# ---- block 1 ----
**Block 1: routing congestion map**

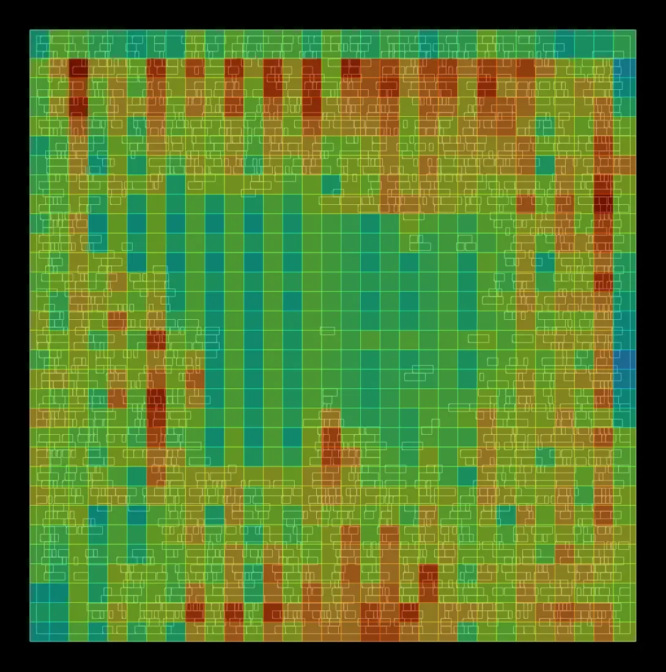

### src/rtl/store_logic_gen.sv
// Write-side address generator for the Q/K/V buffer: streams one tile of result words into port A.
// Optional macro STORE_BEAT_COUNT_EN adds a saturating total_beats counter output.
module store_logic_gen #(
    parameter int NUM_STORES_PER_TILE = 32,
    parameter int ADDR_WIDTH          = 16,
    parameter int ORIGINAL_COLUMNS    = 768,
    parameter int ORIGINAL_ROWS       = 512,
    parameter int NUM_BITS            = 8,
    parameter int DATA_WIDTH          = 256
) (
    input  logic                  clk,
    input  logic                  rst_n,
    input  logic                  start_store,
    input  logic                  reset_addr_counter,
    input  logic [2:0]            Offset_Control,
    input  logic                  in_valid,
    input  logic [DATA_WIDTH-1:0] in_data,
    output logic                  in_ready,
    output logic                  bram_en,
    output logic                  bram_we,
    output logic [ADDR_WIDTH-1:0] bram_addr,
    output logic [DATA_WIDTH-1:0] bram_din,
    output logic                  store_done,
    output logic                  busy,
    output logic                  cfg_err
`ifdef STORE_BEAT_COUNT_EN
   ,output logic [31:0]           total_beats
`endif
);
    localparam int WORDS_PER_ROW = ORIGINAL_COLUMNS * NUM_BITS / DATA_WIDTH;
    localparam int REGION_WORDS  = ORIGINAL_ROWS * WORDS_PER_ROW;
    localparam int CNT_W         = $clog2(NUM_STORES_PER_TILE + 1);
    localparam logic [ADDR_WIDTH-1:0] LAST_ADDR = ADDR_WIDTH'(REGION_WORDS - 1);
    localparam logic [CNT_W-1:0]      LAST_BEAT = CNT_W'(NUM_STORES_PER_TILE - 1);

    typedef enum logic [1:0] {IDLE, STORE, DONE} state_t;

    state_t                r_state, w_next;
    logic [ADDR_WIDTH-1:0] r_addr_ctr, r_base, r_bram_addr;
    logic [CNT_W-1:0]      r_beat_cnt;
    logic [DATA_WIDTH-1:0] r_bram_din;
    logic                  r_bram_en, r_bram_we, r_cfg_err;
    logic                  w_accept, w_start_ok, w_start_bad;
    logic [ADDR_WIDTH-1:0] w_base_sel;

    assign w_accept   = in_valid && (r_state == STORE);
    assign w_base_sel = ADDR_WIDTH'(32'(Offset_Control) * 32'(REGION_WORDS));

    always_comb begin
        w_next      = r_state;
        w_start_ok  = 1'b0;
        w_start_bad = 1'b0;
        case (r_state)
            IDLE: if (start_store) begin
                if (Offset_Control <= 3'd4) begin
                    w_start_ok = 1'b1;
                    w_next     = STORE;
                end else begin
                    w_start_bad = 1'b1;
                end
            end
            STORE: if (w_accept && r_beat_cnt == LAST_BEAT) w_next = DONE;
            DONE:    w_next = IDLE;
            default: w_next = IDLE;
        endcase
    end

    always_ff @(posedge clk) begin
        if (!rst_n) begin
            r_state     <= IDLE;
            r_addr_ctr  <= '0;
            r_base      <= '0;
            r_beat_cnt  <= '0;
            r_bram_addr <= '0;
            r_bram_din  <= '0;
            r_bram_en   <= 1'b0;
            r_bram_we   <= 1'b0;
            r_cfg_err   <= 1'b0;
        end else begin
            r_state   <= w_next;
            r_cfg_err <= w_start_bad;
            r_bram_en <= w_accept;
            r_bram_we <= w_accept;
            if (w_accept) begin
                r_bram_addr <= r_base + r_addr_ctr;
                r_bram_din  <= in_data;
            end
            if (w_start_ok) begin
                r_base     <= w_base_sel;
                r_beat_cnt <= '0;
            end else if (w_accept) begin
                r_beat_cnt <= r_beat_cnt + 1'b1;
            end
            // Clear beats increment so a clear on an accepted beat restarts at 0.
            if (reset_addr_counter)
                r_addr_ctr <= '0;
            else if (w_accept)
                r_addr_ctr <= (r_addr_ctr == LAST_ADDR) ? '0 : r_addr_ctr + 1'b1;
        end
    end

`ifdef STORE_BEAT_COUNT_EN
    logic [31:0] r_total_beats;
    always_ff @(posedge clk) begin
        if (!rst_n)
            r_total_beats <= '0;
        else if (w_accept && r_total_beats != 32'hFFFF_FFFF)
            r_total_beats <= r_total_beats + 1'b1;
    end
    assign total_beats = r_total_beats;
`endif

    assign in_ready   = (r_state == STORE);
    assign store_done = (r_state == DONE);
    assign busy       = (r_state != IDLE);
    assign bram_en    = r_bram_en;
    assign bram_we    = r_bram_we;
    assign bram_addr  = r_bram_addr;
    assign bram_din   = r_bram_din;
    assign cfg_err    = r_cfg_err;
endmodule

### config.mk
export PLATFORM = sky130hd
export DESIGN_NAME = store_logic_gen
export DESIGN_NICKNAME = d
export VERILOG_FILES = /design/src/rtl/store_logic_gen.sv
export SDC_FILE = /design/constraint.sdc
export NUM_CORES = 1
export LEC_CHECK = 0
export CORE_AREA = 2 2 213 215
export CTS_BUF_LIST = sky130_fd_sc_hd__clkbuf_8
export DETAILED_ROUTE_END_ITERATION = 8
export DIE_AREA = 0 0 215 217
export GPL_ROUTABILITY_DRIVEN = 0
export PLACE_DENSITY_LB_ADDON = 0.2
export SLEW_MARGIN = 0
export SYNTH_ARGS = -nofsm -noshare
export SYNTH_HDL_FRONTEND = slang
export SYNTH_SLANG_ARGS = --single-unit
### constraint.sdc
create_clock -name clk -period 2.6 [get_ports clk]
set_input_delay 0.78 -clock clk [delete_from_list [all_inputs] [get_ports clk]]
set_output_delay 0.78 -clock clk [all_outputs]
set_load 0.01 [all_outputs]
# ---- block 2 ----
### src/rtl/sprite_pkg.sv
// Shared configuration encodings, default geometry and index-width helper
// for the sprite scan unit and its per-sprite hit units.
package sprite_pkg;

   typedef enum logic [1:0] {
      CFG_X    = 2'd0,
      CFG_Y    = 2'd1,
      CFG_EN   = 2'd2,
      CFG_RSVD = 2'd3
   } cfg_field_e;

   localparam int DEF_COORD_W   = 10;
   localparam int DEF_SIZE_LOG2 = 4;

   // Width of a sprite slot index; never narrower than one bit.
   function automatic int idx_width(input int n);
      return (n <= 2) ? 1 : $clog2(n);
   endfunction

endpackage

### src/rtl/sprite_hit_unit.sv
// One sprite slot: position/enable registers plus the wrap-around offset
// compare against the current raster position.
module sprite_hit_unit
   import sprite_pkg::*;
#(
   parameter int COORD_W   = DEF_COORD_W,
   parameter int SIZE_LOG2 = DEF_SIZE_LOG2
) (
   input  logic                 clk,
   input  logic                 reset_n,
   input  logic [COORD_W-1:0]   raster_x,
   input  logic [COORD_W-1:0]   raster_y,
   input  logic                 cfg_sel,
   input  cfg_field_e           cfg_field,
   input  logic [COORD_W-1:0]   cfg_data,
   output logic                 hit,
   output logic [SIZE_LOG2-1:0] dx_low,
   output logic [SIZE_LOG2-1:0] dy_low
);

   logic [COORD_W-1:0] pos_x;
   logic [COORD_W-1:0] pos_y;
   logic               enable;
   logic [COORD_W-1:0] dx;
   logic [COORD_W-1:0] dy;

   always_ff @(posedge clk or negedge reset_n) begin
      if (!reset_n) begin
         pos_x  <= '0;
         pos_y  <= '0;
         enable <= 1'b0;
      end else if (cfg_sel) begin
         case (cfg_field)
            CFG_X:   pos_x  <= cfg_data;
            CFG_Y:   pos_y  <= cfg_data;
            CFG_EN:  enable <= cfg_data[0];
            default: ;
         endcase
      end
   end

   // Modulo subtraction lets sprites straddle the coordinate wrap.
   assign dx     = raster_x - pos_x;
   assign dy     = raster_y - pos_y;
   assign hit    = enable && (dx[COORD_W-1:SIZE_LOG2] == '0) && (dy[COORD_W-1:SIZE_LOG2] == '0);
   assign dx_low = dx[SIZE_LOG2-1:0];
   assign dy_low = dy[SIZE_LOG2-1:0];

endmodule

### src/rtl/sprite_scan_unit.sv
// Multi-sprite hit detector: two-stage pipeline to the sprite pixel memory.
// Define SPRITE_COLLISION_EN to build the sticky sprite-overlap collision flag.
module sprite_scan_unit
   import sprite_pkg::*;
#(
   parameter int NUM_SPRITES = 8,
   parameter int SIZE_LOG2   = DEF_SIZE_LOG2,
   parameter int COORD_W     = DEF_COORD_W
) (
   input  logic                                clk,
   input  logic                                reset_n,
   input  logic [COORD_W-1:0]                  raster_x,
   input  logic [COORD_W-1:0]                  raster_y,
   input  logic                                cfg_write,
   input  logic [idx_width(NUM_SPRITES)-1:0]   cfg_sprite,
   input  logic [1:0]                          cfg_field,
   input  logic [COORD_W-1:0]                  cfg_data,
   input  logic                                collision_clear,
   output logic                                sprite_active,
   output logic [idx_width(NUM_SPRITES)-1:0]   sprite_index,
   output logic [2*SIZE_LOG2-1:0]              sprite_address,
   output logic                                collision
);

   localparam int IDX_W = idx_width(NUM_SPRITES);

   logic [NUM_SPRITES-1:0]                hit_now;
   logic [NUM_SPRITES-1:0][SIZE_LOG2-1:0] dx_now;
   logic [NUM_SPRITES-1:0][SIZE_LOG2-1:0] dy_now;
   logic [NUM_SPRITES-1:0]                s1_hits;
   logic [NUM_SPRITES-1:0][SIZE_LOG2-1:0] s1_dx;
   logic [NUM_SPRITES-1:0][SIZE_LOG2-1:0] s1_dy;
   logic                                  win_found;
   logic [IDX_W-1:0]                      win_idx;
   logic [2*SIZE_LOG2-1:0]                win_addr;

   // Slots beyond NUM_SPRITES have no hit unit, so such writes fall away.
   for (genvar i = 0; i < NUM_SPRITES; i++) begin : g_sprite
      sprite_hit_unit #(
         .COORD_W   (COORD_W),
         .SIZE_LOG2 (SIZE_LOG2)
      ) u_hit (
         .clk       (clk),
         .reset_n   (reset_n),
         .raster_x  (raster_x),
         .raster_y  (raster_y),
         .cfg_sel   (cfg_write && (cfg_sprite == IDX_W'(i))),
         .cfg_field (cfg_field_e'(cfg_field)),
         .cfg_data  (cfg_data),
         .hit       (hit_now[i]),
         .dx_low    (dx_now[i]),
         .dy_low    (dy_now[i])
      );
   end

   always_ff @(posedge clk or negedge reset_n) begin
      if (!reset_n) begin
         s1_hits <= '0;
         s1_dx   <= '0;
         s1_dy   <= '0;
      end else begin
         s1_hits <= hit_now;
         s1_dx   <= dx_now;
         s1_dy   <= dy_now;
      end
   end

   // Lowest index wins; index and address stay zero when nothing hits.
   always_comb begin
      win_found = 1'b0;
      win_idx   = '0;
      win_addr  = '0;
      for (int i = 0; i < NUM_SPRITES; i++) begin
         if (!win_found && s1_hits[i]) begin
            win_found = 1'b1;
            win_idx   = IDX_W'(i);
            win_addr  = {s1_dy[i], s1_dx[i]};
         end
      end
   end

   always_ff @(posedge clk or negedge reset_n) begin
      if (!reset_n) begin
         sprite_active  <= 1'b0;
         sprite_index   <= '0;
         sprite_address <= '0;
      end else begin
         sprite_active  <= win_found;
         sprite_index   <= win_idx;
         sprite_address <= win_addr;
      end
   end

`ifdef SPRITE_COLLISION_EN
   logic multi_hit;

   // Clearing the lowest set bit leaves something only when two or more hit.
   assign multi_hit = |(s1_hits & (s1_hits - NUM_SPRITES'(1)));

   always_ff @(posedge clk or negedge reset_n) begin
      if (!reset_n)
         collision <= 1'b0;
      else if (multi_hit)
         collision <= 1'b1;
      else if (collision_clear)
         collision <= 1'b0;
   end
`else
   logic unused_collision_clear;

   assign unused_collision_clear = collision_clear;
   assign collision              = 1'b0;
`endif

endmodule

### config.mk
export PLATFORM = sky130hd
export DESIGN_NAME = sprite_scan_unit
export DESIGN_NICKNAME = d
export VERILOG_FILES = /design/src/rtl/sprite_pkg.sv /design/src/rtl/sprite_hit_unit.sv /design/src/rtl/sprite_scan_unit.sv
export SDC_FILE = /design/constraint.sdc
export NUM_CORES = 1
export LEC_CHECK = 0
export CAP_MARGIN = 20
export CORE_ASPECT_RATIO = 0.7
export CORE_MARGIN = 8
export CORE_UTILIZATION = 48
export CTS_BUF_LIST = sky130_fd_sc_hd__clkbuf_2
export CTS_CLUSTER_DIAMETER = 40
export CTS_CLUSTER_SIZE = 24
export DETAILED_ROUTE_END_ITERATION = 12
export GPL_TIMING_DRIVEN = 0
export SLEW_MARGIN = 20
export SYNTH_ARGS = -nofsm -noshare
export SYNTH_HDL_FRONTEND = slang
export SYNTH_HIERARCHICAL = 1
export SYNTH_SLANG_ARGS = --single-unit
### constraint.sdc
create_clock -name clk -period 2.6 [get_ports clk]
set_input_delay 0.52 -clock clk [delete_from_list [all_inputs] [get_ports clk]]
set_output_delay 0.52 -clock clk [all_outputs]
set_load 0.01 [all_outputs]
# ---- block 3 ----
### src/rtl/instr_enc.sv
// instr_enc: packs RV32I fields and an immediate into an instruction word, flags out-of-range immediates, buffers results in a 2-entry FIFO
module instr_enc #(
  parameter int CNT_W = 8
) (
  input  logic             CLK,
  input  logic             RST,
  input  logic             IN_VALID,
  output logic             IN_READY,
  input  logic [2:0]       EXTOP,
  input  logic [6:0]       OPCODE,
  input  logic [4:0]       RD,
  input  logic [4:0]       RS1,
  input  logic [4:0]       RS2,
  input  logic [2:0]       FUNCT3,
  input  logic [6:0]       FUNCT7,
  input  logic [31:0]      IMM,
  output logic             OUT_VALID,
  input  logic             OUT_READY,
  output logic [31:0]      OUT_INSTR,
  output logic             OUT_ERR,
  output logic [CNT_W-1:0] ERR_CNT
);
  logic [31:0] enc;
  logic        err;
  logic [32:0] mem [2];
  logic [32:0] last;
  logic        wr_ptr, rd_ptr;
  logic [1:0]  count;
  logic        push, pop;
  always_comb begin
    enc = '0;
    err = 1'b0;
    case (EXTOP)
      3'b000: begin
        enc = {IMM[11:0], RS1, FUNCT3, RD, OPCODE};
        err = ~(&IMM[31:11] | ~|IMM[31:11]);
      end
      3'b001: begin
        enc = {IMM[31:12], RD, OPCODE};
        err = |IMM[11:0];
      end
      3'b010: begin
        enc = {IMM[11:5], RS2, RS1, FUNCT3, IMM[4:0], OPCODE};
        err = ~(&IMM[31:11] | ~|IMM[31:11]);
      end
      3'b011: begin
        enc = {IMM[12], IMM[10:5], RS2, RS1, FUNCT3, IMM[4:1], IMM[11], OPCODE};
        err = ~(&IMM[31:12] | ~|IMM[31:12]) | IMM[0];
      end
      3'b100: begin
        enc = {IMM[20], IMM[10:1], IMM[11], IMM[19:12], RD, OPCODE};
        err = ~(&IMM[31:20] | ~|IMM[31:20]) | IMM[0];
      end
      3'b101: enc = {FUNCT7, RS2, RS1, FUNCT3, RD, OPCODE};
      default: err = 1'b1;
    endcase
  end
  assign IN_READY  = (count != 2'd2) & ~RST;
  assign OUT_VALID = count != 2'd0;
  assign push      = IN_VALID & IN_READY;
  assign pop       = OUT_VALID & OUT_READY;
  // when empty the outputs keep showing the most recently popped entry
  assign {OUT_INSTR, OUT_ERR} = OUT_VALID ? mem[rd_ptr] : last;
  always_ff @(posedge CLK) begin
    if (RST) begin
      mem[0]  <= '0;
      mem[1]  <= '0;
      last    <= '0;
      wr_ptr  <= 1'b0;
      rd_ptr  <= 1'b0;
      count   <= 2'd0;
      ERR_CNT <= '0;
    end else begin
      if (push) begin
        mem[wr_ptr] <= {enc, err};
        wr_ptr      <= ~wr_ptr;
      end
      if (pop) begin
        rd_ptr <= ~rd_ptr;
        last   <= mem[rd_ptr];
      end
      count <= count + {1'b0, push} - {1'b0, pop};
      if (push & err & ~&ERR_CNT) ERR_CNT <= ERR_CNT + 1'b1;
    end
  end
endmodule

### config.mk
export PLATFORM = sky130hd
export DESIGN_NAME = instr_enc
export DESIGN_NICKNAME = d
export VERILOG_FILES = /design/src/rtl/instr_enc.sv
export SDC_FILE = /design/constraint.sdc
export NUM_CORES = 1
export LEC_CHECK = 0
export CORE_ASPECT_RATIO = 1.2
export CORE_MARGIN = 10
export CORE_UTILIZATION = 56
export CTS_CLUSTER_DIAMETER = 150
export DETAILED_ROUTE_END_ITERATION = 10
export GPL_TIMING_DRIVEN = 0
export MAX_ROUTING_LAYER = met4
export PLACE_DENSITY = 0.9
export REMOVE_ABC_BUFFERS = 1
export SLEW_MARGIN = 5
export SYNTH_ARGS = -nofsm -noshare
export SYNTH_HDL_FRONTEND = slang
export SYNTH_SLANG_ARGS = --single-unit
### constraint.sdc
create_clock -name CLK -period 6.76 [get_ports CLK]
set_input_delay 1.352 -clock CLK [delete_from_list [all_inputs] [get_ports CLK]]
set_output_delay 1.352 -clock CLK [all_outputs]
set_load 0.005 [all_outputs]
**Block 2: placement by RTL instance**

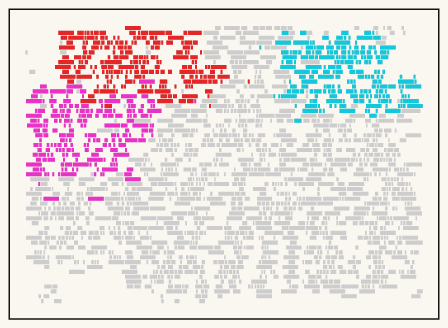
`g_sprite[7].u_hit`: drawn in red, cells 202. `g_sprite[6].u_hit`: drawn in cyan, cells 196, where upper right. `g_sprite[5].u_hit`: drawn in magenta, cells 197, where middle left.
Another 1245 cells are not colored.
Die Footprint: 41000 um2
final core utilization: 0.533
Finished Layout Cells: 2317

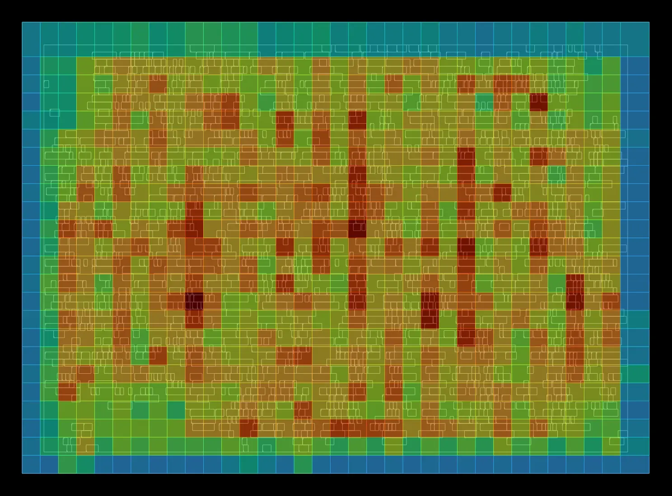
**Above:** block 2 (routing congestion map).
global router's overall resource usage: 0.242
met3 Track Usage GR: 0.0430
drt wl/cell: 21.4 um
GR Util met1: 0.356
met2 track demand over resource: 0.364

==> GITHUB_STEP_SUMMARY, block 2 <==
## Implementation flow summary

| Metric | Value |
|---|---|
| Run status | `complete, but fails checks` |
| Failing checks | `negative setup slack` |
| Dominant logic cell types in the final layout | `dfrtp_1, inv_1, ha_1` |
| Syn Nets | `1921` |
| Setup crit end kind | `flip-flop` |
| Top non-seq family | `AND-OR/OR-AND gates` |
| Initial antenna violation count | `6` |
| DRT met1 WL | `24.3 mm` |
| RR Startpoint | `g_sprite[5].u_hit/pos_y[0]` |
| Fin area | `between 15000 and 20000 um2` |
| I/O Pins | `52` |
| Invs w/o clock | `around 220` |
| Crit path time final | `between 2 and 3 ns` |
| R2r worst-path depth | `9` |
| Placed inst area | `roughly 18000 um2` |
| Met3 WL post-DR | `between 3 and 4 mm` |
| Worst Setup SP | `raster_y[9]` |
| Startpoint Class | `primary input` |
| Final wirelength | `49.5 mm` |
| RSZ-0062 raised after global routing | `no` |
| Vias in the first global route | `between 10000 and 15000` |
| Final tally of setup violations | `1` |
| Final worst setup slack | `-0.000987 ns` |
| Post-CTS Hold Fix Bufs | `2` |
| Post-route ant nets | `0` |
| Vias/cell | `~5.7` |
| IO buf count | `a little under 50` |
| Logic area | `9460 um2` |
[block 2: worst max-delay path: stages]
cell and delay, ns:
clkdlybuf4s50_1 1.21, xor2_1 0.27, a221o_1 0.42, nor4_1 0.34, nand4_1 0.21, a2111oi_4 0.41
[block 2: Yosys cell counts (all sizes together) (6+ instances only)]
cell type	instances
nand2b	46
nand3b	25
o31a	6
o311a	6
nor2	81
nand3	17
fa	16
dfrtp	252
or4	7
o221ai	9
o21ai	135
clkbuf	24
nor4	17
buf	11
o211ai	14
a22o	8
o21a	10
a21o	29
inv	215
a21boi	12
nor3b	13
a21oi	111
nand2	112
mux2i	10
xor2	40
a2111oi	8
a22oi	8
o21bai	9
ha	144
a211oi	18
nor2b	19
nand4	18
o2111ai	7
nor4b	7
xnor2	46
or3	8
nor3	30
o22ai	9
mux2	105
[block 2: worst max path at each step]
stage | to | slack, ns | cells after the start
final | s1_hits[7] | -0.001 | 6
after global routing | s1_hits[5] | 0.004 | 9
after CTS | s1_hits[5] | 0.004 | 9
after detailed placement | s1_hits[2] | -1.46 | 10
after global placement | g_sprite[7].u_hit/pos_y[5] | -10.07 | 1
after floorplan | s1_hits[5] | 0.01 | 10
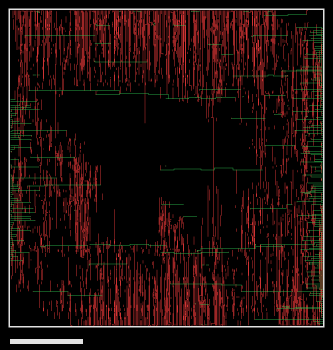
**Above:** block 1 (metal layers overlaid).
The bar under the picture is 50 um long. Two of the layers only.
metal 3: drawn in green, wire length 2720 um. metal 2: drawn in red, wire length 20.2 mm.

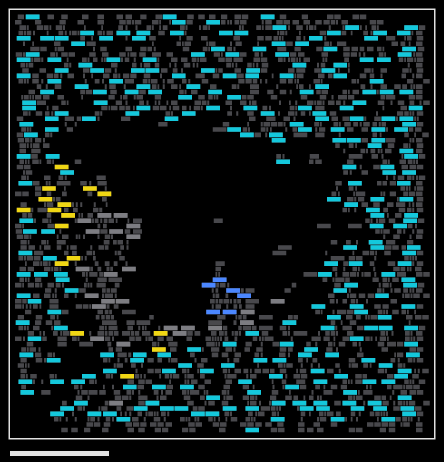
**Above:** block 1 (sequential cells colored by netlist name).
The bar under the picture is 50 um long.
`bram_din`: drawn in cyan, placed flops 256, where widely spread. `bram_addr`: drawn in yellow, placed flops 16, where middle left. `r_beat_cnt`: drawn in blue, placed flops 6.
sequential share of cell area: 0.324
final core utilization: 0.418
Seq power: 4.90 mW

Notes on 'routing congestion map' of block 1 above:
gr busiest metal: met2
drt wl/cell: 16.4 um
met2 track demand over resource: 0.292

==> GITHUB_STEP_SUMMARY, block 1 <==
## Implementation flow summary

| Metric | Value |
|---|---|
| Setup Skew | `between 0.01 and 0.015 ns` |
| MUX share of area | `0` |
| Clock sink count | `between 300 and 400` |
| I/O Pins | `between 500 and 600` |
| Clock buf/inv share | `0.0535` |
| Initial antenna violation count | `0` |
| Hold path depth | `2` |
| Min-delay src | `bram_din[118]` |
| IO buf count | `541` |
| Run status | `completed` |
| Post-synth cell types | `40` |
| Register bit total from synthesis | `roughly 300` |
| Final HPWL DP | `roughly 30 mm` |
| Cells after synthesis | `between 1000 and 1500` |
| Syn Nets | `around 1600` |
| Seq/Total Area, Yosys | `0.528` |
| Reg-to-reg critical path endpoint | `r_addr_ctr[3]` |
| # Cells Yosys | `around 1400` |
| Fin area | `~19000 um2` |
| R2r worst-path depth | `6` |
## block 1: layer usage
metal | part of all wire | GRT usage
met2 | 0.49 | 0.292
met4 | 0.024 | 0.0543
met5 | 0 | 0
met3 | 0.066 | 0.0517
met1 | 0.42 | 0.206
## block 1: layout by cell type (no fill, tap or decap), drive strengths merged, types with 2 or more instances in the layout
| cell type | n |
|---|---|
| nand2 | 555 |
| clkdlybuf4s50 | 538 |
| dfxtp | 302 |
| a21boi | 270 |
| clkbuf | 64 |
| buf | 35 |
| inv | 33 |
| nor2 | 20 |
| nand4 | 12 |
| xor2 | 10 |
| a21oi | 9 |
| nand3 | 8 |
| xnor2 | 8 |
| ha | 7 |
| o21ai | 6 |
| nor4 | 4 |
| diode | 3 |
| nor2b | 3 |
| a22o | 3 |
| and3 | 3 |
| and4 | 3 |
| nor3 | 2 |
| nand2b | 2 |
| o21a | 2 |
| and2 | 2 |
| or3 | 2 |
| o211ai | 2 |
| fa | 2 |
| clkinvlp | 2 |
| dlygate4sd2 | 2 |
## block 1: worst max-delay path: stages, from the launching register on
cell	delay [ns]
dfxtp_1	0.40
nor2_2	0.07
inv_1	0.06
clkdlybuf4s50_1	0.55
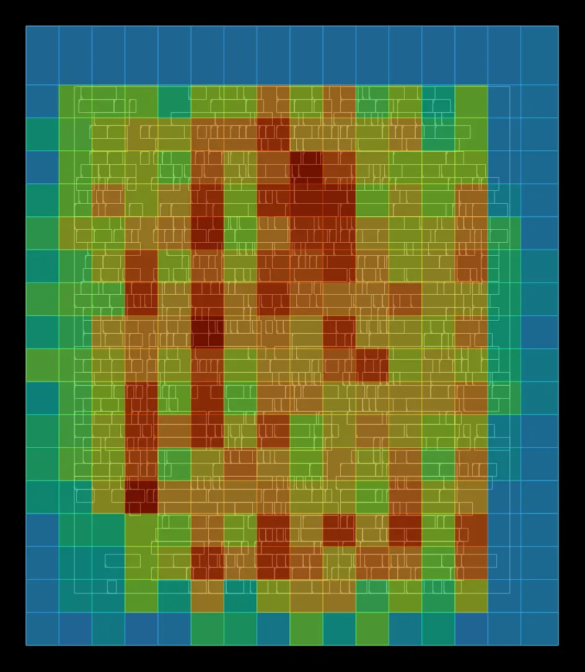
**Above:** block 3 (routing congestion map).
gr busiest metal: met2
met2 track demand over resource: 0.339

==> GITHUB_STEP_SUMMARY, block 3 <==
## Implementation flow summary

| Metric | Value |
|---|---|
| Sw Share | `0.308` |
| Gpl congestion | `between 0.8 and 0.9` |
| Final Hold Violation Tally | `0` |
| Run status | `completed` |
| Tally of OpenROAD warnings | `25` |
| # Cells Yosys | `approximately 580` |
| Seq/Total Area, Yosys | `0.518` |
| Total CTS buffers | `9` |
| Max reg flops | `approximately 66` |
| Count leader, synth | `nor2_1` |
| Data arrival, critical path | `around 4.4 ns` |
| Init Core Util | `0.580` |
| DRC | `0` |
| PwrDens | `333 nW/um2` |
| Area leader, netlist | `edfxtp_1` |
| MUX share of area | `0.114` |
## block 3: placed cells by master (no fill, tap or decap), drive strengths merged, types with 2 or more instances in the layout
master,synthesis,layout
nor2,158,158
clkdlybuf4s50,0,110
edfxtp,66,66
a21oi,55,55
mux2i,47,47
dfxtp,46,46
a211oi,45,45
nand2,19,19
a22oi,15,15
mux2,13,13
clkbuf,25,11
nor4,8,8
inv,7,8
nand4,7,7
buf,19,6
nor2b,5,5
o21ai,4,4
nor3,4,4
o21a,4,4
nand3,3,3
xnor2,3,3
ha,3,3
o2111ai,3,3
o211a,2,2
o22ai,2,2
a31oi,2,2
and3,2,2
clkinv,0,2
bufinv,0,2
and4,2,2
## block 3: final cells by class
| type | count | area [um2] | area share |
|---|---|---|---|
| clock inverters | 5 | 78.8 | 0.0111 |
| multi-input cells | 417 | 2510 | 0.353 |
| flip-flops and latches | 112 | 2900 | 0.409 |
| inverters | 7 | 26.3 | 0.00370 |
| clock buffers | 11 | 243 | 0.0342 |
| well taps | 123 | 154 | 0.0217 |
| repair buffers | 116 | 1180 | 0.167 |

# ---- block 4 ----
**Block 4: placed cells, one color a class**

The bar under the picture is 20 um long. Fill, decap, tap and diode cells in gray.
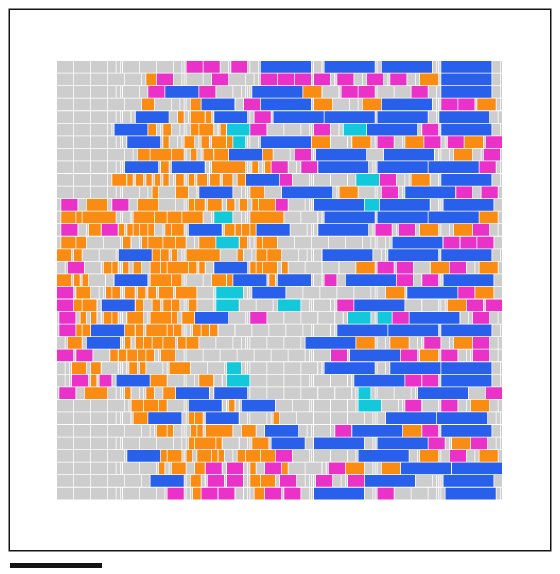

--- config.mk ---
export PLATFORM = sky130hd
export DESIGN_NAME = spectrum_sram_fifo_ctrl
export DESIGN_NICKNAME = d
export VERILOG_FILES = /design/src/rtl/spectrum_fifo_pkg.sv /design/src/rtl/fifo_prefetch_buf.sv /design/src/rtl/spectrum_sram_fifo_ctrl.sv
export SDC_FILE = /design/constraint.sdc
export NUM_CORES = 1
export LEC_CHECK = 0
export CORE_MARGIN = 10
export CORE_UTILIZATION = 49
export CTS_BUF_LIST = sky130_fd_sc_hd__clkbuf_4 sky130_fd_sc_hd__clkbuf_8 sky130_fd_sc_hd__clkbuf_16
export DETAILED_ROUTE_END_ITERATION = 16
export PLACE_DENSITY = 0.86
export SLEW_MARGIN = 20
export SYNTH_ARGS = -nofsm -noshare
export SYNTH_HDL_FRONTEND = slang
export SYNTH_SLANG_ARGS = --single-unit
--- constraint.sdc ---
create_clock -name clock -period 7.75 [get_ports clock]
set_clock_uncertainty 0.1 [all_clocks]
set_input_delay 1.55 -clock clock [delete_from_list [all_inputs] [get_ports clock]]
set_output_delay 1.55 -clock clock [all_outputs]
set_load 0.005 [all_outputs]
--- src/rtl/spectrum_fifo_pkg.sv ---
// ============================================================================
// Module : spectrum_fifo_pkg
// Brief  : Shared sizing constants for the spectrum SRAM streaming FIFO.
// Rev    : 1.0  initial release
// ============================================================================
`default_nettype none

package spectrum_fifo_pkg;

    localparam int unsigned c_DATA_W      = 32;
    localparam int unsigned c_ADDR_W      = 9;
    localparam int unsigned c_DEPTH       = 512;
    localparam int unsigned c_CNT_W       = 10;
    // Output-side register stage depth; sized so one read can be outstanding
    // while the head word is being consumed.
    localparam int unsigned c_PF_DEPTH    = 2;

endpackage

`default_nettype wire

--- src/rtl/fifo_prefetch_buf.sv ---
// ============================================================================
// Module : fifo_prefetch_buf
// Brief  : 2-entry register FIFO holding words prefetched from the SRAM.
// Rev    : 1.0  initial release
// ============================================================================
`default_nettype none

module fifo_prefetch_buf
    import spectrum_fifo_pkg::*;
#(
    parameter int unsigned DATA_W = c_DATA_W
) (
    input  logic              clk,
    input  logic              rst,
    input  logic              i_clear,
    input  logic              i_push,
    input  logic [DATA_W-1:0] i_push_data,
    input  logic              i_pop,
    output logic [DATA_W-1:0] o_head_data,
    output logic [1:0]        o_cnt
);

    logic [DATA_W-1:0] r_mem [0:c_PF_DEPTH-1];
    logic              r_head;
    logic              r_tail;
    logic [1:0]        r_cnt;

    always_ff @(posedge clk) begin
        if (rst || i_clear) begin
            r_head <= 1'b0;
            r_tail <= 1'b0;
            r_cnt  <= 2'd0;
        end else begin
            if (i_push) begin
                r_mem[r_tail] <= i_push_data;
                r_tail        <= ~r_tail;
            end
            if (i_pop) begin
                r_head <= ~r_head;
            end
            case ({i_push, i_pop})
                2'b10:   r_cnt <= r_cnt + 2'd1;
                2'b01:   r_cnt <= r_cnt - 2'd1;
                default: r_cnt <= r_cnt;
            endcase
        end
    end

    assign o_head_data = r_mem[r_head];
    assign o_cnt       = r_cnt;

endmodule

`default_nettype wire

--- src/rtl/spectrum_sram_fifo_ctrl.sv ---
// ============================================================================
// Module : spectrum_sram_fifo_ctrl
// Brief  : Streaming FIFO controller for a 512x32 1W/1R SRAM with read prefetch.
// Rev    : 1.0  initial release
// ============================================================================
`default_nettype none

module spectrum_sram_fifo_ctrl
    import spectrum_fifo_pkg::*;
#(
    parameter int unsigned DATA_W = c_DATA_W,
    parameter int unsigned ADDR_W = c_ADDR_W,
    parameter int unsigned DEPTH  = c_DEPTH,
    parameter int unsigned CNT_W  = c_CNT_W
) (
    input  logic              clock,
    input  logic              reset,
    input  logic              flush,
    input  logic              in_valid,
    output logic              in_ready,
    input  logic [DATA_W-1:0] in_bits,
    output logic              out_valid,
    input  logic              out_ready,
    output logic [DATA_W-1:0] out_bits,
    output logic [CNT_W-1:0]  count,
    output logic              mem_W0_en,
    output logic [ADDR_W-1:0] mem_W0_addr,
    output logic [DATA_W-1:0] mem_W0_data,
    output logic              mem_R0_en,
    output logic [ADDR_W-1:0] mem_R0_addr,
    input  logic [DATA_W-1:0] mem_R0_data
);

    logic [ADDR_W-1:0] r_wr_ptr;
    logic [ADDR_W-1:0] r_rd_ptr;
    logic [ADDR_W:0]   r_sram_cnt;
    logic              r_inflight;

    logic [1:0]        w_buf_cnt;
    logic [DATA_W-1:0] w_buf_head;
    logic              w_in_fire;
    logic              w_out_fire;
    logic              w_rd_go;
    logic [2:0]        w_occ;
    logic              w_active;

    assign w_active   = ~reset & ~flush;
    assign in_ready   = w_active & (r_sram_cnt < (ADDR_W+1)'(DEPTH));
    assign w_in_fire  = in_valid & in_ready;
    assign out_valid  = (w_buf_cnt != 2'd0);
    assign w_out_fire = out_valid & out_ready;

    // Buffer slots committed after this edge; a new read may only be issued
    // if its data will still have a free slot when it returns.
    assign w_occ   = 3'(w_buf_cnt) + 3'(r_inflight) - 3'(w_out_fire);
    assign w_rd_go = w_active & (r_sram_cnt != '0) & (w_occ < 3'(c_PF_DEPTH));

    assign mem_W0_en   = w_in_fire;
    assign mem_W0_addr = r_wr_ptr;
    assign mem_W0_data = in_bits;
    assign mem_R0_en   = w_rd_go;
    assign mem_R0_addr = r_rd_ptr;

    always_ff @(posedge clock) begin
        if (reset || flush) begin
            r_wr_ptr   <= '0;
            r_rd_ptr   <= '0;
            r_sram_cnt <= '0;
            r_inflight <= 1'b0;
        end else begin
            r_inflight <= w_rd_go;
            if (w_in_fire) begin
                r_wr_ptr <= r_wr_ptr + ADDR_W'(1);
            end
            if (w_rd_go) begin
                r_rd_ptr <= r_rd_ptr + ADDR_W'(1);
            end
            case ({w_in_fire, w_rd_go})
                2'b10:   r_sram_cnt <= r_sram_cnt + (ADDR_W+1)'(1);
                2'b01:   r_sram_cnt <= r_sram_cnt - (ADDR_W+1)'(1);
                default: r_sram_cnt <= r_sram_cnt;
            endcase
        end
    end

    // A flush also clears the buffer, so data returning from a read issued
    // before the flush is discarded rather than captured.
    fifo_prefetch_buf #(
        .DATA_W (DATA_W)
    ) u_prefetch_buf (
        .clk         (clock),
        .rst         (reset),
        .i_clear     (flush),
        .i_push      (r_inflight),
        .i_push_data (mem_R0_data),
        .i_pop       (w_out_fire),
        .o_head_data (w_buf_head),
        .o_cnt       (w_buf_cnt)
    );

    assign out_bits = w_buf_head;
    assign count    = CNT_W'(r_sram_cnt) + CNT_W'(r_inflight) + CNT_W'(w_buf_cnt);

endmodule

`default_nettype wire

# ---- block 5 ----
### src/rtl/hazard_pkg.sv
// Shared types for pipeline hazard control: FSM state, register constants, stall-control bundle.
// Latency: n/a (types only).
// Backpressure: n/a.
package hazard_pkg;

  // Hazard FSM: normal flow, or counting out extra load-use bubbles
  typedef enum logic {
    RUN      = 1'b0,
    LU_STALL = 1'b1
  } hz_state_e;

  // x0 is hard-wired zero, so it never creates a true dependence
  localparam logic [4:0] REG_X0 = 5'd0;

  // Per-stage stall/flush/bubble controls, shared with the pipeline-register wrappers
  typedef struct packed {
    logic pcStall;
    logic IFID_stall;
    logic IFID_flush;
    logic IDEX_stall;
    logic IDEX_bubble;
    logic EXMEM_stall;
    logic MEMWB_bubble;
  } stall_ctrl_t;

endpackage

### src/rtl/load_use_detect.sv
// Combinational load-use compare between the load in EX and the source operands in ID.
// Latency: zero (pure combinational).
// Backpressure: none; the result is consumed by the hazard FSM.
module load_use_detect
  import hazard_pkg::*;
(
  input  logic [4:0] rs1Addr_i,
  input  logic [4:0] rs2Addr_i,
  input  logic       useRs1_i,
  input  logic       useRs2_i,
  input  logic [4:0] rdAddr_i,
  input  logic       memRead_i,
  output logic       luHaz_o
);

  logic rs1_match;
  logic rs2_match;

  // A dependence exists only for operands the ID instruction actually reads
  assign rs1_match = useRs1_i && (rdAddr_i == rs1Addr_i);
  assign rs2_match = useRs2_i && (rdAddr_i == rs2Addr_i);
  assign luHaz_o   = memRead_i && (rdAddr_i != REG_X0) && (rs1_match || rs2_match);

endmodule

### src/rtl/hazard_stall_unit.sv
// Pipeline hazard control: load-use bubbles, EX redirect flush, data-memory wait freeze, perf/timeout tracking.
// Latency: control outputs are combinational (zero cycles); state and counters update on posedge clk.
// Backpressure: memory wait freezes PC..EX/MEM and bubbles MEM/WB; load-use holds PC and IF/ID and bubbles ID/EX.
module hazard_stall_unit
  import hazard_pkg::*;
#(
  parameter int unsigned LOAD_USE_STALLS = 1,
  parameter int unsigned MEM_TIMEOUT     = 15,
  parameter int unsigned PERF_W          = 32
) (
  input  logic              clk,
  input  logic              rst_n,
  input  logic [4:0]        ID_rs1Addr,
  input  logic [4:0]        ID_rs2Addr,
  input  logic              ID_useRs1,
  input  logic              ID_useRs2,
  input  logic [4:0]        EX_rdAddr,
  input  logic              EX_memRead,
  input  logic              EX_redirect,
  input  logic              MEM_memReq,
  input  logic              MEM_memReady,
  output logic              pcStall,
  output logic              IFID_stall,
  output logic              IFID_flush,
  output logic              IDEX_stall,
  output logic              IDEX_bubble,
  output logic              EXMEM_stall,
  output logic              MEMWB_bubble,
  output logic              memTimeout,
  output logic [PERF_W-1:0] stallCycles
);

  // Entering LU_STALL already accounts for the first bubble issued from RUN
  localparam logic [2:0] LU_INIT    = 3'(LOAD_USE_STALLS - 1);
  localparam logic [7:0] TIMEOUT_TH = 8'(MEM_TIMEOUT);

  hz_state_e         state_q, state_d;
  logic [2:0]        luCnt_q, luCnt_d;
  logic [7:0]        waitCnt_q, waitCnt_d;
  logic              memTimeout_q, memTimeout_d;
  logic [PERF_W-1:0] stallCycles_q, stallCycles_d;

  logic        luHaz;
  logic        memWait;
  stall_ctrl_t ctrl;

  load_use_detect u_load_use_detect (
    .rs1Addr_i (ID_rs1Addr),
    .rs2Addr_i (ID_rs2Addr),
    .useRs1_i  (ID_useRs1),
    .useRs2_i  (ID_useRs2),
    .rdAddr_i  (EX_rdAddr),
    .memRead_i (EX_memRead),
    .luHaz_o   (luHaz)
  );

  assign memWait = MEM_memReq && !MEM_memReady;

  // Prioritised hazard resolution: memory wait, then redirect, then load-use
  always_comb begin
    ctrl    = '0;
    state_d = state_q;
    luCnt_d = luCnt_q;
    if (memWait) begin
      // Whole front of the pipe freezes; MEM/WB gets a NOP while the access is outstanding
      ctrl.pcStall      = 1'b1;
      ctrl.IFID_stall   = 1'b1;
      ctrl.IDEX_stall   = 1'b1;
      ctrl.EXMEM_stall  = 1'b1;
      ctrl.MEMWB_bubble = 1'b1;
    end else if (EX_redirect) begin
      // Wrong-path instructions in IF/ID and ID are squashed; any pending load-use bubbles are moot
      ctrl.IFID_flush  = 1'b1;
      ctrl.IDEX_bubble = 1'b1;
      state_d          = RUN;
      luCnt_d          = '0;
    end else if (state_q == LU_STALL) begin
      ctrl.pcStall     = 1'b1;
      ctrl.IFID_stall  = 1'b1;
      ctrl.IDEX_bubble = 1'b1;
      if (luCnt_q <= 3'd1) begin
        state_d = RUN;
        luCnt_d = '0;
      end else begin
        luCnt_d = luCnt_q - 3'd1;
      end
    end else if (luHaz) begin
      ctrl.pcStall     = 1'b1;
      ctrl.IFID_stall  = 1'b1;
      ctrl.IDEX_bubble = 1'b1;
      if (LOAD_USE_STALLS > 1) begin
        state_d = LU_STALL;
        luCnt_d = LU_INIT;
      end
    end
  end

  // Wait-cycle counter (saturating), sticky timeout and stall-cycle perf counter
  always_comb begin
    waitCnt_d     = '0;
    if (memWait) begin
      waitCnt_d = (waitCnt_q == 8'hFF) ? waitCnt_q : waitCnt_q + 8'd1;
    end
    memTimeout_d  = memTimeout_q || (memWait && (waitCnt_d >= TIMEOUT_TH));
    stallCycles_d = stallCycles_q + {{(PERF_W-1){1'b0}}, ctrl.pcStall};
  end

  // State and counter registers
  always_ff @(posedge clk or negedge rst_n) begin
    if (!rst_n) begin
      state_q       <= RUN;
      luCnt_q       <= '0;
      waitCnt_q     <= '0;
      memTimeout_q  <= 1'b0;
      stallCycles_q <= '0;
    end else begin
      state_q       <= state_d;
      luCnt_q       <= luCnt_d;
      waitCnt_q     <= waitCnt_d;
      memTimeout_q  <= memTimeout_d;
      stallCycles_q <= stallCycles_d;
    end
  end

  // Reset gating keeps controls low while reset is held even if inputs show a hazard
  always_comb begin
    pcStall      = rst_n && ctrl.pcStall;
    IFID_stall   = rst_n && ctrl.IFID_stall;
    IFID_flush   = rst_n && ctrl.IFID_flush;
    IDEX_stall   = rst_n && ctrl.IDEX_stall;
    IDEX_bubble  = rst_n && ctrl.IDEX_bubble;
    EXMEM_stall  = rst_n && ctrl.EXMEM_stall;
    MEMWB_bubble = rst_n && ctrl.MEMWB_bubble;
    memTimeout   = memTimeout_q;
    stallCycles  = stallCycles_q;
  end

endmodule

### config.mk
export PLATFORM = sky130hd
export DESIGN_NAME = hazard_stall_unit
export DESIGN_NICKNAME = d
export VERILOG_FILES = /design/src/rtl/hazard_pkg.sv /design/src/rtl/load_use_detect.sv /design/src/rtl/hazard_stall_unit.sv
export SDC_FILE = /design/constraint.sdc
export NUM_CORES = 1
export LEC_CHECK = 0
export CAP_MARGIN = 40
export CORE_MARGIN = 3
export CORE_UTILIZATION = 50
export DETAILED_ROUTE_END_ITERATION = 6
export PLACE_DENSITY = 0.87
export RECOVER_POWER = 100
export SLEW_MARGIN = 20
export SYNTH_ARGS = -nofsm -noshare
export SYNTH_HDL_FRONTEND = slang
export SYNTH_SLANG_ARGS = --single-unit
### constraint.sdc
create_clock -name clk -period 5.16 [get_ports clk]
set_input_delay 1.548 -clock clk [delete_from_list [all_inputs] [get_ports clk]]
set_output_delay 1.548 -clock clk [all_outputs]
set_load 0.02 [all_outputs]
**Block 5: placed cells, one color a class**

The bar under the picture is 20 um long. Fill, decap, tap and diode cells in gray.
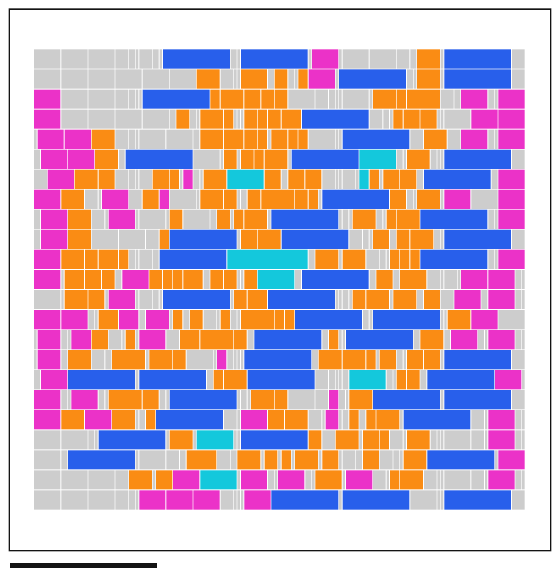
combinational and other logic: drawn in orange, cells 165, share of their area 37%. flops: drawn in blue, cells 45, share of their area 38%. other buffers and delay cells: drawn in magenta, cells 68, share of their area 22%. clock drivers and dummy loads: drawn in cyan, cells 8, share of their area 3.9%.

==> GITHUB_STEP_SUMMARY, block 5 <==
## Implementation flow summary

| Metric | Value |
|---|---|
| Syn. warnings | `0` |
| Clock sink count | `approximately 45` |
| Sequential share of cell area | `0.370` |
| CTS max path bufs | `2` |
| Syn_area_per_cell | `about 11 um2` |
| GRT overflow | `0` |
| Fill cell count | `between 300 and 400` |
| Vias | `around 1800` |
| R2R Setup Slk | `~3 ns` |
| Area leader, netlist | `dfrtp_1` |
| Vias in the first global route | `approximately 1800` |
| Gr busiest metal | `met2` |
| Run status | `completed` |
| Final core utilization | `0.729` |
| Setup bufs post-CTS | `0` |
| # Cells Yosys | `215` |
[block 5: per-stage QoR]
step           area [um2]  TNS, ns  hold WS (ns)
2_1_floorplan        2260        0         0.447
3_3_place_gp         2950   -0.150         0.462
3_5_place_dp         2950   -0.351         0.469
4_1_cts              3070        0         0.480
5_1_grt              3040        0         0.495
6_report             3040        0         0.479
[block 5: layer usage]
layer,part of all wire,up-vias
met5,0,-
met1,0.44,879
li1,-,897
met4,0.015,0
met3,0.070,7
met2,0.47,65
[block 5: power by group through the flow]
stage	logic, mW	registers (mW)	clock network (mW)
final	0.141	0.401	0.274
after global routing	0.153	0.405	0.291
after detailed placement	0.154	0.409	0
after floorplan	0.0389	0.432	0
after global placement	0.151	0.407	0
after CTS	0.154	0.402	0.279
[block 5: critical path: cells and delay by family]
| family | cells | cell delay, ns |
|---|---|---|
| xor+xnor | 1 | 0.19 |
| simple gates | 2 | 0.55 |
| compound gates | 2 | 0.32 |
| buf+inv | 2 | 0.84 |
[block 5: flip-flops by register name (all words and copies together), names as in the netlist]
| register | cells |
|---|---|
| stallCycles | 32 |
| waitCnt_q | 8 |
| luCnt_q | 3 |
| memTimeout | 1 |
| state_q | 1 |
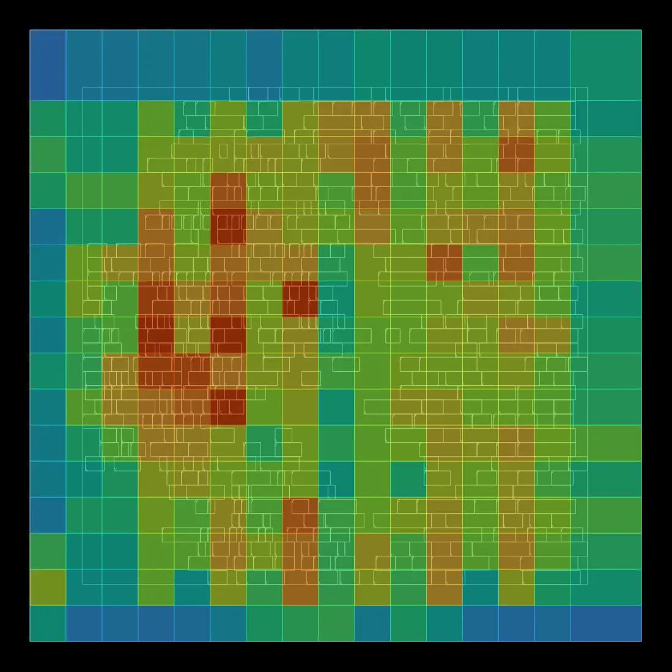
**Above:** block 4 (routing congestion map).
global router's overall resource usage: 0.147
final core utilization: 0.616
gr busiest metal: met2
met3 Track Usage GR: 0.0341
met2 track demand over resource: 0.242

## Picture notes: 'placed cells, one color a class' of block 4
other buffers and delay cells: drawn in magenta, cells 104, share of their area 19%. clock drivers and dummy loads: drawn in cyan, cells 16, share of their area 3.5%. flops: drawn in blue, cells 98, share of their area 47%. combinational and other logic: drawn in orange, cells 240, share of their area 31%.
Cell Rows: 35
core area: 9200 um2
sequential share of cell area: 0.459

==> GITHUB_STEP_SUMMARY, block 4 <==
## Implementation flow summary

| Metric | Value |
|---|---|
| Top flop regs | `u_prefetch_buf.r_mem x64, r_sram_cnt x10` |
| Commonest flop | `edfxtp_1` |
| Seq/Total Area, Yosys | `0.564` |
| Final HPWL DP | `around 7.3 mm` |
| Cell area leaders | `edfxtp_1, dfxtp_1, mux2_2` |
| Pre-CTS WS | `slightly above 2 ns` |
| TritonCTS clock tree | `done` |
| Largest Register | `u_prefetch_buf.r_mem` |
| Fin area | `roughly 5700 um2` |
| Crit path time final | `approximately 5.7 ns` |
| CLK BUF | `10` |
| Run status | `completed` |
| Post-Synth XOR/XNOR Area | `0.0570` |
| Chip Width | `between 100 and 150 um` |
| CTS resizes | `0` |
| Final wirelength | `between 10 and 15 mm` |
| Fill cell count | `around 750` |
| Fraction of area in multi-input gates | `0.294` |
| Syn_area_per_cell | `about 12 um2` |
| Tap Cells | `approximately 110` |
| Worst Setup SP | `out_ready` |
| Gpl congestion | `slightly above 0.8` |
| Post-synth cell types | `38` |
| Registers | `~98` |
| Commonest cells post-synth | `edfxtp_1, dfxtp_1, buf_4, mux2_2` |
| Startpoint Class | `primary input` |
| Post-synth EDFFs | `~64` |
| Dominant logic cell type in the layout | `clkdlybuf4s50_1` |
## block 4: worst paths after layout
check / endpoint / slack [ns] / cells after the start
setup / recovery: mem_R0_en / 2.00 / 9
hold / removal: mem_R0_addr[8] / 0.41 / 2
setup reg to reg: r_sram_cnt[8] / 3.44 / 14
hold reg to reg: mem_R0_addr[8] / 0.41 / 2
## block 4: metrics by stage
step	hold slack, ns	total power [mW]	utilization
global placement	0.375	0.605	0.595
floorplan	0.372	0.594	-
global route	0.422	0.942	0.616
detailed placement	0.387	0.607	0.595
finish	0.408	0.906	0.616
CTS	0.401	0.916	0.616
## block 4: routing by layer
metal | GRT usage | vias up | share of wire
met1 | 0.182 | 1458 | 0.44
met2 | 0.242 | 104 | 0.47
met3 | 0.0341 | 35 | 0.062
met5 | 0 | - | 0
met4 | 0.0593 | 0 | 0.021
li1 | - | 1476 | -
## block 4: report_power, final
part | switching (mW) | internal (mW) | total (mW)
Clock | 0.183 | 0.128 | 0.311
Sequential | 0.000948 | 0.555 | 0.556
Combinational | 0.0160 | 0.0224 | 0.0384
Total | 0.200 | 0.705 | 0.906

## Gallery

Sequential cells colored by netlist name.
The bar under the picture is 20 um long.
picture 1
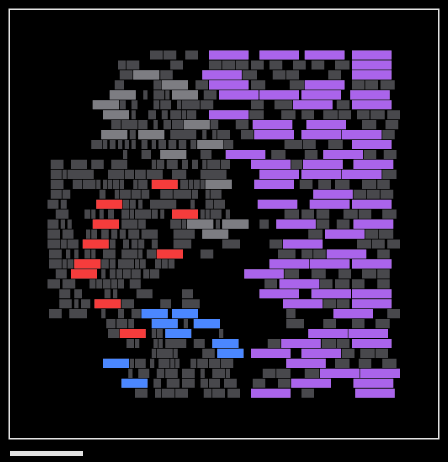
picture 2
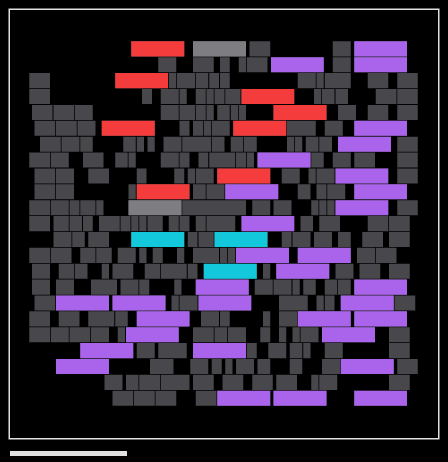
picture 1 -> block 4
picture 2 -> block 5


# ---- block 6 ----
**Block 6: routing congestion map**

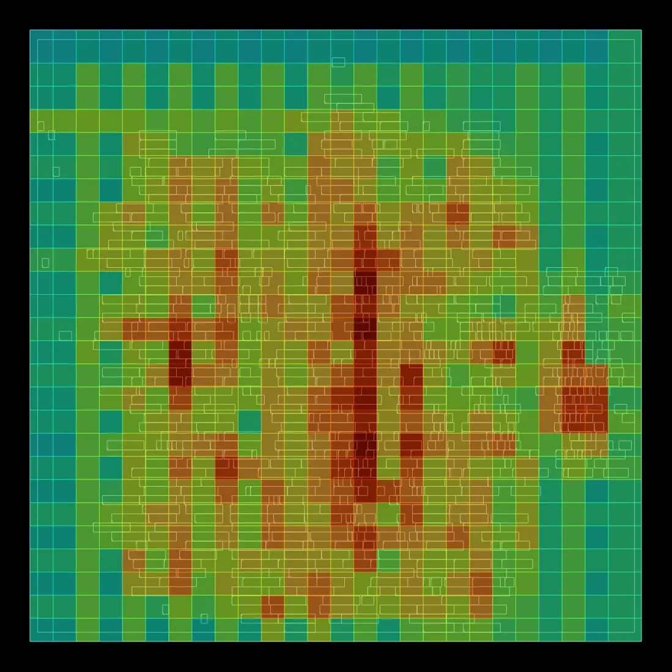

## src/rtl/sync_fifo_flags_if.sv

```systemverilog
// Handshake and status bundle for sync_fifo_flags.
// The producer/consumer side uses the master modport and the FIFO uses the slave modport.
interface sync_fifo_flags_if #(
    parameter int W = 8,
    parameter int D = 32
);
    localparam int CW = $clog2(D + 1);

    logic          w_en;
    logic [W-1:0]  d_in;
    logic          r_en;
    logic [W-1:0]  d_out;
    logic          d_valid;
    logic          full;
    logic          empty;
    logic          almost_full;
    logic          almost_empty;
    logic [CW-1:0] count;
    logic          overflow;
    logic          underflow;

    modport master (
        output w_en, d_in, r_en,
        input  d_out, d_valid, full, empty, almost_full, almost_empty,
               count, overflow, underflow
    );

    modport slave (
        input  w_en, d_in, r_en,
        output d_out, d_valid, full, empty, almost_full, almost_empty,
               count, overflow, underflow
    );
endinterface

```

## src/rtl/sync_fifo_flags.sv

```systemverilog
// Single-clock FIFO with occupancy count, almost-full/almost-empty thresholds,
// overflow/underflow pulses and a selectable first-word-fall-through read port.
module sync_fifo_flags #(
    parameter int W     = 8,
    parameter int D     = 32,
    parameter int AF_TH = 28,
    parameter int AE_TH = 4,
    parameter int FWFT  = 0
) (
    input logic             clk,
    input logic             rst,
    sync_fifo_flags_if.slave bus
);
    localparam int CW = $clog2(D + 1);
    localparam int PW = $clog2(D);

    typedef logic [PW-1:0] ptr_t;

    logic [W-1:0]  mem [D];
    ptr_t          wr_ptr;
    ptr_t          rd_ptr;
    logic [CW-1:0] count_q;
    logic          overflow_q;
    logic          underflow_q;
    logic          full_c;
    logic          empty_c;
    logic          wr_ok;
    logic          rd_ok;

    // Depth need not be a power of two, so wrap on an explicit compare.
    function automatic ptr_t ptr_inc(input ptr_t p);
        return (p == ptr_t'(D - 1)) ? '0 : p + ptr_t'(1);
    endfunction

    assign full_c  = (count_q == CW'(D));
    assign empty_c = (count_q == '0);
    assign wr_ok   = bus.w_en && !full_c;
    assign rd_ok   = bus.r_en && !empty_c;

    // NOTE: sequential state uses non-blocking assignments so every register
    // samples the pre-edge values of its neighbours.
    always_ff @(posedge clk) begin
        if (rst) begin
            wr_ptr      <= '0;
            rd_ptr      <= '0;
            count_q     <= '0;
            overflow_q  <= 1'b0;
            underflow_q <= 1'b0;
        end else begin
            if (wr_ok) wr_ptr <= ptr_inc(wr_ptr);
            if (rd_ok) rd_ptr <= ptr_inc(rd_ptr);
            case ({wr_ok, rd_ok})
                2'b10:   count_q <= count_q + CW'(1);
                2'b01:   count_q <= count_q - CW'(1);
                default: count_q <= count_q;
            endcase
            overflow_q  <= bus.w_en && full_c;
            underflow_q <= bus.r_en && empty_c;
        end
    end

    // NOTE: the storage array carries no reset so it maps onto plain RAM;
    // the pointers and count alone define which entries are live.
    always_ff @(posedge clk) begin
        if (wr_ok && !rst) mem[wr_ptr] <= bus.d_in;
    end

    assign bus.full         = full_c;
    assign bus.empty        = empty_c;
    assign bus.almost_full  = (count_q >= CW'(AF_TH));
    assign bus.almost_empty = (count_q <= CW'(AE_TH));
    assign bus.count        = count_q;
    assign bus.overflow     = overflow_q;
    assign bus.underflow    = underflow_q;

    generate
        if (FWFT != 0) begin : g_fwft
            // Head of queue is always on display; a read simply moves past it.
            assign bus.d_out   = mem[rd_ptr];
            assign bus.d_valid = !empty_c;
        end else begin : g_std
            logic [W-1:0] d_out_q;
            logic         d_valid_q;

            always_ff @(posedge clk) begin
                if (rst) begin
                    d_out_q   <= '0;
                    d_valid_q <= 1'b0;
                end else begin
                    d_valid_q <= rd_ok;
                    if (rd_ok) d_out_q <= mem[rd_ptr];
                end
            end

            assign bus.d_out   = d_out_q;
            assign bus.d_valid = d_valid_q;
        end
    endgenerate
endmodule
```

## src/flat_wrapper.sv

```systemverilog
// flat-port wrapper written by rule: the top's interface ports become plain ports
module sync_fifo_flags_flat 
#(
    parameter int W     = 8,
    parameter int D     = 32,
    parameter int AF_TH = 28,
    parameter int AE_TH = 4,
    parameter int FWFT  = 0
)
  (clk, rst, bus_w_en, bus_d_in, bus_r_en, bus_d_out, bus_d_valid, bus_full, bus_empty, bus_almost_full, bus_almost_empty, bus_count, bus_overflow, bus_underflow);
  sync_fifo_flags_if #(.W(W), .D(D)) bus_i ();
  input logic clk;
  input logic rst;
  input wire logic [$bits(bus_i.w_en)-1:0] bus_w_en;
  input wire logic [$bits(bus_i.d_in)-1:0] bus_d_in;
  input wire logic [$bits(bus_i.r_en)-1:0] bus_r_en;
  output wire logic [$bits(bus_i.d_out)-1:0] bus_d_out;
  output wire logic [$bits(bus_i.d_valid)-1:0] bus_d_valid;
  output wire logic [$bits(bus_i.full)-1:0] bus_full;
  output wire logic [$bits(bus_i.empty)-1:0] bus_empty;
  output wire logic [$bits(bus_i.almost_full)-1:0] bus_almost_full;
  output wire logic [$bits(bus_i.almost_empty)-1:0] bus_almost_empty;
  output wire logic [$bits(bus_i.count)-1:0] bus_count;
  output wire logic [$bits(bus_i.overflow)-1:0] bus_overflow;
  output wire logic [$bits(bus_i.underflow)-1:0] bus_underflow;
  assign bus_i.w_en = bus_w_en;
  assign bus_i.d_in = bus_d_in;
  assign bus_i.r_en = bus_r_en;
  assign bus_d_out = bus_i.d_out;
  assign bus_d_valid = bus_i.d_valid;
  assign bus_full = bus_i.full;
  assign bus_empty = bus_i.empty;
  assign bus_almost_full = bus_i.almost_full;
  assign bus_almost_empty = bus_i.almost_empty;
  assign bus_count = bus_i.count;
  assign bus_overflow = bus_i.overflow;
  assign bus_underflow = bus_i.underflow;
  sync_fifo_flags #(.W(W), .D(D), .AF_TH(AF_TH), .AE_TH(AE_TH), .FWFT(FWFT)) u_core (.clk(clk), .rst(rst), .bus(bus_i));
endmodule
```

## config.mk

```make
export PLATFORM = sky130hd
export DESIGN_NAME = sync_fifo_flags_flat
export DESIGN_NICKNAME = d
export VERILOG_FILES = /design/src/rtl/sync_fifo_flags_if.sv /design/src/rtl/sync_fifo_flags.sv /design/src/flat_wrapper.sv
export SDC_FILE = /design/constraint.sdc
export NUM_CORES = 1
export LEC_CHECK = 0
export CORE_MARGIN = 2
export CORE_UTILIZATION = 36
export CTS_CLUSTER_DIAMETER = 40
export DETAILED_ROUTE_END_ITERATION = 10
export SETUP_SLACK_MARGIN = 0.1
export SYNTH_ARGS = -nofsm -noshare
export SYNTH_HDL_FRONTEND = slang
export SYNTH_SLANG_ARGS = --single-unit
export TNS_END_PERCENT = 30
```

## constraint.sdc

```tcl
create_clock -name clk -period 6.8 [get_ports clk]
set_input_delay 0.68 -clock clk [delete_from_list [all_inputs] [get_ports clk]]
set_output_delay 0.68 -clock clk [all_outputs]
set_load 0.05 [all_outputs]
```

# ---- block 7 ----
File: src/rtl/kbd_pkg.sv
// kbd_pkg -- shared constants for the keyboard event encoder.
//
// Holds the event codes placed in keyboard_input[6:5], the one-hot key codes
// placed in keyboard_input[4:0], the PS/2 prefix bytes, the scan codes of both
// player key maps, the event FSM state type and the scan-code to key mapping.
package kbd_pkg;

    // Event field codes; 2'b00 means "key held, no event this cycle".
    localparam logic [1:0] EVT_NONE    = 2'b00;
    localparam logic [1:0] EVT_PRESS   = 2'b01;
    localparam logic [1:0] EVT_HOLD    = 2'b11;
    localparam logic [1:0] EVT_RELEASE = 2'b10;

    // One-hot key codes as consumed by the player block.
    localparam logic [4:0] KEY_NONE        = 5'b00000;
    localparam logic [4:0] KEY_HOLD_CANNON = 5'b00001;
    localparam logic [4:0] KEY_ANGLE_DOWN  = 5'b00010;
    localparam logic [4:0] KEY_ANGLE_UP    = 5'b00100;
    localparam logic [4:0] KEY_BACKWARD    = 5'b01000;
    localparam logic [4:0] KEY_FORWARD     = 5'b10000;

    // PS/2 set-2 prefix bytes.
    localparam logic [7:0] PREFIX_EXT   = 8'hE0;
    localparam logic [7:0] PREFIX_BREAK = 8'hF0;

    // Player 1: plain (non-extended) codes.
    localparam logic [7:0] SC1_ANGLE_UP    = 8'h1D;
    localparam logic [7:0] SC1_ANGLE_DOWN  = 8'h1B;
    localparam logic [7:0] SC1_BACKWARD    = 8'h1C;
    localparam logic [7:0] SC1_FORWARD     = 8'h23;
    localparam logic [7:0] SC1_HOLD_CANNON = 8'h29;

    // Player 2: arrow keys are extended codes, cannon key is plain.
    localparam logic [7:0] SC2_ANGLE_UP    = 8'h75;
    localparam logic [7:0] SC2_ANGLE_DOWN  = 8'h72;
    localparam logic [7:0] SC2_BACKWARD    = 8'h6B;
    localparam logic [7:0] SC2_FORWARD     = 8'h74;
    localparam logic [7:0] SC2_HOLD_CANNON = 8'h5A;

    typedef enum logic [1:0] {
        IDLE,
        PRESS,
        HOLD,
        RELEASE
    } state_t;

    // Returns the one-hot key for a scan code, or KEY_NONE when unmapped.
    function automatic logic [4:0] map_key(input logic pos, input logic ext,
                                           input logic [7:0] code);
        logic [4:0] k;
        k = KEY_NONE;
        if (!pos) begin
            if (!ext) begin
                case (code)
                    SC1_ANGLE_UP:    k = KEY_ANGLE_UP;
                    SC1_ANGLE_DOWN:  k = KEY_ANGLE_DOWN;
                    SC1_BACKWARD:    k = KEY_BACKWARD;
                    SC1_FORWARD:     k = KEY_FORWARD;
                    SC1_HOLD_CANNON: k = KEY_HOLD_CANNON;
                    default:         k = KEY_NONE;
                endcase
            end
        end else begin
            if (ext) begin
                case (code)
                    SC2_ANGLE_UP:   k = KEY_ANGLE_UP;
                    SC2_ANGLE_DOWN: k = KEY_ANGLE_DOWN;
                    SC2_BACKWARD:   k = KEY_BACKWARD;
                    SC2_FORWARD:    k = KEY_FORWARD;
                    default:        k = KEY_NONE;
                endcase
            end else if (code == SC2_HOLD_CANNON) begin
                k = KEY_HOLD_CANNON;
            end
        end
        return k;
    endfunction

endpackage

File: src/rtl/kbd_event_encoder_ps2_rx.sv
// ps2_rx -- PS/2 device-to-host frame receiver.
//
// Synchronizes the raw PS/2 lines, samples data on each falling edge of the
// synchronized PS/2 clock and assembles 11-bit frames (start, 8 data LSB
// first, odd parity, stop). A good frame gives a one-cycle byte_valid with the
// byte on rx_byte; a bad frame or a mid-frame idle timeout gives a one-cycle err.
//
// Build option: KBD_PARITY_CHECK_EN -- when defined, frames failing odd parity
// are dropped with err; otherwise the parity bit is sampled and ignored.
//
// Ports:
//   clock      system clock
//   rst        synchronous active-high reset
//   ps2_clk    raw asynchronous PS/2 clock
//   ps2_data   raw asynchronous PS/2 data
//   rx_byte    last received data byte (valid with byte_valid)
//   byte_valid one-cycle pulse per accepted frame
//   err        one-cycle pulse per dropped frame
module ps2_rx #(
    parameter logic [13:0] TIMEOUT_CYCLES = 14'd10_000
) (
    input  logic       clock,
    input  logic       rst,
    input  logic       ps2_clk,
    input  logic       ps2_data,
    output logic [7:0] rx_byte,
    output logic       byte_valid,
    output logic       err
);

    // Bit 0 = PS/2 clock, bit 1 = PS/2 data.
    logic [1:0] raw_bits;
    logic [1:0] sync_bits;
    assign raw_bits = {ps2_data, ps2_clk};

    genvar gi;
    generate
        for (gi = 0; gi < 2; gi++) begin : g_sync
            logic meta_reg;
            logic sync_reg;
            // Idle level of both PS/2 lines is high.
            always_ff @(posedge clock) begin
                if (rst) begin
                    meta_reg <= 1'b1;
                    sync_reg <= 1'b1;
                end else begin
                    meta_reg <= raw_bits[gi];
                    sync_reg <= meta_reg;
                end
            end
            assign sync_bits[gi] = sync_reg;
        end
    endgenerate

    logic        clk_prev_reg;
    logic [3:0]  bit_cnt_reg;
    logic [9:0]  shift_reg;
    logic [13:0] idle_cnt_reg;
    logic [7:0]  rx_byte_reg;
    logic        byte_valid_reg;
    logic        err_reg;

    logic        ps2_fall;
    logic [10:0] full_frame;
    logic        parity_ok;
    logic        frame_ok;

    assign ps2_fall = clk_prev_reg & ~sync_bits[0];

    // New bits enter at the top, so once the stop bit arrives the frame reads
    // [0]=start, [8:1]=data, [9]=parity, [10]=stop.
    assign full_frame = {sync_bits[1], shift_reg};

`ifdef KBD_PARITY_CHECK_EN
    assign parity_ok = ^full_frame[9:1];
`else
    // Parity is still shifted in with the frame but never vetoes it.
    assign parity_ok = (^full_frame[9:1]) | 1'b1;
`endif

    assign frame_ok = ~full_frame[0] & full_frame[10] & parity_ok;

    always_ff @(posedge clock) begin
        if (rst) begin
            clk_prev_reg   <= 1'b1;
            bit_cnt_reg    <= 4'd0;
            shift_reg      <= 10'd0;
            idle_cnt_reg   <= 14'd0;
            rx_byte_reg    <= 8'd0;
            byte_valid_reg <= 1'b0;
            err_reg        <= 1'b0;
        end else begin
            clk_prev_reg   <= sync_bits[0];
            byte_valid_reg <= 1'b0;
            err_reg        <= 1'b0;
            if (ps2_fall) begin
                idle_cnt_reg <= 14'd0;
                if (bit_cnt_reg == 4'd10) begin
                    bit_cnt_reg <= 4'd0;
                    if (frame_ok) begin
                        rx_byte_reg    <= full_frame[8:1];
                        byte_valid_reg <= 1'b1;
                    end else begin
                        err_reg <= 1'b1;
                    end
                end else begin
                    shift_reg   <= {sync_bits[1], shift_reg[9:1]};
                    bit_cnt_reg <= bit_cnt_reg + 4'd1;
                end
            end else if (bit_cnt_reg != 4'd0) begin
                // Mid-frame: abort if the keyboard stalls too long.
                if (idle_cnt_reg == TIMEOUT_CYCLES - 14'd1) begin
                    bit_cnt_reg  <= 4'd0;
                    idle_cnt_reg <= 14'd0;
                    err_reg      <= 1'b1;
                end else begin
                    idle_cnt_reg <= idle_cnt_reg + 14'd1;
                end
            end else begin
                idle_cnt_reg <= 14'd0;
            end
        end
    end

    assign rx_byte    = rx_byte_reg;
    assign byte_valid = byte_valid_reg;
    assign err        = err_reg;

endmodule

File: src/rtl/kbd_event_encoder.sv
// kbd_event_encoder -- PS/2 keyboard to player key-event encoder.
//
// Receives PS/2 scan codes, tracks the E0/F0 prefixes, maps codes of one
// player's key set and runs a single-key IDLE/PRESS/HOLD/RELEASE FSM that
// emits press, periodic hold and release events.
//
// Build option: KBD_PARITY_CHECK_EN (see ps2_rx) enables parity checking.
//
// Ports:
//   clock          system clock
//   rst            synchronous active-high reset
//   ps2_clk        raw asynchronous PS/2 clock
//   ps2_data       raw asynchronous PS/2 data
//   keyboard_input {event[1:0], key[4:0]} for the player block
//   frame_err      one-cycle pulse when a PS/2 frame is dropped
module kbd_event_encoder
    import kbd_pkg::*;
#(
    parameter logic        Position       = 1'b0,
    parameter logic [22:0] HOLD_PERIOD    = 23'd5_000_000,
    parameter logic [13:0] TIMEOUT_CYCLES = 14'd10_000
) (
    input  logic       clock,
    input  logic       rst,
    input  logic       ps2_clk,
    input  logic       ps2_data,
    output logic [6:0] keyboard_input,
    output logic       frame_err
);

    logic [7:0] rx_byte;
    logic       byte_valid;
    logic       rx_err;

    ps2_rx #(
        .TIMEOUT_CYCLES(TIMEOUT_CYCLES)
    ) u_rx (
        .clock     (clock),
        .rst       (rst),
        .ps2_clk   (ps2_clk),
        .ps2_data  (ps2_data),
        .rx_byte   (rx_byte),
        .byte_valid(byte_valid),
        .err       (rx_err)
    );

    logic ext_reg;
    logic brk_reg;
    logic is_prefix;
    logic [4:0] key_code;
    logic key_evt;

    assign is_prefix = (rx_byte == PREFIX_EXT) || (rx_byte == PREFIX_BREAK);
    assign key_code  = map_key(Position, ext_reg, rx_byte);
    assign key_evt   = byte_valid && !is_prefix && (key_code != KEY_NONE);

    // Prefix flags apply to the next non-prefix byte only.
    always_ff @(posedge clock) begin
        if (rst) begin
            ext_reg <= 1'b0;
            brk_reg <= 1'b0;
        end else if (byte_valid) begin
            if (rx_byte == PREFIX_EXT) begin
                ext_reg <= 1'b1;
            end else if (rx_byte == PREFIX_BREAK) begin
                brk_reg <= 1'b1;
            end else begin
                ext_reg <= 1'b0;
                brk_reg <= 1'b0;
            end
        end
    end

    state_t      state_reg;
    logic [4:0]  key_reg;
    logic [22:0] hold_cnt_reg;
    logic [6:0]  out_reg;

    always_ff @(posedge clock) begin
        if (rst) begin
            state_reg    <= IDLE;
            key_reg      <= KEY_NONE;
            hold_cnt_reg <= 23'd0;
            out_reg      <= 7'd0;
        end else begin
            case (state_reg)
                IDLE: begin
                    if (key_evt && !brk_reg) begin
                        state_reg <= PRESS;
                        key_reg   <= key_code;
                        out_reg   <= {EVT_PRESS, key_code};
                    end else begin
                        out_reg <= 7'd0;
                    end
                end
                PRESS: begin
                    state_reg    <= HOLD;
                    hold_cnt_reg <= 23'd0;
                    out_reg      <= {EVT_NONE, key_reg};
                end
                HOLD: begin
                    // A matching break wins over a hold pulse due this cycle.
                    if (key_evt && brk_reg && (key_code == key_reg)) begin
                        state_reg <= RELEASE;
                        out_reg   <= {EVT_RELEASE, key_reg};
                    end else if (hold_cnt_reg == HOLD_PERIOD - 23'd1) begin
                        hold_cnt_reg <= 23'd0;
                        out_reg      <= {EVT_HOLD, key_reg};
                    end else begin
                        hold_cnt_reg <= hold_cnt_reg + 23'd1;
                        out_reg      <= {EVT_NONE, key_reg};
                    end
                end
                RELEASE: begin
                    state_reg <= IDLE;
                    key_reg   <= KEY_NONE;
                    out_reg   <= 7'd0;
                end
                default: begin
                    state_reg <= IDLE;
                    key_reg   <= KEY_NONE;
                    out_reg   <= 7'd0;
                end
            endcase
        end
    end

    assign keyboard_input = out_reg;
    assign frame_err      = rx_err;

endmodule

File: config.mk
export PLATFORM = sky130hd
export DESIGN_NAME = kbd_event_encoder
export DESIGN_NICKNAME = d
export VERILOG_FILES = /design/src/rtl/kbd_pkg.sv /design/src/rtl/kbd_event_encoder_ps2_rx.sv /design/src/rtl/kbd_event_encoder.sv
export SDC_FILE = /design/constraint.sdc
export NUM_CORES = 1
export LEC_CHECK = 0
export CORE_MARGIN = 2
export CORE_UTILIZATION = 48
export CTS_CLUSTER_DIAMETER = 30
export DETAILED_ROUTE_END_ITERATION = 8
export PLACE_DENSITY = 0.69
export SLEW_MARGIN = 20
export SYNTH_ARGS = -nofsm -noshare
export SYNTH_HDL_FRONTEND = slang
export SYNTH_SLANG_ARGS = --single-unit
File: constraint.sdc
create_clock -name clock -period 2.4 [get_ports clock]
set_input_delay 0.36 -clock clock [delete_from_list [all_inputs] [get_ports clock]]
set_output_delay 0.36 -clock clock [all_outputs]
set_load 0.03 [all_outputs]

==> screenshots <==
Cell area per tile.
panel A
The die is cut into 9 by 9 equal tiles; black is low, pale yellow is high, 0 to 100% covered.
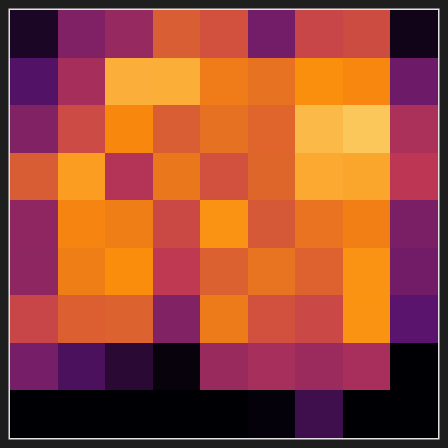
panel B
The die is cut into 18 by 18 equal tiles; black is low, pale yellow is high, 0 to 100% covered.
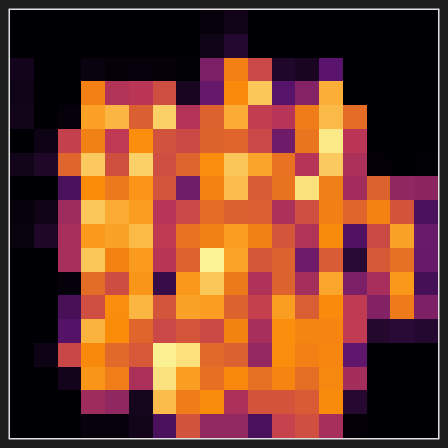
Panel B comes from block 6.
Panel A comes from block 7.
- highest utilization: panel A

**Block 7: placed cells, one color a class**

The bar under the picture is 20 um long. Fill, decap, tap and diode cells in gray.
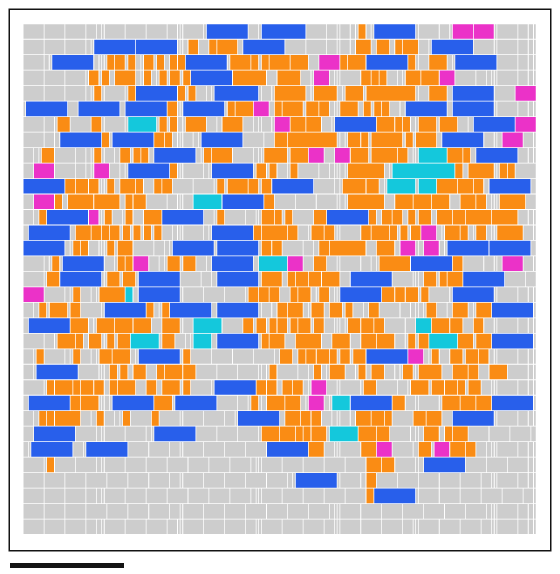
clock drivers and dummy loads: drawn in cyan, cells 15, share of their area 4.4%. combinational and other logic: drawn in orange, cells 358, share of their area 52%. other buffers and delay cells: drawn in magenta, cells 28, share of their area 5.4%. flops: drawn in blue, cells 82, share of their area 38%.
fin area: 4460 um2
sequential share of cell area: 0.368
Cell Rows: 33
core area: 8090 um2
final core utilization: 0.551

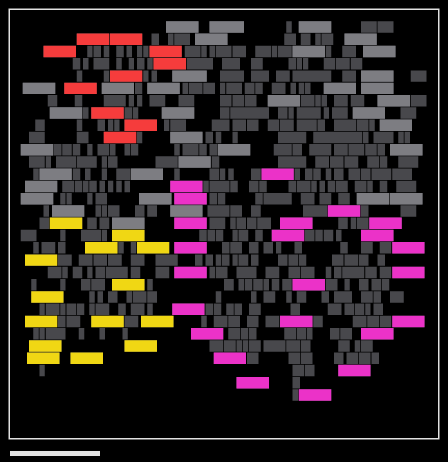
**Above:** block 7 (sequential cells colored by netlist name).
The bar under the picture is 20 um long.
`u_rx.shift_reg`: drawn in red, placed flops 10, where upper left. `u_rx.idle_cnt_reg`: drawn in yellow, placed flops 14. `hold_cnt_reg`: drawn in magenta, placed flops 23.
Another 35 sequential cells are not colored.

==> GITHUB_STEP_SUMMARY, block 7 <==
## Implementation flow summary

| Metric | Value |
|---|---|
| CTS resizes | `0` |
| Run status | `completed` |
| Setup Skew | `roughly 0.011 ns` |
| Post-synth EDFFs | `0` |
| VDD IR max | `359 uV` |
| Met3 Track Usage GR | `0.0439` |
| Root buffer cell | `clkbuf_8` |
| Die Ht | `94.9 um` |
| Pleak | `between 1.5 and 2 nW` |
| Dominant logic cell type in the layout | `dfxtp_1` |
| Cell family with most CP delay | `simple AND/OR/NAND/NOR gates` |
| Fraction of the mapped netlist area in simple logic gates | `0.285` |
| Registers | `~82` |
| Synth Cell Area | `~4000 um2` |
| Clock Pin Slew Worst Setup and Hold Paths | `0.08 ns` |
| Tally of OpenROAD warnings | `32` |
| Register bit total from synthesis | `between 80 and 90` |
| Logic area | `~2200 um2` |
| Hold path depth | `2` |
| Largest net degree at the start of global routing | `34` |
| Final Hold Violation Tally | `0` |
| Worst setup endpoint | `hold_cnt_reg[13]` |
| Pre-CTS WS | `around 0.12 ns` |
| Layout cell share with drive strength beyond 1 | `0.133` |
| I/O Pins | `12` |
| Uppermost layer routed | `met4` |
| Gpl congestion | `~0.86` |
| Hold crit path type | `in -> reg` |
[block 7: Yosys cell counts, drive strengths merged (5+ instances only)]
| library cell | number | area, um2 |
|---|---|---|
| nor4b | 5 | 73.8 |
| nor4 | 5 | 37.5 |
| clkbuf | 15 | 66.3 |
| xnor2 | 6 | 52.6 |
| nand3 | 19 | 100 |
| a21oi | 32 | 164 |
| o211ai | 12 | 95.1 |
| or2 | 7 | 43.8 |
| o21ai | 14 | 73.8 |
| a22oi | 5 | 37.5 |
| xor2 | 7 | 61.3 |
| o31ai | 9 | 67.6 |
| ha | 10 | 125 |
| nor2 | 58 | 218 |
| nor3 | 5 | 36.3 |
| mux2i | 9 | 90.1 |
| inv | 13 | 48.8 |
| nand2 | 48 | 180 |
| nand4 | 14 | 87.6 |
| or3 | 5 | 32.5 |
| and3 | 10 | 67.6 |
| dfxtp | 82 | 1640 |
| a31oi | 5 | 31.3 |
[block 7: power breakdown]
group / switching, mW / internal [mW]
Combinational: 0.228 / 0.108
Sequential: 0.0133 / 1.38
Clock: 0.518 / 0.485
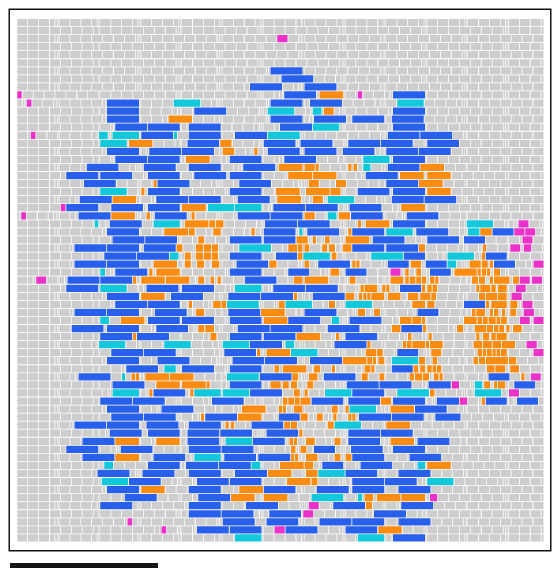
**Above:** block 6 (placed cells, one color a class).
The bar under the picture is 50 um long. Fill, decap, tap and diode cells in gray.
combinational and other logic: drawn in orange, cells 324, share of their area 23%. other buffers and delay cells: drawn in magenta, cells 36, share of their area 2.4%. flops: drawn in blue, cells 283, share of their area 64%. clock drivers and dummy loads: drawn in cyan, cells 67, share of their area 10%.

Notes on 'routing congestion map' of block 6 above:
drt wl/cell: 24.1 um
global router's overall resource usage: 0.164
GR Util met1: 0.229

==> GITHUB_STEP_SUMMARY, block 6 <==
## Implementation flow summary

| Metric | Value |
|---|---|
| Run status | `completed` |
| MaxCap Viol Count | `0` |
| Fraction of the mapped netlist area in simple logic gates | `0.0663` |
| Final Hold Violation Tally | `0` |
| Startpoint Class | `flip-flop` |
| Met2 track demand over resource | `0.264` |
| Gpl congestion | `0.908` |
| Area leader, netlist | `edfxtp_1` |
| Syn Nets | `667` |
| DRT Pass-1 Iters | `5` |
| Met3 Track Usage GR | `0.0285` |
| DRC | `0` |
| Worst EP required | `~7 ns` |
| TritonCTS clock tree | `done` |
| Post-synth cell types | `roughly 58` |
| Final tally of setup violations | `0` |
| Setup CP Type | `reg -> reg` |
| Largest net degree at the start of global routing | `between 60 and 70` |
| CTS resizes | `0` |
| Comb group | `around 1 mW` |
| Init Core Util | `0.364` |
| Final HPWL DP | `16.5 mm` |
| Final wirelength | `between 20 and 30 mm` |
block 6: placed cells by master, fill, tap and decap left out, types with 7 or more instances in the layout:
master / instances
a21oi_1: 16
a31oi_1: 8
buf_2: 8
bufinv_16: 7
clkbuf_16: 39
clkdlybuf4s50_1: 24
dfxtp_1: 24
edfxtp_1: 256
ha_1: 9
inv_1: 9
mux2i_1: 13
mux4_2: 59
nand2_1: 16
nand3_1: 7
nor2_1: 59
nor2b_1: 15
nor3_1: 9
nor4_1: 14
o21ai_0: 9
o22ai_1: 7
block 6: through the flow:
| stage | cells | hold slack [ns] | setup WS [ns] | utilization |
|---|---|---|---|---|
| CTS | 1112 | 0.499 | 3.29 | 0.426 |
| global placement | 1045 | 0.473 | 3.43 | 0.384 |
| detailed placement | 1045 | 0.485 | 3.33 | 0.384 |
| finish | 1112 | 0.506 | 3.30 | 0.426 |
| floorplan | 646 | 0.493 | 2.59 | - |
| global route | 1112 | 0.513 | 2.99 | 0.426 |
block 6: layout make-up:
type                    count  area [um2]  share of cell area
clock buffers              40         980              0.0730
clock inverters            27         363              0.0270
inverters                  11        43.8             0.00326
multi-input cells         313        2980               0.222
flip-flops and latches    283        8230               0.614
well taps                 402         503              0.0375
repair buffers             36         310              0.0231

# ---- block 8 ----
**Block 8: sequential cells colored by netlist name**

The bar under the picture is 20 um long.
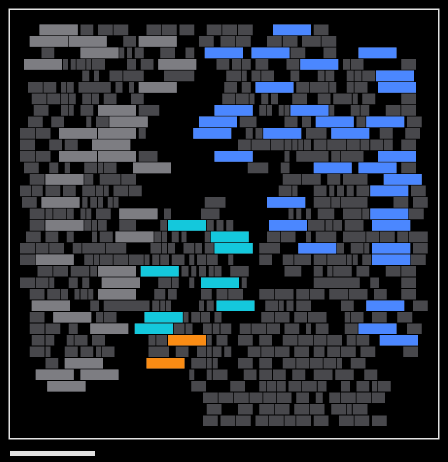

$ cat src/rtl/pipeline_pkg.sv
// Shared types and constants for the 5-stage pipeline hazard controller.
// Covers the sequencing states, the forwarding select encodings and the all-zero bubble control word.
package pipeline_pkg;

    typedef enum logic [1:0] {
        RUN     = 2'd0,
        MEMWAIT = 2'd1,
        ERROR   = 2'd2
    } state_e;

    // EX operand source selects.
    localparam logic [1:0] FWD_RF  = 2'b00;
    localparam logic [1:0] FWD_MEM = 2'b10;
    localparam logic [1:0] FWD_WB  = 2'b01;

    typedef struct packed {
        logic       regwrite;
        logic       memtoreg;
        logic       memread;
        logic       memwrite;
        logic       branch;
        logic       alusrc;
        logic       regdst;
        logic [1:0] aluop;
    } ctrl_t;

    // A flushed pipeline register loads this control word, which makes it a bubble.
    localparam ctrl_t BUBBLE_CTRL = '0;

endpackage

$ cat src/rtl/pipeline_hazard_ctrl_fwd_unit.sv
// EX-stage forwarding compare.
// A pending write in MEM wins over one in WB, and register 0 is never forwarded.
module fwd_unit
    import pipeline_pkg::*;
(
    input  logic [4:0] ex_rs,
    input  logic [4:0] ex_rt,
    input  logic [4:0] mem_writereg,
    input  logic [4:0] wb_writereg,
    input  logic       mem_regwrite,
    input  logic       wb_regwrite,
    output logic [1:0] fwd_a,
    output logic [1:0] fwd_b
);

    function automatic logic [1:0] fwd_sel(
        input logic [4:0] src,
        input logic       m_we,
        input logic [4:0] m_rd,
        input logic       w_we,
        input logic [4:0] w_rd
    );
        logic [1:0] sel;
        sel = FWD_RF;
        if (m_we && (m_rd != 5'd0) && (m_rd == src))
            sel = FWD_MEM;
        else if (w_we && (w_rd != 5'd0) && (w_rd == src))
            sel = FWD_WB;
        return sel;
    endfunction

    always_comb begin
        fwd_a = fwd_sel(ex_rs, mem_regwrite, mem_writereg, wb_regwrite, wb_writereg);
        fwd_b = fwd_sel(ex_rt, mem_regwrite, mem_writereg, wb_regwrite, wb_writereg);
    end

endmodule

$ cat src/rtl/pipeline_hazard_ctrl.sv
// Hazard/sequencing controller for the 5-stage MIPS pipeline.
// Handles load-use stalls, taken-branch flushes and dmem waits with a timeout, and keeps stall/flush counters.
module pipeline_hazard_ctrl
    import pipeline_pkg::*;
#(
    parameter int MEM_TIMEOUT = 15,
    parameter int CNT_W       = 32
) (
    input  logic             clk,
    input  logic             reset,
    input  logic [4:0]       id_rs,
    input  logic [4:0]       id_rt,
    input  logic [4:0]       ex_rs,
    input  logic [4:0]       ex_rt,
    input  logic             ex_memtoreg,
    input  logic [4:0]       mem_writereg,
    input  logic [4:0]       wb_writereg,
    input  logic             mem_regwrite,
    input  logic             wb_regwrite,
    input  logic             mem_branch_taken,
    input  logic             mem_access,
    input  logic             dmem_ready,
    output logic             dmem_req,
    output logic             pc_en,
    output logic             if_id_en,
    output logic             id_ex_en,
    output logic             ex_mem_en,
    output logic             mem_wb_en,
    output logic             pc_src,
    output logic             if_id_flush,
    output logic             id_ex_flush,
    output logic             ex_mem_flush,
    output logic [1:0]       fwd_a,
    output logic [1:0]       fwd_b,
    output logic             err,
    output logic [CNT_W-1:0] stall_cnt,
    output logic [CNT_W-1:0] flush_cnt
);

    localparam logic [7:0] TIMEOUT = 8'(MEM_TIMEOUT);

    state_e           state_q, state_d;
    logic [7:0]       wait_q, wait_d;
    logic [7:0]       wait_inc;
    logic [CNT_W-1:0] stall_cnt_q, stall_cnt_d;
    logic [CNT_W-1:0] flush_cnt_q, flush_cnt_d;
    logic             load_use;

    fwd_unit u_fwd (
        .ex_rs        (ex_rs),
        .ex_rt        (ex_rt),
        .mem_writereg (mem_writereg),
        .wb_writereg  (wb_writereg),
        .mem_regwrite (mem_regwrite),
        .wb_regwrite  (wb_regwrite),
        .fwd_a        (fwd_a),
        .fwd_b        (fwd_b)
    );

    assign load_use = ex_memtoreg && (ex_rt != 5'd0) && ((ex_rt == id_rs) || (ex_rt == id_rt));
    assign wait_inc = wait_q + 8'd1;

    always_comb begin
        state_d      = state_q;
        wait_d       = wait_q;
        pc_en        = 1'b1;
        if_id_en     = 1'b1;
        id_ex_en     = 1'b1;
        ex_mem_en    = 1'b1;
        mem_wb_en    = 1'b1;
        pc_src       = 1'b0;
        if_id_flush  = 1'b0;
        id_ex_flush  = 1'b0;
        ex_mem_flush = 1'b0;
        dmem_req     = 1'b0;
        case (state_q)
            RUN: begin
                dmem_req = mem_access;
                if (mem_access && !dmem_ready) begin
                    // MEM/WB keeps loading so the datapath can clock a gated-regwrite bubble into WB.
                    pc_en     = 1'b0;
                    if_id_en  = 1'b0;
                    id_ex_en  = 1'b0;
                    ex_mem_en = 1'b0;
                    wait_d    = 8'd1;
                    state_d   = (TIMEOUT <= 8'd1) ? ERROR : MEMWAIT;
                end else if (mem_branch_taken) begin
                    pc_src       = 1'b1;
                    if_id_flush  = 1'b1;
                    id_ex_flush  = 1'b1;
                    ex_mem_flush = 1'b1;
                end else if (load_use) begin
                    pc_en       = 1'b0;
                    if_id_en    = 1'b0;
                    id_ex_flush = 1'b1;
                end
            end
            MEMWAIT: begin
                dmem_req = 1'b1;
                if (dmem_ready) begin
                    wait_d  = 8'd0;
                    state_d = RUN;
                end else begin
                    pc_en     = 1'b0;
                    if_id_en  = 1'b0;
                    id_ex_en  = 1'b0;
                    ex_mem_en = 1'b0;
                    mem_wb_en = 1'b0;
                    wait_d    = wait_inc;
                    if (wait_inc >= TIMEOUT)
                        state_d = ERROR;
                end
            end
            ERROR: begin
                pc_en     = 1'b0;
                if_id_en  = 1'b0;
                id_ex_en  = 1'b0;
                ex_mem_en = 1'b0;
                mem_wb_en = 1'b0;
            end
            default: begin
                state_d = RUN;
                wait_d  = 8'd0;
            end
        endcase
    end

    // Counters saturate rather than wrap so long runs never read as small values.
    always_comb begin
        stall_cnt_d = stall_cnt_q;
        flush_cnt_d = flush_cnt_q;
        if (!pc_en && (state_q != ERROR) && (stall_cnt_q != '1))
            stall_cnt_d = stall_cnt_q + CNT_W'(1);
        if (pc_src && (flush_cnt_q != '1))
            flush_cnt_d = flush_cnt_q + CNT_W'(1);
    end

    always_ff @(posedge clk or posedge reset) begin
        if (reset) begin
            state_q     <= RUN;
            wait_q      <= 8'd0;
            stall_cnt_q <= '0;
            flush_cnt_q <= '0;
        end else begin
            state_q     <= state_d;
            wait_q      <= wait_d;
            stall_cnt_q <= stall_cnt_d;
            flush_cnt_q <= flush_cnt_d;
        end
    end

    assign err       = (state_q == ERROR);
    assign stall_cnt = stall_cnt_q;
    assign flush_cnt = flush_cnt_q;

endmodule

$ cat config.mk
export PLATFORM = sky130hd
export DESIGN_NAME = pipeline_hazard_ctrl
export DESIGN_NICKNAME = d
export VERILOG_FILES = /design/src/rtl/pipeline_pkg.sv /design/src/rtl/pipeline_hazard_ctrl_fwd_unit.sv /design/src/rtl/pipeline_hazard_ctrl.sv
export SDC_FILE = /design/constraint.sdc
export NUM_CORES = 1
export LEC_CHECK = 0
export CAP_MARGIN = 20
export CORE_MARGIN = 2
export CORE_UTILIZATION = 45
export CTS_CLUSTER_SIZE = 14
export DETAILED_ROUTE_END_ITERATION = 6
export GPL_TIMING_DRIVEN = 0
export PLACE_DENSITY = 0.82
export SYNTH_ARGS = -nofsm -noshare
export SYNTH_HDL_FRONTEND = slang
export SYNTH_HIERARCHICAL = 1
export SYNTH_SLANG_ARGS = --single-unit
export TNS_END_PERCENT = 10
$ cat constraint.sdc
create_clock -name clk -period 5.1 [get_ports clk]
set_input_delay 1.02 -clock clk [delete_from_list [all_inputs] [get_ports clk]]
set_output_delay 1.02 -clock clk [all_outputs]
set_load 0.1 [all_outputs]
# ---- block 9 ----
--- config.mk ---
export PLATFORM = sky130hd
export DESIGN_NAME = fp32_to_e4m3_quant_flat
export DESIGN_NICKNAME = d
export VERILOG_FILES = /design/src/rtl/fp32_to_e4m3_quant_if.sv /design/src/rtl/fp32_to_e4m3_quant.sv /design/src/flat_wrapper.sv
export SDC_FILE = /design/constraint.sdc
export NUM_CORES = 1
export LEC_CHECK = 0
export CAP_MARGIN = 20
export CORE_ASPECT_RATIO = 2
export CORE_MARGIN = 2
export CORE_UTILIZATION = 40
export DETAILED_ROUTE_END_ITERATION = 8
export PLACE_DENSITY = 0.71
export SLEW_MARGIN = 30
export SYNTH_ARGS = -nofsm -noshare
export SYNTH_HDL_FRONTEND = slang
export SYNTH_SLANG_ARGS = --single-unit
--- constraint.sdc ---
create_clock -name clock -period 3.7 [get_ports clock]
set_input_delay 1.11 -clock clock [delete_from_list [all_inputs] [get_ports clock]]
set_output_delay 1.11 -clock clock [all_outputs]
set_load 0.01 [all_outputs]
--- src/rtl/fp32_to_e4m3_quant_if.sv ---
// Stream bundle for the FP32 -> E4M3 quantizer.
// The slave side is the quantizer, the master side is whatever feeds it and drains it.
interface fp32_to_e4m3_quant_if;
  logic        in_valid;
  logic        in_ready;
  logic [31:0] in_data;
  logic        out_valid;
  logic        out_ready;
  logic [7:0]  out_data;
  logic        out_sat;
  logic        out_nan;

  modport master (
    output in_valid, in_data, out_ready,
    input  in_ready, out_valid, out_data, out_sat, out_nan
  );

  modport slave (
    input  in_valid, in_data, out_ready,
    output in_ready, out_valid, out_data, out_sat, out_nan
  );
endinterface

--- src/rtl/fp32_to_e4m3_quant.sv ---
// FP32 -> FP8 E4M3 streaming quantizer, 2-stage valid/ready pipeline.
// S1 classifies the sample and aligns the significand.
// S2 applies round-to-nearest-even, packs the code and holds the registered outputs.
//
// Both target ranges share one datapath. Normal targets use shift 0 and base = e+6.
// Subnormal targets use shift = -6-e and base = 0.
// The packed magnitude is then base*8 + rounded 4-bit significand. Because of this,
// a mantissa carry and a subnormal-to-normal promotion both fall out of the add.
module fp32_to_e4m3_quant #(
  parameter bit SATURATE = 1'b1
) (
  input  logic clock,
  input  logic reset,
  fp32_to_e4m3_quant_if.slave io
);

  typedef struct packed {
    logic       sign;
    logic       is_nan;
    logic       is_inf;
    logic [7:0] base;    // exponent field minus one for normals, 0 for subnormals
    logic [3:0] q;       // kept significand bits: hidden bit plus 3 mantissa bits
    logic       guard;
    logic       sticky;
  } s1_t;

  logic [2:1]  vld_pipe;
  logic        adv1, adv2;

  s1_t         s1_d, s1_q;
  logic [7:0]  exp_f;
  logic [22:0] frac;
  logic [6:0]  shamt;
  logic [47:0] aligned;

  logic        round_up;
  logic [4:0]  q_rnd;
  logic [11:0] code;
  logic        ovf;
  logic [7:0]  data_d, data_q;
  logic        sat_d, sat_q;
  logic        nan_d, nan_q;

  assign adv2         = !vld_pipe[2] || io.out_ready;
  assign adv1         = !vld_pipe[1] || adv2;
  assign io.in_ready  = adv1;
  assign io.out_valid = vld_pipe[2];
  assign io.out_data  = data_q;
  assign io.out_sat   = sat_q;
  assign io.out_nan   = nan_q;

  // S1 comb: classify and align 1.M so bits 47:44 hold the kept significand.
  // E=0 has no hidden bit and shifts 121, which yields signed zero.
  always_comb begin
    exp_f       = io.in_data[30:23];
    frac        = io.in_data[22:0];
    shamt       = (exp_f >= 8'd121) ? 7'd0 : 7'(8'd121 - exp_f);
    aligned     = {exp_f != 8'd0, frac, 24'b0} >> shamt;
    s1_d.sign   = io.in_data[31];
    s1_d.is_nan = (&exp_f) && (|frac);
    s1_d.is_inf = (&exp_f) && !(|frac);
    s1_d.base   = (exp_f >= 8'd121) ? (exp_f - 8'd121) : 8'd0;
    s1_d.q      = aligned[47:44];
    s1_d.guard  = aligned[43];
    s1_d.sticky = |aligned[42:0];
  end

  // S2 comb: RNE round, pack, then replace specials and overflow.
  // Overflow is any packed magnitude above 0x7E, so the 464 tie still lands on 448.
  always_comb begin
    round_up = s1_q.guard & (s1_q.sticky | s1_q.q[0]);
    q_rnd    = {1'b0, s1_q.q} + {4'b0, round_up};
    code     = {1'b0, s1_q.base, 3'b0} + {7'b0, q_rnd};
    ovf      = code > 12'd126;
    data_d   = {s1_q.sign, code[6:0]};
    sat_d    = 1'b0;
    nan_d    = 1'b0;
    if (s1_q.is_nan) begin
      data_d = {s1_q.sign, 7'h7F};
      nan_d  = 1'b1;
    end else if (s1_q.is_inf || ovf) begin
      data_d = SATURATE ? {s1_q.sign, 7'h7E} : {s1_q.sign, 7'h7F};
      sat_d  = 1'b1;
      nan_d  = !SATURATE;
    end
  end

  // Stage valids advance independently so a stalled S2 still lets S1 fill.
  always_ff @(posedge clock or negedge reset) begin
    if (!reset) begin
      vld_pipe <= '0;
    end else begin
      if (adv1) vld_pipe[1] <= io.in_valid;
      if (adv2) vld_pipe[2] <= vld_pipe[1];
    end
  end

  // S1 payload: load only on a real input transfer.
  always_ff @(posedge clock or negedge reset) begin
    if (!reset)                   s1_q <= '0;
    else if (adv1 && io.in_valid) s1_q <= s1_d;
  end

  // S2 payload: the code and its flags move together, and hold while stalled.
  always_ff @(posedge clock or negedge reset) begin
    if (!reset) begin
      data_q <= 8'h00;
      sat_q  <= 1'b0;
      nan_q  <= 1'b0;
    end else if (adv2 && vld_pipe[1]) begin
      data_q <= data_d;
      sat_q  <= sat_d;
      nan_q  <= nan_d;
    end
  end

endmodule
--- src/flat_wrapper.sv ---
// flat-port wrapper written by rule: the top's interface ports become plain ports
module fp32_to_e4m3_quant_flat 
#(
  parameter bit SATURATE = 1'b1
)
  (clock, reset, io_in_valid, io_in_data, io_out_ready, io_in_ready, io_out_valid, io_out_data, io_out_sat, io_out_nan);
  fp32_to_e4m3_quant_if io_i ();
  input  logic clock;
  input  logic reset;
  input wire logic [$bits(io_i.in_valid)-1:0] io_in_valid;
  input wire logic [$bits(io_i.in_data)-1:0] io_in_data;
  input wire logic [$bits(io_i.out_ready)-1:0] io_out_ready;
  output wire logic [$bits(io_i.in_ready)-1:0] io_in_ready;
  output wire logic [$bits(io_i.out_valid)-1:0] io_out_valid;
  output wire logic [$bits(io_i.out_data)-1:0] io_out_data;
  output wire logic [$bits(io_i.out_sat)-1:0] io_out_sat;
  output wire logic [$bits(io_i.out_nan)-1:0] io_out_nan;
  assign io_i.in_valid = io_in_valid;
  assign io_i.in_data = io_in_data;
  assign io_i.out_ready = io_out_ready;
  assign io_in_ready = io_i.in_ready;
  assign io_out_valid = io_i.out_valid;
  assign io_out_data = io_i.out_data;
  assign io_out_sat = io_i.out_sat;
  assign io_out_nan = io_i.out_nan;
  fp32_to_e4m3_quant #(.SATURATE(SATURATE)) u_core (.clock(clock), .reset(reset), .io(io_i));
endmodule
# ---- block 10 ----
===== src/rtl/prog_loader.sv =====
// Serial program loader: fills instruction memory from a length-prefixed byte
// stream while holding the core in reset. Optional checksum byte via LOADER_CHECKSUM_EN.
module prog_loader #(
  parameter int ADDR_W = 8
) (
  input  logic              clk,
  input  logic              rst,
  input  logic              start,
  input  logic              in_valid,
  input  logic [7:0]        in_byte,
  output logic              in_ready,
  output logic              imem_we,
  output logic [ADDR_W-1:0] imem_addr,
  output logic [31:0]       imem_wdata,
  output logic              cpu_hold,
  output logic              done,
  output logic              error
);

  if (ADDR_W < 8) begin : gAddrWidthCheck
    $error("prog_loader: ADDR_W must be at least 8 to hold 256 words");
  end

`ifdef LOADER_CHECKSUM_EN
  typedef enum logic [2:0] {IDLE, LEN, DATA, CSUM, DONE, ERROR} stateT;
`else
  typedef enum logic [2:0] {IDLE, LEN, DATA, DONE, ERROR} stateT;
`endif

  stateT             state;
  logic [1:0]        byteCnt;
  logic [ADDR_W-1:0] wordIdx;
  logic [ADDR_W-1:0] lastIdx;
  logic [23:0]       wordAsm;
  logic              accept;
  logic              lastWord;
`ifdef LOADER_CHECKSUM_EN
  logic [7:0]        csum;
`endif

  // LEN byte 0 encodes 256 words, so the last index is simply LEN-1 modulo 256.
  function automatic logic [ADDR_W-1:0] lenToLastIdx(input logic [7:0] lenByte);
    logic [7:0] lenM1;
    lenM1 = lenByte - 8'd1;
    return ADDR_W'(lenM1);
  endfunction

  assign accept   = in_valid && in_ready;
  assign lastWord = (wordIdx == lastIdx);

  always_ff @(posedge clk or negedge rst) begin
    if (!rst) begin
      state      <= IDLE;
      in_ready   <= 1'b0;
      imem_we    <= 1'b0;
      imem_addr  <= '0;
      imem_wdata <= '0;
      cpu_hold   <= 1'b1;
      done       <= 1'b0;
      error      <= 1'b0;
      byteCnt    <= '0;
      wordIdx    <= '0;
      lastIdx    <= '0;
      wordAsm    <= '0;
`ifdef LOADER_CHECKSUM_EN
      csum       <= '0;
`endif
    end else begin
      imem_we <= 1'b0;
      unique case (state)
        IDLE: begin
          if (start) begin
            state    <= LEN;
            in_ready <= 1'b1;
          end
        end
        LEN: begin
          if (accept) begin
            lastIdx <= lenToLastIdx(in_byte);
            wordIdx <= '0;
            byteCnt <= '0;
`ifdef LOADER_CHECKSUM_EN
            csum    <= '0;
`endif
            state   <= DATA;
          end
        end
        DATA: begin
          if (accept) begin
`ifdef LOADER_CHECKSUM_EN
            csum    <= csum ^ in_byte;
`endif
            byteCnt <= byteCnt + 2'd1;
            if (byteCnt == 2'd3) begin
              // Word complete: strobe next cycle while still accepting bytes.
              imem_we    <= 1'b1;
              imem_addr  <= wordIdx;
              imem_wdata <= {wordAsm, in_byte};
              if (lastWord) begin
`ifdef LOADER_CHECKSUM_EN
                state    <= CSUM;
`else
                state    <= DONE;
                in_ready <= 1'b0;
`endif
              end else begin
                wordIdx <= wordIdx + ADDR_W'(1);
              end
            end else begin
              wordAsm <= {wordAsm[15:0], in_byte};
            end
          end
        end
`ifdef LOADER_CHECKSUM_EN
        CSUM: begin
          if (accept) begin
            in_ready <= 1'b0;
            state    <= (in_byte == csum) ? DONE : ERROR;
          end
        end
`endif
        DONE: begin
          if (start) begin
            done     <= 1'b0;
            cpu_hold <= 1'b1;
            in_ready <= 1'b1;
            state    <= LEN;
          end else begin
            done     <= 1'b1;
            cpu_hold <= 1'b0;
          end
        end
        ERROR: begin
          cpu_hold <= 1'b1;
          if (start) begin
            error    <= 1'b0;
            in_ready <= 1'b1;
            state    <= LEN;
          end else begin
            error    <= 1'b1;
          end
        end
        default: begin
          state    <= IDLE;
          in_ready <= 1'b0;
        end
      endcase
    end
  end

endmodule


===== config.mk =====
export PLATFORM = sky130hd
export DESIGN_NAME = prog_loader
export DESIGN_NICKNAME = d
export VERILOG_FILES = /design/src/rtl/prog_loader.sv
export SDC_FILE = /design/constraint.sdc
export NUM_CORES = 1
export LEC_CHECK = 0
export CELL_PAD_IN_SITES_DETAIL_PLACEMENT = 1
export CELL_PAD_IN_SITES_GLOBAL_PLACEMENT = 2
export CORE_UTILIZATION = 32
export CTS_CLUSTER_DIAMETER = 40
export DETAILED_ROUTE_END_ITERATION = 10
export GPL_ROUTABILITY_DRIVEN = 0
export PLACE_DENSITY = 0.73
export SYNTH_ARGS = -nofsm -noshare
export SYNTH_HDL_FRONTEND = slang
export SYNTH_SLANG_ARGS = --single-unit

===== constraint.sdc =====
create_clock -name clk -period 1.8 [get_ports clk]
set_input_delay 0.54 -clock clk [delete_from_list [all_inputs] [get_ports clk]]
set_output_delay 0.54 -clock clk [all_outputs]
set_load 0.02 [all_outputs]

# ---- block 11 ----
===== config.mk =====
export PLATFORM = sky130hd
export DESIGN_NAME = mandel_row_dispatcher
export DESIGN_NICKNAME = d
export VERILOG_FILES = /design/src/rtl/mandel_row_dispatcher.sv
export SDC_FILE = /design/constraint.sdc
export NUM_CORES = 1
export LEC_CHECK = 0
export CORE_MARGIN = 4
export CORE_UTILIZATION = 51
export DETAILED_ROUTE_END_ITERATION = 8
export GPL_TIMING_DRIVEN = 0
export PLACE_DENSITY_LB_ADDON = 0.05
export SLEW_MARGIN = 25
export SYNTH_ARGS = -nofsm -noshare
export SYNTH_HDL_FRONTEND = slang
export SYNTH_SLANG_ARGS = --single-unit

===== constraint.sdc =====
create_clock -name clk -period 3.2 [get_ports clk]
set_clock_uncertainty 0.15 [all_clocks]
set_input_delay 0.64 -clock clk [delete_from_list [all_inputs] [get_ports clk]]
set_output_delay 0.64 -clock clk [all_outputs]
set_load 0.02 [all_outputs]

===== src/rtl/mandel_row_dispatcher.sv =====
// On-demand row distributor for the Mandelbrot solvers: hands out frame rows
// round-robin over per-solver request/grant handshakes and times each frame.
module mandel_row_dispatcher #(
  parameter int NUM_SOLVERS = 4,
  parameter int COORD_W     = 27,
  parameter int ROWS        = 480,
  parameter int ROW_W       = 9,
  parameter int CYCLE_W     = 32
) (
  input  logic                   clk,
  input  logic                   reset,
  input  logic                   start,
  input  logic [COORD_W-1:0]     init_x,
  input  logic [COORD_W-1:0]     init_y,
  input  logic [COORD_W-1:0]     y_incr,
  input  logic [NUM_SOLVERS-1:0] row_req,
  input  logic [NUM_SOLVERS-1:0] row_done,
  output logic [NUM_SOLVERS-1:0] row_valid,
  output logic [ROW_W-1:0]       row_index,
  output logic [COORD_W-1:0]     row_x0,
  output logic [COORD_W-1:0]     row_ci,
  output logic                   flush,
  output logic                   busy,
  output logic                   done,
  output logic [CYCLE_W-1:0]     cycle_count
);

  localparam int PTR_W = (NUM_SOLVERS > 1) ? $clog2(NUM_SOLVERS) : 1;
  // One extra bit so the row counter can hold ROWS even when ROWS == 2**ROW_W.
  localparam logic [ROW_W:0] ROWS_C = (ROW_W+1)'(ROWS);

  typedef enum logic [2:0] {S_IDLE, S_LOAD, S_DISPATCH, S_DRAIN, S_DONE} state_t;

  state_t                 state_q, state_d;
  logic [COORD_W-1:0]     x0_lat_q, x0_lat_d;
  logic [COORD_W-1:0]     y_incr_q, y_incr_d;
  logic [COORD_W-1:0]     ci_acc_q, ci_acc_d;
  logic [ROW_W:0]         next_row_q, next_row_d;
  logic [NUM_SOLVERS-1:0] outstanding_q, outstanding_d;
  logic [PTR_W-1:0]       ptr_q, ptr_d;
  logic [NUM_SOLVERS-1:0] row_valid_q, row_valid_d;
  logic [ROW_W-1:0]       row_index_q, row_index_d;
  logic [COORD_W-1:0]     row_x0_q, row_x0_d;
  logic [COORD_W-1:0]     row_ci_q, row_ci_d;
  logic [CYCLE_W-1:0]     cycle_count_q, cycle_count_d;

  logic [NUM_SOLVERS-1:0] eligible;
  logic [NUM_SOLVERS-1:0] grant_oh;
  logic [PTR_W-1:0]       grant_idx;
  logic                   grant_vld;
  logic                   can_grant;

  assign flush       = (state_q == S_LOAD);
  assign busy        = (state_q == S_LOAD) || (state_q == S_DISPATCH) || (state_q == S_DRAIN);
  assign done        = (state_q == S_DONE);
  assign row_valid   = row_valid_q;
  assign row_index   = row_index_q;
  assign row_x0      = row_x0_q;
  assign row_ci      = row_ci_q;
  assign cycle_count = cycle_count_q;

  // Round-robin search: first eligible solver at or after the pointer.
  always_comb begin
    logic [PTR_W:0]   sum;
    logic [PTR_W-1:0] idx;
    eligible  = row_req & ~outstanding_q;
    grant_vld = 1'b0;
    grant_idx = '0;
    sum       = '0;
    idx       = '0;
    for (int j = 0; j < NUM_SOLVERS; j++) begin
      sum = {1'b0, ptr_q} + (PTR_W+1)'(j);
      if (sum >= (PTR_W+1)'(NUM_SOLVERS)) sum = sum - (PTR_W+1)'(NUM_SOLVERS);
      idx = sum[PTR_W-1:0];
      if (!grant_vld && eligible[idx]) begin
        grant_vld = 1'b1;
        grant_idx = idx;
      end
    end
    can_grant = (state_q == S_DISPATCH) && (next_row_q < ROWS_C) && !start && grant_vld;
    grant_oh  = '0;
    grant_oh[grant_idx] = can_grant;
  end

  always_comb begin
    state_d       = state_q;
    x0_lat_d      = x0_lat_q;
    y_incr_d      = y_incr_q;
    ci_acc_d      = ci_acc_q;
    next_row_d    = next_row_q;
    outstanding_d = outstanding_q;
    ptr_d         = ptr_q;
    row_valid_d   = '0;
    row_index_d   = row_index_q;
    row_x0_d      = row_x0_q;
    row_ci_d      = row_ci_q;
    cycle_count_d = cycle_count_q;

    case (state_q)
      S_LOAD:     state_d = S_DISPATCH;
      S_DISPATCH: if (next_row_q == ROWS_C) state_d = S_DRAIN;
      S_DRAIN:    if (outstanding_q == '0) state_d = S_DONE;
      default:    state_d = state_q;
    endcase

    if (state_q != S_LOAD) outstanding_d = outstanding_q & ~row_done;
    if (busy && (cycle_count_q != '1)) cycle_count_d = cycle_count_q + 1'b1;

    if (can_grant) begin
      outstanding_d = outstanding_d | grant_oh;
      row_valid_d   = grant_oh;
      row_index_d   = next_row_q[ROW_W-1:0];
      row_x0_d      = x0_lat_q;
      row_ci_d      = ci_acc_q;
      next_row_d    = next_row_q + 1'b1;
      ci_acc_d      = ci_acc_q + y_incr_q;
      ptr_d         = (grant_idx == PTR_W'(NUM_SOLVERS-1)) ? '0 : grant_idx + 1'b1;
    end

    // Start from any state restarts the frame; in-flight rows are forgotten.
    if (start) begin
      state_d       = S_LOAD;
      x0_lat_d      = init_x;
      y_incr_d      = y_incr;
      ci_acc_d      = init_y;
      next_row_d    = '0;
      outstanding_d = '0;
      ptr_d         = '0;
      cycle_count_d = '0;
    end
  end

  always_ff @(posedge clk) begin
    if (reset) begin
      state_q       <= S_IDLE;
      x0_lat_q      <= '0;
      y_incr_q      <= '0;
      ci_acc_q      <= '0;
      next_row_q    <= '0;
      outstanding_q <= '0;
      ptr_q         <= '0;
      row_valid_q   <= '0;
      row_index_q   <= '0;
      row_x0_q      <= '0;
      row_ci_q      <= '0;
      cycle_count_q <= '0;
    end else begin
      state_q       <= state_d;
      x0_lat_q      <= x0_lat_d;
      y_incr_q      <= y_incr_d;
      ci_acc_q      <= ci_acc_d;
      next_row_q    <= next_row_d;
      outstanding_q <= outstanding_d;
      ptr_q         <= ptr_d;
      row_valid_q   <= row_valid_d;
      row_index_q   <= row_index_d;
      row_x0_q      <= row_x0_d;
      row_ci_q      <= row_ci_d;
      cycle_count_q <= cycle_count_d;
    end
  end

endmodule


**Block 9: placed cells, one color a class**

The bar under the picture is 20 um long. Fill, decap, tap and diode cells in gray.
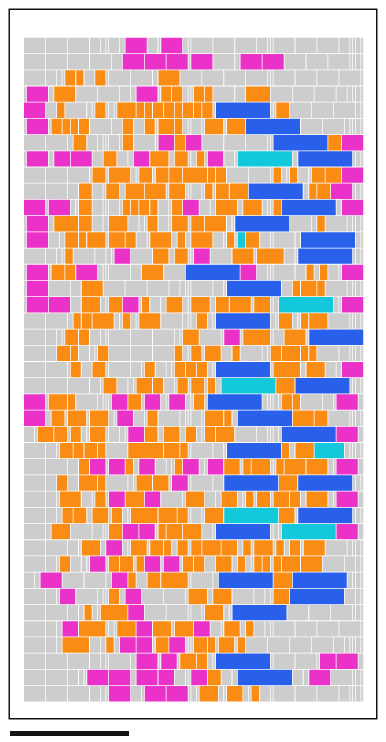
flops: drawn in blue, cells 29, share of their area 21%. combinational and other logic: drawn in orange, cells 278, share of their area 52%. other buffers and delay cells: drawn in magenta, cells 91, share of their area 23%. clock drivers and dummy loads: drawn in cyan, cells 7, share of their area 4.1%.
final core utilization: 0.563
fin area: 3580 um2

==> GITHUB_STEP_SUMMARY, block 9 <==
## Implementation flow summary

| Metric | Value |
|---|---|
| Syn. warnings | `0` |
| Met3 Track Usage GR | `0.0250` |
| Crit path time final | `about 3.5 ns` |
| Uppermost layer routed | `met4` |
| Setup crit end kind | `flip-flop` |
| Top area contributor share | `0.275` |
| Register area | `between 700 and 800 um2` |
| Setup bufs post-CTS | `0` |
| Synth Cell Area | `approximately 2600 um2` |
| Cells after synthesis | `327` |
| Root buffer cell | `clkbuf_16` |
| Vias in the first global route | `between 3000 and 4000` |
| Die Footprint | `around 7300 um2` |
| Global router's overall resource usage | `0.258` |
| Slew @ Worst Pin | `~0.65 ns` |
| Clk pwr share | `0.321` |
| Run status | `completed` |
| H-tree Lvls | `2` |
| Worst setup endpoint | `u_core.s1_q[0]` |
| Commonest cells post-synth | `nand2_1, dfrtp_1, nor2_1, o21ai_0, a21oi_1` |
| Sw Share | `0.313` |
| I/O Pins | `between 40 and 50` |
==> block 9: logic make-up after synthesis <==
group,share of synthesized area
buffers and inverters,0.0517
AND/OR/NAND/NOR,0.247
AND-OR/OR-AND,0.299
adder cells (fa/ha/maj),0.0332
flip-flops,0.275
multiplexers,0.0470
XOR/XNOR,0.0465
==> block 9: worst max-delay path: stages <==
cell and delay (ns):
clkdlybuf4s50_1 0.47, inv_1 0.07, ha_1 0.20, or3b_1 0.45, buf_4 0.18, a21oi_4 0.15
and3_1 0.19, a211oi_1 0.06, o32a_1 0.30, nor4bb_1 0.34, o211ai_1 0.12
==> block 9: through the flow <==
stage	setup TNS (ns)	instances	setup WS, ns	utilization	cell area (um2)
CTS	0	491	0.204	0.563	3580
global placement	-0.0365	484	-0.0365	0.540	3440
finish	0	491	0.194	0.563	3580
global route	0	491	0.0335	0.563	3580
detailed placement	-0.0935	484	-0.0935	0.540	3440
floorplan	0	327	0.140	-	2640
==> block 9: registers in the layout, indices dropped and copies added, names as in the netlist <==
name	count
u_core.vld_pipe	2
u_core.io.out_sat	1
u_core.s1_q	17
u_core.io.out_nan	1
u_core.io.out_data	8
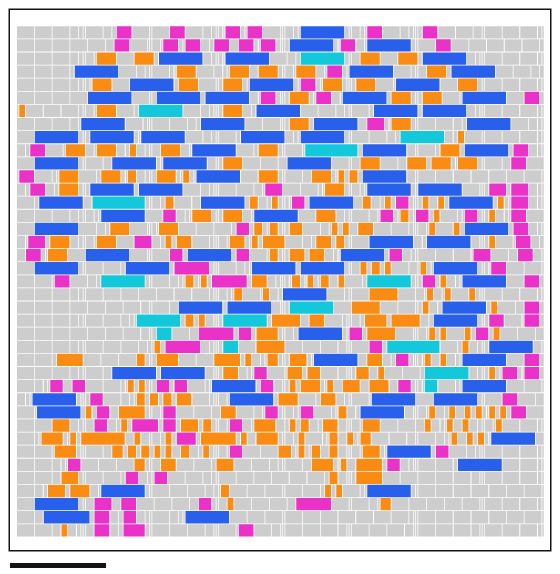
**Above:** block 10 (placed cells, one color a class).
The bar under the picture is 20 um long. Fill, decap, tap and diode cells in gray.
other buffers and delay cells: drawn in magenta, cells 100, share of their area 18%. flops: drawn in blue, cells 88, share of their area 43%. combinational and other logic: drawn in orange, cells 217, share of their area 32%. clock drivers and dummy loads: drawn in cyan, cells 15, share of their area 6.7%.

==> GITHUB_STEP_SUMMARY, block 10 <==
## Implementation flow summary

| Metric | Value |
|---|---|
| R2R Setup Slk | `around 0.090 ns` |
| Post-synth cell types | `38` |
| GR Util met1 | `0.210` |
| Met3 WL post-DR | `a little under 300 um` |
| Run status | `complete, but fails checks` |
| Failing checks | `design-rule violations` |
| Yosys stat area | `between 3000 and 4000 um2` |
| Post-Synth XOR/XNOR Area | `0.0394` |
| Worst-path cell chain | `dlygate4sd2_1` |
| Syn_area_per_cell | `between 10 and 15 um2` |
| Dominant logic cell type in the layout | `dfrtp_1` |
| DRC | `5` |
| Final worst setup slack | `roughly 0.074 ns` |
| Initial DRC count | `roughly 75` |
| Int Pwr | `about 4.7 mW` |
| Final tally of setup violations | `0` |
| Fin. max-slew vios | `0` |
| Total CTS buffers | `9` |
block 10: registers in the layout, summed over array words and instances, names as in the netlist:
register    flops
imem_wdata     32
wordAsm        24
imem_addr       8
lastIdx         8
wordIdx         8
byteCnt         2
state           2
cpu_hold        1
done            1
imem_we         1
in_ready        1
block 10: per-stage QoR:
stage / area (um2) / total power, mW / TNS [ns] / instances / utilization
2_1_floorplan: 3880 / 3.70 / -0.0330 / 324 / -
3_3_place_gp: 4860 / 4.29 / -21.21 / 542 / 0.419
3_5_place_dp: 4860 / 4.39 / -23.59 / 542 / 0.419
4_1_cts: 5220 / 6.63 / -0.0239 / 562 / 0.449
5_1_grt: 5280 / 7.06 / -0.00658 / 563 / 0.454
6_report: 5280 / 6.65 / 0 / 563 / 0.454
block 10: what timing repair did:
action,4_1_cts,5_1_grt
gates resized,53,14
gates cloned,0,0
pin swaps,0,4
endpoints found under the hold margin,0,0
setup endpoints to repair,68,31
buffers inserted,5,2
block 10: area by class of cell:
cell class | count | share of cell area
Multi-Input combinational cell | 210 | 0.307
Sequential cell | 88 | 0.417
Clock buffer | 9 | 0.0427
Clock inverter | 6 | 0.0218
Timing Repair Buffer | 100 | 0.172
Tap cell | 143 | 0.0339
Inverter | 7 | 0.00498
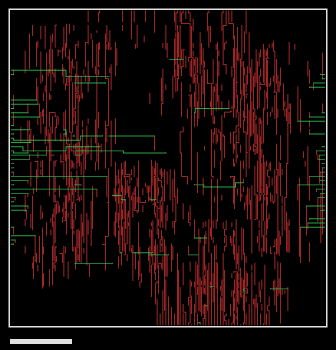
**Above:** block 8 (metal layers overlaid).
The bar under the picture is 20 um long. Two of the layers only.
metal 3: drawn in green, wire length 483 um. metal 2: drawn in red, wire length 5100 um.
global router's overall resource usage: 0.209
Vias: 3599
drt wl/cell: 15.6 um
final wirelength: 10.3 mm

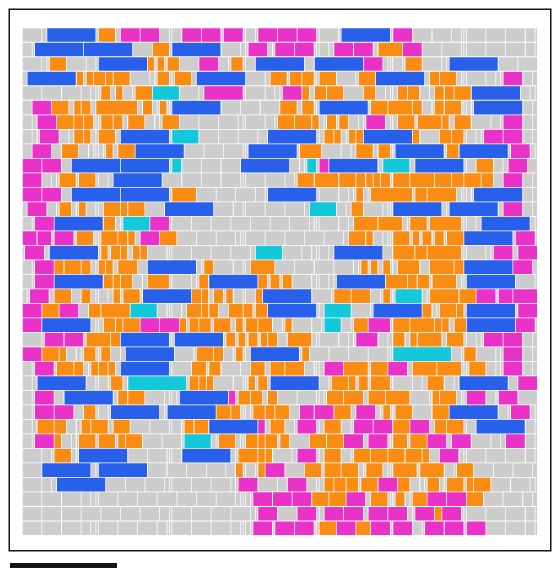
**Above:** block 8 (placed cells, one color a class).
The bar under the picture is 20 um long. Fill, decap, tap and diode cells in gray.
other buffers and delay cells: drawn in magenta, cells 126, share of their area 22%. flops: drawn in blue, cells 74, share of their area 33%. clock drivers and dummy loads: drawn in cyan, cells 15, share of their area 3.8%. combinational and other logic: drawn in orange, cells 333, share of their area 42%.
Cell Rows: 35
final core utilization: 0.632

## Picture notes: 'sequential cells colored by netlist name' of block 8
`state_q`: drawn in orange, placed flops 2. `stall_cnt`: drawn in blue, placed flops 32. `wait_q`: drawn in cyan, placed flops 8.
Another 32 sequential cells are not colored.
sequential share of cell area: 0.318
register area: 1850 um2

==> GITHUB_STEP_SUMMARY, block 8 <==
## Implementation flow summary

| Metric | Value |
|---|---|
| Setup TNS | `0 ns` |
| Cells after synthesis | `416` |
| Run status | `completed` |
| Core area | `9200 um2` |
| Met3 Track Usage GR | `0.0518` |
| Met2 track demand over resource | `0.350` |
| RR Startpoint | `stall_cnt[3]` |
| Worst EP required | `4.08 ns` |
| # nets final | `586` |
| Post-CTS Hold Fix Bufs | `0` |
| Fin area | `just under 6000 um2` |
| Compound Share, Synth | `0.0612` |
| Hold path depth | `1` |
| Setup Skew | `between 0.01 and 0.015 ns` |
| Commonest cells post-synth | `dfrtp_1, xnor2_1, nand2_1, xor2_1, nand3_1` |
| Data arrival, critical path | `about 4.0 ns` |
| RSZ-0062 raised after global routing | `no` |
| Setup crit end kind | `output pin` |
| Largest net degree at the start of global routing | `39` |
| MaxCap Viol Count | `0` |
| Crit path max-delay cell type | `clkdlybuf4s50_1` |
| Hold endpoint | `flush_cnt[23]` |
| Setup bufs post-CTS | `0` |
| Fraction of the mapped netlist area in simple logic gates | `0.266` |
| Clock sink count | `74` |
| Top area contributor share | `0.435` |
| Area leader, netlist | `dfrtp_1` |
## block 8: power by group
group	switching (mW)	internal, mW
logic	0.843	0.291
registers	0.0875	0.647
clock network	0.216	0.285
total	1.15	1.22
## block 8: state kept, by name, summed over array words and instances, names as in the netlist
name and cells:
stall_cnt 32, flush_cnt 32, state_q 2, wait_q 8
## block 8: cell type report
cell class | count | area [um2]
buffer | 9 | 65.1
inverter | 10 | 40.0
sequential | 74 | 1850
tap | 111 | 139
timing repair buffer | 117 | 1180
clock inverter | 5 | 78.8
clock buffer | 10 | 138
fill | 757 | 3380
multi-input combinational | 323 | 2320
## block 8: worst reg2reg max path: stages (launching register included)
cell     delay [ns]
dfrtp_1        0.45
nand4_1        0.20
nor2_1         0.49
nand2_1        0.33
or4_4          0.50
xnor2_2        0.14
## block 8: worst max path at each step
stage	to	depth (start not counted)
3_3_place_gp	pc_en	7
4_1_cts	pc_en	7
6_report	if_id_en	6
2_1_floorplan	fwd_a[0]	4
5_1_grt	if_id_en	6
3_5_place_dp	pc_en	7
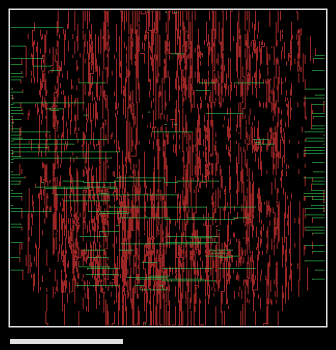
**Above:** block 11 (metal layers overlaid).
The bar under the picture is 50 um long. Two of the layers only.
metal 2: drawn in red, wire length 11000 um. metal 3: drawn in green, wire length 1560 um.
final wirelength: 23.8 mm
drt wl/cell: 15.9 um
global router's overall resource usage: 0.239

==> GITHUB_STEP_SUMMARY, block 11 <==
## Implementation flow summary

| Metric | Value |
|---|---|
| Worst-path cell chain | `clkdlybuf4s50_1 -> nor2b_1 -> nand2b_1 -> nor3_1 -> nor3_2 -> nor2_2 -> clkbuf_1 -> a22oi_1 -> o22ai_1` |
| Registers | `a little under 200` |
| FFs w/ async S/R, synth | `0` |
| Worst Setup SP | `row_req[3]` |
| WHS | `0.302 ns` |
| CLK BUF | `18` |
| Chip Width | `approximately 140 um` |
| Total CTS buffers | `17` |
| Min-delay src | `x0_lat_q[13]` |
| Diode count | `0` |
| VDD IR max | `between 400 and 500 uV` |
| Adder Area Share | `0.0486` |
| Run status | `completed` |
| GRT overflow | `0` |
| Top cell category | `logic gates` |
| Post-synth EDFFs | `0` |
block 11: stage by stage:
stage	instance area (um2)	utilization	TNS, ns
CTS	11700	0.679	0
global route	11700	0.680	0
global placement	11100	0.646	-18.33
floorplan	8900	-	0
detailed placement	11100	0.646	-20.81
finish	11700	0.680	0
block 11: report_power, final:
group | total, mW | switching (mW) | internal, mW
Combinational | 0.544 | 0.282 | 0.262
Sequential | 2.59 | 0.0480 | 2.54
Clock | 2.10 | 1.00 | 1.10
block 11: critical path: cells and delay by family:
family | cells | cell delay (ns)
compound gates | 2 | 0.35
buf+inv | 2 | 1.01
simple gates | 5 | 1.19
block 11: state kept, by name, indices dropped and copies added, names as in the netlist:
register / count
cycle_count: 32
ci_acc_q: 27
state_q: 3
row_index: 9
ptr_q: 2
outstanding_q: 4
next_row_q: 10
row_valid: 4
row_ci: 27
x0_lat_q: 27
row_x0: 27
y_incr_q: 27
block 11: kinds of logic (layout without fill, tap and decap cells):
logic type,count (synthesis),count (layout)
compound gates,216,216
xor+xnor,51,51
fa+ha+maj,34,34
buf+inv,78,301
flops,199,199
mux,55,55
simple gates,413,413

==> gallery <==
Routing congestion map.
Plate I
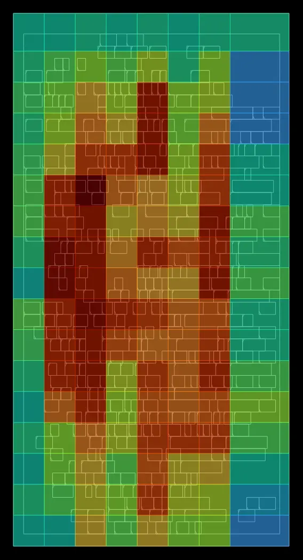
Plate II
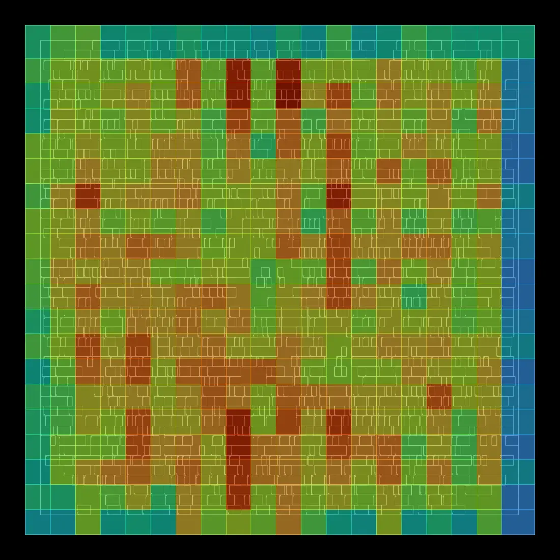
Plate III
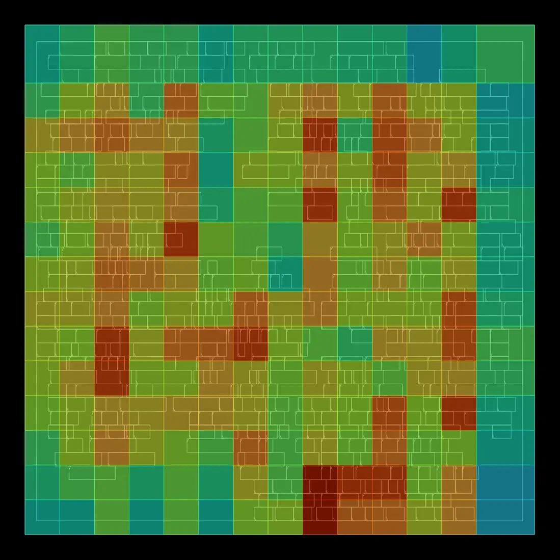
Plate IV
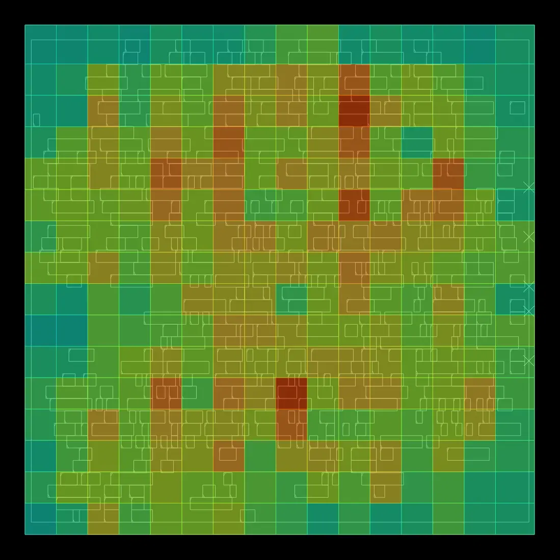
For block 10, see Plate IV.
For block 11, see Plate II.
For block 8, see Plate III.
For block 9, see Plate I.
- lowest track usage: Plate IV
- lowest utilization: Plate IV


# ---- block 12 ----
**Block 12: routing congestion map**

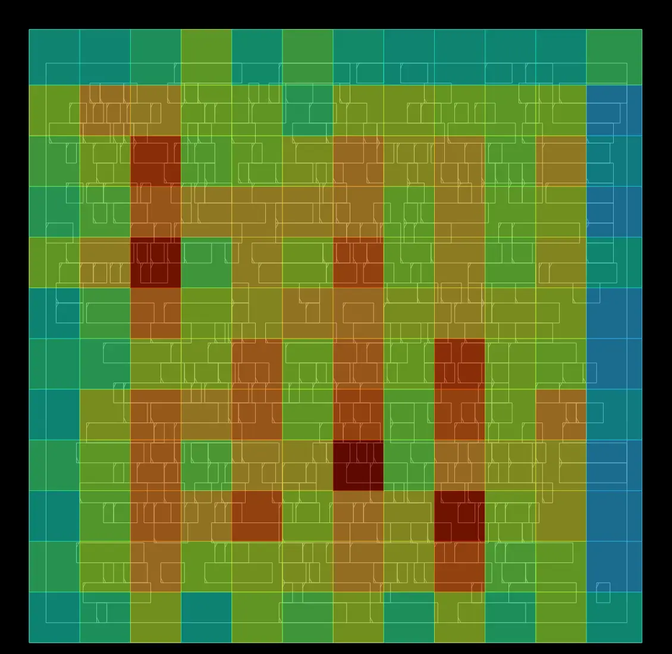

## src/rtl/led_seq_pkg.sv

```systemverilog
// Shared types and constants for the LED shift-display sequencer.
package led_seq_pkg;

    typedef enum logic [1:0] {
        ROT_L  = 2'd0,
        ROT_R  = 2'd1,
        BOUNCE = 2'd2,
        BLINK  = 2'd3
    } mode_t;

    // FSM encodings stay plain constants so older code can compare raw bits.
    typedef logic [1:0] state_t;
    localparam state_t IDLE  = 2'd0;
    localparam state_t RUN   = 2'd1;
    localparam state_t PAUSE = 2'd2;

    typedef enum logic {
        LEFT  = 1'b0,
        RIGHT = 1'b1
    } dir_t;

    localparam logic [7:0] LED_RESET = 8'h01;

    function automatic logic [7:0] onehot(input logic [2:0] p);
        return LED_RESET << p;
    endfunction

endpackage

```

## src/rtl/step_tick_gen.sv

```systemverilog
// Shift-time prescaler: counts RUN cycles and flags the last cycle of each step period.
module step_tick_gen #(
    parameter int SHIFT_TIME = 50_000_000,
    parameter int CNT_W      = 26
) (
    input  logic       clk,
    input  logic       rst_n,
    input  logic       enable,
    input  logic       restart,
    input  logic [1:0] speed,
    output logic       step,
    output logic       tick
);

    localparam logic [CNT_W-1:0] BASE = CNT_W'(SHIFT_TIME);

    logic [CNT_W-1:0] cnt;
    logic [CNT_W-1:0] period_q;

    // Exact-equality compare so a shorter re-latched period can never be overshot.
    assign step = enable && (cnt == period_q - CNT_W'(1));

    always_ff @(posedge clk or negedge rst_n) begin
        if (!rst_n) begin
            cnt      <= '0;
            period_q <= BASE;
            tick     <= 1'b0;
        end else begin
            tick <= step;
            if (restart || step) begin
                cnt      <= '0;
                period_q <= BASE >> speed;
            end else if (enable) begin
                cnt <= cnt + CNT_W'(1);
            end
        end
    end

endmodule

```

## src/rtl/led_seq_ctrl.sv

```systemverilog
// LED sequencer top: RUN/PAUSE/IDLE FSM plus pattern stepping on each prescaler tick.
// Optional build macro LED_DIMMER_EN adds a duty input and 3-bit PWM gating of the LEDs.
module led_seq_ctrl
    import led_seq_pkg::*;
#(
    parameter int SHIFT_TIME = 50_000_000,
    parameter int CNT_W      = 26
) (
    input  logic       clk,
    input  logic       rst_n,
    input  logic       start,
    input  logic       stop,
    input  logic       clear,
    input  logic [1:0] mode,
    input  logic [1:0] speed,
`ifdef LED_DIMMER_EN
    input  logic [2:0] duty,
`endif
    output logic [7:0] LED,
    output logic       running,
    output logic       tick
);

    state_t     state, state_nx;
    logic [2:0] pos, pos_nx;
    dir_t       dir, dir_nx;
    logic       blink_ph, ph_nx;
    logic [7:0] pat, pat_nx;
    logic       step;
    logic       cnt_enable;
    logic       cnt_restart;

    always_comb begin
        state_nx = state;
        if (clear) begin
            state_nx = IDLE;
        end else begin
            case (state)
                IDLE:    if (start && !stop) state_nx = RUN;
                RUN:     if (stop) state_nx = PAUSE;
                PAUSE:   if (stop) state_nx = IDLE;
                         else if (start) state_nx = RUN;
                default: state_nx = IDLE;
            endcase
        end
    end

    // Counting stops on the very edge a stop/clear lands, so PAUSE freezes the current count.
    assign cnt_enable  = (state == RUN) && (state_nx == RUN);
    assign cnt_restart = (state == IDLE) || (state_nx == IDLE);

    step_tick_gen #(
        .SHIFT_TIME(SHIFT_TIME),
        .CNT_W     (CNT_W)
    ) u_tick_gen (
        .clk    (clk),
        .rst_n  (rst_n),
        .enable (cnt_enable),
        .restart(cnt_restart),
        .speed  (speed),
        .step   (step),
        .tick   (tick)
    );

    always_comb begin
        pos_nx = pos;
        dir_nx = dir;
        ph_nx  = blink_ph;
        pat_nx = pat;
        case (mode_t'(mode))
            ROT_L: begin
                pos_nx = pos + 3'd1;
                pat_nx = onehot(pos_nx);
            end
            ROT_R: begin
                pos_nx = pos - 3'd1;
                pat_nx = onehot(pos_nx);
            end
            BOUNCE: begin
                if (dir == LEFT) begin
                    if (pos == 3'd7) begin
                        dir_nx = RIGHT;
                        pos_nx = 3'd6;
                    end else begin
                        pos_nx = pos + 3'd1;
                    end
                end else begin
                    if (pos == 3'd0) begin
                        dir_nx = LEFT;
                        pos_nx = 3'd1;
                    end else begin
                        pos_nx = pos - 3'd1;
                    end
                end
                pat_nx = onehot(pos_nx);
            end
            BLINK: begin
                ph_nx  = ~blink_ph;
                pat_nx = ph_nx ? 8'hFF : 8'h00;
            end
            default: pat_nx = pat;
        endcase
    end

    always_ff @(posedge clk or negedge rst_n) begin
        if (!rst_n) begin
            state    <= IDLE;
            pos      <= 3'd0;
            dir      <= LEFT;
            blink_ph <= 1'b0;
            pat      <= LED_RESET;
        end else begin
            state <= state_nx;
            if (state_nx == IDLE) begin
                pos      <= 3'd0;
                dir      <= LEFT;
                blink_ph <= 1'b0;
                pat      <= LED_RESET;
            end else if (step) begin
                pos      <= pos_nx;
                dir      <= dir_nx;
                blink_ph <= ph_nx;
                pat      <= pat_nx;
            end
        end
    end

    assign running = (state == RUN);

`ifdef LED_DIMMER_EN
    logic [2:0] pwm_cnt;

    always_ff @(posedge clk or negedge rst_n) begin
        if (!rst_n) pwm_cnt <= 3'd0;
        else        pwm_cnt <= pwm_cnt + 3'd1;
    end

    assign LED = pat & {8{pwm_cnt <= duty}};
`else
    assign LED = pat;
`endif

endmodule

```

## config.mk

```make
export PLATFORM = sky130hd
export DESIGN_NAME = led_seq_ctrl
export DESIGN_NICKNAME = d
export VERILOG_FILES = /design/src/rtl/led_seq_pkg.sv /design/src/rtl/step_tick_gen.sv /design/src/rtl/led_seq_ctrl.sv
export SDC_FILE = /design/constraint.sdc
export NUM_CORES = 1
export LEC_CHECK = 0
export CORE_MARGIN = 2
export CORE_UTILIZATION = 50
export CTS_BUF_LIST = sky130_fd_sc_hd__clkbuf_8
export CTS_CLUSTER_DIAMETER = 120
export DETAILED_ROUTE_END_ITERATION = 10
export PLACE_DENSITY_LB_ADDON = 0.1
export SKIP_CTS_REPAIR_TIMING = 1
export SYNTH_ARGS = -nofsm -noshare
export SYNTH_HDL_FRONTEND = slang
export SYNTH_SLANG_ARGS = --single-unit
```

## constraint.sdc

```tcl
create_clock -name clk -period 3.4 [get_ports clk]
set_input_delay 0.51 -clock clk [delete_from_list [all_inputs] [get_ports clk]]
set_output_delay 0.51 -clock clk [all_outputs]
set_load 0.1 [all_outputs]
```

# ---- block 13 ----
**config.mk**
```make
export PLATFORM = sky130hd
export DESIGN_NAME = alu_op_sequencer
export DESIGN_NICKNAME = d
export VERILOG_FILES = /design/src/rtl/alu_op_sequencer.sv
export SDC_FILE = /design/constraint.sdc
export NUM_CORES = 1
export LEC_CHECK = 0
export ABC_CLOCK_PERIOD_IN_PS = 1700
export CAP_MARGIN = 10
export CORE_MARGIN = 2
export CORE_UTILIZATION = 35
export CTS_CLUSTER_DIAMETER = 30
export DETAILED_ROUTE_END_ITERATION = 10
export DONT_BUFFER_PORTS = 1
export GPL_ROUTABILITY_DRIVEN = 0
export GPL_TIMING_DRIVEN = 0
export PLACE_DENSITY = 0.53
export SYNTH_ARGS = -nofsm -noshare
export SYNTH_HDL_FRONTEND = slang
export SYNTH_SLANG_ARGS = --single-unit
```
**constraint.sdc**
```tcl
create_clock -name clk -period 1.7 [get_ports clk]
set_input_delay 0.51 -clock clk [delete_from_list [all_inputs] [get_ports clk]]
set_output_delay 0.51 -clock clk [all_outputs]
set_load 0.03 [all_outputs]
```
**src/rtl/alu_op_sequencer.sv**
```systemverilog
// Command-side sequencer for the external 4-bit ripple ALU: holds operands for a settle window,
// captures flags and returns them; ABS_DIFF re-issues a negate pass. Optional: ALU_SELFCHECK_EN.
//
// state | meaning
// IDLE  | accepting a command (cmd_ready=1)
// WAIT1 | first ALU pass settling
// WAIT2 | negate pass settling (negative ABS_DIFF only)
// RESP  | response held until rsp_ready
module alu_op_sequencer #(
  parameter int WIDTH         = 4,
  parameter int SETTLE_CYCLES = 3
) (
  input  logic             clk,
  input  logic             rst_n,
  input  logic             cmd_valid,
  output logic             cmd_ready,
  input  logic [WIDTH-1:0] cmd_a,
  input  logic [WIDTH-1:0] cmd_b,
  input  logic [1:0]       cmd_op,
  output logic [WIDTH-1:0] alu_a,
  output logic [WIDTH-1:0] alu_b,
  output logic [1:0]       alu_op,
  input  logic [WIDTH-1:0] alu_result,
  input  logic             alu_overflow,
  input  logic             alu_zero,
  output logic             rsp_valid,
  input  logic             rsp_ready,
  output logic [WIDTH-1:0] rsp_result,
  output logic             rsp_overflow,
  output logic             rsp_zero,
  output logic             busy
`ifdef ALU_SELFCHECK_EN
  ,
  output logic             chk_err
`endif
);

  localparam int CW = $clog2(SETTLE_CYCLES + 1);
  localparam logic [CW-1:0] CNT_LOAD = CW'(SETTLE_CYCLES);
  localparam logic [CW-1:0] CNT_ONE  = CW'(1);

  typedef enum logic [1:0] {IDLE, WAIT1, WAIT2, RESP} state_t;

  state_t        state;
  logic [CW-1:0] cnt;
  logic          is_abs;
  logic          ov_sticky;
  logic          at_tc;

  assign at_tc     = (cnt == CNT_ONE);
  assign cmd_ready = (state == IDLE);
  assign busy      = (state != IDLE);
  assign rsp_valid = (state == RESP);

  always_ff @(posedge clk or negedge rst_n) begin
    if (!rst_n) begin
      state        <= IDLE;
      cnt          <= '0;
      is_abs       <= 1'b0;
      ov_sticky    <= 1'b0;
      alu_a        <= '0;
      alu_b        <= '0;
      alu_op       <= 2'b00;
      rsp_result   <= '0;
      rsp_overflow <= 1'b0;
      rsp_zero     <= 1'b0;
    end else begin
      case (state)
        IDLE: begin
          if (cmd_valid) begin
            alu_a     <= cmd_a;
            alu_b     <= cmd_b;
            alu_op    <= (cmd_op == 2'b01 || cmd_op == 2'b10) ? 2'b01 : 2'b00;
            is_abs    <= (cmd_op == 2'b10);
            ov_sticky <= 1'b0;
            cnt       <= CNT_LOAD;
            state     <= WAIT1;
          end
        end
        WAIT1: begin
          if (at_tc) begin
            rsp_result   <= alu_result;
            rsp_overflow <= alu_overflow;
            rsp_zero     <= alu_zero;
            // Negative difference: negate it through the ALU as 0 - result.
            if (is_abs && alu_result[WIDTH-1]) begin
              alu_a     <= '0;
              alu_b     <= alu_result;
              alu_op    <= 2'b01;
              ov_sticky <= alu_overflow;
              cnt       <= CNT_LOAD;
              state     <= WAIT2;
            end else begin
              cnt   <= '0;
              state <= RESP;
            end
          end else begin
            cnt <= cnt - CNT_ONE;
          end
        end
        WAIT2: begin
          if (at_tc) begin
            rsp_result   <= alu_result;
            rsp_overflow <= ov_sticky | alu_overflow;
            rsp_zero     <= alu_zero;
            cnt          <= '0;
            state        <= RESP;
          end else begin
            cnt <= cnt - CNT_ONE;
          end
        end
        RESP: begin
          if (rsp_ready) state <= IDLE;
        end
        default: state <= IDLE;
      endcase
    end
  end

`ifdef ALU_SELFCHECK_EN
  logic             sample_edge;
  logic [WIDTH-1:0] chk_expect;

  assign sample_edge = (state == WAIT1 || state == WAIT2) && at_tc;
  assign chk_expect  = alu_op[0] ? (alu_a - alu_b) : (alu_a + alu_b);

  always_ff @(posedge clk or negedge rst_n) begin
    if (!rst_n) begin
      chk_err <= 1'b0;
    end else if (sample_edge && (alu_result != chk_expect)) begin
      chk_err <= 1'b1;
    end
  end
`endif

endmodule

```
# ---- block 14 ----
==> src/rtl/ppu_vmem_arbiter.sv <==
// rtl/ppu_vmem_arbiter.sv - video-memory port arbiter with OAM DMA engine and PPU-mode access locking
module ppu_vmem_arbiter #(
    parameter int DMA_LEN         = 160,
    parameter int DMA_START_DELAY = 1     // must be >= 1
) (
    input  logic        clk,
    input  logic        rst,
    input  logic [15:0] CPU_ADDR,
    input  logic        CPU_RD,
    input  logic        CPU_WR,
    input  logic [7:0]  CPU_DATA_out,
    output logic [7:0]  CPU_DATA_in,
    input  logic [1:0]  PPU_MODE,
    input  logic        PPU_RD,
    input  logic [15:0] PPU_ADDR,
    output logic [7:0]  PPU_DATA_in,
    output logic [15:0] SYS_ADDR,
    output logic        SYS_RD,
    input  logic [7:0]  SYS_DATA,
    output logic [15:0] MEM_ADDR,
    output logic        MEM_RD,
    output logic        MEM_WR,
    output logic [7:0]  MEM_WDATA,
    input  logic [7:0]  MEM_RDATA,
    output logic        DMA_ACTIVE
);

    localparam logic [1:0] S_IDLE  = 2'd0;
    localparam logic [1:0] S_DELAY = 2'd1;
    localparam logic [1:0] S_RD    = 2'd2;
    localparam logic [1:0] S_WR    = 2'd3;

    localparam logic [1:0] MODE_SCAN = 2'd2;
    localparam logic [1:0] MODE_DRAW = 2'd3;

    localparam logic [7:0] LAST_IDX = 8'(DMA_LEN - 1);
    localparam logic [7:0] DLY_INIT = 8'(DMA_START_DELAY - 1);

    logic [1:0]  state_q, state_d;
    logic [7:0]  idx_q, idx_d;
    logic [7:0]  src_hi_q, src_hi_d;
    logic [7:0]  dly_q, dly_d;
    logic [15:0] mem_addr_q, mem_addr_d;
    logic [7:0]  mem_wdata_q, mem_wdata_d;
    logic [15:0] sys_addr_q, sys_addr_d;
    logic        rd_vld_q, rd_vld_d;
    logic        rd_own_q, rd_own_d;     // 1 = PPU owns the returning read, 0 = CPU

    logic cpu_vram, cpu_oam, ppu_oam;
    logic dma_trig, dma_active, dma_wr;
    logic ppu_grant, cpu_req, cpu_locked, cpu_grant;
    logic mem_rd_c, mem_wr_c, sys_rd_c;

    assign cpu_vram   = (CPU_ADDR[15:13] == 3'b100);
    assign cpu_oam    = (CPU_ADDR >= 16'hFE00) && (CPU_ADDR <= 16'hFE9F);
    assign ppu_oam    = (PPU_ADDR >= 16'hFE00) && (PPU_ADDR <= 16'hFE9F);
    assign dma_trig   = CPU_WR && (CPU_ADDR == 16'hFF46);
    assign dma_active = (state_q != S_IDLE);
    assign dma_wr     = (state_q == S_WR);

    // DMA sequencer: a FF46 write (re)starts the copy from any state
    always_comb begin
        state_d  = state_q;
        idx_d    = idx_q;
        src_hi_d = src_hi_q;
        dly_d    = dly_q;
        case (state_q)
            S_DELAY: begin
                if (dly_q == 8'd0) state_d = S_RD;
                else               dly_d   = dly_q - 8'd1;
            end
            S_RD:    state_d = S_WR;
            S_WR: begin
                idx_d   = idx_q + 8'd1;
                state_d = (idx_q == LAST_IDX) ? S_IDLE : S_RD;
            end
            default: ;
        endcase
        if (dma_trig) begin
            // FE/FF pages alias back onto echo RAM at DE/DF
            src_hi_d = (CPU_DATA_out >= 8'hFE) ? (CPU_DATA_out - 8'h20) : CPU_DATA_out;
            idx_d    = 8'd0;
            dly_d    = DLY_INIT;
            state_d  = S_DELAY;
        end
    end

    assign ppu_grant  = PPU_RD && !dma_wr && !(dma_active && ppu_oam);
    assign cpu_req    = (CPU_RD || CPU_WR) && (cpu_vram || cpu_oam);
    assign cpu_locked = dma_active
                     || (((PPU_MODE == MODE_SCAN) || (PPU_MODE == MODE_DRAW)) && cpu_oam)
                     || ((PPU_MODE == MODE_DRAW) && cpu_vram);
    assign cpu_grant  = cpu_req && !cpu_locked && !dma_wr && !ppu_grant;

    // Port arbitration: DMA write beats PPU beats CPU; address/data hold when idle
    always_comb begin
        mem_rd_c    = 1'b0;
        mem_wr_c    = 1'b0;
        mem_addr_d  = mem_addr_q;
        mem_wdata_d = mem_wdata_q;
        rd_vld_d    = 1'b0;
        rd_own_d    = rd_own_q;
        if (!rst) begin
            if (dma_wr) begin
                mem_wr_c    = 1'b1;
                mem_addr_d  = 16'hFE00 + {8'h00, idx_q};
                mem_wdata_d = SYS_DATA;
            end else if (ppu_grant) begin
                mem_rd_c   = 1'b1;
                mem_addr_d = PPU_ADDR;
                rd_vld_d   = 1'b1;
                rd_own_d   = 1'b1;
            end else if (cpu_grant) begin
                mem_addr_d = CPU_ADDR;
                if (CPU_WR) begin
                    mem_wr_c    = 1'b1;
                    mem_wdata_d = CPU_DATA_out;
                end else begin
                    mem_rd_c = 1'b1;
                    rd_vld_d = 1'b1;
                    rd_own_d = 1'b0;
                end
            end
        end
    end

    // DMA source read: address only moves while a source read is issued
    always_comb begin
        sys_rd_c   = !rst && (state_q == S_RD);
        sys_addr_d = sys_rd_c ? {src_hi_q, idx_q} : sys_addr_q;
    end

    assign MEM_RD      = mem_rd_c;
    assign MEM_WR      = mem_wr_c;
    assign MEM_ADDR    = mem_addr_d;
    assign MEM_WDATA   = mem_wdata_d;
    assign SYS_RD      = sys_rd_c;
    assign SYS_ADDR    = sys_addr_d;
    assign DMA_ACTIVE  = dma_active;
    assign CPU_DATA_in = (rd_vld_q && !rd_own_q) ? MEM_RDATA : 8'hFF;
    assign PPU_DATA_in = (rd_vld_q &&  rd_own_q) ? MEM_RDATA : 8'hFF;

    // State registers with synchronous reset
    always_ff @(posedge clk) begin
        if (rst) begin
            state_q     <= S_IDLE;
            idx_q       <= 8'd0;
            src_hi_q    <= 8'd0;
            dly_q       <= 8'd0;
            mem_addr_q  <= 16'd0;
            mem_wdata_q <= 8'd0;
            sys_addr_q  <= 16'd0;
            rd_vld_q    <= 1'b0;
            rd_own_q    <= 1'b0;
        end else begin
            state_q     <= state_d;
            idx_q       <= idx_d;
            src_hi_q    <= src_hi_d;
            dly_q       <= dly_d;
            mem_addr_q  <= mem_addr_d;
            mem_wdata_q <= mem_wdata_d;
            sys_addr_q  <= sys_addr_d;
            rd_vld_q    <= rd_vld_d;
            rd_own_q    <= rd_own_d;
        end
    end

endmodule

==> config.mk <==
export PLATFORM = sky130hd
export DESIGN_NAME = ppu_vmem_arbiter
export DESIGN_NICKNAME = d
export VERILOG_FILES = /design/src/rtl/ppu_vmem_arbiter.sv
export SDC_FILE = /design/constraint.sdc
export NUM_CORES = 1
export LEC_CHECK = 0
export CORE_MARGIN = 3
export CORE_UTILIZATION = 50
export DETAILED_ROUTE_END_ITERATION = 10
export PLACE_DENSITY_LB_ADDON = 0.12
export SYNTH_ARGS = -nofsm -noshare
export SYNTH_HDL_FRONTEND = slang
export SYNTH_SLANG_ARGS = --single-unit
==> constraint.sdc <==
create_clock -name clk -period 6 [get_ports clk]
set_input_delay 1.2 -clock clk [delete_from_list [all_inputs] [get_ports clk]]
set_output_delay 1.2 -clock clk [all_outputs]
set_load 0.005 [all_outputs]
# ---- block 15 ----
==> config.mk <==
export PLATFORM = sky130hd
export DESIGN_NAME = hazard_forward_ctrl
export DESIGN_NICKNAME = d
export VERILOG_FILES = /design/src/rtl/hazard_forward_ctrl.sv
export SDC_FILE = /design/constraint.sdc
export NUM_CORES = 1
export LEC_CHECK = 0
export ABC_CLOCK_PERIOD_IN_PS = 5400
export CAP_MARGIN = 30
export CORE_MARGIN = 2
export CORE_UTILIZATION = 30
export CTS_CLUSTER_SIZE = 14
export DETAILED_ROUTE_END_ITERATION = 12
export PLACE_DENSITY = 0.65
export REMOVE_ABC_BUFFERS = 1
export SYNTH_ARGS = -nofsm -noshare
export SYNTH_HDL_FRONTEND = slang
export SYNTH_SLANG_ARGS = --single-unit
==> constraint.sdc <==
create_clock -name clk -period 5.4 [get_ports clk]
set_clock_uncertainty 0.15 [all_clocks]
set_input_delay 1.35 -clock clk [delete_from_list [all_inputs] [get_ports clk]]
set_output_delay 1.35 -clock clk [all_outputs]
set_load 0.02 [all_outputs]
==> src/rtl/hazard_forward_ctrl.sv <==
// Hazard/forwarding controller between ID and EX: tracks in-flight destinations,
// emits registered per-operand forward selects and a combinational load-use stall.
module hazard_forward_ctrl #(
   parameter int REG_ADDR_W = 5,
   parameter int NUM_READ   = 2,
   parameter int FWD_STAGES = 2,
   parameter int LOAD_LAT   = 1,
   parameter int SEL_W      = $clog2(FWD_STAGES + 1),
   parameter int CNT_W      = 16
) (
   input  logic                           clk,
   input  logic                           rst,
   input  logic                           id_valid,
   input  logic [NUM_READ*REG_ADDR_W-1:0] id_rs,
   input  logic [NUM_READ-1:0]            id_rs_used,
   input  logic [REG_ADDR_W-1:0]          id_rd,
   input  logic                           id_regwrite,
   input  logic                           id_memread,
   input  logic                           flush,
   output logic                           stall,
   output logic [NUM_READ*SEL_W-1:0]      fwd_sel,
   output logic [CNT_W-1:0]               stall_cnt
);

   // Slot FWD_STAGES is never examined (its value comes from the register file),
   // so only slots 0..FWD_STAGES-1 are stored.
   logic [FWD_STAGES-1:0]   r_valid;
   logic [FWD_STAGES-1:0]   r_regwrite;
   logic [FWD_STAGES-1:0]   r_memread;
   logic [REG_ADDR_W-1:0]   r_rd [FWD_STAGES];
   logic [NUM_READ*SEL_W-1:0] r_fwd_sel;
   logic [CNT_W-1:0]        r_stall_cnt;

   logic [NUM_READ*SEL_W-1:0] w_sel_flat;
   logic [NUM_READ-1:0]       w_haz;
   logic                      w_issue;

   genvar gi;
   generate
      for (gi = 0; gi < NUM_READ; gi++) begin : g_op
         logic [REG_ADDR_W-1:0] w_rs;
         logic [SEL_W-1:0]      w_sel;
         logic                  w_load_hit;

         assign w_rs = id_rs[gi*REG_ADDR_W +: REG_ADDR_W];

         // Scan oldest to youngest so the youngest match overwrites older ones.
         always_comb begin
            w_sel      = '0;
            w_load_hit = 1'b0;
            for (int p = FWD_STAGES - 1; p >= 0; p--) begin
               if (id_rs_used[gi] && (w_rs != '0) && r_valid[p] &&
                   r_regwrite[p] && (r_rd[p] == w_rs)) begin
                  w_sel      = SEL_W'(p + 1);
                  w_load_hit = r_memread[p] && (p < LOAD_LAT);
               end
            end
         end

         assign w_sel_flat[gi*SEL_W +: SEL_W] = w_sel;
         assign w_haz[gi]                     = w_load_hit;
      end
   endgenerate

   assign stall   = id_valid & (|w_haz) & ~flush;
   assign w_issue = id_valid & ~stall & ~flush;

   always_ff @(posedge clk) begin
      if (rst) begin
         r_valid     <= '0;
         r_regwrite  <= '0;
         r_memread   <= '0;
         r_fwd_sel   <= '0;
         r_stall_cnt <= '0;
         for (int p = 0; p < FWD_STAGES; p++) begin
            r_rd[p] <= '0;
         end
      end else begin
         r_valid    <= {r_valid[FWD_STAGES-2:0], w_issue};
         r_regwrite <= {r_regwrite[FWD_STAGES-2:0], w_issue & id_regwrite};
         r_memread  <= {r_memread[FWD_STAGES-2:0], w_issue & id_memread};
         r_rd[0]    <= id_rd;
         for (int p = 1; p < FWD_STAGES; p++) begin
            r_rd[p] <= r_rd[p-1];
         end
         r_fwd_sel <= w_issue ? w_sel_flat : '0;
         if (stall && (r_stall_cnt != '1)) begin
            r_stall_cnt <= r_stall_cnt + 1'b1;
         end
      end
   end

   assign fwd_sel   = r_fwd_sel;
   assign stall_cnt = r_stall_cnt;

endmodule

**Block 15: metal layers overlaid**

The bar under the picture is 20 um long. Two of the layers only.
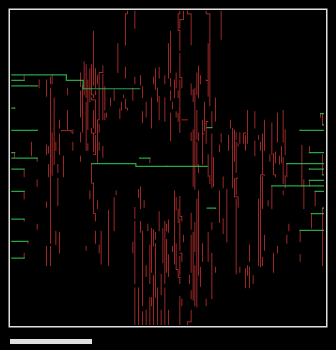
metal 2: drawn in red, wire length 1530 um. metal 3: drawn in green, wire length 158 um.

==> GITHUB_STEP_SUMMARY, block 15 <==
## Implementation flow summary

| Metric | Value |
|---|---|
| Dominant logic cell type in the layout | `clkdlybuf4s50_1` |
| Startpoint Class | `primary input` |
| Final tally of setup violations | `0` |
| # Cells Yosys | `170` |
| Init Core Util | `0.315` |
| Yosys stat area | `1620 um2` |
| Crit path time final | `5.04 ns` |
| Post-Synth XOR/XNOR Area | `0.119` |
| Slew @ Worst Pin | `roughly 0.76 ns` |
| Top area contributor share | `0.433` |
| Run status | `completed` |
| Syn. warnings | `0` |
| Fraction of the mapped netlist area in simple logic gates | `0.283` |
| I/O Pins | `around 44` |
| Final wirelength | `~3.3 mm` |
| Die Ht | `~77 um` |
| Sw Share | `0.205` |
| Slew HR | `0.495` |
| Core area | `a little over 5000 um2` |
| Vias/cell | `4.62` |
| Clock Pin Slew Worst Setup and Hold Paths | `0.06 ns` |
| Diode count | `0` |
| Crit path largest cell delay | `0.55 ns` |
| Register bit total from synthesis | `35` |
| Fin. max-slew vios | `0` |
| Post-CTS Hold Fix Bufs | `0` |
| Chip Width | `a little under 80 um` |
| Final worst setup slack | `between 0.3 and 0.4 ns` |
-- block 15: layer usage --
metal	GRT usage	vias to the layer above	routed length, um
met4	0.0429	0	36
met2	0.191	29	1530
met1	0.147	597	1590
met3	0.0337	5	158
met5	0	-	0
li1	-	696	-
-- block 15: final cells by class --
class,instances,share of cell area
inverter,4,0.00678
sequential,35,0.317
tap,70,0.0396
multi-input combinational,126,0.394
clock buffer,8,0.0452
timing repair buffer,44,0.198
-- block 15: power by group through the flow --
stage	clock network, mW	registers, mW	logic (mW)
after floorplan	0	0.272	0.0182
after global placement	0	0.273	0.0440
after detailed placement	0	0.272	0.0440
after CTS	0.210	0.267	0.0442
after global routing	0.218	0.267	0.0478
final	0.201	0.267	0.0435
-- block 15: stage by stage --
stage	power (mW)	cell area (um2)	utilization	std cells	hold WS, ns
after floorplan	0.290	1590	-	165	0.307
after global placement	0.317	2110	0.411	279	0.323
after detailed placement	0.317	2110	0.411	279	0.330
after CTS	0.521	2210	0.431	287	0.339
after global routing	0.533	2210	0.431	287	0.357
final	0.511	2210	0.431	287	0.334
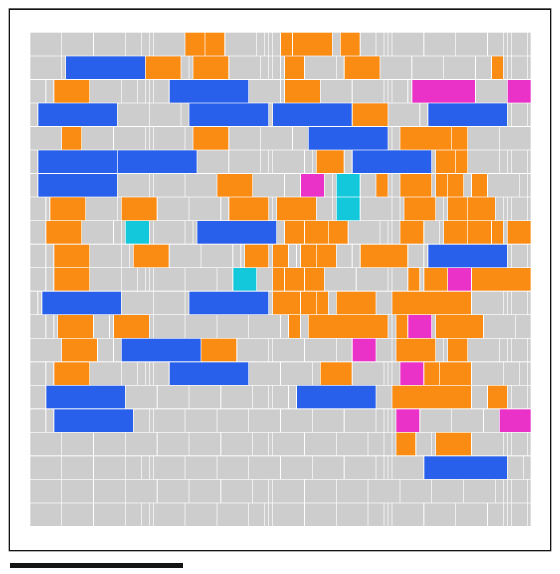
**Above:** block 13 (placed cells, one color a class).
The bar under the picture is 20 um long. Fill, decap, tap and diode cells in gray.
other buffers and delay cells: drawn in magenta, cells 9, share of their area 6.1%. clock drivers and dummy loads: drawn in cyan, cells 4, share of their area 2.2%. flops: drawn in blue, cells 21, share of their area 39%. combinational and other logic: drawn in orange, cells 79, share of their area 53%.

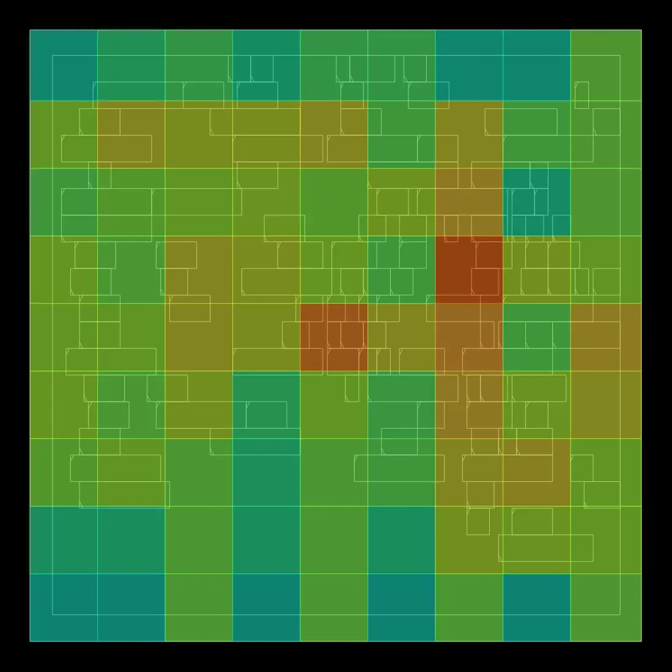
**Above:** block 13 (routing congestion map).
drt wl/cell: 15.3 um
global router's overall resource usage: 0.136
met2 track demand over resource: 0.216

==> GITHUB_STEP_SUMMARY, block 13 <==
## Implementation flow summary

| Metric | Value |
|---|---|
| GRT overflow | `0` |
| Worst-path cell chain | `inv_4 -> ha_4 -> clkinvlp_4` |
| Startpoint Class | `flip-flop` |
| Crit path time final | `~1.8 ns` |
| Synth Cell Area | `between 1000 and 1500 um2` |
| R2R Setup Slk | `-0.03 ns` |
| Failing checks | `negative setup slack` |
| Final tally of setup violations | `10` |
| Top area contributor share | `0.440` |
| Largest net degree at the start of global routing | `22` |
| Cells after synthesis | `between 100 and 150` |
| Area leader, netlist | `dfrtp_1` |
| Commonest flop | `dfrtp_1` |
| Late-Pin Clk Latency | `about 0.32 ns` |
| Commonest cells post-synth | `dfrtp_1, mux2_2, ha_1, inv_1, nor2b_1` |
| Cell area leaders | `dfrtp_1, mux2_2, ha_1` |
| Diode count | `0` |
| IO buf count | `0` |
| Slew @ Worst Pin | `roughly 1 ns` |
| Data arrival, critical path | `between 1 and 1.5 ns` |
| Run status | `complete, but fails checks` |
| Final worst setup slack | `-0.104 ns` |
-- block 13: cell usage in the layout, fill, tap and decap left out, types with 2 or more instances in the layout --
cell type / n
buf_4: 7
mux2i_1: 2
dfrtp_1: 20
ha_1: 5
and2b_1: 2
a21oi_1: 3
ha_2: 2
a41oi_1: 2
nand3_1: 3
clkinvlp_4: 2
mux2_2: 19
inv_1: 4
nand2b_1: 4
ha_4: 3
nor2b_1: 5
nand2_1: 4
clkbuf_4: 3
-- block 13: metal layers --
metal / global-route usage / wire length (um)
met3: 0.0577 / 201
met2: 0.216 / 1110
met1: 0.166 / 1090
met5: 0 / 0
met4: 0.0417 / 31
-- block 13: kinds of logic (layout without fill, tap and decap cells) --
family                   count (synthesis)  count (layout)
multiplexers                            21              21
adder cells (fa/ha/maj)                 10              10
AND/OR/NAND/NOR                         25              25
buffers and inverters                    9              20
other                                    1               1
AND-OR/OR-AND                           15              15
flip-flops                              21              21
-- block 13: per-stage QoR --
stage           util  cell area (um2)  hold WS [ns]
2_1_floorplan      -             1210         0.214
3_3_place_gp   0.382             1260         0.215
3_5_place_dp   0.382             1260         0.215
4_1_cts        0.420             1390         0.320
5_1_grt        0.427             1410         0.310
6_report       0.427             1410         0.331
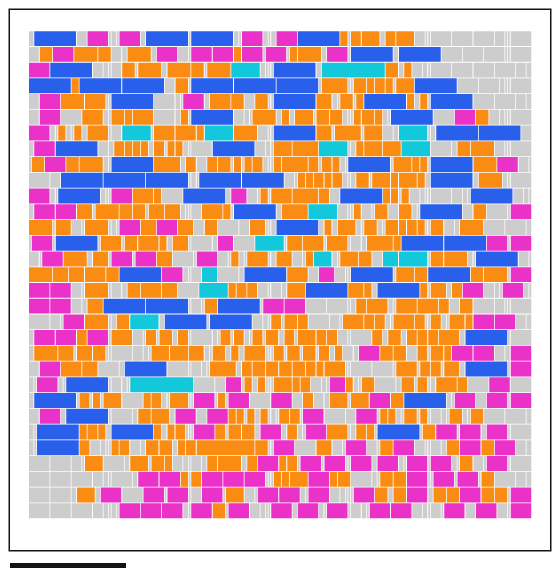
**Above:** block 14 (placed cells, one color a class).
The bar under the picture is 20 um long. Fill, decap, tap and diode cells in gray.
clock drivers and dummy loads: drawn in cyan, cells 16, share of their area 4.5%. other buffers and delay cells: drawn in magenta, cells 127, share of their area 24%. flops: drawn in blue, cells 68, share of their area 26%. combinational and other logic: drawn in orange, cells 354, share of their area 45%.

==> GITHUB_STEP_SUMMARY, block 14 <==
## Implementation flow summary

| Metric | Value |
|---|---|
| Hold crit path type | `reg -> reg` |
| Data buffer area share | `0.236` |
| Gpl congestion | `0.969` |
| Cell area leaders | `dfxtp_1, mux2_2, mux2i_1` |
| Vias/cell | `around 5.8` |
| Sequential share of cell area | `0.256` |
| # nets final | `631` |
| Fill cell count | `~550` |
| Registers | `a little under 70` |
| H-tree Lvls | `3` |
| Core area | `around 7300 um2` |
| Syn. warnings | `0` |
| Chip Width | `93.4 um` |
| Setup TNS | `0 ns` |
| Count leader, synth | `dfxtp_1` |
| Reg-to-reg critical path endpoint | `mem_addr_q[14]` |
| Tally of OpenROAD warnings | `30` |
| Synth Cell Area | `3810 um2` |
| I/O Pins | `approximately 120` |
| CTS max path bufs | `2` |
| WHS | `approximately 0.46 ns` |
| CTS resizes | `0` |
| Run status | `completed` |
| Crit path max-delay cell type | `clkdlybuf4s50_1` |
==> block 14: placed cells by master, fill, tap and decap left out, types with 2 or more instances in the layout <==
cell type / instances
xnor2_1: 5
o21ai_0: 17
a211oi_1: 5
clkbuf_8: 11
o221a_2: 8
dfxtp_1: 68
a221o_1: 7
clkdlybuf4s50_1: 122
or3_1: 10
mux2i_1: 13
a31oi_1: 11
bufinv_16: 2
nand4_1: 12
clkinvlp_4: 2
a21o_1: 11
or2_2: 8
buf_4: 5
a21oi_1: 22
ha_1: 8
nand2_1: 34
and2_1: 16
nor3_1: 9
nand3_1: 16
nor4_1: 4
o21a_1: 10
o2bb2ai_1: 6
xor2_1: 8
nor2_2: 2
inv_1: 15
o211a_1: 8
nand2b_1: 17
nor2_1: 34
mux2_2: 16
==> block 14: power groups by stage <==
| stage | Combinational [mW] | Clock [mW] | Sequential, mW |
|---|---|---|---|
| floorplan | 0.111 | 0 | 0.484 |
| global placement | 0.227 | 0 | 0.487 |
| detailed placement | 0.230 | 0 | 0.488 |
| CTS | 0.231 | 0.438 | 0.477 |
| global route | 0.252 | 0.453 | 0.479 |
| finish | 0.233 | 0.429 | 0.478 |
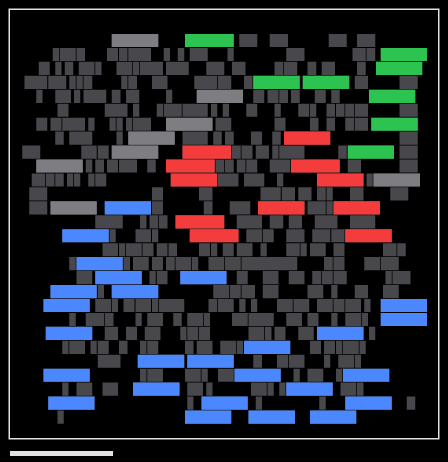
**Above:** block 12 (sequential cells colored by netlist name).
The bar under the picture is 20 um long.
`LED`: drawn in green, placed flops 8, where upper right. `u_tick_gen.period_q`: drawn in red, placed flops 11. `u_tick_gen.cnt`: drawn in blue, placed flops 26.
Another 8 sequential cells are not colored.

## Picture notes: 'routing congestion map' of block 12
final core utilization: 0.583
global router's overall resource usage: 0.195
met2 track demand over resource: 0.285

==> GITHUB_STEP_SUMMARY, block 12 <==
## Implementation flow summary

| Metric | Value |
|---|---|
| Cell family with most CP delay | `simple AND/OR/NAND/NOR gates` |
| Routed wire length on met2 | `about 2.8 mm` |
| Uppermost layer routed | `met4` |
| DRC | `0` |
| Vias | `roughly 2400` |
| Hold crit path type | `in -> async` |
| First-pass GRT wire length | `between 10 and 15 mm` |
| Initial antenna violation count | `0` |
| Sequential share of power | `0.537` |
| Highest-power group | `sequential cells` |
| Cell Rows | `28` |
| Register bit total from synthesis | `53` |
| Crit path max-delay cell type | `or4b_4` |
| Fin area | `about 3500 um2` |
| Run status | `completed` |
| Startpoint Class | `flip-flop` |
| MaxCap Viol Count | `0` |
| Vias/cell | `approximately 5.7` |
| Top area contributor share | `0.372` |
| Die Ht | `approximately 83 um` |
| DRT met1 WL | `~3.5 mm` |
| DRT Pass-1 Iters | `5` |
| Total CTS buffers | `5` |
| Fraction of the mapped netlist area in simple logic gates | `0.262` |
| Clock sink count | `between 50 and 60` |
| Worst EP required | `approximately 3.6 ns` |
| Placed inst area | `about 3400 um2` |
==> block 12: cell usage after synthesis, types with 2 or more instances <==
cell / number
clkbuf_1: 7
nor2_1: 42
nand2b_1: 2
a2111oi_0: 2
ha_1: 11
buf_4: 4
nor4_1: 6
a21o_1: 2
a21oi_1: 13
nand3b_1: 8
a22oi_1: 2
dfstp_2: 6
inv_1: 18
o21ai_0: 14
xnor2_1: 17
xor2_1: 20
nand4_1: 13
and4_1: 6
nor3_1: 12
dfrtp_1: 47
and3b_1: 2
nand3_1: 7
nand2_1: 21
buf_2: 2
mux2_1: 5
nor2b_1: 8
nand4b_1: 3
o21ai_1: 2
and3_1: 8
mux2i_1: 5
a211oi_1: 2
==> block 12: area by class of cell <==
type,instances,area share
inverters,18,0.0192
flip-flops and latches,53,0.380
multi-input cells,254,0.479
clock buffers,6,0.0235
repair buffers,24,0.0620
clock inverters,2,0.00962
well taps,75,0.0267
==> block 12: flip-flops by register name, indices dropped and copies added (netlist names) <==
register             count
u_tick_gen.period_q     11
u_tick_gen.tick          1
dir                      1
u_tick_gen.cnt          26
blink_ph                 1
pos                      3
state                    2
LED                      8

# ---- block 16 ----
**Block 16: placed cells, one color a class**

The bar under the picture is 20 um long. Fill, decap, tap and diode cells in gray.
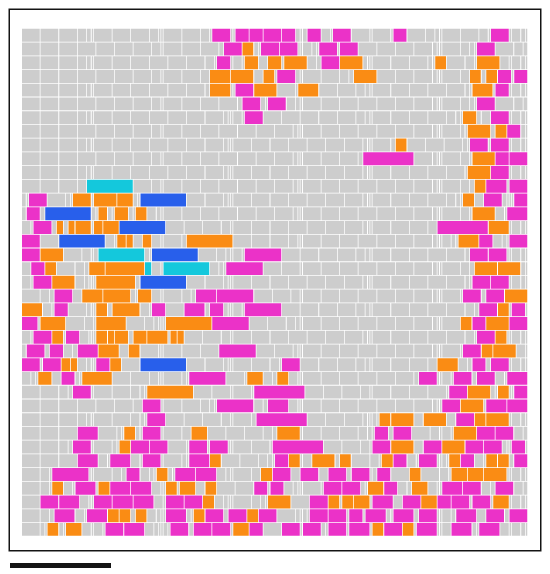

==> config.mk <==
export PLATFORM = sky130hd
export DESIGN_NAME = memory_arbiter
export DESIGN_NICKNAME = d
export VERILOG_FILES = /design/src/rtl/memory_arbiter.sv
export SDC_FILE = /design/constraint.sdc
export NUM_CORES = 1
export LEC_CHECK = 0
export CORE_AREA = 2 2 103 105
export CTS_BUF_LIST = sky130_fd_sc_hd__clkbuf_16
export CTS_CLUSTER_SIZE = 16
export DETAILED_ROUTE_END_ITERATION = 7
export DIE_AREA = 0 0 105 107
export PLACE_DENSITY = 0.71
export SETUP_SLACK_MARGIN = 0.5
export SLEW_MARGIN = 40
export SYNTH_ARGS = -nofsm -noshare
export SYNTH_HDL_FRONTEND = slang
export SYNTH_SLANG_ARGS = --single-unit
export TNS_END_PERCENT = 50
==> constraint.sdc <==
create_clock -name CLK -period 1.9 [get_ports CLK]
set_clock_uncertainty 0.05 [all_clocks]
set_input_delay 0.19 -clock CLK [delete_from_list [all_inputs] [get_ports CLK]]
set_output_delay 0.19 -clock CLK [all_outputs]
set_load 0.03 [all_outputs]
==> src/rtl/memory_arbiter.sv <==
// rtl/memory_arbiter.sv - two-port (instruction/data) arbiter in front of a single RAM
module memory_arbiter #(
  parameter int ADDR_W   = 32,
  parameter int DATA_W   = 32,
  parameter int MAX_WAIT = 15
) (
  input  logic              CLK,
  input  logic              nRST,
  input  logic              iREN,
  input  logic [ADDR_W-1:0] iaddr,
  output logic              iwait,
  output logic [DATA_W-1:0] iload,
  input  logic              dREN,
  input  logic              dWEN,
  input  logic [ADDR_W-1:0] daddr,
  input  logic [DATA_W-1:0] dstore,
  output logic              dwait,
  output logic [DATA_W-1:0] dload,
  output logic              ramREN,
  output logic              ramWEN,
  output logic [ADDR_W-1:0] ramaddr,
  output logic [DATA_W-1:0] ramstore,
  input  logic [DATA_W-1:0] ramload,
  input  logic [1:0]        ramstate,
  output logic              err
);

  typedef enum logic [1:0] {IDLE, INSTR, DATA, ERR} state_e;

  localparam logic [1:0] RAM_ACCESS = 2'd2;
  localparam logic [1:0] RAM_ERROR  = 2'd3;

  // The watchdog is only 4 bits wide, so the limit is clamped into 1..15.
  localparam int         WLIM   = (MAX_WAIT > 15) ? 15 : ((MAX_WAIT < 1) ? 1 : MAX_WAIT);
  localparam logic [3:0] WLIM_C = 4'(WLIM);

  state_e     state_q, state_d;
  logic [3:0] wdog_q, wdog_d;
  logic       err_q, err_d;

  logic       dreq;
  logic       grant_req;
  logic [3:0] wdog_inc;

  assign dreq     = dREN | dWEN;
  assign wdog_inc = (wdog_q == 4'hF) ? wdog_q : wdog_q + 4'd1;

  // State, watchdog and sticky error flag; reset takes effect without a clock edge.
  always_ff @(posedge CLK or negedge nRST) begin
    if (!nRST) begin
      state_q <= IDLE;
      wdog_q  <= 4'd0;
      err_q   <= 1'b0;
    end else begin
      state_q <= state_d;
      wdog_q  <= wdog_d;
      err_q   <= err_d;
    end
  end

  // Next-state logic: data beats instruction in IDLE, no preemption once granted.
  always_comb begin
    state_d   = state_q;
    wdog_d    = wdog_q;
    grant_req = 1'b0;
    case (state_q)
      IDLE: begin
        wdog_d = 4'd0;
        if (dreq) begin
          state_d = DATA;
        end else if (iREN) begin
          state_d = INSTR;
        end
      end
      INSTR, DATA: begin
        grant_req = (state_q == INSTR) ? iREN : dreq;
        wdog_d    = wdog_inc;
        if (ramstate == RAM_ACCESS) begin
          state_d = IDLE;
        end else if (ramstate == RAM_ERROR) begin
          state_d = ERR;
        end else if (!grant_req) begin
          state_d = IDLE;
        end else if (wdog_inc >= WLIM_C) begin
          state_d = ERR;
        end
      end
      ERR: begin
        wdog_d  = 4'd0;
        state_d = IDLE;
      end
      default: state_d = IDLE;
    endcase
    err_d = err_q | (state_d == ERR);
  end

  // RAM-side strobes and requester stalls decoded from the current state.
  always_comb begin
    ramREN   = 1'b0;
    ramWEN   = 1'b0;
    ramaddr  = '0;
    ramstore = '0;
    iwait    = iREN;
    dwait    = dreq;
    case (state_q)
      INSTR: begin
        ramREN  = 1'b1;
        ramaddr = iaddr;
        if (ramstate == RAM_ACCESS) begin
          iwait = 1'b0;
        end
      end
      DATA: begin
        ramaddr  = daddr;
        ramstore = dstore;
        ramWEN   = dWEN;
        ramREN   = ~dWEN;
        if (ramstate == RAM_ACCESS) begin
          dwait = 1'b0;
        end
      end
      default: begin
        ramREN = 1'b0;
      end
    endcase
  end

  assign iload = ramload;
  assign dload = ramload;
  assign err   = err_q;

endmodule

# ---- block 17 ----
**src/rtl/flash_pkg.sv**
```systemverilog
// Shared types and default widths for the flash data-port read arbiter.
package flash_pkg;

    localparam int FLASH_ADDR_W  = 17;
    localparam int FLASH_DATA_W  = 32;
    localparam int FLASH_BURST_W = 2;

    typedef enum logic [1:0] {
        FA_IDLE,
        FA_ISSUE,
        FA_DATA
    } fa_state_t;

endpackage

```
**src/rtl/flash_read_arbiter_if.sv**
```systemverilog
// One Avalon-MM read link: master drives the request, slave answers with
// waitrequest and the returned beats.
interface flash_read_arbiter_if
    import flash_pkg::*;
#(
    parameter int ADDR_W  = FLASH_ADDR_W,
    parameter int DATA_W  = FLASH_DATA_W,
    parameter int BURST_W = FLASH_BURST_W
);
    logic [ADDR_W-1:0]  addr;
    logic               read;
    logic [BURST_W-1:0] burstcount;
    logic               waitrequest;
    logic               readdatavalid;
    logic [DATA_W-1:0]  readdata;

    modport master (
        output addr, read, burstcount,
        input  waitrequest, readdatavalid, readdata
    );

    modport slave (
        input  addr, read, burstcount,
        output waitrequest, readdatavalid, readdata
    );
endinterface

```
**src/rtl/rr_arb2.sv**
```systemverilog
// Purpose: two-way round-robin pick; a lone requester wins, on a tie the one that was not served last wins.
// Latency: purely combinational.
// Backpressure: none; caller decides whether the pick is consumed.
module rr_arb2 (
    input  logic [1:0] req,
    input  logic       last,
    output logic       gnt_vld,
    output logic       gnt
);
    always_comb begin
        gnt_vld = |req;
        gnt     = 1'b0;
        if (req == 2'b11) begin
            gnt = ~last;
        end else begin
            gnt = req[1];
        end
    end
endmodule

```
**src/rtl/flash_read_arbiter.sv**
```systemverilog
// Purpose: shares the flash read data port between two Avalon-MM read masters, one transaction in flight.
// Latency: accept at T, flash_read at T+1; return beats are steered to the owner in the cycle they arrive.
// Backpressure: loser and busy-state requests see waitrequest high; flash waitrequest holds the ISSUE state.
module flash_read_arbiter
    import flash_pkg::*;
#(
    parameter int ADDR_W  = FLASH_ADDR_W,
    parameter int DATA_W  = FLASH_DATA_W,
    parameter int BURST_W = FLASH_BURST_W
) (
    input  logic                  clock,
    input  logic                  reset,
    flash_read_arbiter_if.slave   m0,
    flash_read_arbiter_if.slave   m1,
    flash_read_arbiter_if.master  flash
);
    localparam logic [BURST_W-1:0] ONE_REQ  = BURST_W'(1);
    localparam logic [BURST_W:0]   ONE_BEAT = (BURST_W+1)'(1);

    fa_state_t          state;
    fa_state_t          state_nxt;
    logic               grant;
    logic               last_grant;
    logic [ADDR_W-1:0]  addr_q;
    logic [BURST_W-1:0] burst_q;
    logic [BURST_W:0]   beats_left;

    logic               pick_vld;
    logic               pick;
    logic               accept;
    logic               last_beat;
    logic               beat_ok;
    logic [BURST_W-1:0] sel_burst;
    logic [DATA_W-1:0]  rd_dat;

    rr_arb2 u_rr_arb2 (
        .req     ({m1.read, m0.read}),
        .last    (last_grant),
        .gnt_vld (pick_vld),
        .gnt     (pick)
    );

    always_comb begin
        state_nxt = state;
        accept    = 1'b0;
        last_beat = 1'b0;
        unique case (state)
            FA_IDLE: begin
                if (pick_vld) begin
                    accept    = 1'b1;
                    state_nxt = FA_ISSUE;
                end
            end
            FA_ISSUE: begin
                if (!flash.waitrequest) begin
                    state_nxt = FA_DATA;
                end
            end
            FA_DATA: begin
                if (flash.readdatavalid && (beats_left == ONE_BEAT)) begin
                    last_beat = 1'b1;
                    state_nxt = FA_IDLE;
                end
            end
            default: state_nxt = FA_IDLE;
        endcase
    end

    always_ff @(posedge clock) begin
        if (reset) begin
            state <= FA_IDLE;
        end else begin
            state <= state_nxt;
        end
    end

    // A zero burstcount is a single beat; normalise once so the flash never sees 0.
    assign sel_burst = pick ? m1.burstcount : m0.burstcount;

    always_ff @(posedge clock) begin
        if (reset) begin
            grant      <= 1'b0;
            last_grant <= 1'b1;
            addr_q     <= '0;
            burst_q    <= '0;
            beats_left <= '0;
        end else begin
            if (accept) begin
                grant   <= pick;
                addr_q  <= pick ? m1.addr : m0.addr;
                burst_q <= (sel_burst == '0) ? ONE_REQ : sel_burst;
            end
            if ((state == FA_ISSUE) && !flash.waitrequest) begin
                beats_left <= {1'b0, burst_q};
            end else if ((state == FA_DATA) && flash.readdatavalid) begin
                beats_left <= beats_left - ONE_BEAT;
            end
            if (last_beat) begin
                last_grant <= grant;
            end
        end
    end

    assign flash.read       = (state == FA_ISSUE);
    assign flash.addr       = addr_q;
    assign flash.burstcount = burst_q;

    assign m0.waitrequest = !(accept && !reset && !pick);
    assign m1.waitrequest = !(accept && !reset &&  pick);

    // Beats outside DATA have no owner and are dropped.
    assign beat_ok          = (state == FA_DATA) && flash.readdatavalid && !reset;
    assign m0.readdatavalid = beat_ok && !grant;
    assign m1.readdatavalid = beat_ok &&  grant;

    assign rd_dat      = flash.readdata;
    assign m0.readdata = rd_dat;
    assign m1.readdata = rd_dat;
endmodule
```
**src/flat_wrapper.sv**
```systemverilog
// flat-port wrapper written by rule: the top's interface ports become plain ports
module flash_read_arbiter_flat import flash_pkg::*;
#(
    parameter int ADDR_W  = FLASH_ADDR_W,
    parameter int DATA_W  = FLASH_DATA_W,
    parameter int BURST_W = FLASH_BURST_W
)
  (clock, reset, m0_addr, m0_read, m0_burstcount, m0_waitrequest, m0_readdatavalid, m0_readdata, m1_addr, m1_read, m1_burstcount, m1_waitrequest, m1_readdatavalid, m1_readdata, flash_addr, flash_read, flash_burstcount, flash_waitrequest, flash_readdatavalid, flash_readdata);
  flash_read_arbiter_if #(.ADDR_W(ADDR_W), .DATA_W(DATA_W), .BURST_W(BURST_W)) m0_i ();
  flash_read_arbiter_if #(.ADDR_W(ADDR_W), .DATA_W(DATA_W), .BURST_W(BURST_W)) m1_i ();
  flash_read_arbiter_if #(.ADDR_W(ADDR_W), .DATA_W(DATA_W), .BURST_W(BURST_W)) flash_i ();
  input  logic clock;
  input  logic reset;
  input wire logic [$bits(m0_i.addr)-1:0] m0_addr;
  input wire logic [$bits(m0_i.read)-1:0] m0_read;
  input wire logic [$bits(m0_i.burstcount)-1:0] m0_burstcount;
  output wire logic [$bits(m0_i.waitrequest)-1:0] m0_waitrequest;
  output wire logic [$bits(m0_i.readdatavalid)-1:0] m0_readdatavalid;
  output wire logic [$bits(m0_i.readdata)-1:0] m0_readdata;
  input wire logic [$bits(m1_i.addr)-1:0] m1_addr;
  input wire logic [$bits(m1_i.read)-1:0] m1_read;
  input wire logic [$bits(m1_i.burstcount)-1:0] m1_burstcount;
  output wire logic [$bits(m1_i.waitrequest)-1:0] m1_waitrequest;
  output wire logic [$bits(m1_i.readdatavalid)-1:0] m1_readdatavalid;
  output wire logic [$bits(m1_i.readdata)-1:0] m1_readdata;
  output wire logic [$bits(flash_i.addr)-1:0] flash_addr;
  output wire logic [$bits(flash_i.read)-1:0] flash_read;
  output wire logic [$bits(flash_i.burstcount)-1:0] flash_burstcount;
  input wire logic [$bits(flash_i.waitrequest)-1:0] flash_waitrequest;
  input wire logic [$bits(flash_i.readdatavalid)-1:0] flash_readdatavalid;
  input wire logic [$bits(flash_i.readdata)-1:0] flash_readdata;
  assign m0_i.addr = m0_addr;
  assign m0_i.read = m0_read;
  assign m0_i.burstcount = m0_burstcount;
  assign m0_waitrequest = m0_i.waitrequest;
  assign m0_readdatavalid = m0_i.readdatavalid;
  assign m0_readdata = m0_i.readdata;
  assign m1_i.addr = m1_addr;
  assign m1_i.read = m1_read;
  assign m1_i.burstcount = m1_burstcount;
  assign m1_waitrequest = m1_i.waitrequest;
  assign m1_readdatavalid = m1_i.readdatavalid;
  assign m1_readdata = m1_i.readdata;
  assign flash_addr = flash_i.addr;
  assign flash_read = flash_i.read;
  assign flash_burstcount = flash_i.burstcount;
  assign flash_i.waitrequest = flash_waitrequest;
  assign flash_i.readdatavalid = flash_readdatavalid;
  assign flash_i.readdata = flash_readdata;
  flash_read_arbiter #(.ADDR_W(ADDR_W), .DATA_W(DATA_W), .BURST_W(BURST_W)) u_core (.clock(clock), .reset(reset), .m0(m0_i), .m1(m1_i), .flash(flash_i));
endmodule
```
**config.mk**
```make
export PLATFORM = sky130hd
export DESIGN_NAME = flash_read_arbiter_flat
export DESIGN_NICKNAME = d
export VERILOG_FILES = /design/src/rtl/flash_pkg.sv /design/src/rtl/flash_read_arbiter_if.sv /design/src/rtl/rr_arb2.sv /design/src/rtl/flash_read_arbiter.sv /design/src/flat_wrapper.sv
export SDC_FILE = /design/constraint.sdc
export NUM_CORES = 1
export LEC_CHECK = 0
export ABC_AREA = 1
export CORE_MARGIN = 4
export CORE_UTILIZATION = 31
export DETAILED_ROUTE_END_ITERATION = 8
export HOLD_SLACK_MARGIN = 0.12
export PLACE_DENSITY = 0.83
export SETUP_SLACK_MARGIN = 0.3
export SLEW_MARGIN = 25
export SYNTH_ARGS = -nofsm -noshare
export SYNTH_HDL_FRONTEND = slang
export SYNTH_SLANG_ARGS = --single-unit
export TNS_END_PERCENT = 30
```
**constraint.sdc**
```tcl
create_clock -name clock -period 1.3 [get_ports clock]
set_input_delay 0.13 -clock clock [delete_from_list [all_inputs] [get_ports clock]]
set_output_delay 0.13 -clock clock [all_outputs]
set_load 0.03 [all_outputs]
```
**Block 17: placed cells, one color a class**

The bar under the picture is 20 um long. Fill, decap, tap and diode cells in gray.
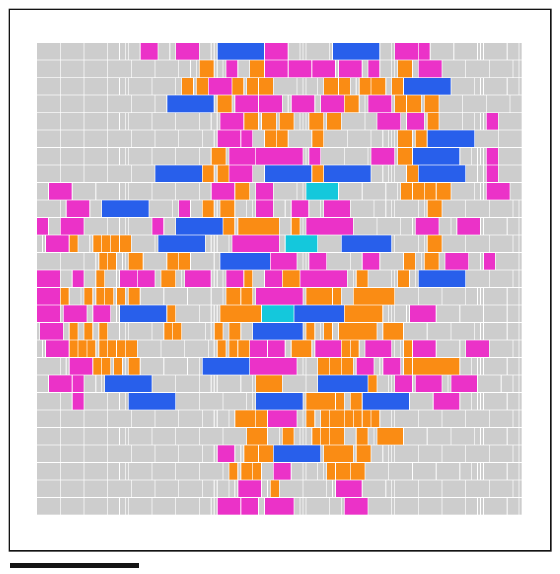
other buffers and delay cells: drawn in magenta, cells 95, share of their area 39%. clock drivers: drawn in cyan, cells 3, share of their area 1.8%. combinational and other logic: drawn in orange, cells 145, share of their area 36%. flops: drawn in blue, cells 26, share of their area 23%.

==> GITHUB_STEP_SUMMARY, block 17 <==
## Implementation flow summary

| Metric | Value |
|---|---|
| MaxCap Viol Count | `0` |
| Final worst setup slack | `-0.00742 ns` |
| PwrDens | `between 900 and 1000 nW/um2` |
| # Cells Yosys | `248` |
| Final tally of setup violations | `2` |
| # nets final | `around 350` |
| Setup TNS | `-0.0144 ns` |
| Hold path depth | `0` |
| Top area contributor share | `0.291` |
| Diode count | `0` |
| Post-CTS Hold Fix Bufs | `0` |
| Vias in the first global route | `1470` |
| Area growth syn-to-layout | `33.7%` |
| Reg-to-reg critical path endpoint | `u_core.flash.addr[0]` |
| Yosys stat area | `~1800 um2` |
| Slew @ Worst Pin | `0.280 ns` |
| Area leader, netlist | `dfxtp_1` |
| Synth Cell Area | `roughly 1800 um2` |
| Layout cell share with drive strength beyond 1 | `0.309` |
| Design Power | `2.29 mW` |
| Post-synth EDFFs | `0` |
| Drt wl/cell | `between 10 and 15 um` |
| TritonCTS clock tree | `done` |
| Failing checks | `negative setup slack` |
| Run status | `complete, but fails checks` |
| WHS | `~0.26 ns` |
## block 17: timing repair
| item | in CTS | in global routing |
|---|---|---|
| cloned | 0 | 1 |
| endpoints found under the setup margin | 48 | 35 |
| pin swaps | 10 | 14 |
| setup buffers | 5 | 5 |
| gates resized | 117 | 18 |
## block 17: report_power, final
group / switching [mW] / internal, mW
Clock: 0.255 / 0.208
Sequential: 0.0492 / 0.881
Combinational: 0.483 / 0.415
Total: 0.787 / 1.50
## block 17: registers in the layout, summed over array words and instances (netlist names)
name,count
u_core.beats_left,3
u_core.state,2
u_core.flash.addr,17
u_core.flash.burstcount,2
u_core.grant,1
u_core.last_grant,1
## block 17: metal layers
layer | wire length (um) | GRT usage
met1 | 1900 | 0.152
met2 | 2310 | 0.202
met3 | 355 | 0.0415
met4 | 82 | 0.0541
met5 | 0 | 0
## block 17: final cells by class
type | instances | area, um2
clock buffers | 3 | 41.3
fillers | 568 | 3150
inverters | 17 | 73.8
multi-input cells | 128 | 754
flip-flops and latches | 26 | 527
well taps | 72 | 90.1
repair buffers | 95 | 905
## block 17: critical path, stage by stage
cell and delay, ns:
clkdlybuf4s50_1 0.46, inv_1 0.17, buf_12 0.19, nand3_4 0.09
buf_12 0.14
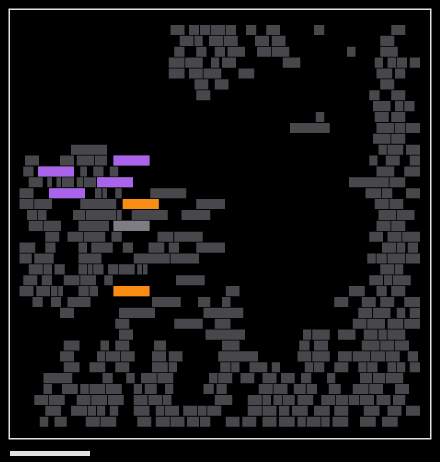
**Above:** block 16 (sequential cells colored by netlist name).
The bar under the picture is 20 um long.
`state_q`: drawn in orange, placed flops 2. `wdog_q`: drawn in purple, placed flops 4, where middle left.
Another 1 sequential cells are not colored.

About 'placed cells, one color a class' of block 16:
other buffers and delay cells: drawn in magenta, cells 192, share of their area 57%. combinational and other logic: drawn in orange, cells 139, share of their area 36%. clock drivers and dummy loads: drawn in cyan, cells 4, share of their area 2.2%. flops: drawn in blue, cells 7, share of their area 4.9%.

==> GITHUB_STEP_SUMMARY, block 16 <==
## Implementation flow summary

| Metric | Value |
|---|---|
| Compound Share, Synth | `0.223` |
| Crit path time final | `1.79 ns` |
| Layout cell share with drive strength beyond 1 | `0.532` |
| Commonest flop | `dfrtp_1` |
| Maximum clock rate | `around 560 MHz` |
| Final tally of setup violations | `0` |
| Pleak | `approximately 1.5 nW` |
| Post-Synth XOR/XNOR Area | `0.0109` |
| Init Core Util | `0.159` |
| Initial antenna violation count | `1` |
| Syn Nets | `around 360` |
| MaxCap Viol Count | `0` |
| Pre-CTS WS | `a little over 0.06 ns` |
| Fraction of the mapped netlist area in simple logic gates | `0.271` |
| Run status | `completed` |
| Final core utilization | `0.371` |
| Setup crit end kind | `output pin` |
| Fin area | `around 3700 um2` |
==> block 16: worst max-delay path: stages (launching register included) <==
cell     delay [ns]
dfrtp_1        0.39
buf_6          0.14
ha_4           0.19
buf_12         0.15
a22oi_2        0.23
nor2_4         0.05
buf_4          0.16
==> block 16: worst max-delay path by stage <==
stage / to / cells after the start / slack [ns] / startpoint
finish: ramaddr[18] / 6 / 0.11 / state_q[0]
global route: ramaddr[18] / 6 / 0.05 / state_q[0]
global placement: iwait / 4 / 0.07 / ramstate[1]
floorplan: err / 6 / 0.25 / state_q[0]
CTS: ramaddr[18] / 6 / 0.1 / state_q[0]
detailed placement: iwait / 4 / 0.06 / ramstate[1]
==> block 16: power groups by stage <==
stage / Clock (mW) / Combinational, mW / Sequential [mW]
finish: 0.353 / 6.14 / 0.267
global route: 0.368 / 6.47 / 0.276
floorplan: 0 / 3.28 / 0.273
CTS: 0.355 / 5.99 / 0.264
detailed placement: 0 / 4.55 / 0.273
global placement: 0 / 4.51 / 0.270
==> block 16: flip-flops by register name, summed over array words and instances, names as in the netlist <==
name,flops
err,1
state_q,2
wdog_q,4

# ---- block 18 ----
[src/rtl/data_register_access_ctrl.sv]
`default_nettype none
// ============================================================================
// Module      : data_register_access_ctrl
// Description : Byte-stream command front-end for the data register file.
//               Parses burst write / burst read packets, drives the register
//               file write port and read address, and streams read bytes out.
// Revision    : 1.0 - initial release
// ============================================================================

module data_register_access_ctrl #(
    parameter int DATA_WIDTH = 8,
    parameter int ADDR_WIDTH = 8
) (
    input  logic                  clock,
    input  logic                  reset_n,

    input  logic                  in_valid,
    output logic                  in_ready,
    input  logic [DATA_WIDTH-1:0] in_data,

    output logic                  out_valid,
    input  logic                  out_ready,
    output logic [DATA_WIDTH-1:0] out_data,

    output logic                  enable_write,
    output logic [ADDR_WIDTH-1:0] write_addr,
    output logic [DATA_WIDTH-1:0] write_data,
    output logic [ADDR_WIDTH-1:0] read_addr,
    input  logic [DATA_WIDTH-1:0] read_data,

    output logic                  busy
);

    localparam logic [2:0] c_ST_IDLE   = 3'd0;
    localparam logic [2:0] c_ST_ADDR   = 3'd1;
    localparam logic [2:0] c_ST_WDATA  = 3'd2;
    localparam logic [2:0] c_ST_RD     = 3'd3;
    localparam logic [2:0] c_ST_RDRAIN = 3'd4;

    localparam int c_CNT_W = DATA_WIDTH - 1;

    logic [2:0]            r_state;
    logic                  r_op;
    logic [c_CNT_W-1:0]    r_count;
    logic [ADDR_WIDTH-1:0] r_addr_ptr;
    logic                  r_in_ready;
    logic                  r_out_valid;
    logic [DATA_WIDTH-1:0] r_out_data;
    logic                  r_wr_en;
    logic [ADDR_WIDTH-1:0] r_wr_addr;
    logic [DATA_WIDTH-1:0] r_wr_data;

    logic [2:0]            w_state_nxt;
    logic                  w_op_nxt;
    logic [c_CNT_W-1:0]    w_count_nxt;
    logic [ADDR_WIDTH-1:0] w_addr_nxt;
    logic                  w_in_ready_nxt;
    logic                  w_accept;
    logic                  w_out_xfer;
    logic                  w_rd_load;
    logic                  w_wr_strobe;

    assign w_accept    = in_valid && r_in_ready;
    assign w_out_xfer  = r_out_valid && out_ready;
    // A new read byte may be loaded whenever the output slot is empty or draining.
    assign w_rd_load   = (r_state == c_ST_RD) && (!r_out_valid || out_ready);
    assign w_wr_strobe = (r_state == c_ST_WDATA) && w_accept;

    always_comb begin
        w_state_nxt = r_state;
        w_op_nxt    = r_op;
        w_count_nxt = r_count;
        w_addr_nxt  = r_addr_ptr;
        case (r_state)
            c_ST_IDLE: begin
                if (w_accept) begin
                    w_op_nxt    = in_data[DATA_WIDTH-1];
                    w_count_nxt = in_data[DATA_WIDTH-2:0];
                    w_state_nxt = c_ST_ADDR;
                end
            end
            c_ST_ADDR: begin
                if (w_accept) begin
                    w_addr_nxt  = in_data[ADDR_WIDTH-1:0];
                    w_state_nxt = r_op ? c_ST_WDATA : c_ST_RD;
                end
            end
            c_ST_WDATA: begin
                if (w_accept) begin
                    w_addr_nxt = r_addr_ptr + 1'b1;
                    if (r_count == '0) begin
                        w_state_nxt = c_ST_IDLE;
                    end else begin
                        w_count_nxt = r_count - 1'b1;
                    end
                end
            end
            c_ST_RD: begin
                if (w_rd_load) begin
                    w_addr_nxt = r_addr_ptr + 1'b1;
                    if (r_count == '0) begin
                        w_state_nxt = c_ST_RDRAIN;
                    end else begin
                        w_count_nxt = r_count - 1'b1;
                    end
                end
            end
            c_ST_RDRAIN: begin
                if (w_out_xfer) begin
                    w_state_nxt = c_ST_IDLE;
                end
            end
            default: begin
                w_state_nxt = c_ST_IDLE;
            end
        endcase
    end

    // Registered ready keeps in_ready low while reset is held.
    assign w_in_ready_nxt = (w_state_nxt == c_ST_IDLE) ||
                            (w_state_nxt == c_ST_ADDR) ||
                            (w_state_nxt == c_ST_WDATA);

    always_ff @(posedge clock or negedge reset_n) begin
        if (!reset_n) begin
            r_state    <= c_ST_IDLE;
            r_op       <= 1'b0;
            r_count    <= '0;
            r_addr_ptr <= '0;
            r_in_ready <= 1'b0;
        end else begin
            r_state    <= w_state_nxt;
            r_op       <= w_op_nxt;
            r_count    <= w_count_nxt;
            r_addr_ptr <= w_addr_nxt;
            r_in_ready <= w_in_ready_nxt;
        end
    end

    always_ff @(posedge clock or negedge reset_n) begin
        if (!reset_n) begin
            r_wr_en   <= 1'b0;
            r_wr_addr <= '0;
            r_wr_data <= '0;
        end else begin
            r_wr_en <= w_wr_strobe;
            if (w_wr_strobe) begin
                r_wr_addr <= r_addr_ptr;
                r_wr_data <= in_data;
            end
        end
    end

    always_ff @(posedge clock or negedge reset_n) begin
        if (!reset_n) begin
            r_out_valid <= 1'b0;
            r_out_data  <= '0;
        end else if (w_rd_load) begin
            r_out_valid <= 1'b1;
            r_out_data  <= read_data;
        end else if (w_out_xfer) begin
            r_out_valid <= 1'b0;
        end
    end

    assign in_ready     = r_in_ready;
    assign out_valid    = r_out_valid;
    assign out_data     = r_out_data;
    assign enable_write = r_wr_en;
    assign write_addr   = r_wr_addr;
    assign write_data   = r_wr_data;
    // The read port is asynchronous, so it simply follows the burst pointer.
    assign read_addr    = r_addr_ptr;
    assign busy         = (r_state != c_ST_IDLE);

endmodule

`default_nettype wire

[config.mk]
export PLATFORM = sky130hd
export DESIGN_NAME = data_register_access_ctrl
export DESIGN_NICKNAME = d
export VERILOG_FILES = /design/src/rtl/data_register_access_ctrl.sv
export SDC_FILE = /design/constraint.sdc
export NUM_CORES = 1
export LEC_CHECK = 0
export ABC_CLOCK_PERIOD_IN_PS = 2500
export CORE_ASPECT_RATIO = 1.75
export CORE_MARGIN = 2
export CORE_UTILIZATION = 30
export DETAILED_ROUTE_END_ITERATION = 10
export PLACE_DENSITY = 0.63
export SLEW_MARGIN = 20
export SYNTH_ARGS = -nofsm -noshare
export SYNTH_HDL_FRONTEND = slang
export SYNTH_SLANG_ARGS = --single-unit
[constraint.sdc]
create_clock -name clock -period 2.5 [get_ports clock]
set_input_delay 0.375 -clock clock [delete_from_list [all_inputs] [get_ports clock]]
set_output_delay 0.375 -clock clock [all_outputs]
set_load 0.03 [all_outputs]
# ---- block 19 ----
## src/rtl/cache_miss_ctrl.sv

```systemverilog
// cache_miss_ctrl
// Per-access miss controller for an 8-way set-associative data cache.
// Picks the way for each lookup (hit way, lowest invalid way, or the pLRU
// victim). On a miss it writes back a dirty victim and refills the line, then
// commits the fill and issues one pLRU update. Outputs are decoded from the
// state register and the fields captured at accept time only.
module cache_miss_ctrl #(
    parameter int unsigned INDEX     = 5,
    parameter int unsigned INDEX_WAY = 3,
    parameter int unsigned TAG_W     = 22,
    parameter int unsigned CNT_W     = 16
) (
    input  logic                   clk_i,
    input  logic                   rst_ni,

    // Lookup from tag compare
    input  logic                   req_valid_i,
    output logic                   req_ready_o,
    input  logic [INDEX-1:0]       req_index_i,
    input  logic [TAG_W-1:0]       req_tag_i,
    input  logic                   req_hit_i,
    input  logic [INDEX_WAY-1:0]   req_hit_way_i,
    input  logic [7:0]             set_valid_i,
    input  logic [7:0]             set_dirty_i,
    input  logic [8*TAG_W-1:0]     set_tags_i,

    // pLRU replacement tree
    input  logic [INDEX_WAY-1:0]   plru_way_i,
    output logic                   plru_valid_o,
    output logic [INDEX-1:0]       plru_index_o,
    output logic [INDEX_WAY-1:0]   plru_way_o,

    // Memory side
    output logic                   mem_req_o,
    output logic                   mem_we_o,
    output logic [TAG_W+INDEX-1:0] mem_addr_o,
    input  logic                   mem_ack_i,

    // Tag/data array fill
    output logic                   fill_we_o,
    output logic [INDEX-1:0]       fill_index_o,
    output logic [INDEX_WAY-1:0]   fill_way_o,
    output logic [TAG_W-1:0]       fill_tag_o,

    // Completion and statistics
    output logic                   done_o,
    output logic [INDEX_WAY-1:0]   done_way_o,
    output logic [CNT_W-1:0]       miss_cnt_o
);

    localparam int unsigned WAYS = 8;

    typedef enum logic [1:0] {
        StIdle,
        StWriteback,
        StRefill,
        StCommit
    } state_e;

    state_e state_q, state_d;

    // Fields captured when a lookup is accepted
    logic [INDEX-1:0]     index_q;
    logic [TAG_W-1:0]     tag_q;
    logic                 hit_q;
    logic [INDEX_WAY-1:0] way_q;
    logic                 vic_valid_q;
    logic                 vic_dirty_q;
    logic [TAG_W-1:0]     vic_tag_q;
    logic [CNT_W-1:0]     miss_cnt_q;

    // Way selection for the incoming lookup
    logic [INDEX_WAY-1:0] pick_way;
    logic                 pick_valid;
    logic                 pick_dirty;
    logic [TAG_W-1:0]     pick_tag;
    logic                 accept;

    assign accept = (state_q == StIdle) && req_valid_i;

    // Choose hit way, else lowest invalid way, else pLRU victim; look up its state
    always_comb begin
        pick_way = plru_way_i;
        // Scanning downward leaves the lowest invalid way as the final winner
        for (int n = WAYS - 1; n >= 0; n--) begin
            if (!set_valid_i[n]) begin
                pick_way = INDEX_WAY'(n);
            end
        end
        if (req_hit_i) begin
            pick_way = req_hit_way_i;
        end
        pick_valid = set_valid_i[pick_way];
        pick_dirty = set_dirty_i[pick_way];
        pick_tag   = '0;
        for (int n = 0; n < WAYS; n++) begin
            if (pick_way == INDEX_WAY'(n)) begin
                pick_tag = set_tags_i[n*TAG_W +: TAG_W];
            end
        end
    end

    // State register
    always_ff @(posedge clk_i or negedge rst_ni) begin
        if (!rst_ni) begin
            state_q <= StIdle;
        end else begin
            state_q <= state_d;
        end
    end

    // Capture the lookup and its chosen way on accept; hold while busy
    always_ff @(posedge clk_i or negedge rst_ni) begin
        if (!rst_ni) begin
            index_q     <= '0;
            tag_q       <= '0;
            hit_q       <= 1'b0;
            way_q       <= '0;
            vic_valid_q <= 1'b0;
            vic_dirty_q <= 1'b0;
            vic_tag_q   <= '0;
        end else if (accept) begin
            index_q     <= req_index_i;
            tag_q       <= req_tag_i;
            hit_q       <= req_hit_i;
            way_q       <= pick_way;
            vic_valid_q <= pick_valid;
            vic_dirty_q <= pick_dirty;
            vic_tag_q   <= pick_tag;
        end
    end

    // Saturating miss counter, bumped once per committed miss
    always_ff @(posedge clk_i or negedge rst_ni) begin
        if (!rst_ni) begin
            miss_cnt_q <= '0;
        end else if (state_q == StCommit && !hit_q && miss_cnt_q != {CNT_W{1'b1}}) begin
            miss_cnt_q <= miss_cnt_q + CNT_W'(1);
        end
    end

    // Next-state sequencing
    always_comb begin
        state_d = state_q;
        unique case (state_q)
            StIdle: begin
                if (req_valid_i) begin
                    if (req_hit_i) begin
                        state_d = StCommit;
                    end else if (pick_valid && pick_dirty) begin
                        state_d = StWriteback;
                    end else begin
                        state_d = StRefill;
                    end
                end
            end
            StWriteback: begin
                if (mem_ack_i) begin
                    state_d = StRefill;
                end
            end
            StRefill: begin
                if (mem_ack_i) begin
                    state_d = StCommit;
                end
            end
            StCommit: begin
                state_d = StIdle;
            end
            default: begin
                state_d = StIdle;
            end
        endcase
    end

    // Output decode from state and captured fields; idle values are all zero
    always_comb begin
        req_ready_o  = 1'b0;
        plru_valid_o = 1'b0;
        plru_index_o = '0;
        plru_way_o   = '0;
        mem_req_o    = 1'b0;
        mem_we_o     = 1'b0;
        mem_addr_o   = '0;
        fill_we_o    = 1'b0;
        fill_index_o = '0;
        fill_way_o   = '0;
        fill_tag_o   = '0;
        done_o       = 1'b0;
        done_way_o   = '0;
        unique case (state_q)
            StIdle: begin
                req_ready_o = 1'b1;
            end
            StWriteback: begin
                mem_req_o  = 1'b1;
                mem_we_o   = 1'b1;
                mem_addr_o = {vic_tag_q, index_q};
            end
            StRefill: begin
                mem_req_o  = 1'b1;
                mem_addr_o = {tag_q, index_q};
            end
            StCommit: begin
                plru_valid_o = 1'b1;
                plru_index_o = index_q;
                plru_way_o   = way_q;
                done_o       = 1'b1;
                done_way_o   = way_q;
                if (!hit_q) begin
                    fill_we_o    = 1'b1;
                    fill_index_o = index_q;
                    fill_way_o   = way_q;
                    fill_tag_o   = tag_q;
                end
            end
            default: begin
                req_ready_o = 1'b0;
            end
        endcase
    end

    assign miss_cnt_o = miss_cnt_q;

    // Victim valid is captured for visibility into the access; dirty alone
    // does not trigger write-back without it, which the next-state logic uses
    // directly from the lookup.
    logic unused_vic_valid;
    assign unused_vic_valid = vic_valid_q ^ vic_dirty_q;

endmodule

```

## config.mk

```make
export PLATFORM = sky130hd
export DESIGN_NAME = cache_miss_ctrl
export DESIGN_NICKNAME = d
export VERILOG_FILES = /design/src/rtl/cache_miss_ctrl.sv
export SDC_FILE = /design/constraint.sdc
export NUM_CORES = 1
export LEC_CHECK = 0
export CORE_MARGIN = 5
export CORE_UTILIZATION = 41
export CTS_BUF_LIST = sky130_fd_sc_hd__clkbuf_8
export DETAILED_ROUTE_END_ITERATION = 8
export GPL_ROUTABILITY_DRIVEN = 0
export GPL_TIMING_DRIVEN = 0
export PLACE_DENSITY = 0.83
export SYNTH_ARGS = -nofsm -noshare
export SYNTH_HDL_FRONTEND = slang
export SYNTH_SLANG_ARGS = --single-unit
```

## constraint.sdc

```tcl
create_clock -name clk_i -period 2.5 [get_ports clk_i]
set_input_delay 0.375 -clock clk_i [delete_from_list [all_inputs] [get_ports clk_i]]
set_output_delay 0.375 -clock clk_i [all_outputs]
set_load 0.02 [all_outputs]
```

# ---- block 20 ----
[src/rtl/izhikevich_step_ctrl_pkg.sv]
// Shared types, neuron-model defaults and the 16-bit saturation helper
// for the Izhikevich time-step controller.
package izhikevich_step_ctrl_pkg;

    localparam int unsigned DATA_W = 16;
    localparam int unsigned PROD_W = 32;

    typedef enum logic [2:0] {
        IDLE,
        FETCH,
        CALC,
        WRITE,
        DONE
    } state_t;

    localparam logic signed [DATA_W-1:0] DEF_V_PEAK  = 16'sd30;
    localparam logic signed [DATA_W-1:0] DEF_C_RESET = -16'sd65;
    localparam logic signed [DATA_W-1:0] DEF_D_INC   = 16'sd8;

    function automatic logic signed [DATA_W-1:0] sat16(input logic signed [PROD_W-1:0] x);
        if (x > 32'sd32767)
            return 16'sh7fff;
        if (x < -32'sd32768)
            return 16'sh8000;
        return x[DATA_W-1:0];
    endfunction

endpackage

[src/rtl/izhikevich_step_ctrl_state_bank.sv]
// Per-neuron v/u register arrays: reset to the resting state, one write
// port, one read port for the active neuron and one for external readback.
module izh_state_bank
    import izhikevich_step_ctrl_pkg::*;
#(
    parameter int unsigned               N_NEURONS = 16,
    parameter int unsigned               IDX_W     = $clog2(N_NEURONS),
    parameter logic signed [DATA_W-1:0]  C_RESET   = DEF_C_RESET
) (
    input  logic                     clk,
    input  logic                     rst_n,
    input  logic                     we,
    input  logic [IDX_W-1:0]         waddr,
    input  logic signed [DATA_W-1:0] wv,
    input  logic signed [DATA_W-1:0] wu,
    input  logic [IDX_W-1:0]         raddr_a,
    output logic signed [DATA_W-1:0] rv_a,
    output logic signed [DATA_W-1:0] ru_a,
    input  logic [IDX_W-1:0]         raddr_b,
    output logic signed [DATA_W-1:0] rv_b,
    output logic signed [DATA_W-1:0] ru_b
);

    localparam logic signed [DATA_W-1:0] U_RESET = C_RESET >>> 2;

    logic signed [DATA_W-1:0] v_mem [N_NEURONS];
    logic signed [DATA_W-1:0] u_mem [N_NEURONS];

    always_ff @(posedge clk or negedge rst_n) begin
        if (!rst_n) begin
            for (int unsigned i = 0; i < N_NEURONS; i++) begin
                v_mem[i] <= C_RESET;
                u_mem[i] <= U_RESET;
            end
        end else if (we) begin
            v_mem[waddr] <= wv;
            u_mem[waddr] <= wu;
        end
    end

    assign rv_a = v_mem[raddr_a];
    assign ru_a = u_mem[raddr_a];
    assign rv_b = v_mem[raddr_b];
    assign ru_b = u_mem[raddr_b];

endmodule

[src/rtl/izhikevich_step_ctrl.sv]
// Sequences one Izhikevich time step over all neurons through a shared
// external v_next datapath, applying threshold/reset and the u recovery update.
module izhikevich_step_ctrl
    import izhikevich_step_ctrl_pkg::*;
#(
    parameter int unsigned               N_NEURONS = 16,
    parameter int unsigned               IDX_W     = $clog2(N_NEURONS),
    parameter logic signed [DATA_W-1:0]  V_PEAK    = DEF_V_PEAK,
    parameter logic signed [DATA_W-1:0]  C_RESET   = DEF_C_RESET,
    parameter logic signed [DATA_W-1:0]  D_INC     = DEF_D_INC
) (
    input  logic                     clk,
    input  logic                     rst_n,
    input  logic                     start,
    input  logic signed [DATA_W-1:0] dt,
    output logic                     busy,
    output logic                     done,
    output logic [IDX_W-1:0]         cur_addr,
    input  logic signed [DATA_W-1:0] cur_data,
    output logic signed [DATA_W-1:0] dp_v,
    output logic signed [DATA_W-1:0] dp_u,
    output logic signed [DATA_W-1:0] dp_I,
    output logic signed [DATA_W-1:0] dp_dt,
    input  logic signed [PROD_W-1:0] dp_v_next,
    output logic                     spike_valid,
    output logic [IDX_W-1:0]         spike_id,
    input  logic [IDX_W-1:0]         rd_addr,
    output logic signed [DATA_W-1:0] rd_v,
    output logic signed [DATA_W-1:0] rd_u
);

    localparam int unsigned EXT_W = DATA_W + 1;
    localparam int unsigned SPK_W = DATA_W + 2;

    state_t                   state;
    logic [IDX_W-1:0]         idx;
    logic signed [DATA_W-1:0] dt_q;
    logic signed [DATA_W-1:0] dpv_q;
    logic signed [DATA_W-1:0] dpu_q;
    logic signed [DATA_W-1:0] dpdt_q;
    logic signed [PROD_W-1:0] vn_q;

    logic signed [DATA_W-1:0] bank_v;
    logic signed [DATA_W-1:0] bank_u;
    logic signed [DATA_W-1:0] v_sat;
    logic signed [EXT_W-1:0]  u_diff;
    logic signed [EXT_W-1:0]  u_new;
    logic signed [SPK_W-1:0]  u_spk;
    logic                     spike_c;
    logic                     we_c;
    logic signed [DATA_W-1:0] wv_c;
    logic signed [DATA_W-1:0] wu_c;

    izh_state_bank #(
        .N_NEURONS (N_NEURONS),
        .IDX_W     (IDX_W),
        .C_RESET   (C_RESET)
    ) u_bank (
        .clk     (clk),
        .rst_n   (rst_n),
        .we      (we_c),
        .waddr   (idx),
        .wv      (wv_c),
        .wu      (wu_c),
        .raddr_a (idx),
        .rv_a    (bank_v),
        .ru_a    (bank_u),
        .raddr_b (rd_addr),
        .rv_b    (rd_v),
        .ru_b    (rd_u)
    );

    // Write-back value: bank still holds the old v/u of idx during WRITE.
    always_comb begin
        v_sat   = sat16(vn_q);
        u_diff  = EXT_W'(bank_v >>> 2) - EXT_W'(bank_u);
        u_new   = EXT_W'(bank_u) + (u_diff >>> 6);
        u_spk   = SPK_W'(u_new) + SPK_W'(D_INC);
        spike_c = (v_sat >= V_PEAK);
        we_c    = (state == WRITE);
        wv_c    = spike_c ? C_RESET : v_sat;
        wu_c    = spike_c ? sat16(PROD_W'(u_spk)) : sat16(PROD_W'(u_new));
    end

    always_ff @(posedge clk or negedge rst_n) begin
        if (!rst_n) begin
            state       <= IDLE;
            idx         <= '0;
            dt_q        <= '0;
            dpv_q       <= '0;
            dpu_q       <= '0;
            dpdt_q      <= '0;
            vn_q        <= '0;
            busy        <= 1'b0;
            done        <= 1'b0;
            spike_valid <= 1'b0;
            spike_id    <= '0;
        end else begin
            done        <= 1'b0;
            spike_valid <= 1'b0;
            dpv_q       <= '0;
            dpu_q       <= '0;
            dpdt_q      <= '0;
            case (state)
                IDLE: begin
                    if (start) begin
                        dt_q  <= dt;
                        idx   <= '0;
                        busy  <= 1'b1;
                        state <= FETCH;
                    end
                end
                FETCH: begin
                    // Operands are staged so they are stable for the whole CALC cycle.
                    dpv_q  <= bank_v;
                    dpu_q  <= bank_u;
                    dpdt_q <= dt_q;
                    state  <= CALC;
                end
                CALC: begin
                    vn_q  <= dp_v_next;
                    state <= WRITE;
                end
                WRITE: begin
                    spike_valid <= spike_c;
                    if (spike_c)
                        spike_id <= idx;
                    if (idx == IDX_W'(N_NEURONS - 1)) begin
                        state <= DONE;
                    end else begin
                        idx   <= idx + IDX_W'(1);
                        state <= FETCH;
                    end
                end
                DONE: begin
                    done  <= 1'b1;
                    busy  <= 1'b0;
                    state <= IDLE;
                end
                default: state <= IDLE;
            endcase
        end
    end

    assign cur_addr = idx;
    assign dp_v     = dpv_q;
    assign dp_u     = dpu_q;
    assign dp_dt    = dpdt_q;
    assign dp_I     = (state == CALC) ? cur_data : '0;

endmodule

[config.mk]
export PLATFORM = sky130hd
export DESIGN_NAME = izhikevich_step_ctrl
export DESIGN_NICKNAME = d
export VERILOG_FILES = /design/src/rtl/izhikevich_step_ctrl_pkg.sv /design/src/rtl/izhikevich_step_ctrl_state_bank.sv /design/src/rtl/izhikevich_step_ctrl.sv
export SDC_FILE = /design/constraint.sdc
export NUM_CORES = 1
export LEC_CHECK = 0
export CAP_MARGIN = 20
export CORE_UTILIZATION = 40
export CTS_BUF_LIST = sky130_fd_sc_hd__clkbuf_8
export CTS_CLUSTER_SIZE = 10
export DETAILED_ROUTE_END_ITERATION = 8
export PLACE_DENSITY = 0.59
export SLEW_MARGIN = 20
export SYNTH_ARGS = -nofsm -noshare
export SYNTH_HDL_FRONTEND = slang
export SYNTH_SLANG_ARGS = --single-unit
[constraint.sdc]
create_clock -name clk -period 10.8 [get_ports clk]
set_input_delay 1.62 -clock clk [delete_from_list [all_inputs] [get_ports clk]]
set_output_delay 1.62 -clock clk [all_outputs]
set_load 0.01 [all_outputs]

==> notes/layouts.md <==
Pictures saved along the way, in no particular order.

Sequential cells colored by netlist name.
image #1
The bar under the picture is 20 um long.
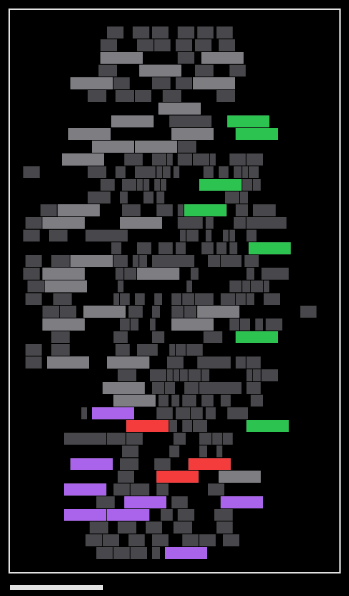
image #2
The bar under the picture is 50 um long.
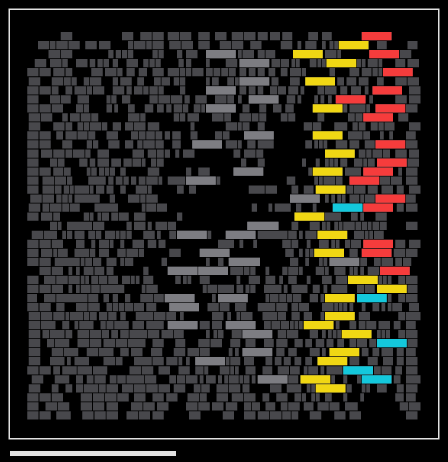
image #3
The bar under the picture is 100 um long.
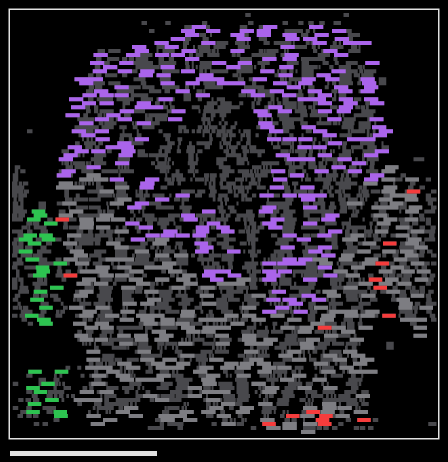
| picture | from |
|---|---|
| image #2 | block 19 |
| image #3 | block 20 |
| image #1 | block 18 |

**Block 19: cell area per tile**

The die is cut into 13 by 13 equal tiles; black is low, pale yellow is high, 0 to 100% covered.
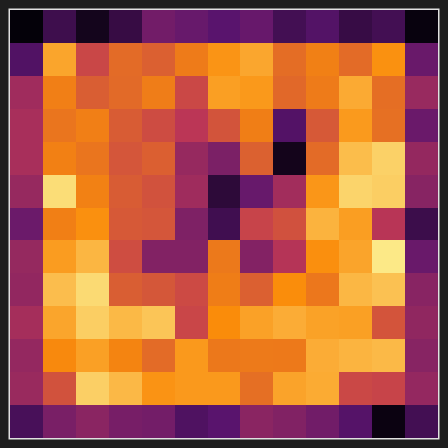
The mean over all tiles is 56%. 28% of the tiles are over 75% full. 0.60% of the tiles are nearly empty.

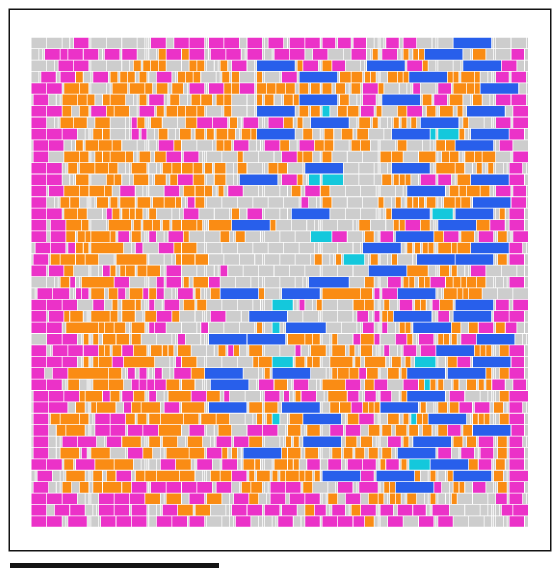
**Above:** block 19 (placed cells, one color a class).
The bar under the picture is 50 um long. Fill, decap, tap and diode cells in gray.
clock drivers and dummy loads: drawn in cyan, cells 16, share of their area 1.7%. combinational and other logic: drawn in orange, cells 594, share of their area 42%. flops: drawn in blue, cells 71, share of their area 19%. other buffers and delay cells: drawn in magenta, cells 387, share of their area 38%.
final core utilization: 0.688
Cell Rows: 43
core area: 13900 um2

==> GITHUB_STEP_SUMMARY, block 19 <==
## Implementation flow summary

| Metric | Value |
|---|---|
| Worst EP required | `~2.8 ns` |
| H-tree Lvls | `3` |
| Final wirelength | `25.6 mm` |
| Post-synth cell types | `between 60 and 70` |
| Setup CP Type | `in -> reg` |
| Startpoint Class | `primary input` |
| Syn. warnings | `0` |
| Layout cell share with drive strength beyond 1 | `0.102` |
| Setup crit end kind | `flip-flop` |
| Run status | `completed` |
| Post-synth EDFFs | `0` |
| Tap Cells | `around 180` |
| Vias/cell | `approximately 5.8` |
| Chip Width | `between 100 and 150 um` |
| Post-route ant nets | `0` |
| RR Startpoint | `state_q[0]` |
| Syn_area_per_cell | `~7.9 um2` |
| Crit path time final | `approximately 2.5 ns` |
| Dominant logic cell type in the layout | `clkdlybuf4s50_1` |
| Total CTS buffers | `9` |
| Bufs w/o clock | `~390` |
| IO buf count | `around 320` |
| Die Footprint | `about 17000 um2` |
==> block 19: state kept, by name, indices dropped and copies added, names as in the netlist <==
| name | count |
|---|---|
| way_q | 3 |
| state_q | 2 |
| vic_tag_q | 22 |
| miss_cnt_o | 16 |
| index_q | 5 |
| tag_q | 22 |
| hit_q | 1 |
==> block 19: repair_timing <==
action,in CTS,in global routing
pin swaps,0,2
buffers inserted,1,2
resized,98,49
setup endpoints to repair,81,53
hold endpoints to repair,0,0
==> block 19: layer usage <==
layer / global-route usage / part of all wire
met1: 0.352 / 0.38
met2: 0.509 / 0.49
met3: 0.0623 / 0.097
met4: 0.117 / 0.036
met5: 0 / 0
==> block 19: cell families after synthesis <==
kind of cell	synth area share
compound gates	0.262
xor+xnor	0.0227
fa+ha+maj	0.0108
buf+inv	0.0607
flops	0.306
mux	0.0382
simple gates	0.300
==> block 19: worst max-delay path, stage by stage <==
cell             delay, ns
clkdlybuf4s50_1       0.66
nand4_4               0.24
o211ai_4              0.28
nand2_1               0.20
clkbuf_2              0.27
a2111oi_1             0.53
a211o_1               0.18
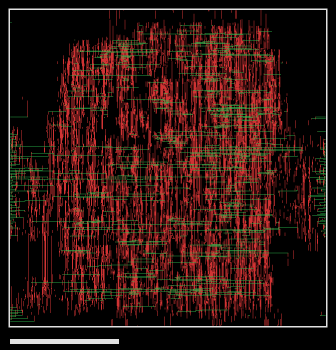
**Above:** block 20 (metal layers overlaid).
The bar under the picture is 100 um long. Two of the layers only.
metal 3: drawn in green, wire length 9340 um. metal 2: drawn in red, wire length 47.0 mm.
global router's overall resource usage: 0.250
final wirelength: 104 mm
Vias: 24400
drt wl/cell: 26.1 um

==> GITHUB_STEP_SUMMARY, block 20 <==
## Implementation flow summary

| Metric | Value |
|---|---|
| Yosys stat area | `33300 um2` |
| Slew HR | `0.250` |
| Run status | `completed` |
| Post-Synth XOR/XNOR Area | `0.00606` |
| Root buffer cell | `clkbuf_8` |
| Hold endpoint | `dp_dt[5]` |
| Cell Rows | `between 100 and 150` |
| Met2 track demand over resource | `0.378` |
| Layout cell share with drive strength beyond 1 | `0.399` |
| Area growth syn-to-layout | `15.1%` |
| Routed wire length on met2 | `47.0 mm` |
| Syn_area_per_cell | `approximately 12 um2` |
| Startpoint Class | `flip-flop` |
| Adder Area Share | `0.0156` |
| Cycle use final | `0.824` |
| Data arrival, critical path | `between 9 and 10 ns` |
| Hold path depth | `1` |
[block 20: per-stage QoR]
| step | util | std cells | setup slack [ns] | hold WS (ns) |
|---|---|---|---|---|
| detailed placement | 0.438 | 3799 | 1.71 | 0.459 |
| CTS | 0.465 | 3994 | 1.62 | 0.469 |
| global placement | 0.437 | 3798 | 1.92 | 0.455 |
| finish | 0.465 | 3997 | 1.91 | 0.466 |
| global route | 0.465 | 3996 | 1.18 | 0.492 |
| floorplan | - | 2733 | 2.49 | 0.449 |
[block 20: registers in the layout, summed over array words and instances (netlist names)]
name	flops
busy	1
cur_addr	4
done	1
dp_dt	16
dp_u	16
dp_v	16
dt_q	16
spike_id	4
spike_valid	1
state	3
u_bank.u_mem	256
u_bank.v_mem	256
vn_q	32
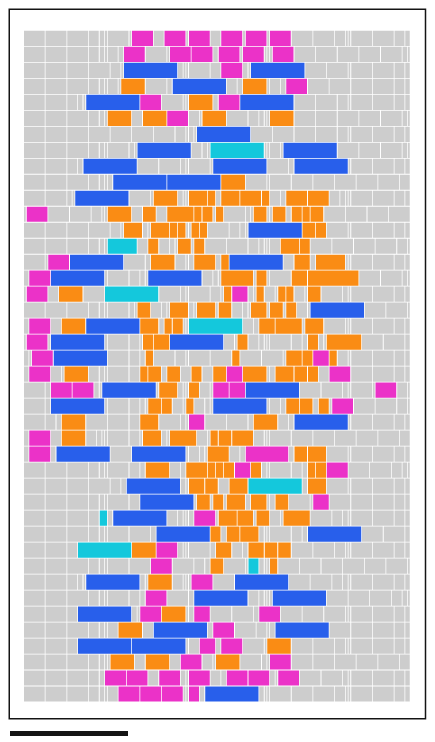
**Above:** block 18 (placed cells, one color a class).
The bar under the picture is 20 um long. Fill, decap, tap and diode cells in gray.
flops: drawn in blue, cells 46, share of their area 38%. clock drivers and dummy loads: drawn in cyan, cells 8, share of their area 4.8%. combinational and other logic: drawn in orange, cells 147, share of their area 37%. other buffers and delay cells: drawn in magenta, cells 66, share of their area 21%.
fin area: 3170 um2
final core utilization: 0.422
sequential share of cell area: 0.363
core area: 7510 um2

==> GITHUB_STEP_SUMMARY, block 18 <==
## Implementation flow summary

| Metric | Value |
|---|---|
| Run status | `completed` |
| Cycle use final | `0.924` |
| Top cell category | `sequential cells` |
| Setup TNS | `0 ns` |
| Register area | `1150 um2` |
| Syn_area_per_cell | `11.5 um2` |
| Late-Pin Clk Latency | `slightly below 0.3 ns` |
| Crit path max-delay cell type | `clkdlybuf4s50_1` |
| Final tally of setup violations | `0` |
| FFs w/ async S/R, synth | `1.00` |
| Top area contributor share | `0.495` |
| GRT overflow | `0` |
| First-pass GRT wire length | `roughly 9.3 mm` |
| Crit path time final | `~2.3 ns` |
| Cells after synthesis | `202` |
| Die Footprint | `between 8000 and 9000 um2` |
| Cell area leaders | `dfrtp_1, mux2_2, o21ai_0` |
| Fraction of area in multi-input gates | `0.347` |
| Gpl congestion | `0.848` |
[block 18: registers in the layout, summed over array words and instances, names as in the netlist]
register	cells
enable_write	1
write_data	8
out_valid	1
read_addr	8
out_data	8
in_ready	1
write_addr	8
r_op	1
r_state	3
r_count	7
[block 18: per-layer routing]
layer / track usage / vias to the layer above / wire length [um] / share of wire
met5: 0 / - / 0 / 0
met4: 0.0709 / 0 / 142 / 0.024
met3: 0.0275 / 11 / 209 / 0.036
met2: 0.255 / 36 / 3190 / 0.55
met1: 0.154 / 924 / 2280 / 0.39
li1: - / 900 / - / -
[block 18: final timing paths]
path	start	endpoint	cells past startpoint
max	r_state[2]	busy	2
min	reset_n	out_data[4]	2
max reg2reg	r_count[0]	r_count[1]	6
min reg2reg	out_data[7]	out_data[7]	1
max in group asynchronous	reset_n	write_addr[1]	2
min in group clock	out_data[7]	out_data[7]	1
[block 18: cell families (layout without fill, tap and decap cells)]
family                   Yosys count  count (layout)  synth area share
buffers and inverters             14              79            0.0307
flip-flops                        46              46             0.495
multiplexers                      28              28             0.135
AND/OR/NAND/NOR                   63              63             0.170
AND-OR/OR-AND                     49              49             0.158
adder cells (fa/ha/maj)            2               2            0.0108

# ---- block 21 ----
**Block 21: routing congestion map**

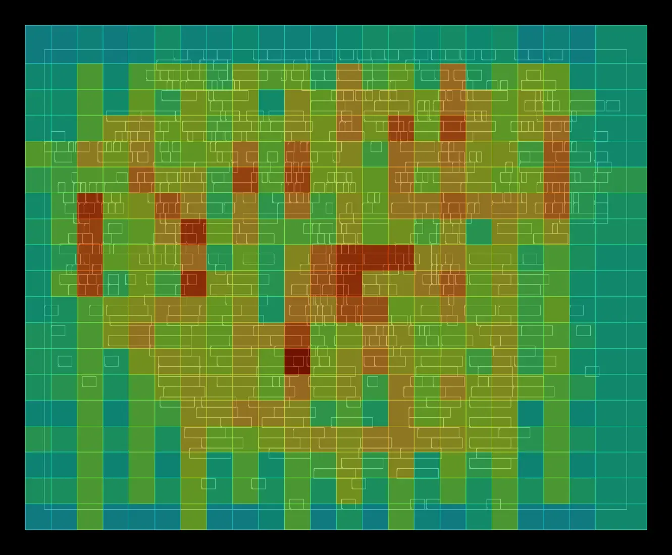

## config.mk

```make
export PLATFORM = sky130hd
export DESIGN_NAME = psum_collector
export DESIGN_NICKNAME = d
export VERILOG_FILES = /design/src/rtl/psum_collector_pkg.sv /design/src/rtl/psum_collector_fifo.sv /design/src/rtl/psum_collector.sv
export SDC_FILE = /design/constraint.sdc
export NUM_CORES = 1
export LEC_CHECK = 0
export CAP_MARGIN = 20
export CORE_ASPECT_RATIO = 0.8
export CORE_MARGIN = 5
export CORE_UTILIZATION = 30
export DETAILED_ROUTE_END_ITERATION = 10
export PLACE_DENSITY = 0.48
export SLEW_MARGIN = 20
export SYNTH_ARGS = -nofsm -noshare
export SYNTH_HDL_FRONTEND = slang
export SYNTH_HIERARCHICAL = 1
export SYNTH_SLANG_ARGS = --single-unit
```

## constraint.sdc

```tcl
create_clock -name clk -period 3.06 [get_ports clk]
set_input_delay 0.612 -clock clk [delete_from_list [all_inputs] [get_ports clk]]
set_output_delay 0.612 -clock clk [all_outputs]
set_load 0.02 [all_outputs]
```

## src/rtl/psum_collector_pkg.sv

```systemverilog
// Shared types for the PE-column psum collector: psum type, ofmap packet layout
// and the collector FSM states.
package psum_collector_pkg;

  localparam int PSUM_W      = 16;
  localparam int OF_W        = 8;
  localparam int OFMAP_LANES = 4;
  localparam int LANE_W      = $clog2(OFMAP_LANES);
  localparam int IDX_W       = 5;
  localparam int CNT_W       = 3;

  typedef logic signed [PSUM_W-1:0] PSUM_DATA_SIZE;

  typedef struct packed {
    logic                                valid;
    logic [IDX_W-1:0]                    packet_idx;
    logic [CNT_W-1:0]                    cnt;
    logic [OFMAP_LANES-1:0][OF_W-1:0]    data;
  } OFMAP_PACKET;

  typedef enum logic [1:0] {
    ST_IDLE  = 2'd0,
    ST_RUN   = 2'd1,
    ST_FLUSH = 2'd2
  } collector_state_e;

endpackage

```

## src/rtl/psum_collector_fifo.sv

```systemverilog
// Synchronous FIFO with wrap-bit pointers; a synchronous clear empties it.
module psum_fifo #(
  parameter int WIDTH = 16,
  parameter int DEPTH = 4
) (
  input  logic             clk,
  input  logic             rst_n,
  input  logic             i_clear,
  input  logic             i_push,
  input  logic             i_pop,
  input  logic [WIDTH-1:0] i_data,
  output logic [WIDTH-1:0] o_data,
  output logic             o_full,
  output logic             o_empty
);

  localparam int AW = $clog2(DEPTH);

  logic [WIDTH-1:0] r_mem [DEPTH];
  logic [AW:0]      r_wr_ptr;
  logic [AW:0]      r_rd_ptr;
  logic             w_push;
  logic             w_pop;

  assign w_push  = i_push & ~o_full;
  assign w_pop   = i_pop & ~o_empty;
  assign o_empty = (r_wr_ptr == r_rd_ptr);
  assign o_full  = (r_wr_ptr[AW] != r_rd_ptr[AW]) &&
                   (r_wr_ptr[AW-1:0] == r_rd_ptr[AW-1:0]);
  assign o_data  = r_mem[r_rd_ptr[AW-1:0]];

  always_ff @(posedge clk or negedge rst_n) begin
    if (!rst_n) begin
      r_wr_ptr <= '0;
      r_rd_ptr <= '0;
    end else if (i_clear) begin
      r_wr_ptr <= '0;
      r_rd_ptr <= '0;
    end else begin
      if (w_push) r_wr_ptr <= r_wr_ptr + 1'b1;
      if (w_pop)  r_rd_ptr <= r_rd_ptr + 1'b1;
    end
  end

  // Storage needs no reset: the pointers decide what is readable.
  always_ff @(posedge clk) begin
    if (w_push && !i_clear) r_mem[r_wr_ptr[AW-1:0]] <= i_data;
  end

endmodule

```

## src/rtl/psum_collector.sv

```systemverilog
// Collects column psums, requantises them and packs four per ofmap packet.
// Build option PSUM_RELU_EN: ReLU + unsigned saturation instead of signed saturation.
module psum_collector
  import psum_collector_pkg::*;
#(
  parameter int PSUM_W     = 16,
  parameter int OF_W       = 8,
  parameter int FIFO_DEPTH = 4,
  parameter int SHIFT_W    = 4
) (
  input  logic               clk,
  input  logic               rst_n,
  input  logic               change_mode,
  input  logic               flush,
  input  logic [SHIFT_W-1:0] shift_amt,
  input  logic [PSUM_W-1:0]  psum_in,
  input  logic               psum_valid_in,
  output logic               psum_ack_out,
  output OFMAP_PACKET        ofmap_pkt,
  input  logic               ofmap_ready,
  output logic               busy
);

  collector_state_e r_state;
  collector_state_e w_state_nxt;

  logic                             r_valid;
  logic [IDX_W-1:0]                 r_idx;
  logic [CNT_W-1:0]                 r_cnt;
  logic [OFMAP_LANES-1:0][OF_W-1:0] r_data;

  logic                             w_valid_nxt;
  logic [IDX_W-1:0]                 w_idx_nxt;
  logic [CNT_W-1:0]                 w_cnt_nxt;
  logic [OFMAP_LANES-1:0][OF_W-1:0] w_data_nxt;

  logic                     w_fifo_full;
  logic                     w_fifo_empty;
  logic [PSUM_W-1:0]        w_fifo_head;
  logic signed [PSUM_W-1:0] w_head;
  logic signed [PSUM_W-1:0] w_shifted;
  logic [OF_W-1:0]          w_req;
  logic                     w_accept;
  logic                     w_pop;
  logic                     w_xfer;
  logic                     w_finalize;

  // Accept only on a registered not-full so ofmap_ready never reaches psum_ack_out.
  assign w_accept     = psum_valid_in & ~w_fifo_full & rst_n;
  assign psum_ack_out = w_accept;

  assign w_xfer     = r_valid & ofmap_ready;
  assign w_pop      = ~w_fifo_empty & (~r_valid | ofmap_ready);
  assign w_finalize = (r_state == ST_FLUSH) & w_fifo_empty & ~w_accept & ~r_valid;

  psum_fifo #(
    .WIDTH (PSUM_W),
    .DEPTH (FIFO_DEPTH)
  ) u_fifo (
    .clk     (clk),
    .rst_n   (rst_n),
    .i_clear (change_mode),
    .i_push  (w_accept & ~change_mode),
    .i_pop   (w_pop & ~change_mode),
    .i_data  (psum_in),
    .o_data  (w_fifo_head),
    .o_full  (w_fifo_full),
    .o_empty (w_fifo_empty)
  );

  assign w_head    = w_fifo_head;
  assign w_shifted = w_head >>> shift_amt;

`ifdef PSUM_RELU_EN
  localparam logic signed [PSUM_W-1:0] L_UMAX = PSUM_W'((1 << OF_W) - 1);

  always_comb begin
    w_req = w_shifted[OF_W-1:0];
    if (w_shifted < 0)           w_req = '0;
    else if (w_shifted > L_UMAX) w_req = L_UMAX[OF_W-1:0];
  end
`else
  localparam logic signed [PSUM_W-1:0] L_SMAX = PSUM_W'((1 << (OF_W - 1)) - 1);
  localparam logic signed [PSUM_W-1:0] L_SMIN = -PSUM_W'(1 << (OF_W - 1));

  always_comb begin
    w_req = w_shifted[OF_W-1:0];
    if (w_shifted > L_SMAX)      w_req = L_SMAX[OF_W-1:0];
    else if (w_shifted < L_SMIN) w_req = L_SMIN[OF_W-1:0];
  end
`endif

  always_ff @(posedge clk or negedge rst_n) begin
    if (!rst_n) r_state <= ST_IDLE;
    else        r_state <= w_state_nxt;
  end

  always_comb begin
    w_state_nxt = r_state;
    case (r_state)
      ST_IDLE:  if (w_accept) w_state_nxt = flush ? ST_FLUSH : ST_RUN;
      ST_RUN:   if (flush) w_state_nxt = ST_FLUSH;
      ST_FLUSH: if (w_finalize) w_state_nxt = ST_IDLE;
      default:  w_state_nxt = ST_IDLE;
    endcase
    if (change_mode) w_state_nxt = ST_IDLE;
  end

  // A transfer clears the packer first so a same-cycle pop refills lane 0.
  always_comb begin
    w_valid_nxt = r_valid;
    w_idx_nxt   = r_idx;
    w_cnt_nxt   = r_cnt;
    w_data_nxt  = r_data;
    if (change_mode) begin
      w_valid_nxt = 1'b0;
      w_idx_nxt   = '0;
      w_cnt_nxt   = '0;
      w_data_nxt  = '0;
    end else begin
      if (w_xfer) begin
        w_valid_nxt = 1'b0;
        w_idx_nxt   = r_idx + 1'b1;
        w_cnt_nxt   = '0;
        w_data_nxt  = '0;
      end
      if (w_pop) begin
        w_data_nxt[w_cnt_nxt[LANE_W-1:0]] = w_req;
        w_cnt_nxt   = w_cnt_nxt + 1'b1;
        w_valid_nxt = (w_cnt_nxt == CNT_W'(OFMAP_LANES));
      end else if (w_finalize && (r_cnt != '0)) begin
        w_valid_nxt = 1'b1;
      end
    end
  end

  always_ff @(posedge clk or negedge rst_n) begin
    if (!rst_n) begin
      r_valid <= 1'b0;
      r_idx   <= '0;
      r_cnt   <= '0;
      r_data  <= '0;
    end else begin
      r_valid <= w_valid_nxt;
      r_idx   <= w_idx_nxt;
      r_cnt   <= w_cnt_nxt;
      r_data  <= w_data_nxt;
    end
  end

  assign ofmap_pkt.valid      = r_valid;
  assign ofmap_pkt.packet_idx = r_idx;
  assign ofmap_pkt.cnt        = r_cnt;
  assign ofmap_pkt.data       = r_data;

  assign busy = (r_state != ST_IDLE) | ~w_fifo_empty | (r_cnt != '0);

endmodule

```

# ---- block 22 ----
File: src/rtl/spi_ram.sv
// Command-driven 256x8 RAM sitting behind the SPI slave: decodes 10-bit
// command words into address/data writes and registered reads toward tx_data.
module spi_ram #(
  parameter int MEM_DEPTH = 256,
  parameter int ADDR_SIZE = 8
) (
  input  logic       clk,
  input  logic       rst_n,
  input  logic [9:0] din,
  input  logic       rx_valid,
  output logic [7:0] dout,
  output logic       tx_valid
);

  typedef enum logic [1:0] {
    OP_WR_ADDR = 2'b00,
    OP_WR_DATA = 2'b01,
    OP_RD_ADDR = 2'b10,
    OP_RD_DATA = 2'b11
  } op_t;

  logic [7:0]           mem [MEM_DEPTH];
  logic [ADDR_SIZE-1:0] wr_addr;
  logic [ADDR_SIZE-1:0] rd_addr;
  op_t                  op;
  logic [7:0]           payload;
  logic                 wr_addr_en;
  logic                 rd_addr_en;
  logic                 wr_en;
  logic                 rd_en;

  always_comb begin
    op         = op_t'(din[9:8]);
    payload    = din[7:0];
    wr_addr_en = rx_valid && (op == OP_WR_ADDR);
    rd_addr_en = rx_valid && (op == OP_RD_ADDR);
    // Reset blocks the memory write so a reset cycle never corrupts contents.
    wr_en      = rst_n && rx_valid && (op == OP_WR_DATA);
    rd_en      = rx_valid && (op == OP_RD_DATA);
  end

  always_ff @(posedge clk) begin
    if (!rst_n) begin
      wr_addr  <= '0;
      rd_addr  <= '0;
      dout     <= 8'h00;
      tx_valid <= 1'b0;
    end else begin
      tx_valid <= rd_en;
      if (wr_addr_en) wr_addr <= payload[ADDR_SIZE-1:0];
      if (rd_addr_en) rd_addr <= payload[ADDR_SIZE-1:0];
      if (rd_en)      dout    <= mem[rd_addr];
    end
  end

  // Storage is deliberately left out of reset: contents survive rst_n.
  always_ff @(posedge clk) begin
    if (wr_en) mem[wr_addr] <= payload;
  end

endmodule
File: config.mk
export PLATFORM = sky130hd
export DESIGN_NAME = spi_ram
export DESIGN_NICKNAME = d
export VERILOG_FILES = /design/src/rtl/spi_ram.sv
export SDC_FILE = /design/constraint.sdc
export NUM_CORES = 2
export LEC_CHECK = 0
export ABC_AREA = 1
export CAP_MARGIN = 30
export CELL_PAD_IN_SITES_DETAIL_PLACEMENT = 0
export CELL_PAD_IN_SITES_GLOBAL_PLACEMENT = 1
export CORE_ASPECT_RATIO = 1.2
export CORE_MARGIN = 2
export CORE_UTILIZATION = 47
export DETAILED_ROUTE_END_ITERATION = 8
export MAX_ROUTING_LAYER = met4
export PLACE_DENSITY_LB_ADDON = 0.1
export RECOVER_POWER = 100
export SETUP_SLACK_MARGIN = 0.2
export SKIP_LAST_GASP = 1
export SLEW_MARGIN = 20
export SYNTH_ARGS = -nofsm -noshare
export SYNTH_HDL_FRONTEND = slang
export SYNTH_SLANG_ARGS = --single-unit
File: constraint.sdc
create_clock -name clk -period 2.2 [get_ports clk]
set_input_delay 0.44 -clock clk [delete_from_list [all_inputs] [get_ports clk]]
set_output_delay 0.44 -clock clk [all_outputs]
set_load 0.02 [all_outputs]
# ---- block 23 ----
`src/rtl/xadac_pkg.sv`:
```
// Shared XADAC request/response types plus the custom-0 vector opcode
// constants and decode helper used by the accelerator-side responder.
package xadac_pkg;

    localparam int unsigned RegDataWidth = 32;
    localparam int unsigned VecDataWidth = 128;
    localparam int unsigned VecElemWidth = 8;
    localparam int unsigned VecSumWidth  = 32;
    localparam int unsigned IdWidth      = 2;
    localparam int unsigned VecNoElem    = VecDataWidth / VecElemWidth;

    localparam logic [6:0] XadacOpcode = 7'b0001011;
    localparam logic [2:0] VdotFunct3  = 3'b000;
    localparam logic [2:0] VaddFunct3  = 3'b001;

    typedef logic [IdWidth-1:0]        IdT;
    typedef logic [RegDataWidth-1:0]   RegDataT;
    typedef logic [VecDataWidth-1:0]   VecDataT;
    typedef logic [VecElemWidth-1:0]   VecElemT;
    typedef logic [2*VecElemWidth-1:0] VecProdT;
    typedef logic [VecSumWidth-1:0]    VecSumT;

    typedef struct packed {
        IdT          id;
        logic [31:0] instr;
    } DecReqT;

    typedef struct packed {
        IdT         id;
        logic       accept;
        logic       rd_clobber;
        logic       vd_clobber;
        logic [1:0] rs_read;
        logic [2:0] vs_read;
    } DecRspT;

    typedef struct packed {
        IdT                id;
        logic [31:0]       instr;
        RegDataT [1:0]     rs;
        VecDataT [2:0]     vs;
    } ExeReqT;

    typedef struct packed {
        IdT         id;
        logic [4:0] rd_addr;
        RegDataT    rd_data;
        logic       rd_write;
        logic [4:0] vd_addr;
        VecDataT    vd_data;
        logic       vd_write;
    } ExeRspT;

    typedef enum logic [1:0] {
        OpNone = 2'd0,
        OpVdot = 2'd1,
        OpVadd = 2'd2
    } VecOpT;

    function automatic VecOpT decodeOp(input logic [31:0] instr);
        VecOpT op;
        op = OpNone;
        if (instr[6:0] == XadacOpcode && instr[31:25] == 7'd0) begin
            case (instr[14:12])
                VdotFunct3: op = OpVdot;
                VaddFunct3: op = OpVadd;
                default:    op = OpNone;
            endcase
        end
        return op;
    endfunction

endpackage

```
`src/rtl/xadac_vdot_reduce.sv`:
```
// Sign-extending adder tree: sums VecNoElem signed products into one VecSumT.
// Latency: combinational.
// Backpressure: none; sits between pipeline registers.
module xadac_vdot_reduce
    import xadac_pkg::*;
(
    input  VecProdT [VecNoElem-1:0] prod,
    output VecSumT                  sum
);

    always_comb begin : bTree
        VecSumT node [VecNoElem];
        for (int i = 0; i < VecNoElem; i++) begin
            node[i] = {{(VecSumWidth - 2*VecElemWidth){prod[i][2*VecElemWidth-1]}}, prod[i]};
        end
        // Pairwise halving keeps the depth at log2(VecNoElem) adders.
        for (int w = VecNoElem / 2; w >= 1; w = w / 2) begin
            for (int i = 0; i < w; i++) begin
                node[i] = node[2*i] + node[2*i+1];
            end
        end
        sum = node[0];
    end

endmodule

```
`src/rtl/xadac_vdot_unit.sv`:
```
// XADAC responder: decodes custom-0 VDOT/VADD and executes accepted ones.
// Latency: decode 1 cycle, execute 2 cycles (S1 products, S2 reduced sum).
// Backpressure: valid/ready; execute buffers at most 2 entries, stalls S1 when S2 is held.
module xadac_vdot_unit
    import xadac_pkg::*;
(
    input  logic   clk_i,
    input  logic   rst_ni,

    input  logic   dec_req_valid_i,
    output logic   dec_req_ready_o,
    input  DecReqT dec_req_i,
    output logic   dec_rsp_valid_o,
    input  logic   dec_rsp_ready_i,
    output DecRspT dec_rsp_o,

    input  logic   exe_req_valid_i,
    output logic   exe_req_ready_o,
    input  ExeReqT exe_req_i,
    output logic   exe_rsp_valid_o,
    input  logic   exe_rsp_ready_i,
    output ExeRspT exe_rsp_o
);

    // ---------------- decode path ----------------
    VecOpT  decOp;
    DecRspT decRspNext;

    assign decOp           = decodeOp(dec_req_i.instr);
    assign dec_req_ready_o = !dec_rsp_valid_o || dec_rsp_ready_i;

    always_comb begin
        decRspNext    = '0;
        decRspNext.id = dec_req_i.id;
        case (decOp)
            OpVdot: begin
                decRspNext.accept     = 1'b1;
                decRspNext.rd_clobber = 1'b1;
                decRspNext.rs_read    = 2'b01;
                decRspNext.vs_read    = 3'b011;
            end
            OpVadd: begin
                decRspNext.accept     = 1'b1;
                decRspNext.vd_clobber = 1'b1;
                decRspNext.vs_read    = 3'b011;
            end
            default: ;
        endcase
    end

    always_ff @(posedge clk_i or negedge rst_ni) begin
        if (!rst_ni) begin
            dec_rsp_valid_o <= 1'b0;
            dec_rsp_o       <= '0;
        end else if (dec_req_ready_o) begin
            dec_rsp_valid_o <= dec_req_valid_i;
            if (dec_req_valid_i) begin
                dec_rsp_o <= decRspNext;
            end
        end
    end

    // ---------------- execute path, stage 1 ----------------
    VecOpT                  exeOp;
    VecProdT [VecNoElem-1:0] prodNext;
    VecDataT                vaddNext;

    logic                   s1Valid;
    IdT                     s1Id;
    VecOpT                  s1Op;
    logic [4:0]             s1Addr;
    RegDataT                s1Rs0;
    VecProdT [VecNoElem-1:0] s1Prod;
    VecDataT                s1Vadd;
    logic                   s2Adv;

    assign exeOp           = decodeOp(exe_req_i.instr);
    assign s2Adv           = !exe_rsp_valid_o || exe_rsp_ready_i;
    assign exe_req_ready_o = !s1Valid || s2Adv;

    always_comb begin
        prodNext = '0;
        vaddNext = '0;
        for (int i = 0; i < VecNoElem; i++) begin
            VecElemT eA;
            VecElemT eB;
            eA = exe_req_i.vs[0][i*VecElemWidth +: VecElemWidth];
            eB = exe_req_i.vs[1][i*VecElemWidth +: VecElemWidth];
            prodNext[i] = {{VecElemWidth{eA[VecElemWidth-1]}}, eA}
                        * {{VecElemWidth{eB[VecElemWidth-1]}}, eB};
            vaddNext[i*VecElemWidth +: VecElemWidth] = eA + eB;
        end
    end

    always_ff @(posedge clk_i or negedge rst_ni) begin
        if (!rst_ni) begin
            s1Valid <= 1'b0;
            s1Id    <= '0;
            s1Op    <= OpNone;
            s1Addr  <= '0;
            s1Rs0   <= '0;
            s1Prod  <= '0;
            s1Vadd  <= '0;
        end else if (exe_req_ready_o) begin
            s1Valid <= exe_req_valid_i;
            if (exe_req_valid_i) begin
                s1Id   <= exe_req_i.id;
                s1Op   <= exeOp;
                s1Addr <= exe_req_i.instr[11:7];
                s1Rs0  <= exe_req_i.rs[0];
                s1Prod <= prodNext;
                s1Vadd <= vaddNext;
            end
        end
    end

    // ---------------- execute path, stage 2 ----------------
    VecSumT dotSum;
    ExeRspT exeRspNext;

    xadac_vdot_reduce uReduce (
        .prod (s1Prod),
        .sum  (dotSum)
    );

    always_comb begin
        exeRspNext         = '0;
        exeRspNext.id      = s1Id;
        exeRspNext.rd_addr = s1Addr;
        exeRspNext.vd_addr = s1Addr;
        case (s1Op)
            OpVdot: begin
                exeRspNext.rd_data  = s1Rs0 + dotSum;
                exeRspNext.rd_write = 1'b1;
            end
            OpVadd: begin
                exeRspNext.vd_data  = s1Vadd;
                exeRspNext.vd_write = 1'b1;
            end
            default: ;
        endcase
    end

    always_ff @(posedge clk_i or negedge rst_ni) begin
        if (!rst_ni) begin
            exe_rsp_valid_o <= 1'b0;
            exe_rsp_o       <= '0;
        end else if (s2Adv) begin
            exe_rsp_valid_o <= s1Valid;
            if (s1Valid) begin
                exe_rsp_o <= exeRspNext;
            end
        end
    end

endmodule

```
`config.mk`:
```
export PLATFORM = sky130hd
export DESIGN_NAME = xadac_vdot_unit
export DESIGN_NICKNAME = d
export VERILOG_FILES = /design/src/rtl/xadac_pkg.sv /design/src/rtl/xadac_vdot_reduce.sv /design/src/rtl/xadac_vdot_unit.sv
export SDC_FILE = /design/constraint.sdc
export NUM_CORES = 2
export LEC_CHECK = 0
export ABC_AREA = 0
export CORE_AREA = 5 5 409 411
export CTS_CLUSTER_DIAMETER = 120
export CTS_CLUSTER_SIZE = 16
export DETAILED_ROUTE_END_ITERATION = 10
export DIE_AREA = 0 0 414 416
export HOLD_SLACK_MARGIN = 0.15
export PLACE_DENSITY = 0.64
export SLEW_MARGIN = 30
export SYNTH_ARGS = -nofsm -noshare
export SYNTH_HDL_FRONTEND = slang
export SYNTH_HIERARCHICAL = 1
export SYNTH_SLANG_ARGS = --single-unit
```
`constraint.sdc`:
```
create_clock -name clk_i -period 14.27 [get_ports clk_i]
set_clock_uncertainty 0.15 [all_clocks]
set_input_delay 2.854 -clock clk_i [delete_from_list [all_inputs] [get_ports clk_i]]
set_output_delay 2.854 -clock clk_i [all_outputs]
set_load 0.01 [all_outputs]
```
**Block 23: cell area per tile**

The die is cut into 21 by 21 equal tiles; black is low, pale yellow is high, 0 to 100% covered.
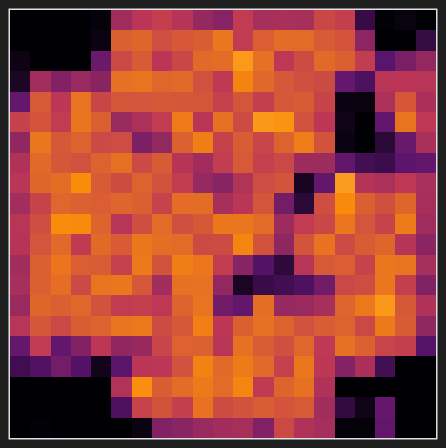
The mean over all tiles is 46%. The fullest tile reaches 79%. 1.4% of the tiles are over 75% full.
core area: 164000 um2
final core utilization: 0.501

==> GITHUB_STEP_SUMMARY, block 23 <==
## Implementation flow summary

| Metric | Value |
|---|---|
| Layout cell share with drive strength beyond 1 | `0.0205` |
| # Cells Yosys | `just under 8000` |
| Commonest flop | `dfrtp_1` |
| Hold crit path type | `reg -> reg` |
| RR Startpoint | `s1Prod[15]` |
| Run status | `completed` |
| Largest net degree at the start of global routing | `between 200 and 300` |
| H-tree Lvls | `2` |
| Syn_area_per_cell | `9.44 um2` |
| Post-route ant nets | `0` |
| IO buf count | `around 520` |
| Fin. max-slew vios | `0` |
| Crit path largest cell delay | `roughly 0.73 ns` |
| Yosys stat area | `73000 um2` |
| Commonest cells post-synth | `inv_1, fa_1, nand2_1, ha_1, dfrtp_1` |
-- block 23: per-layer routing --
metal | track usage | wire [um] | vias to the layer above
li1 | - | - | 24400
met1 | 0.311 | 85400 | 26100
met2 | 0.387 | 93700 | 1070
met3 | 0.0358 | 9840 | 218
met4 | 0.0597 | 5410 | 4
met5 | 0 | 27 | -
-- block 23: through the flow --
step	instance area [um2]	instances
CTS	81900	10400
global route	82000	10400
detailed placement	80600	10300
floorplan	73000	7732
global placement	80600	10300
finish	82000	10400
-- block 23: path summary, 6_finish.rpt --
check	cells past startpoint	endpoint
setup reg to reg	29	exe_rsp_o[165]
hold reg to reg	1	exe_rsp_o[81]
max in group asynchronous	4	s1Prod[34]
min in group asynchronous	1	s1Vadd[110]
setup / recovery	29	exe_rsp_o[165]
hold / removal	1	exe_rsp_o[81]
-- block 23: cell type report --
type | count | area [um2]
Clock inverter | 12 | 158
Sequential cell | 602 | 15100
Antenna cell | 18 | 45.0
Multi-Input combinational cell | 5134 | 50400
Inverter | 1843 | 6920
Timing Repair Buffer | 544 | 5500
Tap cell | 2189 | 2740
Fill cell | 15400 | 81700
Clock buffer | 48 | 1160
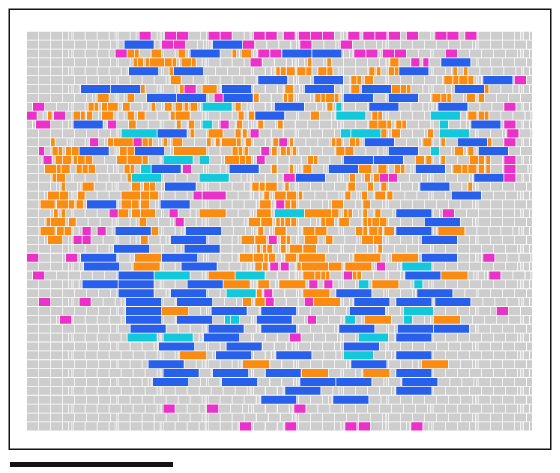
**Above:** block 21 (placed cells, one color a class).
The bar under the picture is 50 um long. Fill, decap, tap and diode cells in gray.
flops: drawn in blue, cells 113, share of their area 44%. clock drivers and dummy loads: drawn in cyan, cells 32, share of their area 8.2%. combinational and other logic: drawn in orange, cells 334, share of their area 35%. other buffers and delay cells: drawn in magenta, cells 103, share of their area 13%.
sequential share of cell area: 0.420
Cell Rows: 45
fin area: 7490 um2
final core utilization: 0.395
core area: 19000 um2

About 'routing congestion map' of block 21:
met2 track demand over resource: 0.214
gr busiest metal: met2
drt wl/cell: 17.7 um
met3 Track Usage GR: 0.0341
global router's overall resource usage: 0.139

==> GITHUB_STEP_SUMMARY, block 21 <==
## Implementation flow summary

| Metric | Value |
|---|---|
| Run status | `completed` |
| Vias | `~4000` |
| Crit path time final | `between 2 and 3 ns` |
| Layout cell share with drive strength beyond 1 | `0.191` |
| Slew @ Worst Pin | `around 0.64 ns` |
| Vias/cell | `between 4 and 5` |
| RSZ-0062 raised after global routing | `no` |
| Met3 WL post-DR | `approximately 470 um` |
| Setup Skew | `approximately 0.006 ns` |
| Data arrival, critical path | `2.33 ns` |
| R2R Setup Slk | `around 0.18 ns` |
| Cycle use final | `0.961` |
| R2r worst-path depth | `8` |
| Largest net degree at the start of global routing | `around 50` |
| Setup bufs post-CTS | `0` |
| Syn_area_per_cell | `around 12 um2` |
| Placed inst area | `between 6000 and 7000 um2` |
| Slew HR | `0.570` |
| Synth Cell Area | `5800 um2` |
==> block 21: synthesized netlist by cell type, types with 3 or more instances <==
master     n
a31oi_1    5
mux2i_1    9
o21a_1    28
and4b_1    3
nand2_1   54
a211oi_1   3
inv_1      9
nand4_1    8
edfxtp_1  64
and3_1     4
xnor2_1    4
nor3b_1    3
ha_1      11
a21oi_1   54
xor2_1     4
mux4_2    25
nor3_1     5
a22oi_1    3
nor2b_1    9
buf_2      5
clkbuf_1  19
o21ai_0    8
nand3_1   16
buf_6      3
mux2_2     6
nand2b_1   3
buf_4      4
dfrtp_1   49
o22ai_1    3
nor2_1    27
==> block 21: logic make-up after synthesis <==
logic type                 count (synthesis)  synth area share
buffers and inverters                     41            0.0343
AOI/OAI and AO/OA                        117             0.127
xor gates and xnor gates                  11            0.0224
and+or+nand+nor                          145             0.124
muxes                                     41             0.126
DFF                                      113             0.543
adders and majority gates                 11            0.0237
==> block 21: final cells by class <==
class	instances	area (um2)	share of cell area
clock buffer	17	425	0.0568
clock inverter	15	160	0.0214
inverter	9	33.8	0.00451
multi-input combinational	325	2460	0.328
sequential	113	3150	0.420
tap	258	323	0.0431
timing repair buffer	103	947	0.126
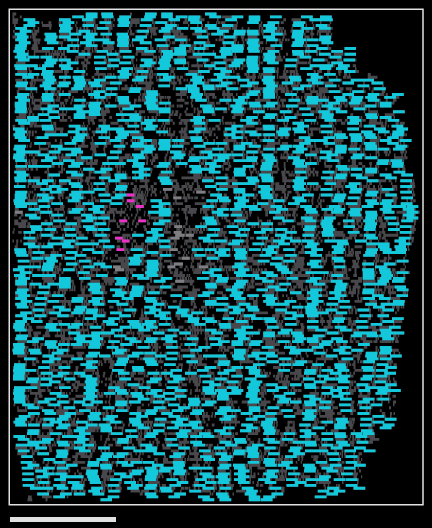
**Above:** block 22 (sequential cells colored by netlist name).
The bar under the picture is 100 um long.
`mem`: drawn in cyan, placed flops 2048, where widely spread. `wr_addr`: drawn in magenta, placed flops 8.
Another 17 sequential cells are not colored.
register area: 62000 um2
final core utilization: 0.563

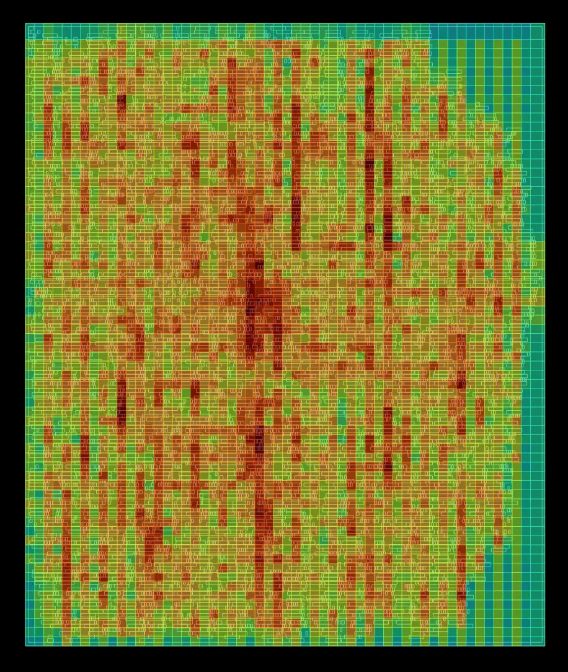
**Above:** block 22 (routing congestion map).
gr busiest metal: met2
met2 track demand over resource: 0.452
met3 Track Usage GR: 0.0372
drt wl/cell: 24.5 um
global router's overall resource usage: 0.279

==> GITHUB_STEP_SUMMARY, block 22 <==
## Implementation flow summary

| Metric | Value |
|---|---|
| Run status | `complete, but fails checks` |
| Failing checks | `max-capacitance violations, max-slew violations, negative setup slack` |
| Setup TNS | `-71.86 ns` |
| # Cells Yosys | `~7100` |
| Final tally of setup violations | `about 1100` |
| Vias | `56600` |
| Setup bufs post-CTS | `16` |
| MaxCap Viol Count | `3` |
| Final worst setup slack | `-0.278 ns` |
| Finished Layout Cells | `about 10000` |
| DRC | `0` |
| Cell area leaders | `edfxtp_1, nand3_1, nand2_1` |
| Uppermost layer routed | `met4` |
| Area leader, netlist | `edfxtp_1` |
| Core area | `~180000 um2` |
| First-pass GRT wire length | `about 360 mm` |
| RSZ-0062 raised after global routing | `yes` |
| Worst Path Buf+Inv | `5` |
| Fin. max-slew vios | `136` |
| Post-route ant nets | `0` |
| GR Util met1 | `0.372` |
| Adder Area Share | `0` |
| Placed insts | `a little under 10000` |
block 22: kinds of logic (layout without fill, tap and decap cells):
| logic type | count (synthesis) | in the layout |
|---|---|---|
| AND/OR/NAND/NOR | 4442 | 4442 |
| flip-flops | 2073 | 2073 |
| buffers and inverters | 542 | 1269 |
| AND-OR/OR-AND | 39 | 39 |
| other | 0 | 2 |
block 22: layout make-up:
type	instances	area share
timing repair buffer	846	0.0847
clock buffer	258	0.0537
inverter	54	0.00248
timing repair inverter	1	0.000112
tap	2322	0.0289
sequential	2073	0.617
multi-input combinational	4481	0.201
antenna	2	0.0000498
clock inverter	110	0.0118
block 22: Yosys cell counts:
master / instances
a21oi_1: 15
buf_1: 37
buf_2: 259
buf_4: 63
buf_6: 16
clkbuf_1: 113
clkinv_1: 3
dfxtp_1: 25
edfxtp_1: 2048
inv_1: 49
inv_4: 2
nand2_1: 2125
nand3_1: 2025
nor2_1: 289
nor3_1: 2
nor4_4: 1
o21a_1: 8
o21ai_0: 16

# ---- block 24 ----
$ cat config.mk
export PLATFORM = sky130hd
export DESIGN_NAME = blake2s_sched_wdog
export DESIGN_NICKNAME = d
export VERILOG_FILES = /design/src/rtl/blake2s_sched_wdog.sv
export SDC_FILE = /design/constraint.sdc
export NUM_CORES = 1
export LEC_CHECK = 0
export CAP_MARGIN = 20
export CORE_MARGIN = 3
export CORE_UTILIZATION = 59
export DETAILED_ROUTE_END_ITERATION = 7
export HOLD_SLACK_MARGIN = 0.05
export PLACE_DENSITY_LB_ADDON = 0.12
export SLEW_MARGIN = 10
export SYNTH_ARGS = -nofsm -noshare
export SYNTH_HDL_FRONTEND = slang
export SYNTH_SLANG_ARGS = --single-unit
$ cat constraint.sdc
create_clock -name clk -period 2.26 [get_ports clk]
set_input_delay 0.226 -clock clk [delete_from_list [all_inputs] [get_ports clk]]
set_output_delay 0.226 -clock clk [all_outputs]
set_load 0.05 [all_outputs]
$ cat src/rtl/blake2s_sched_wdog.sv
// Idle-input watchdog for the block scheduler; only instantiated when
// BLAKE2S_SCHED_WDOG_EN is defined. Fires on the 2**WDOG_W-th consecutive idle cycle.
module blake2s_sched_wdog #(
    parameter int WDOG_W = 16
) (
    input  logic clk,
    input  logic nreset,
    input  logic en_i,
    input  logic kick_i,
    output logic expire_o
);

    logic [WDOG_W-1:0] cnt_q;
    logic [WDOG_W-1:0] cnt_d;

    assign expire_o = en_i && !kick_i && (cnt_q == {WDOG_W{1'b1}});

    always_comb begin
        cnt_d = cnt_q;
        if (!en_i || kick_i || expire_o) begin
            cnt_d = '0;
        end else begin
            cnt_d = cnt_q + {{(WDOG_W-1){1'b0}}, 1'b1};
        end
    end

    always_ff @(posedge clk or negedge nreset) begin
        if (!nreset) begin
            cnt_q <= '0;
        end else begin
            cnt_q <= cnt_d;
        end
    end

endmodule

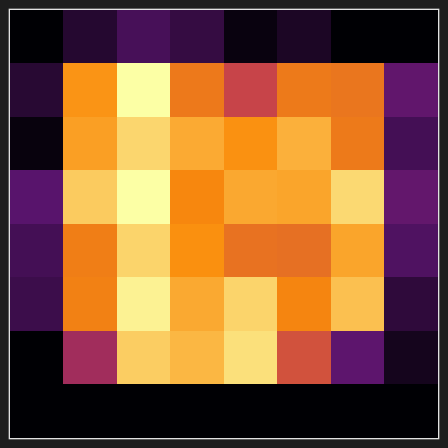
**Above:** block 24 (cell area per tile).
The die is cut into 8 by 8 equal tiles; black is low, pale yellow is high, 0 to 100% covered.
34% of the tiles are over 75% full. The mean over all tiles is 47%. The fullest tile reaches 100%.
final core utilization: 0.737
core area: 1170 um2
Init Core Util: 0.665

## area by class of cell
class	instances	area, um2	share of cell area
clock buffer	3	22.5	0.0261
inverter	4	15.0	0.0174
timing repair buffer	4	50.0	0.0580
tap	14	17.5	0.0203
multi-input combinational	61	358	0.414
sequential	16	400	0.464
## worst max-delay path, stage by stage (launching register included)
cell	delay, ns
dfrtp_1	0.40
ha_1	0.22
nand4_1	0.22
nor2_1	0.27
nand2_1	0.08
nor2_1	0.18
buf_12	0.17
## worst paths after layout
check | slack, ns | cells past startpoint | from | end
setup / recovery | 0.21 | 6 | cnt_q[0] | expire_o
setup reg to reg | 0.48 | 5 | cnt_q[0] | cnt_q[9]
hold / removal | 0.34 | 1 | nreset | cnt_q[15]
min in group clk | 0.50 | 1 | cnt_q[0] | cnt_q[0]
hold reg to reg | 0.50 | 1 | cnt_q[0] | cnt_q[0]
max in group asynchronous | 1.49 | 1 | nreset | cnt_q[1]
## metal layers
metal  track usage  wire length, um
met1         0.218              610
met4        0.0807               16
met5             0                0
met3        0.0472               51
met2         0.286              616
==> GITHUB_STEP_SUMMARY <==
## Implementation flow summary

| Metric | Value |
|---|---|
| Fraction of the mapped netlist area in simple logic gates | `0.272` |
| Die Ht | `around 42 um` |
| Hold crit path type | `in -> async` |
| Run status | `completed` |
| CTS resizes | `0` |
| Worst EP required | `2.03 ns` |
| Setup Skew | `between 0.003 and 0.004 ns` |
| Die Footprint | `1790 um2` |
| Top flop regs | `cnt_q x16` |
| Register bit total from synthesis | `16` |
| Crit path time final | `2.05 ns` |
| TritonCTS clock tree | `done` |
| Placed insts | `about 99` |
| Maximum clock rate | `about 500 MHz` |
| I/O Pins | `5` |
| Max reg flops | `16` |
| Placed inst area | `about 840 um2` |
| Root buffer cell | `clkbuf_4` |
| Pleak | `approximately 0.33 nW` |
| Final tally of setup violations | `0` |
| Syn Nets | `87` |


==> screenshots <==
Sequential cells colored by netlist name.
shot_01.png
The bar under the picture is 20 um long.
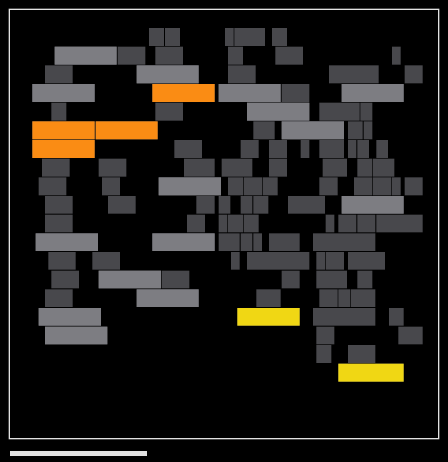
shot_02.png
The bar under the picture is 20 um long.
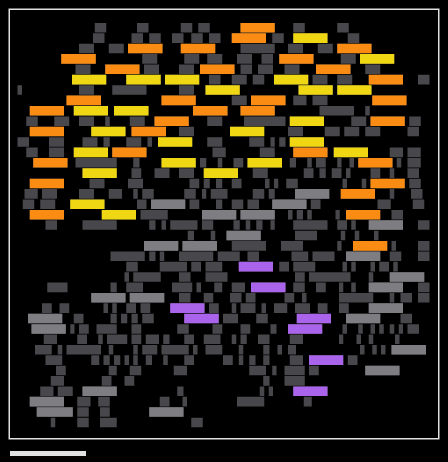
shot_03.png
The bar under the picture is 50 um long.
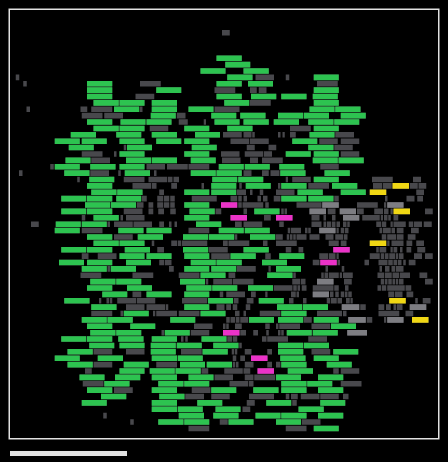
shot_04.png
The bar under the picture is 20 um long.
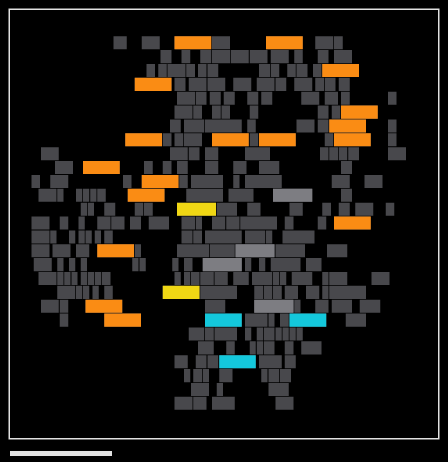
shot_05.png
The bar under the picture is 20 um long.
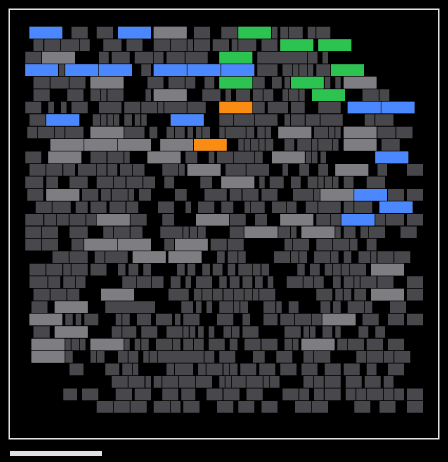
shot_06.png
The bar under the picture is 100 um long.
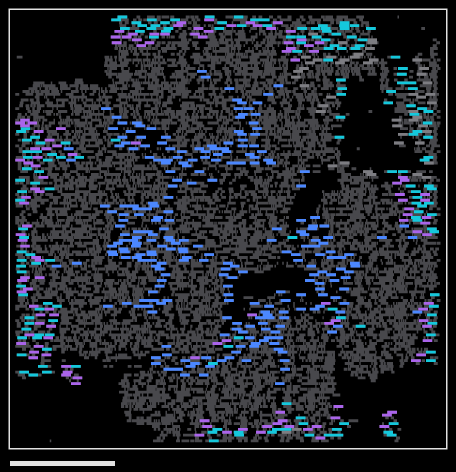
- shot_04.png = block 17
- shot_06.png = block 23
- shot_03.png = block 6
- shot_05.png = block 14
- shot_02.png = block 10
- shot_01.png = block 13


==> gallery <==
Metal layers overlaid.
(a)
The bar under the picture is 50 um long. Two of the layers only.
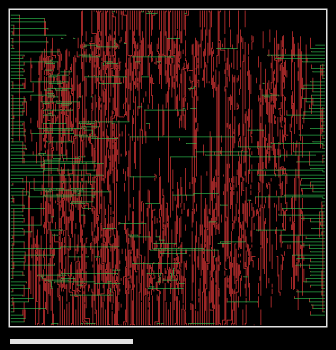
(b)
The bar under the picture is 50 um long. Two of the layers only.
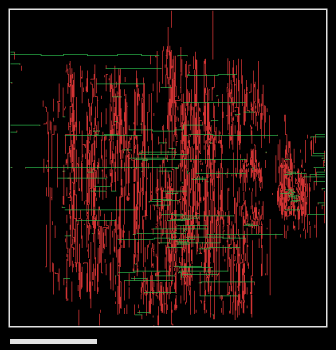
(c)
The bar under the picture is 100 um long. Two of the layers only.
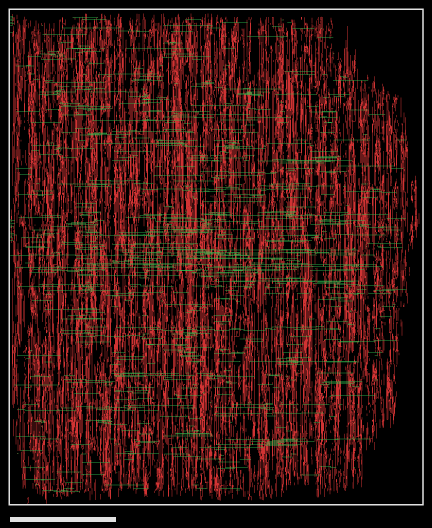
(d)
The bar under the picture is 20 um long. Two of the layers only.
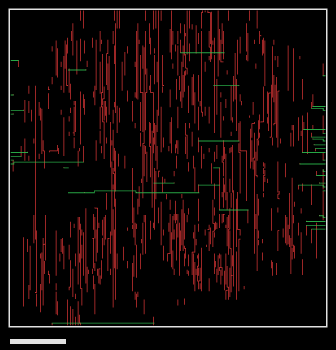
(e)
The bar under the picture is 20 um long. Two of the layers only.
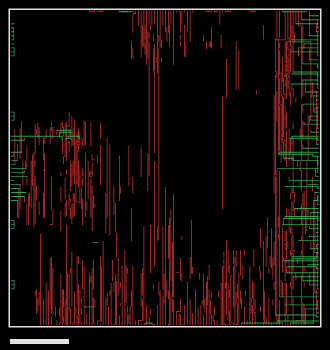
(f)
The bar under the picture is 20 um long. Two of the layers only.
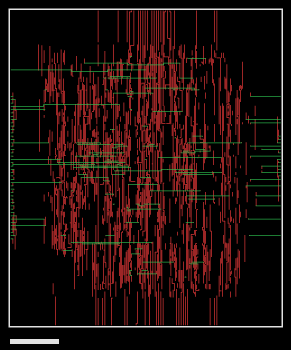
(f) comes from block 3.
(d) comes from block 10.
(e) comes from block 16.
(a) comes from block 19.
(b) comes from block 6.
(c) comes from block 22.
- largest die: (c)
- most wire: (c)

Power figures rest on the tool's default switching activity, not on a simulated workload.
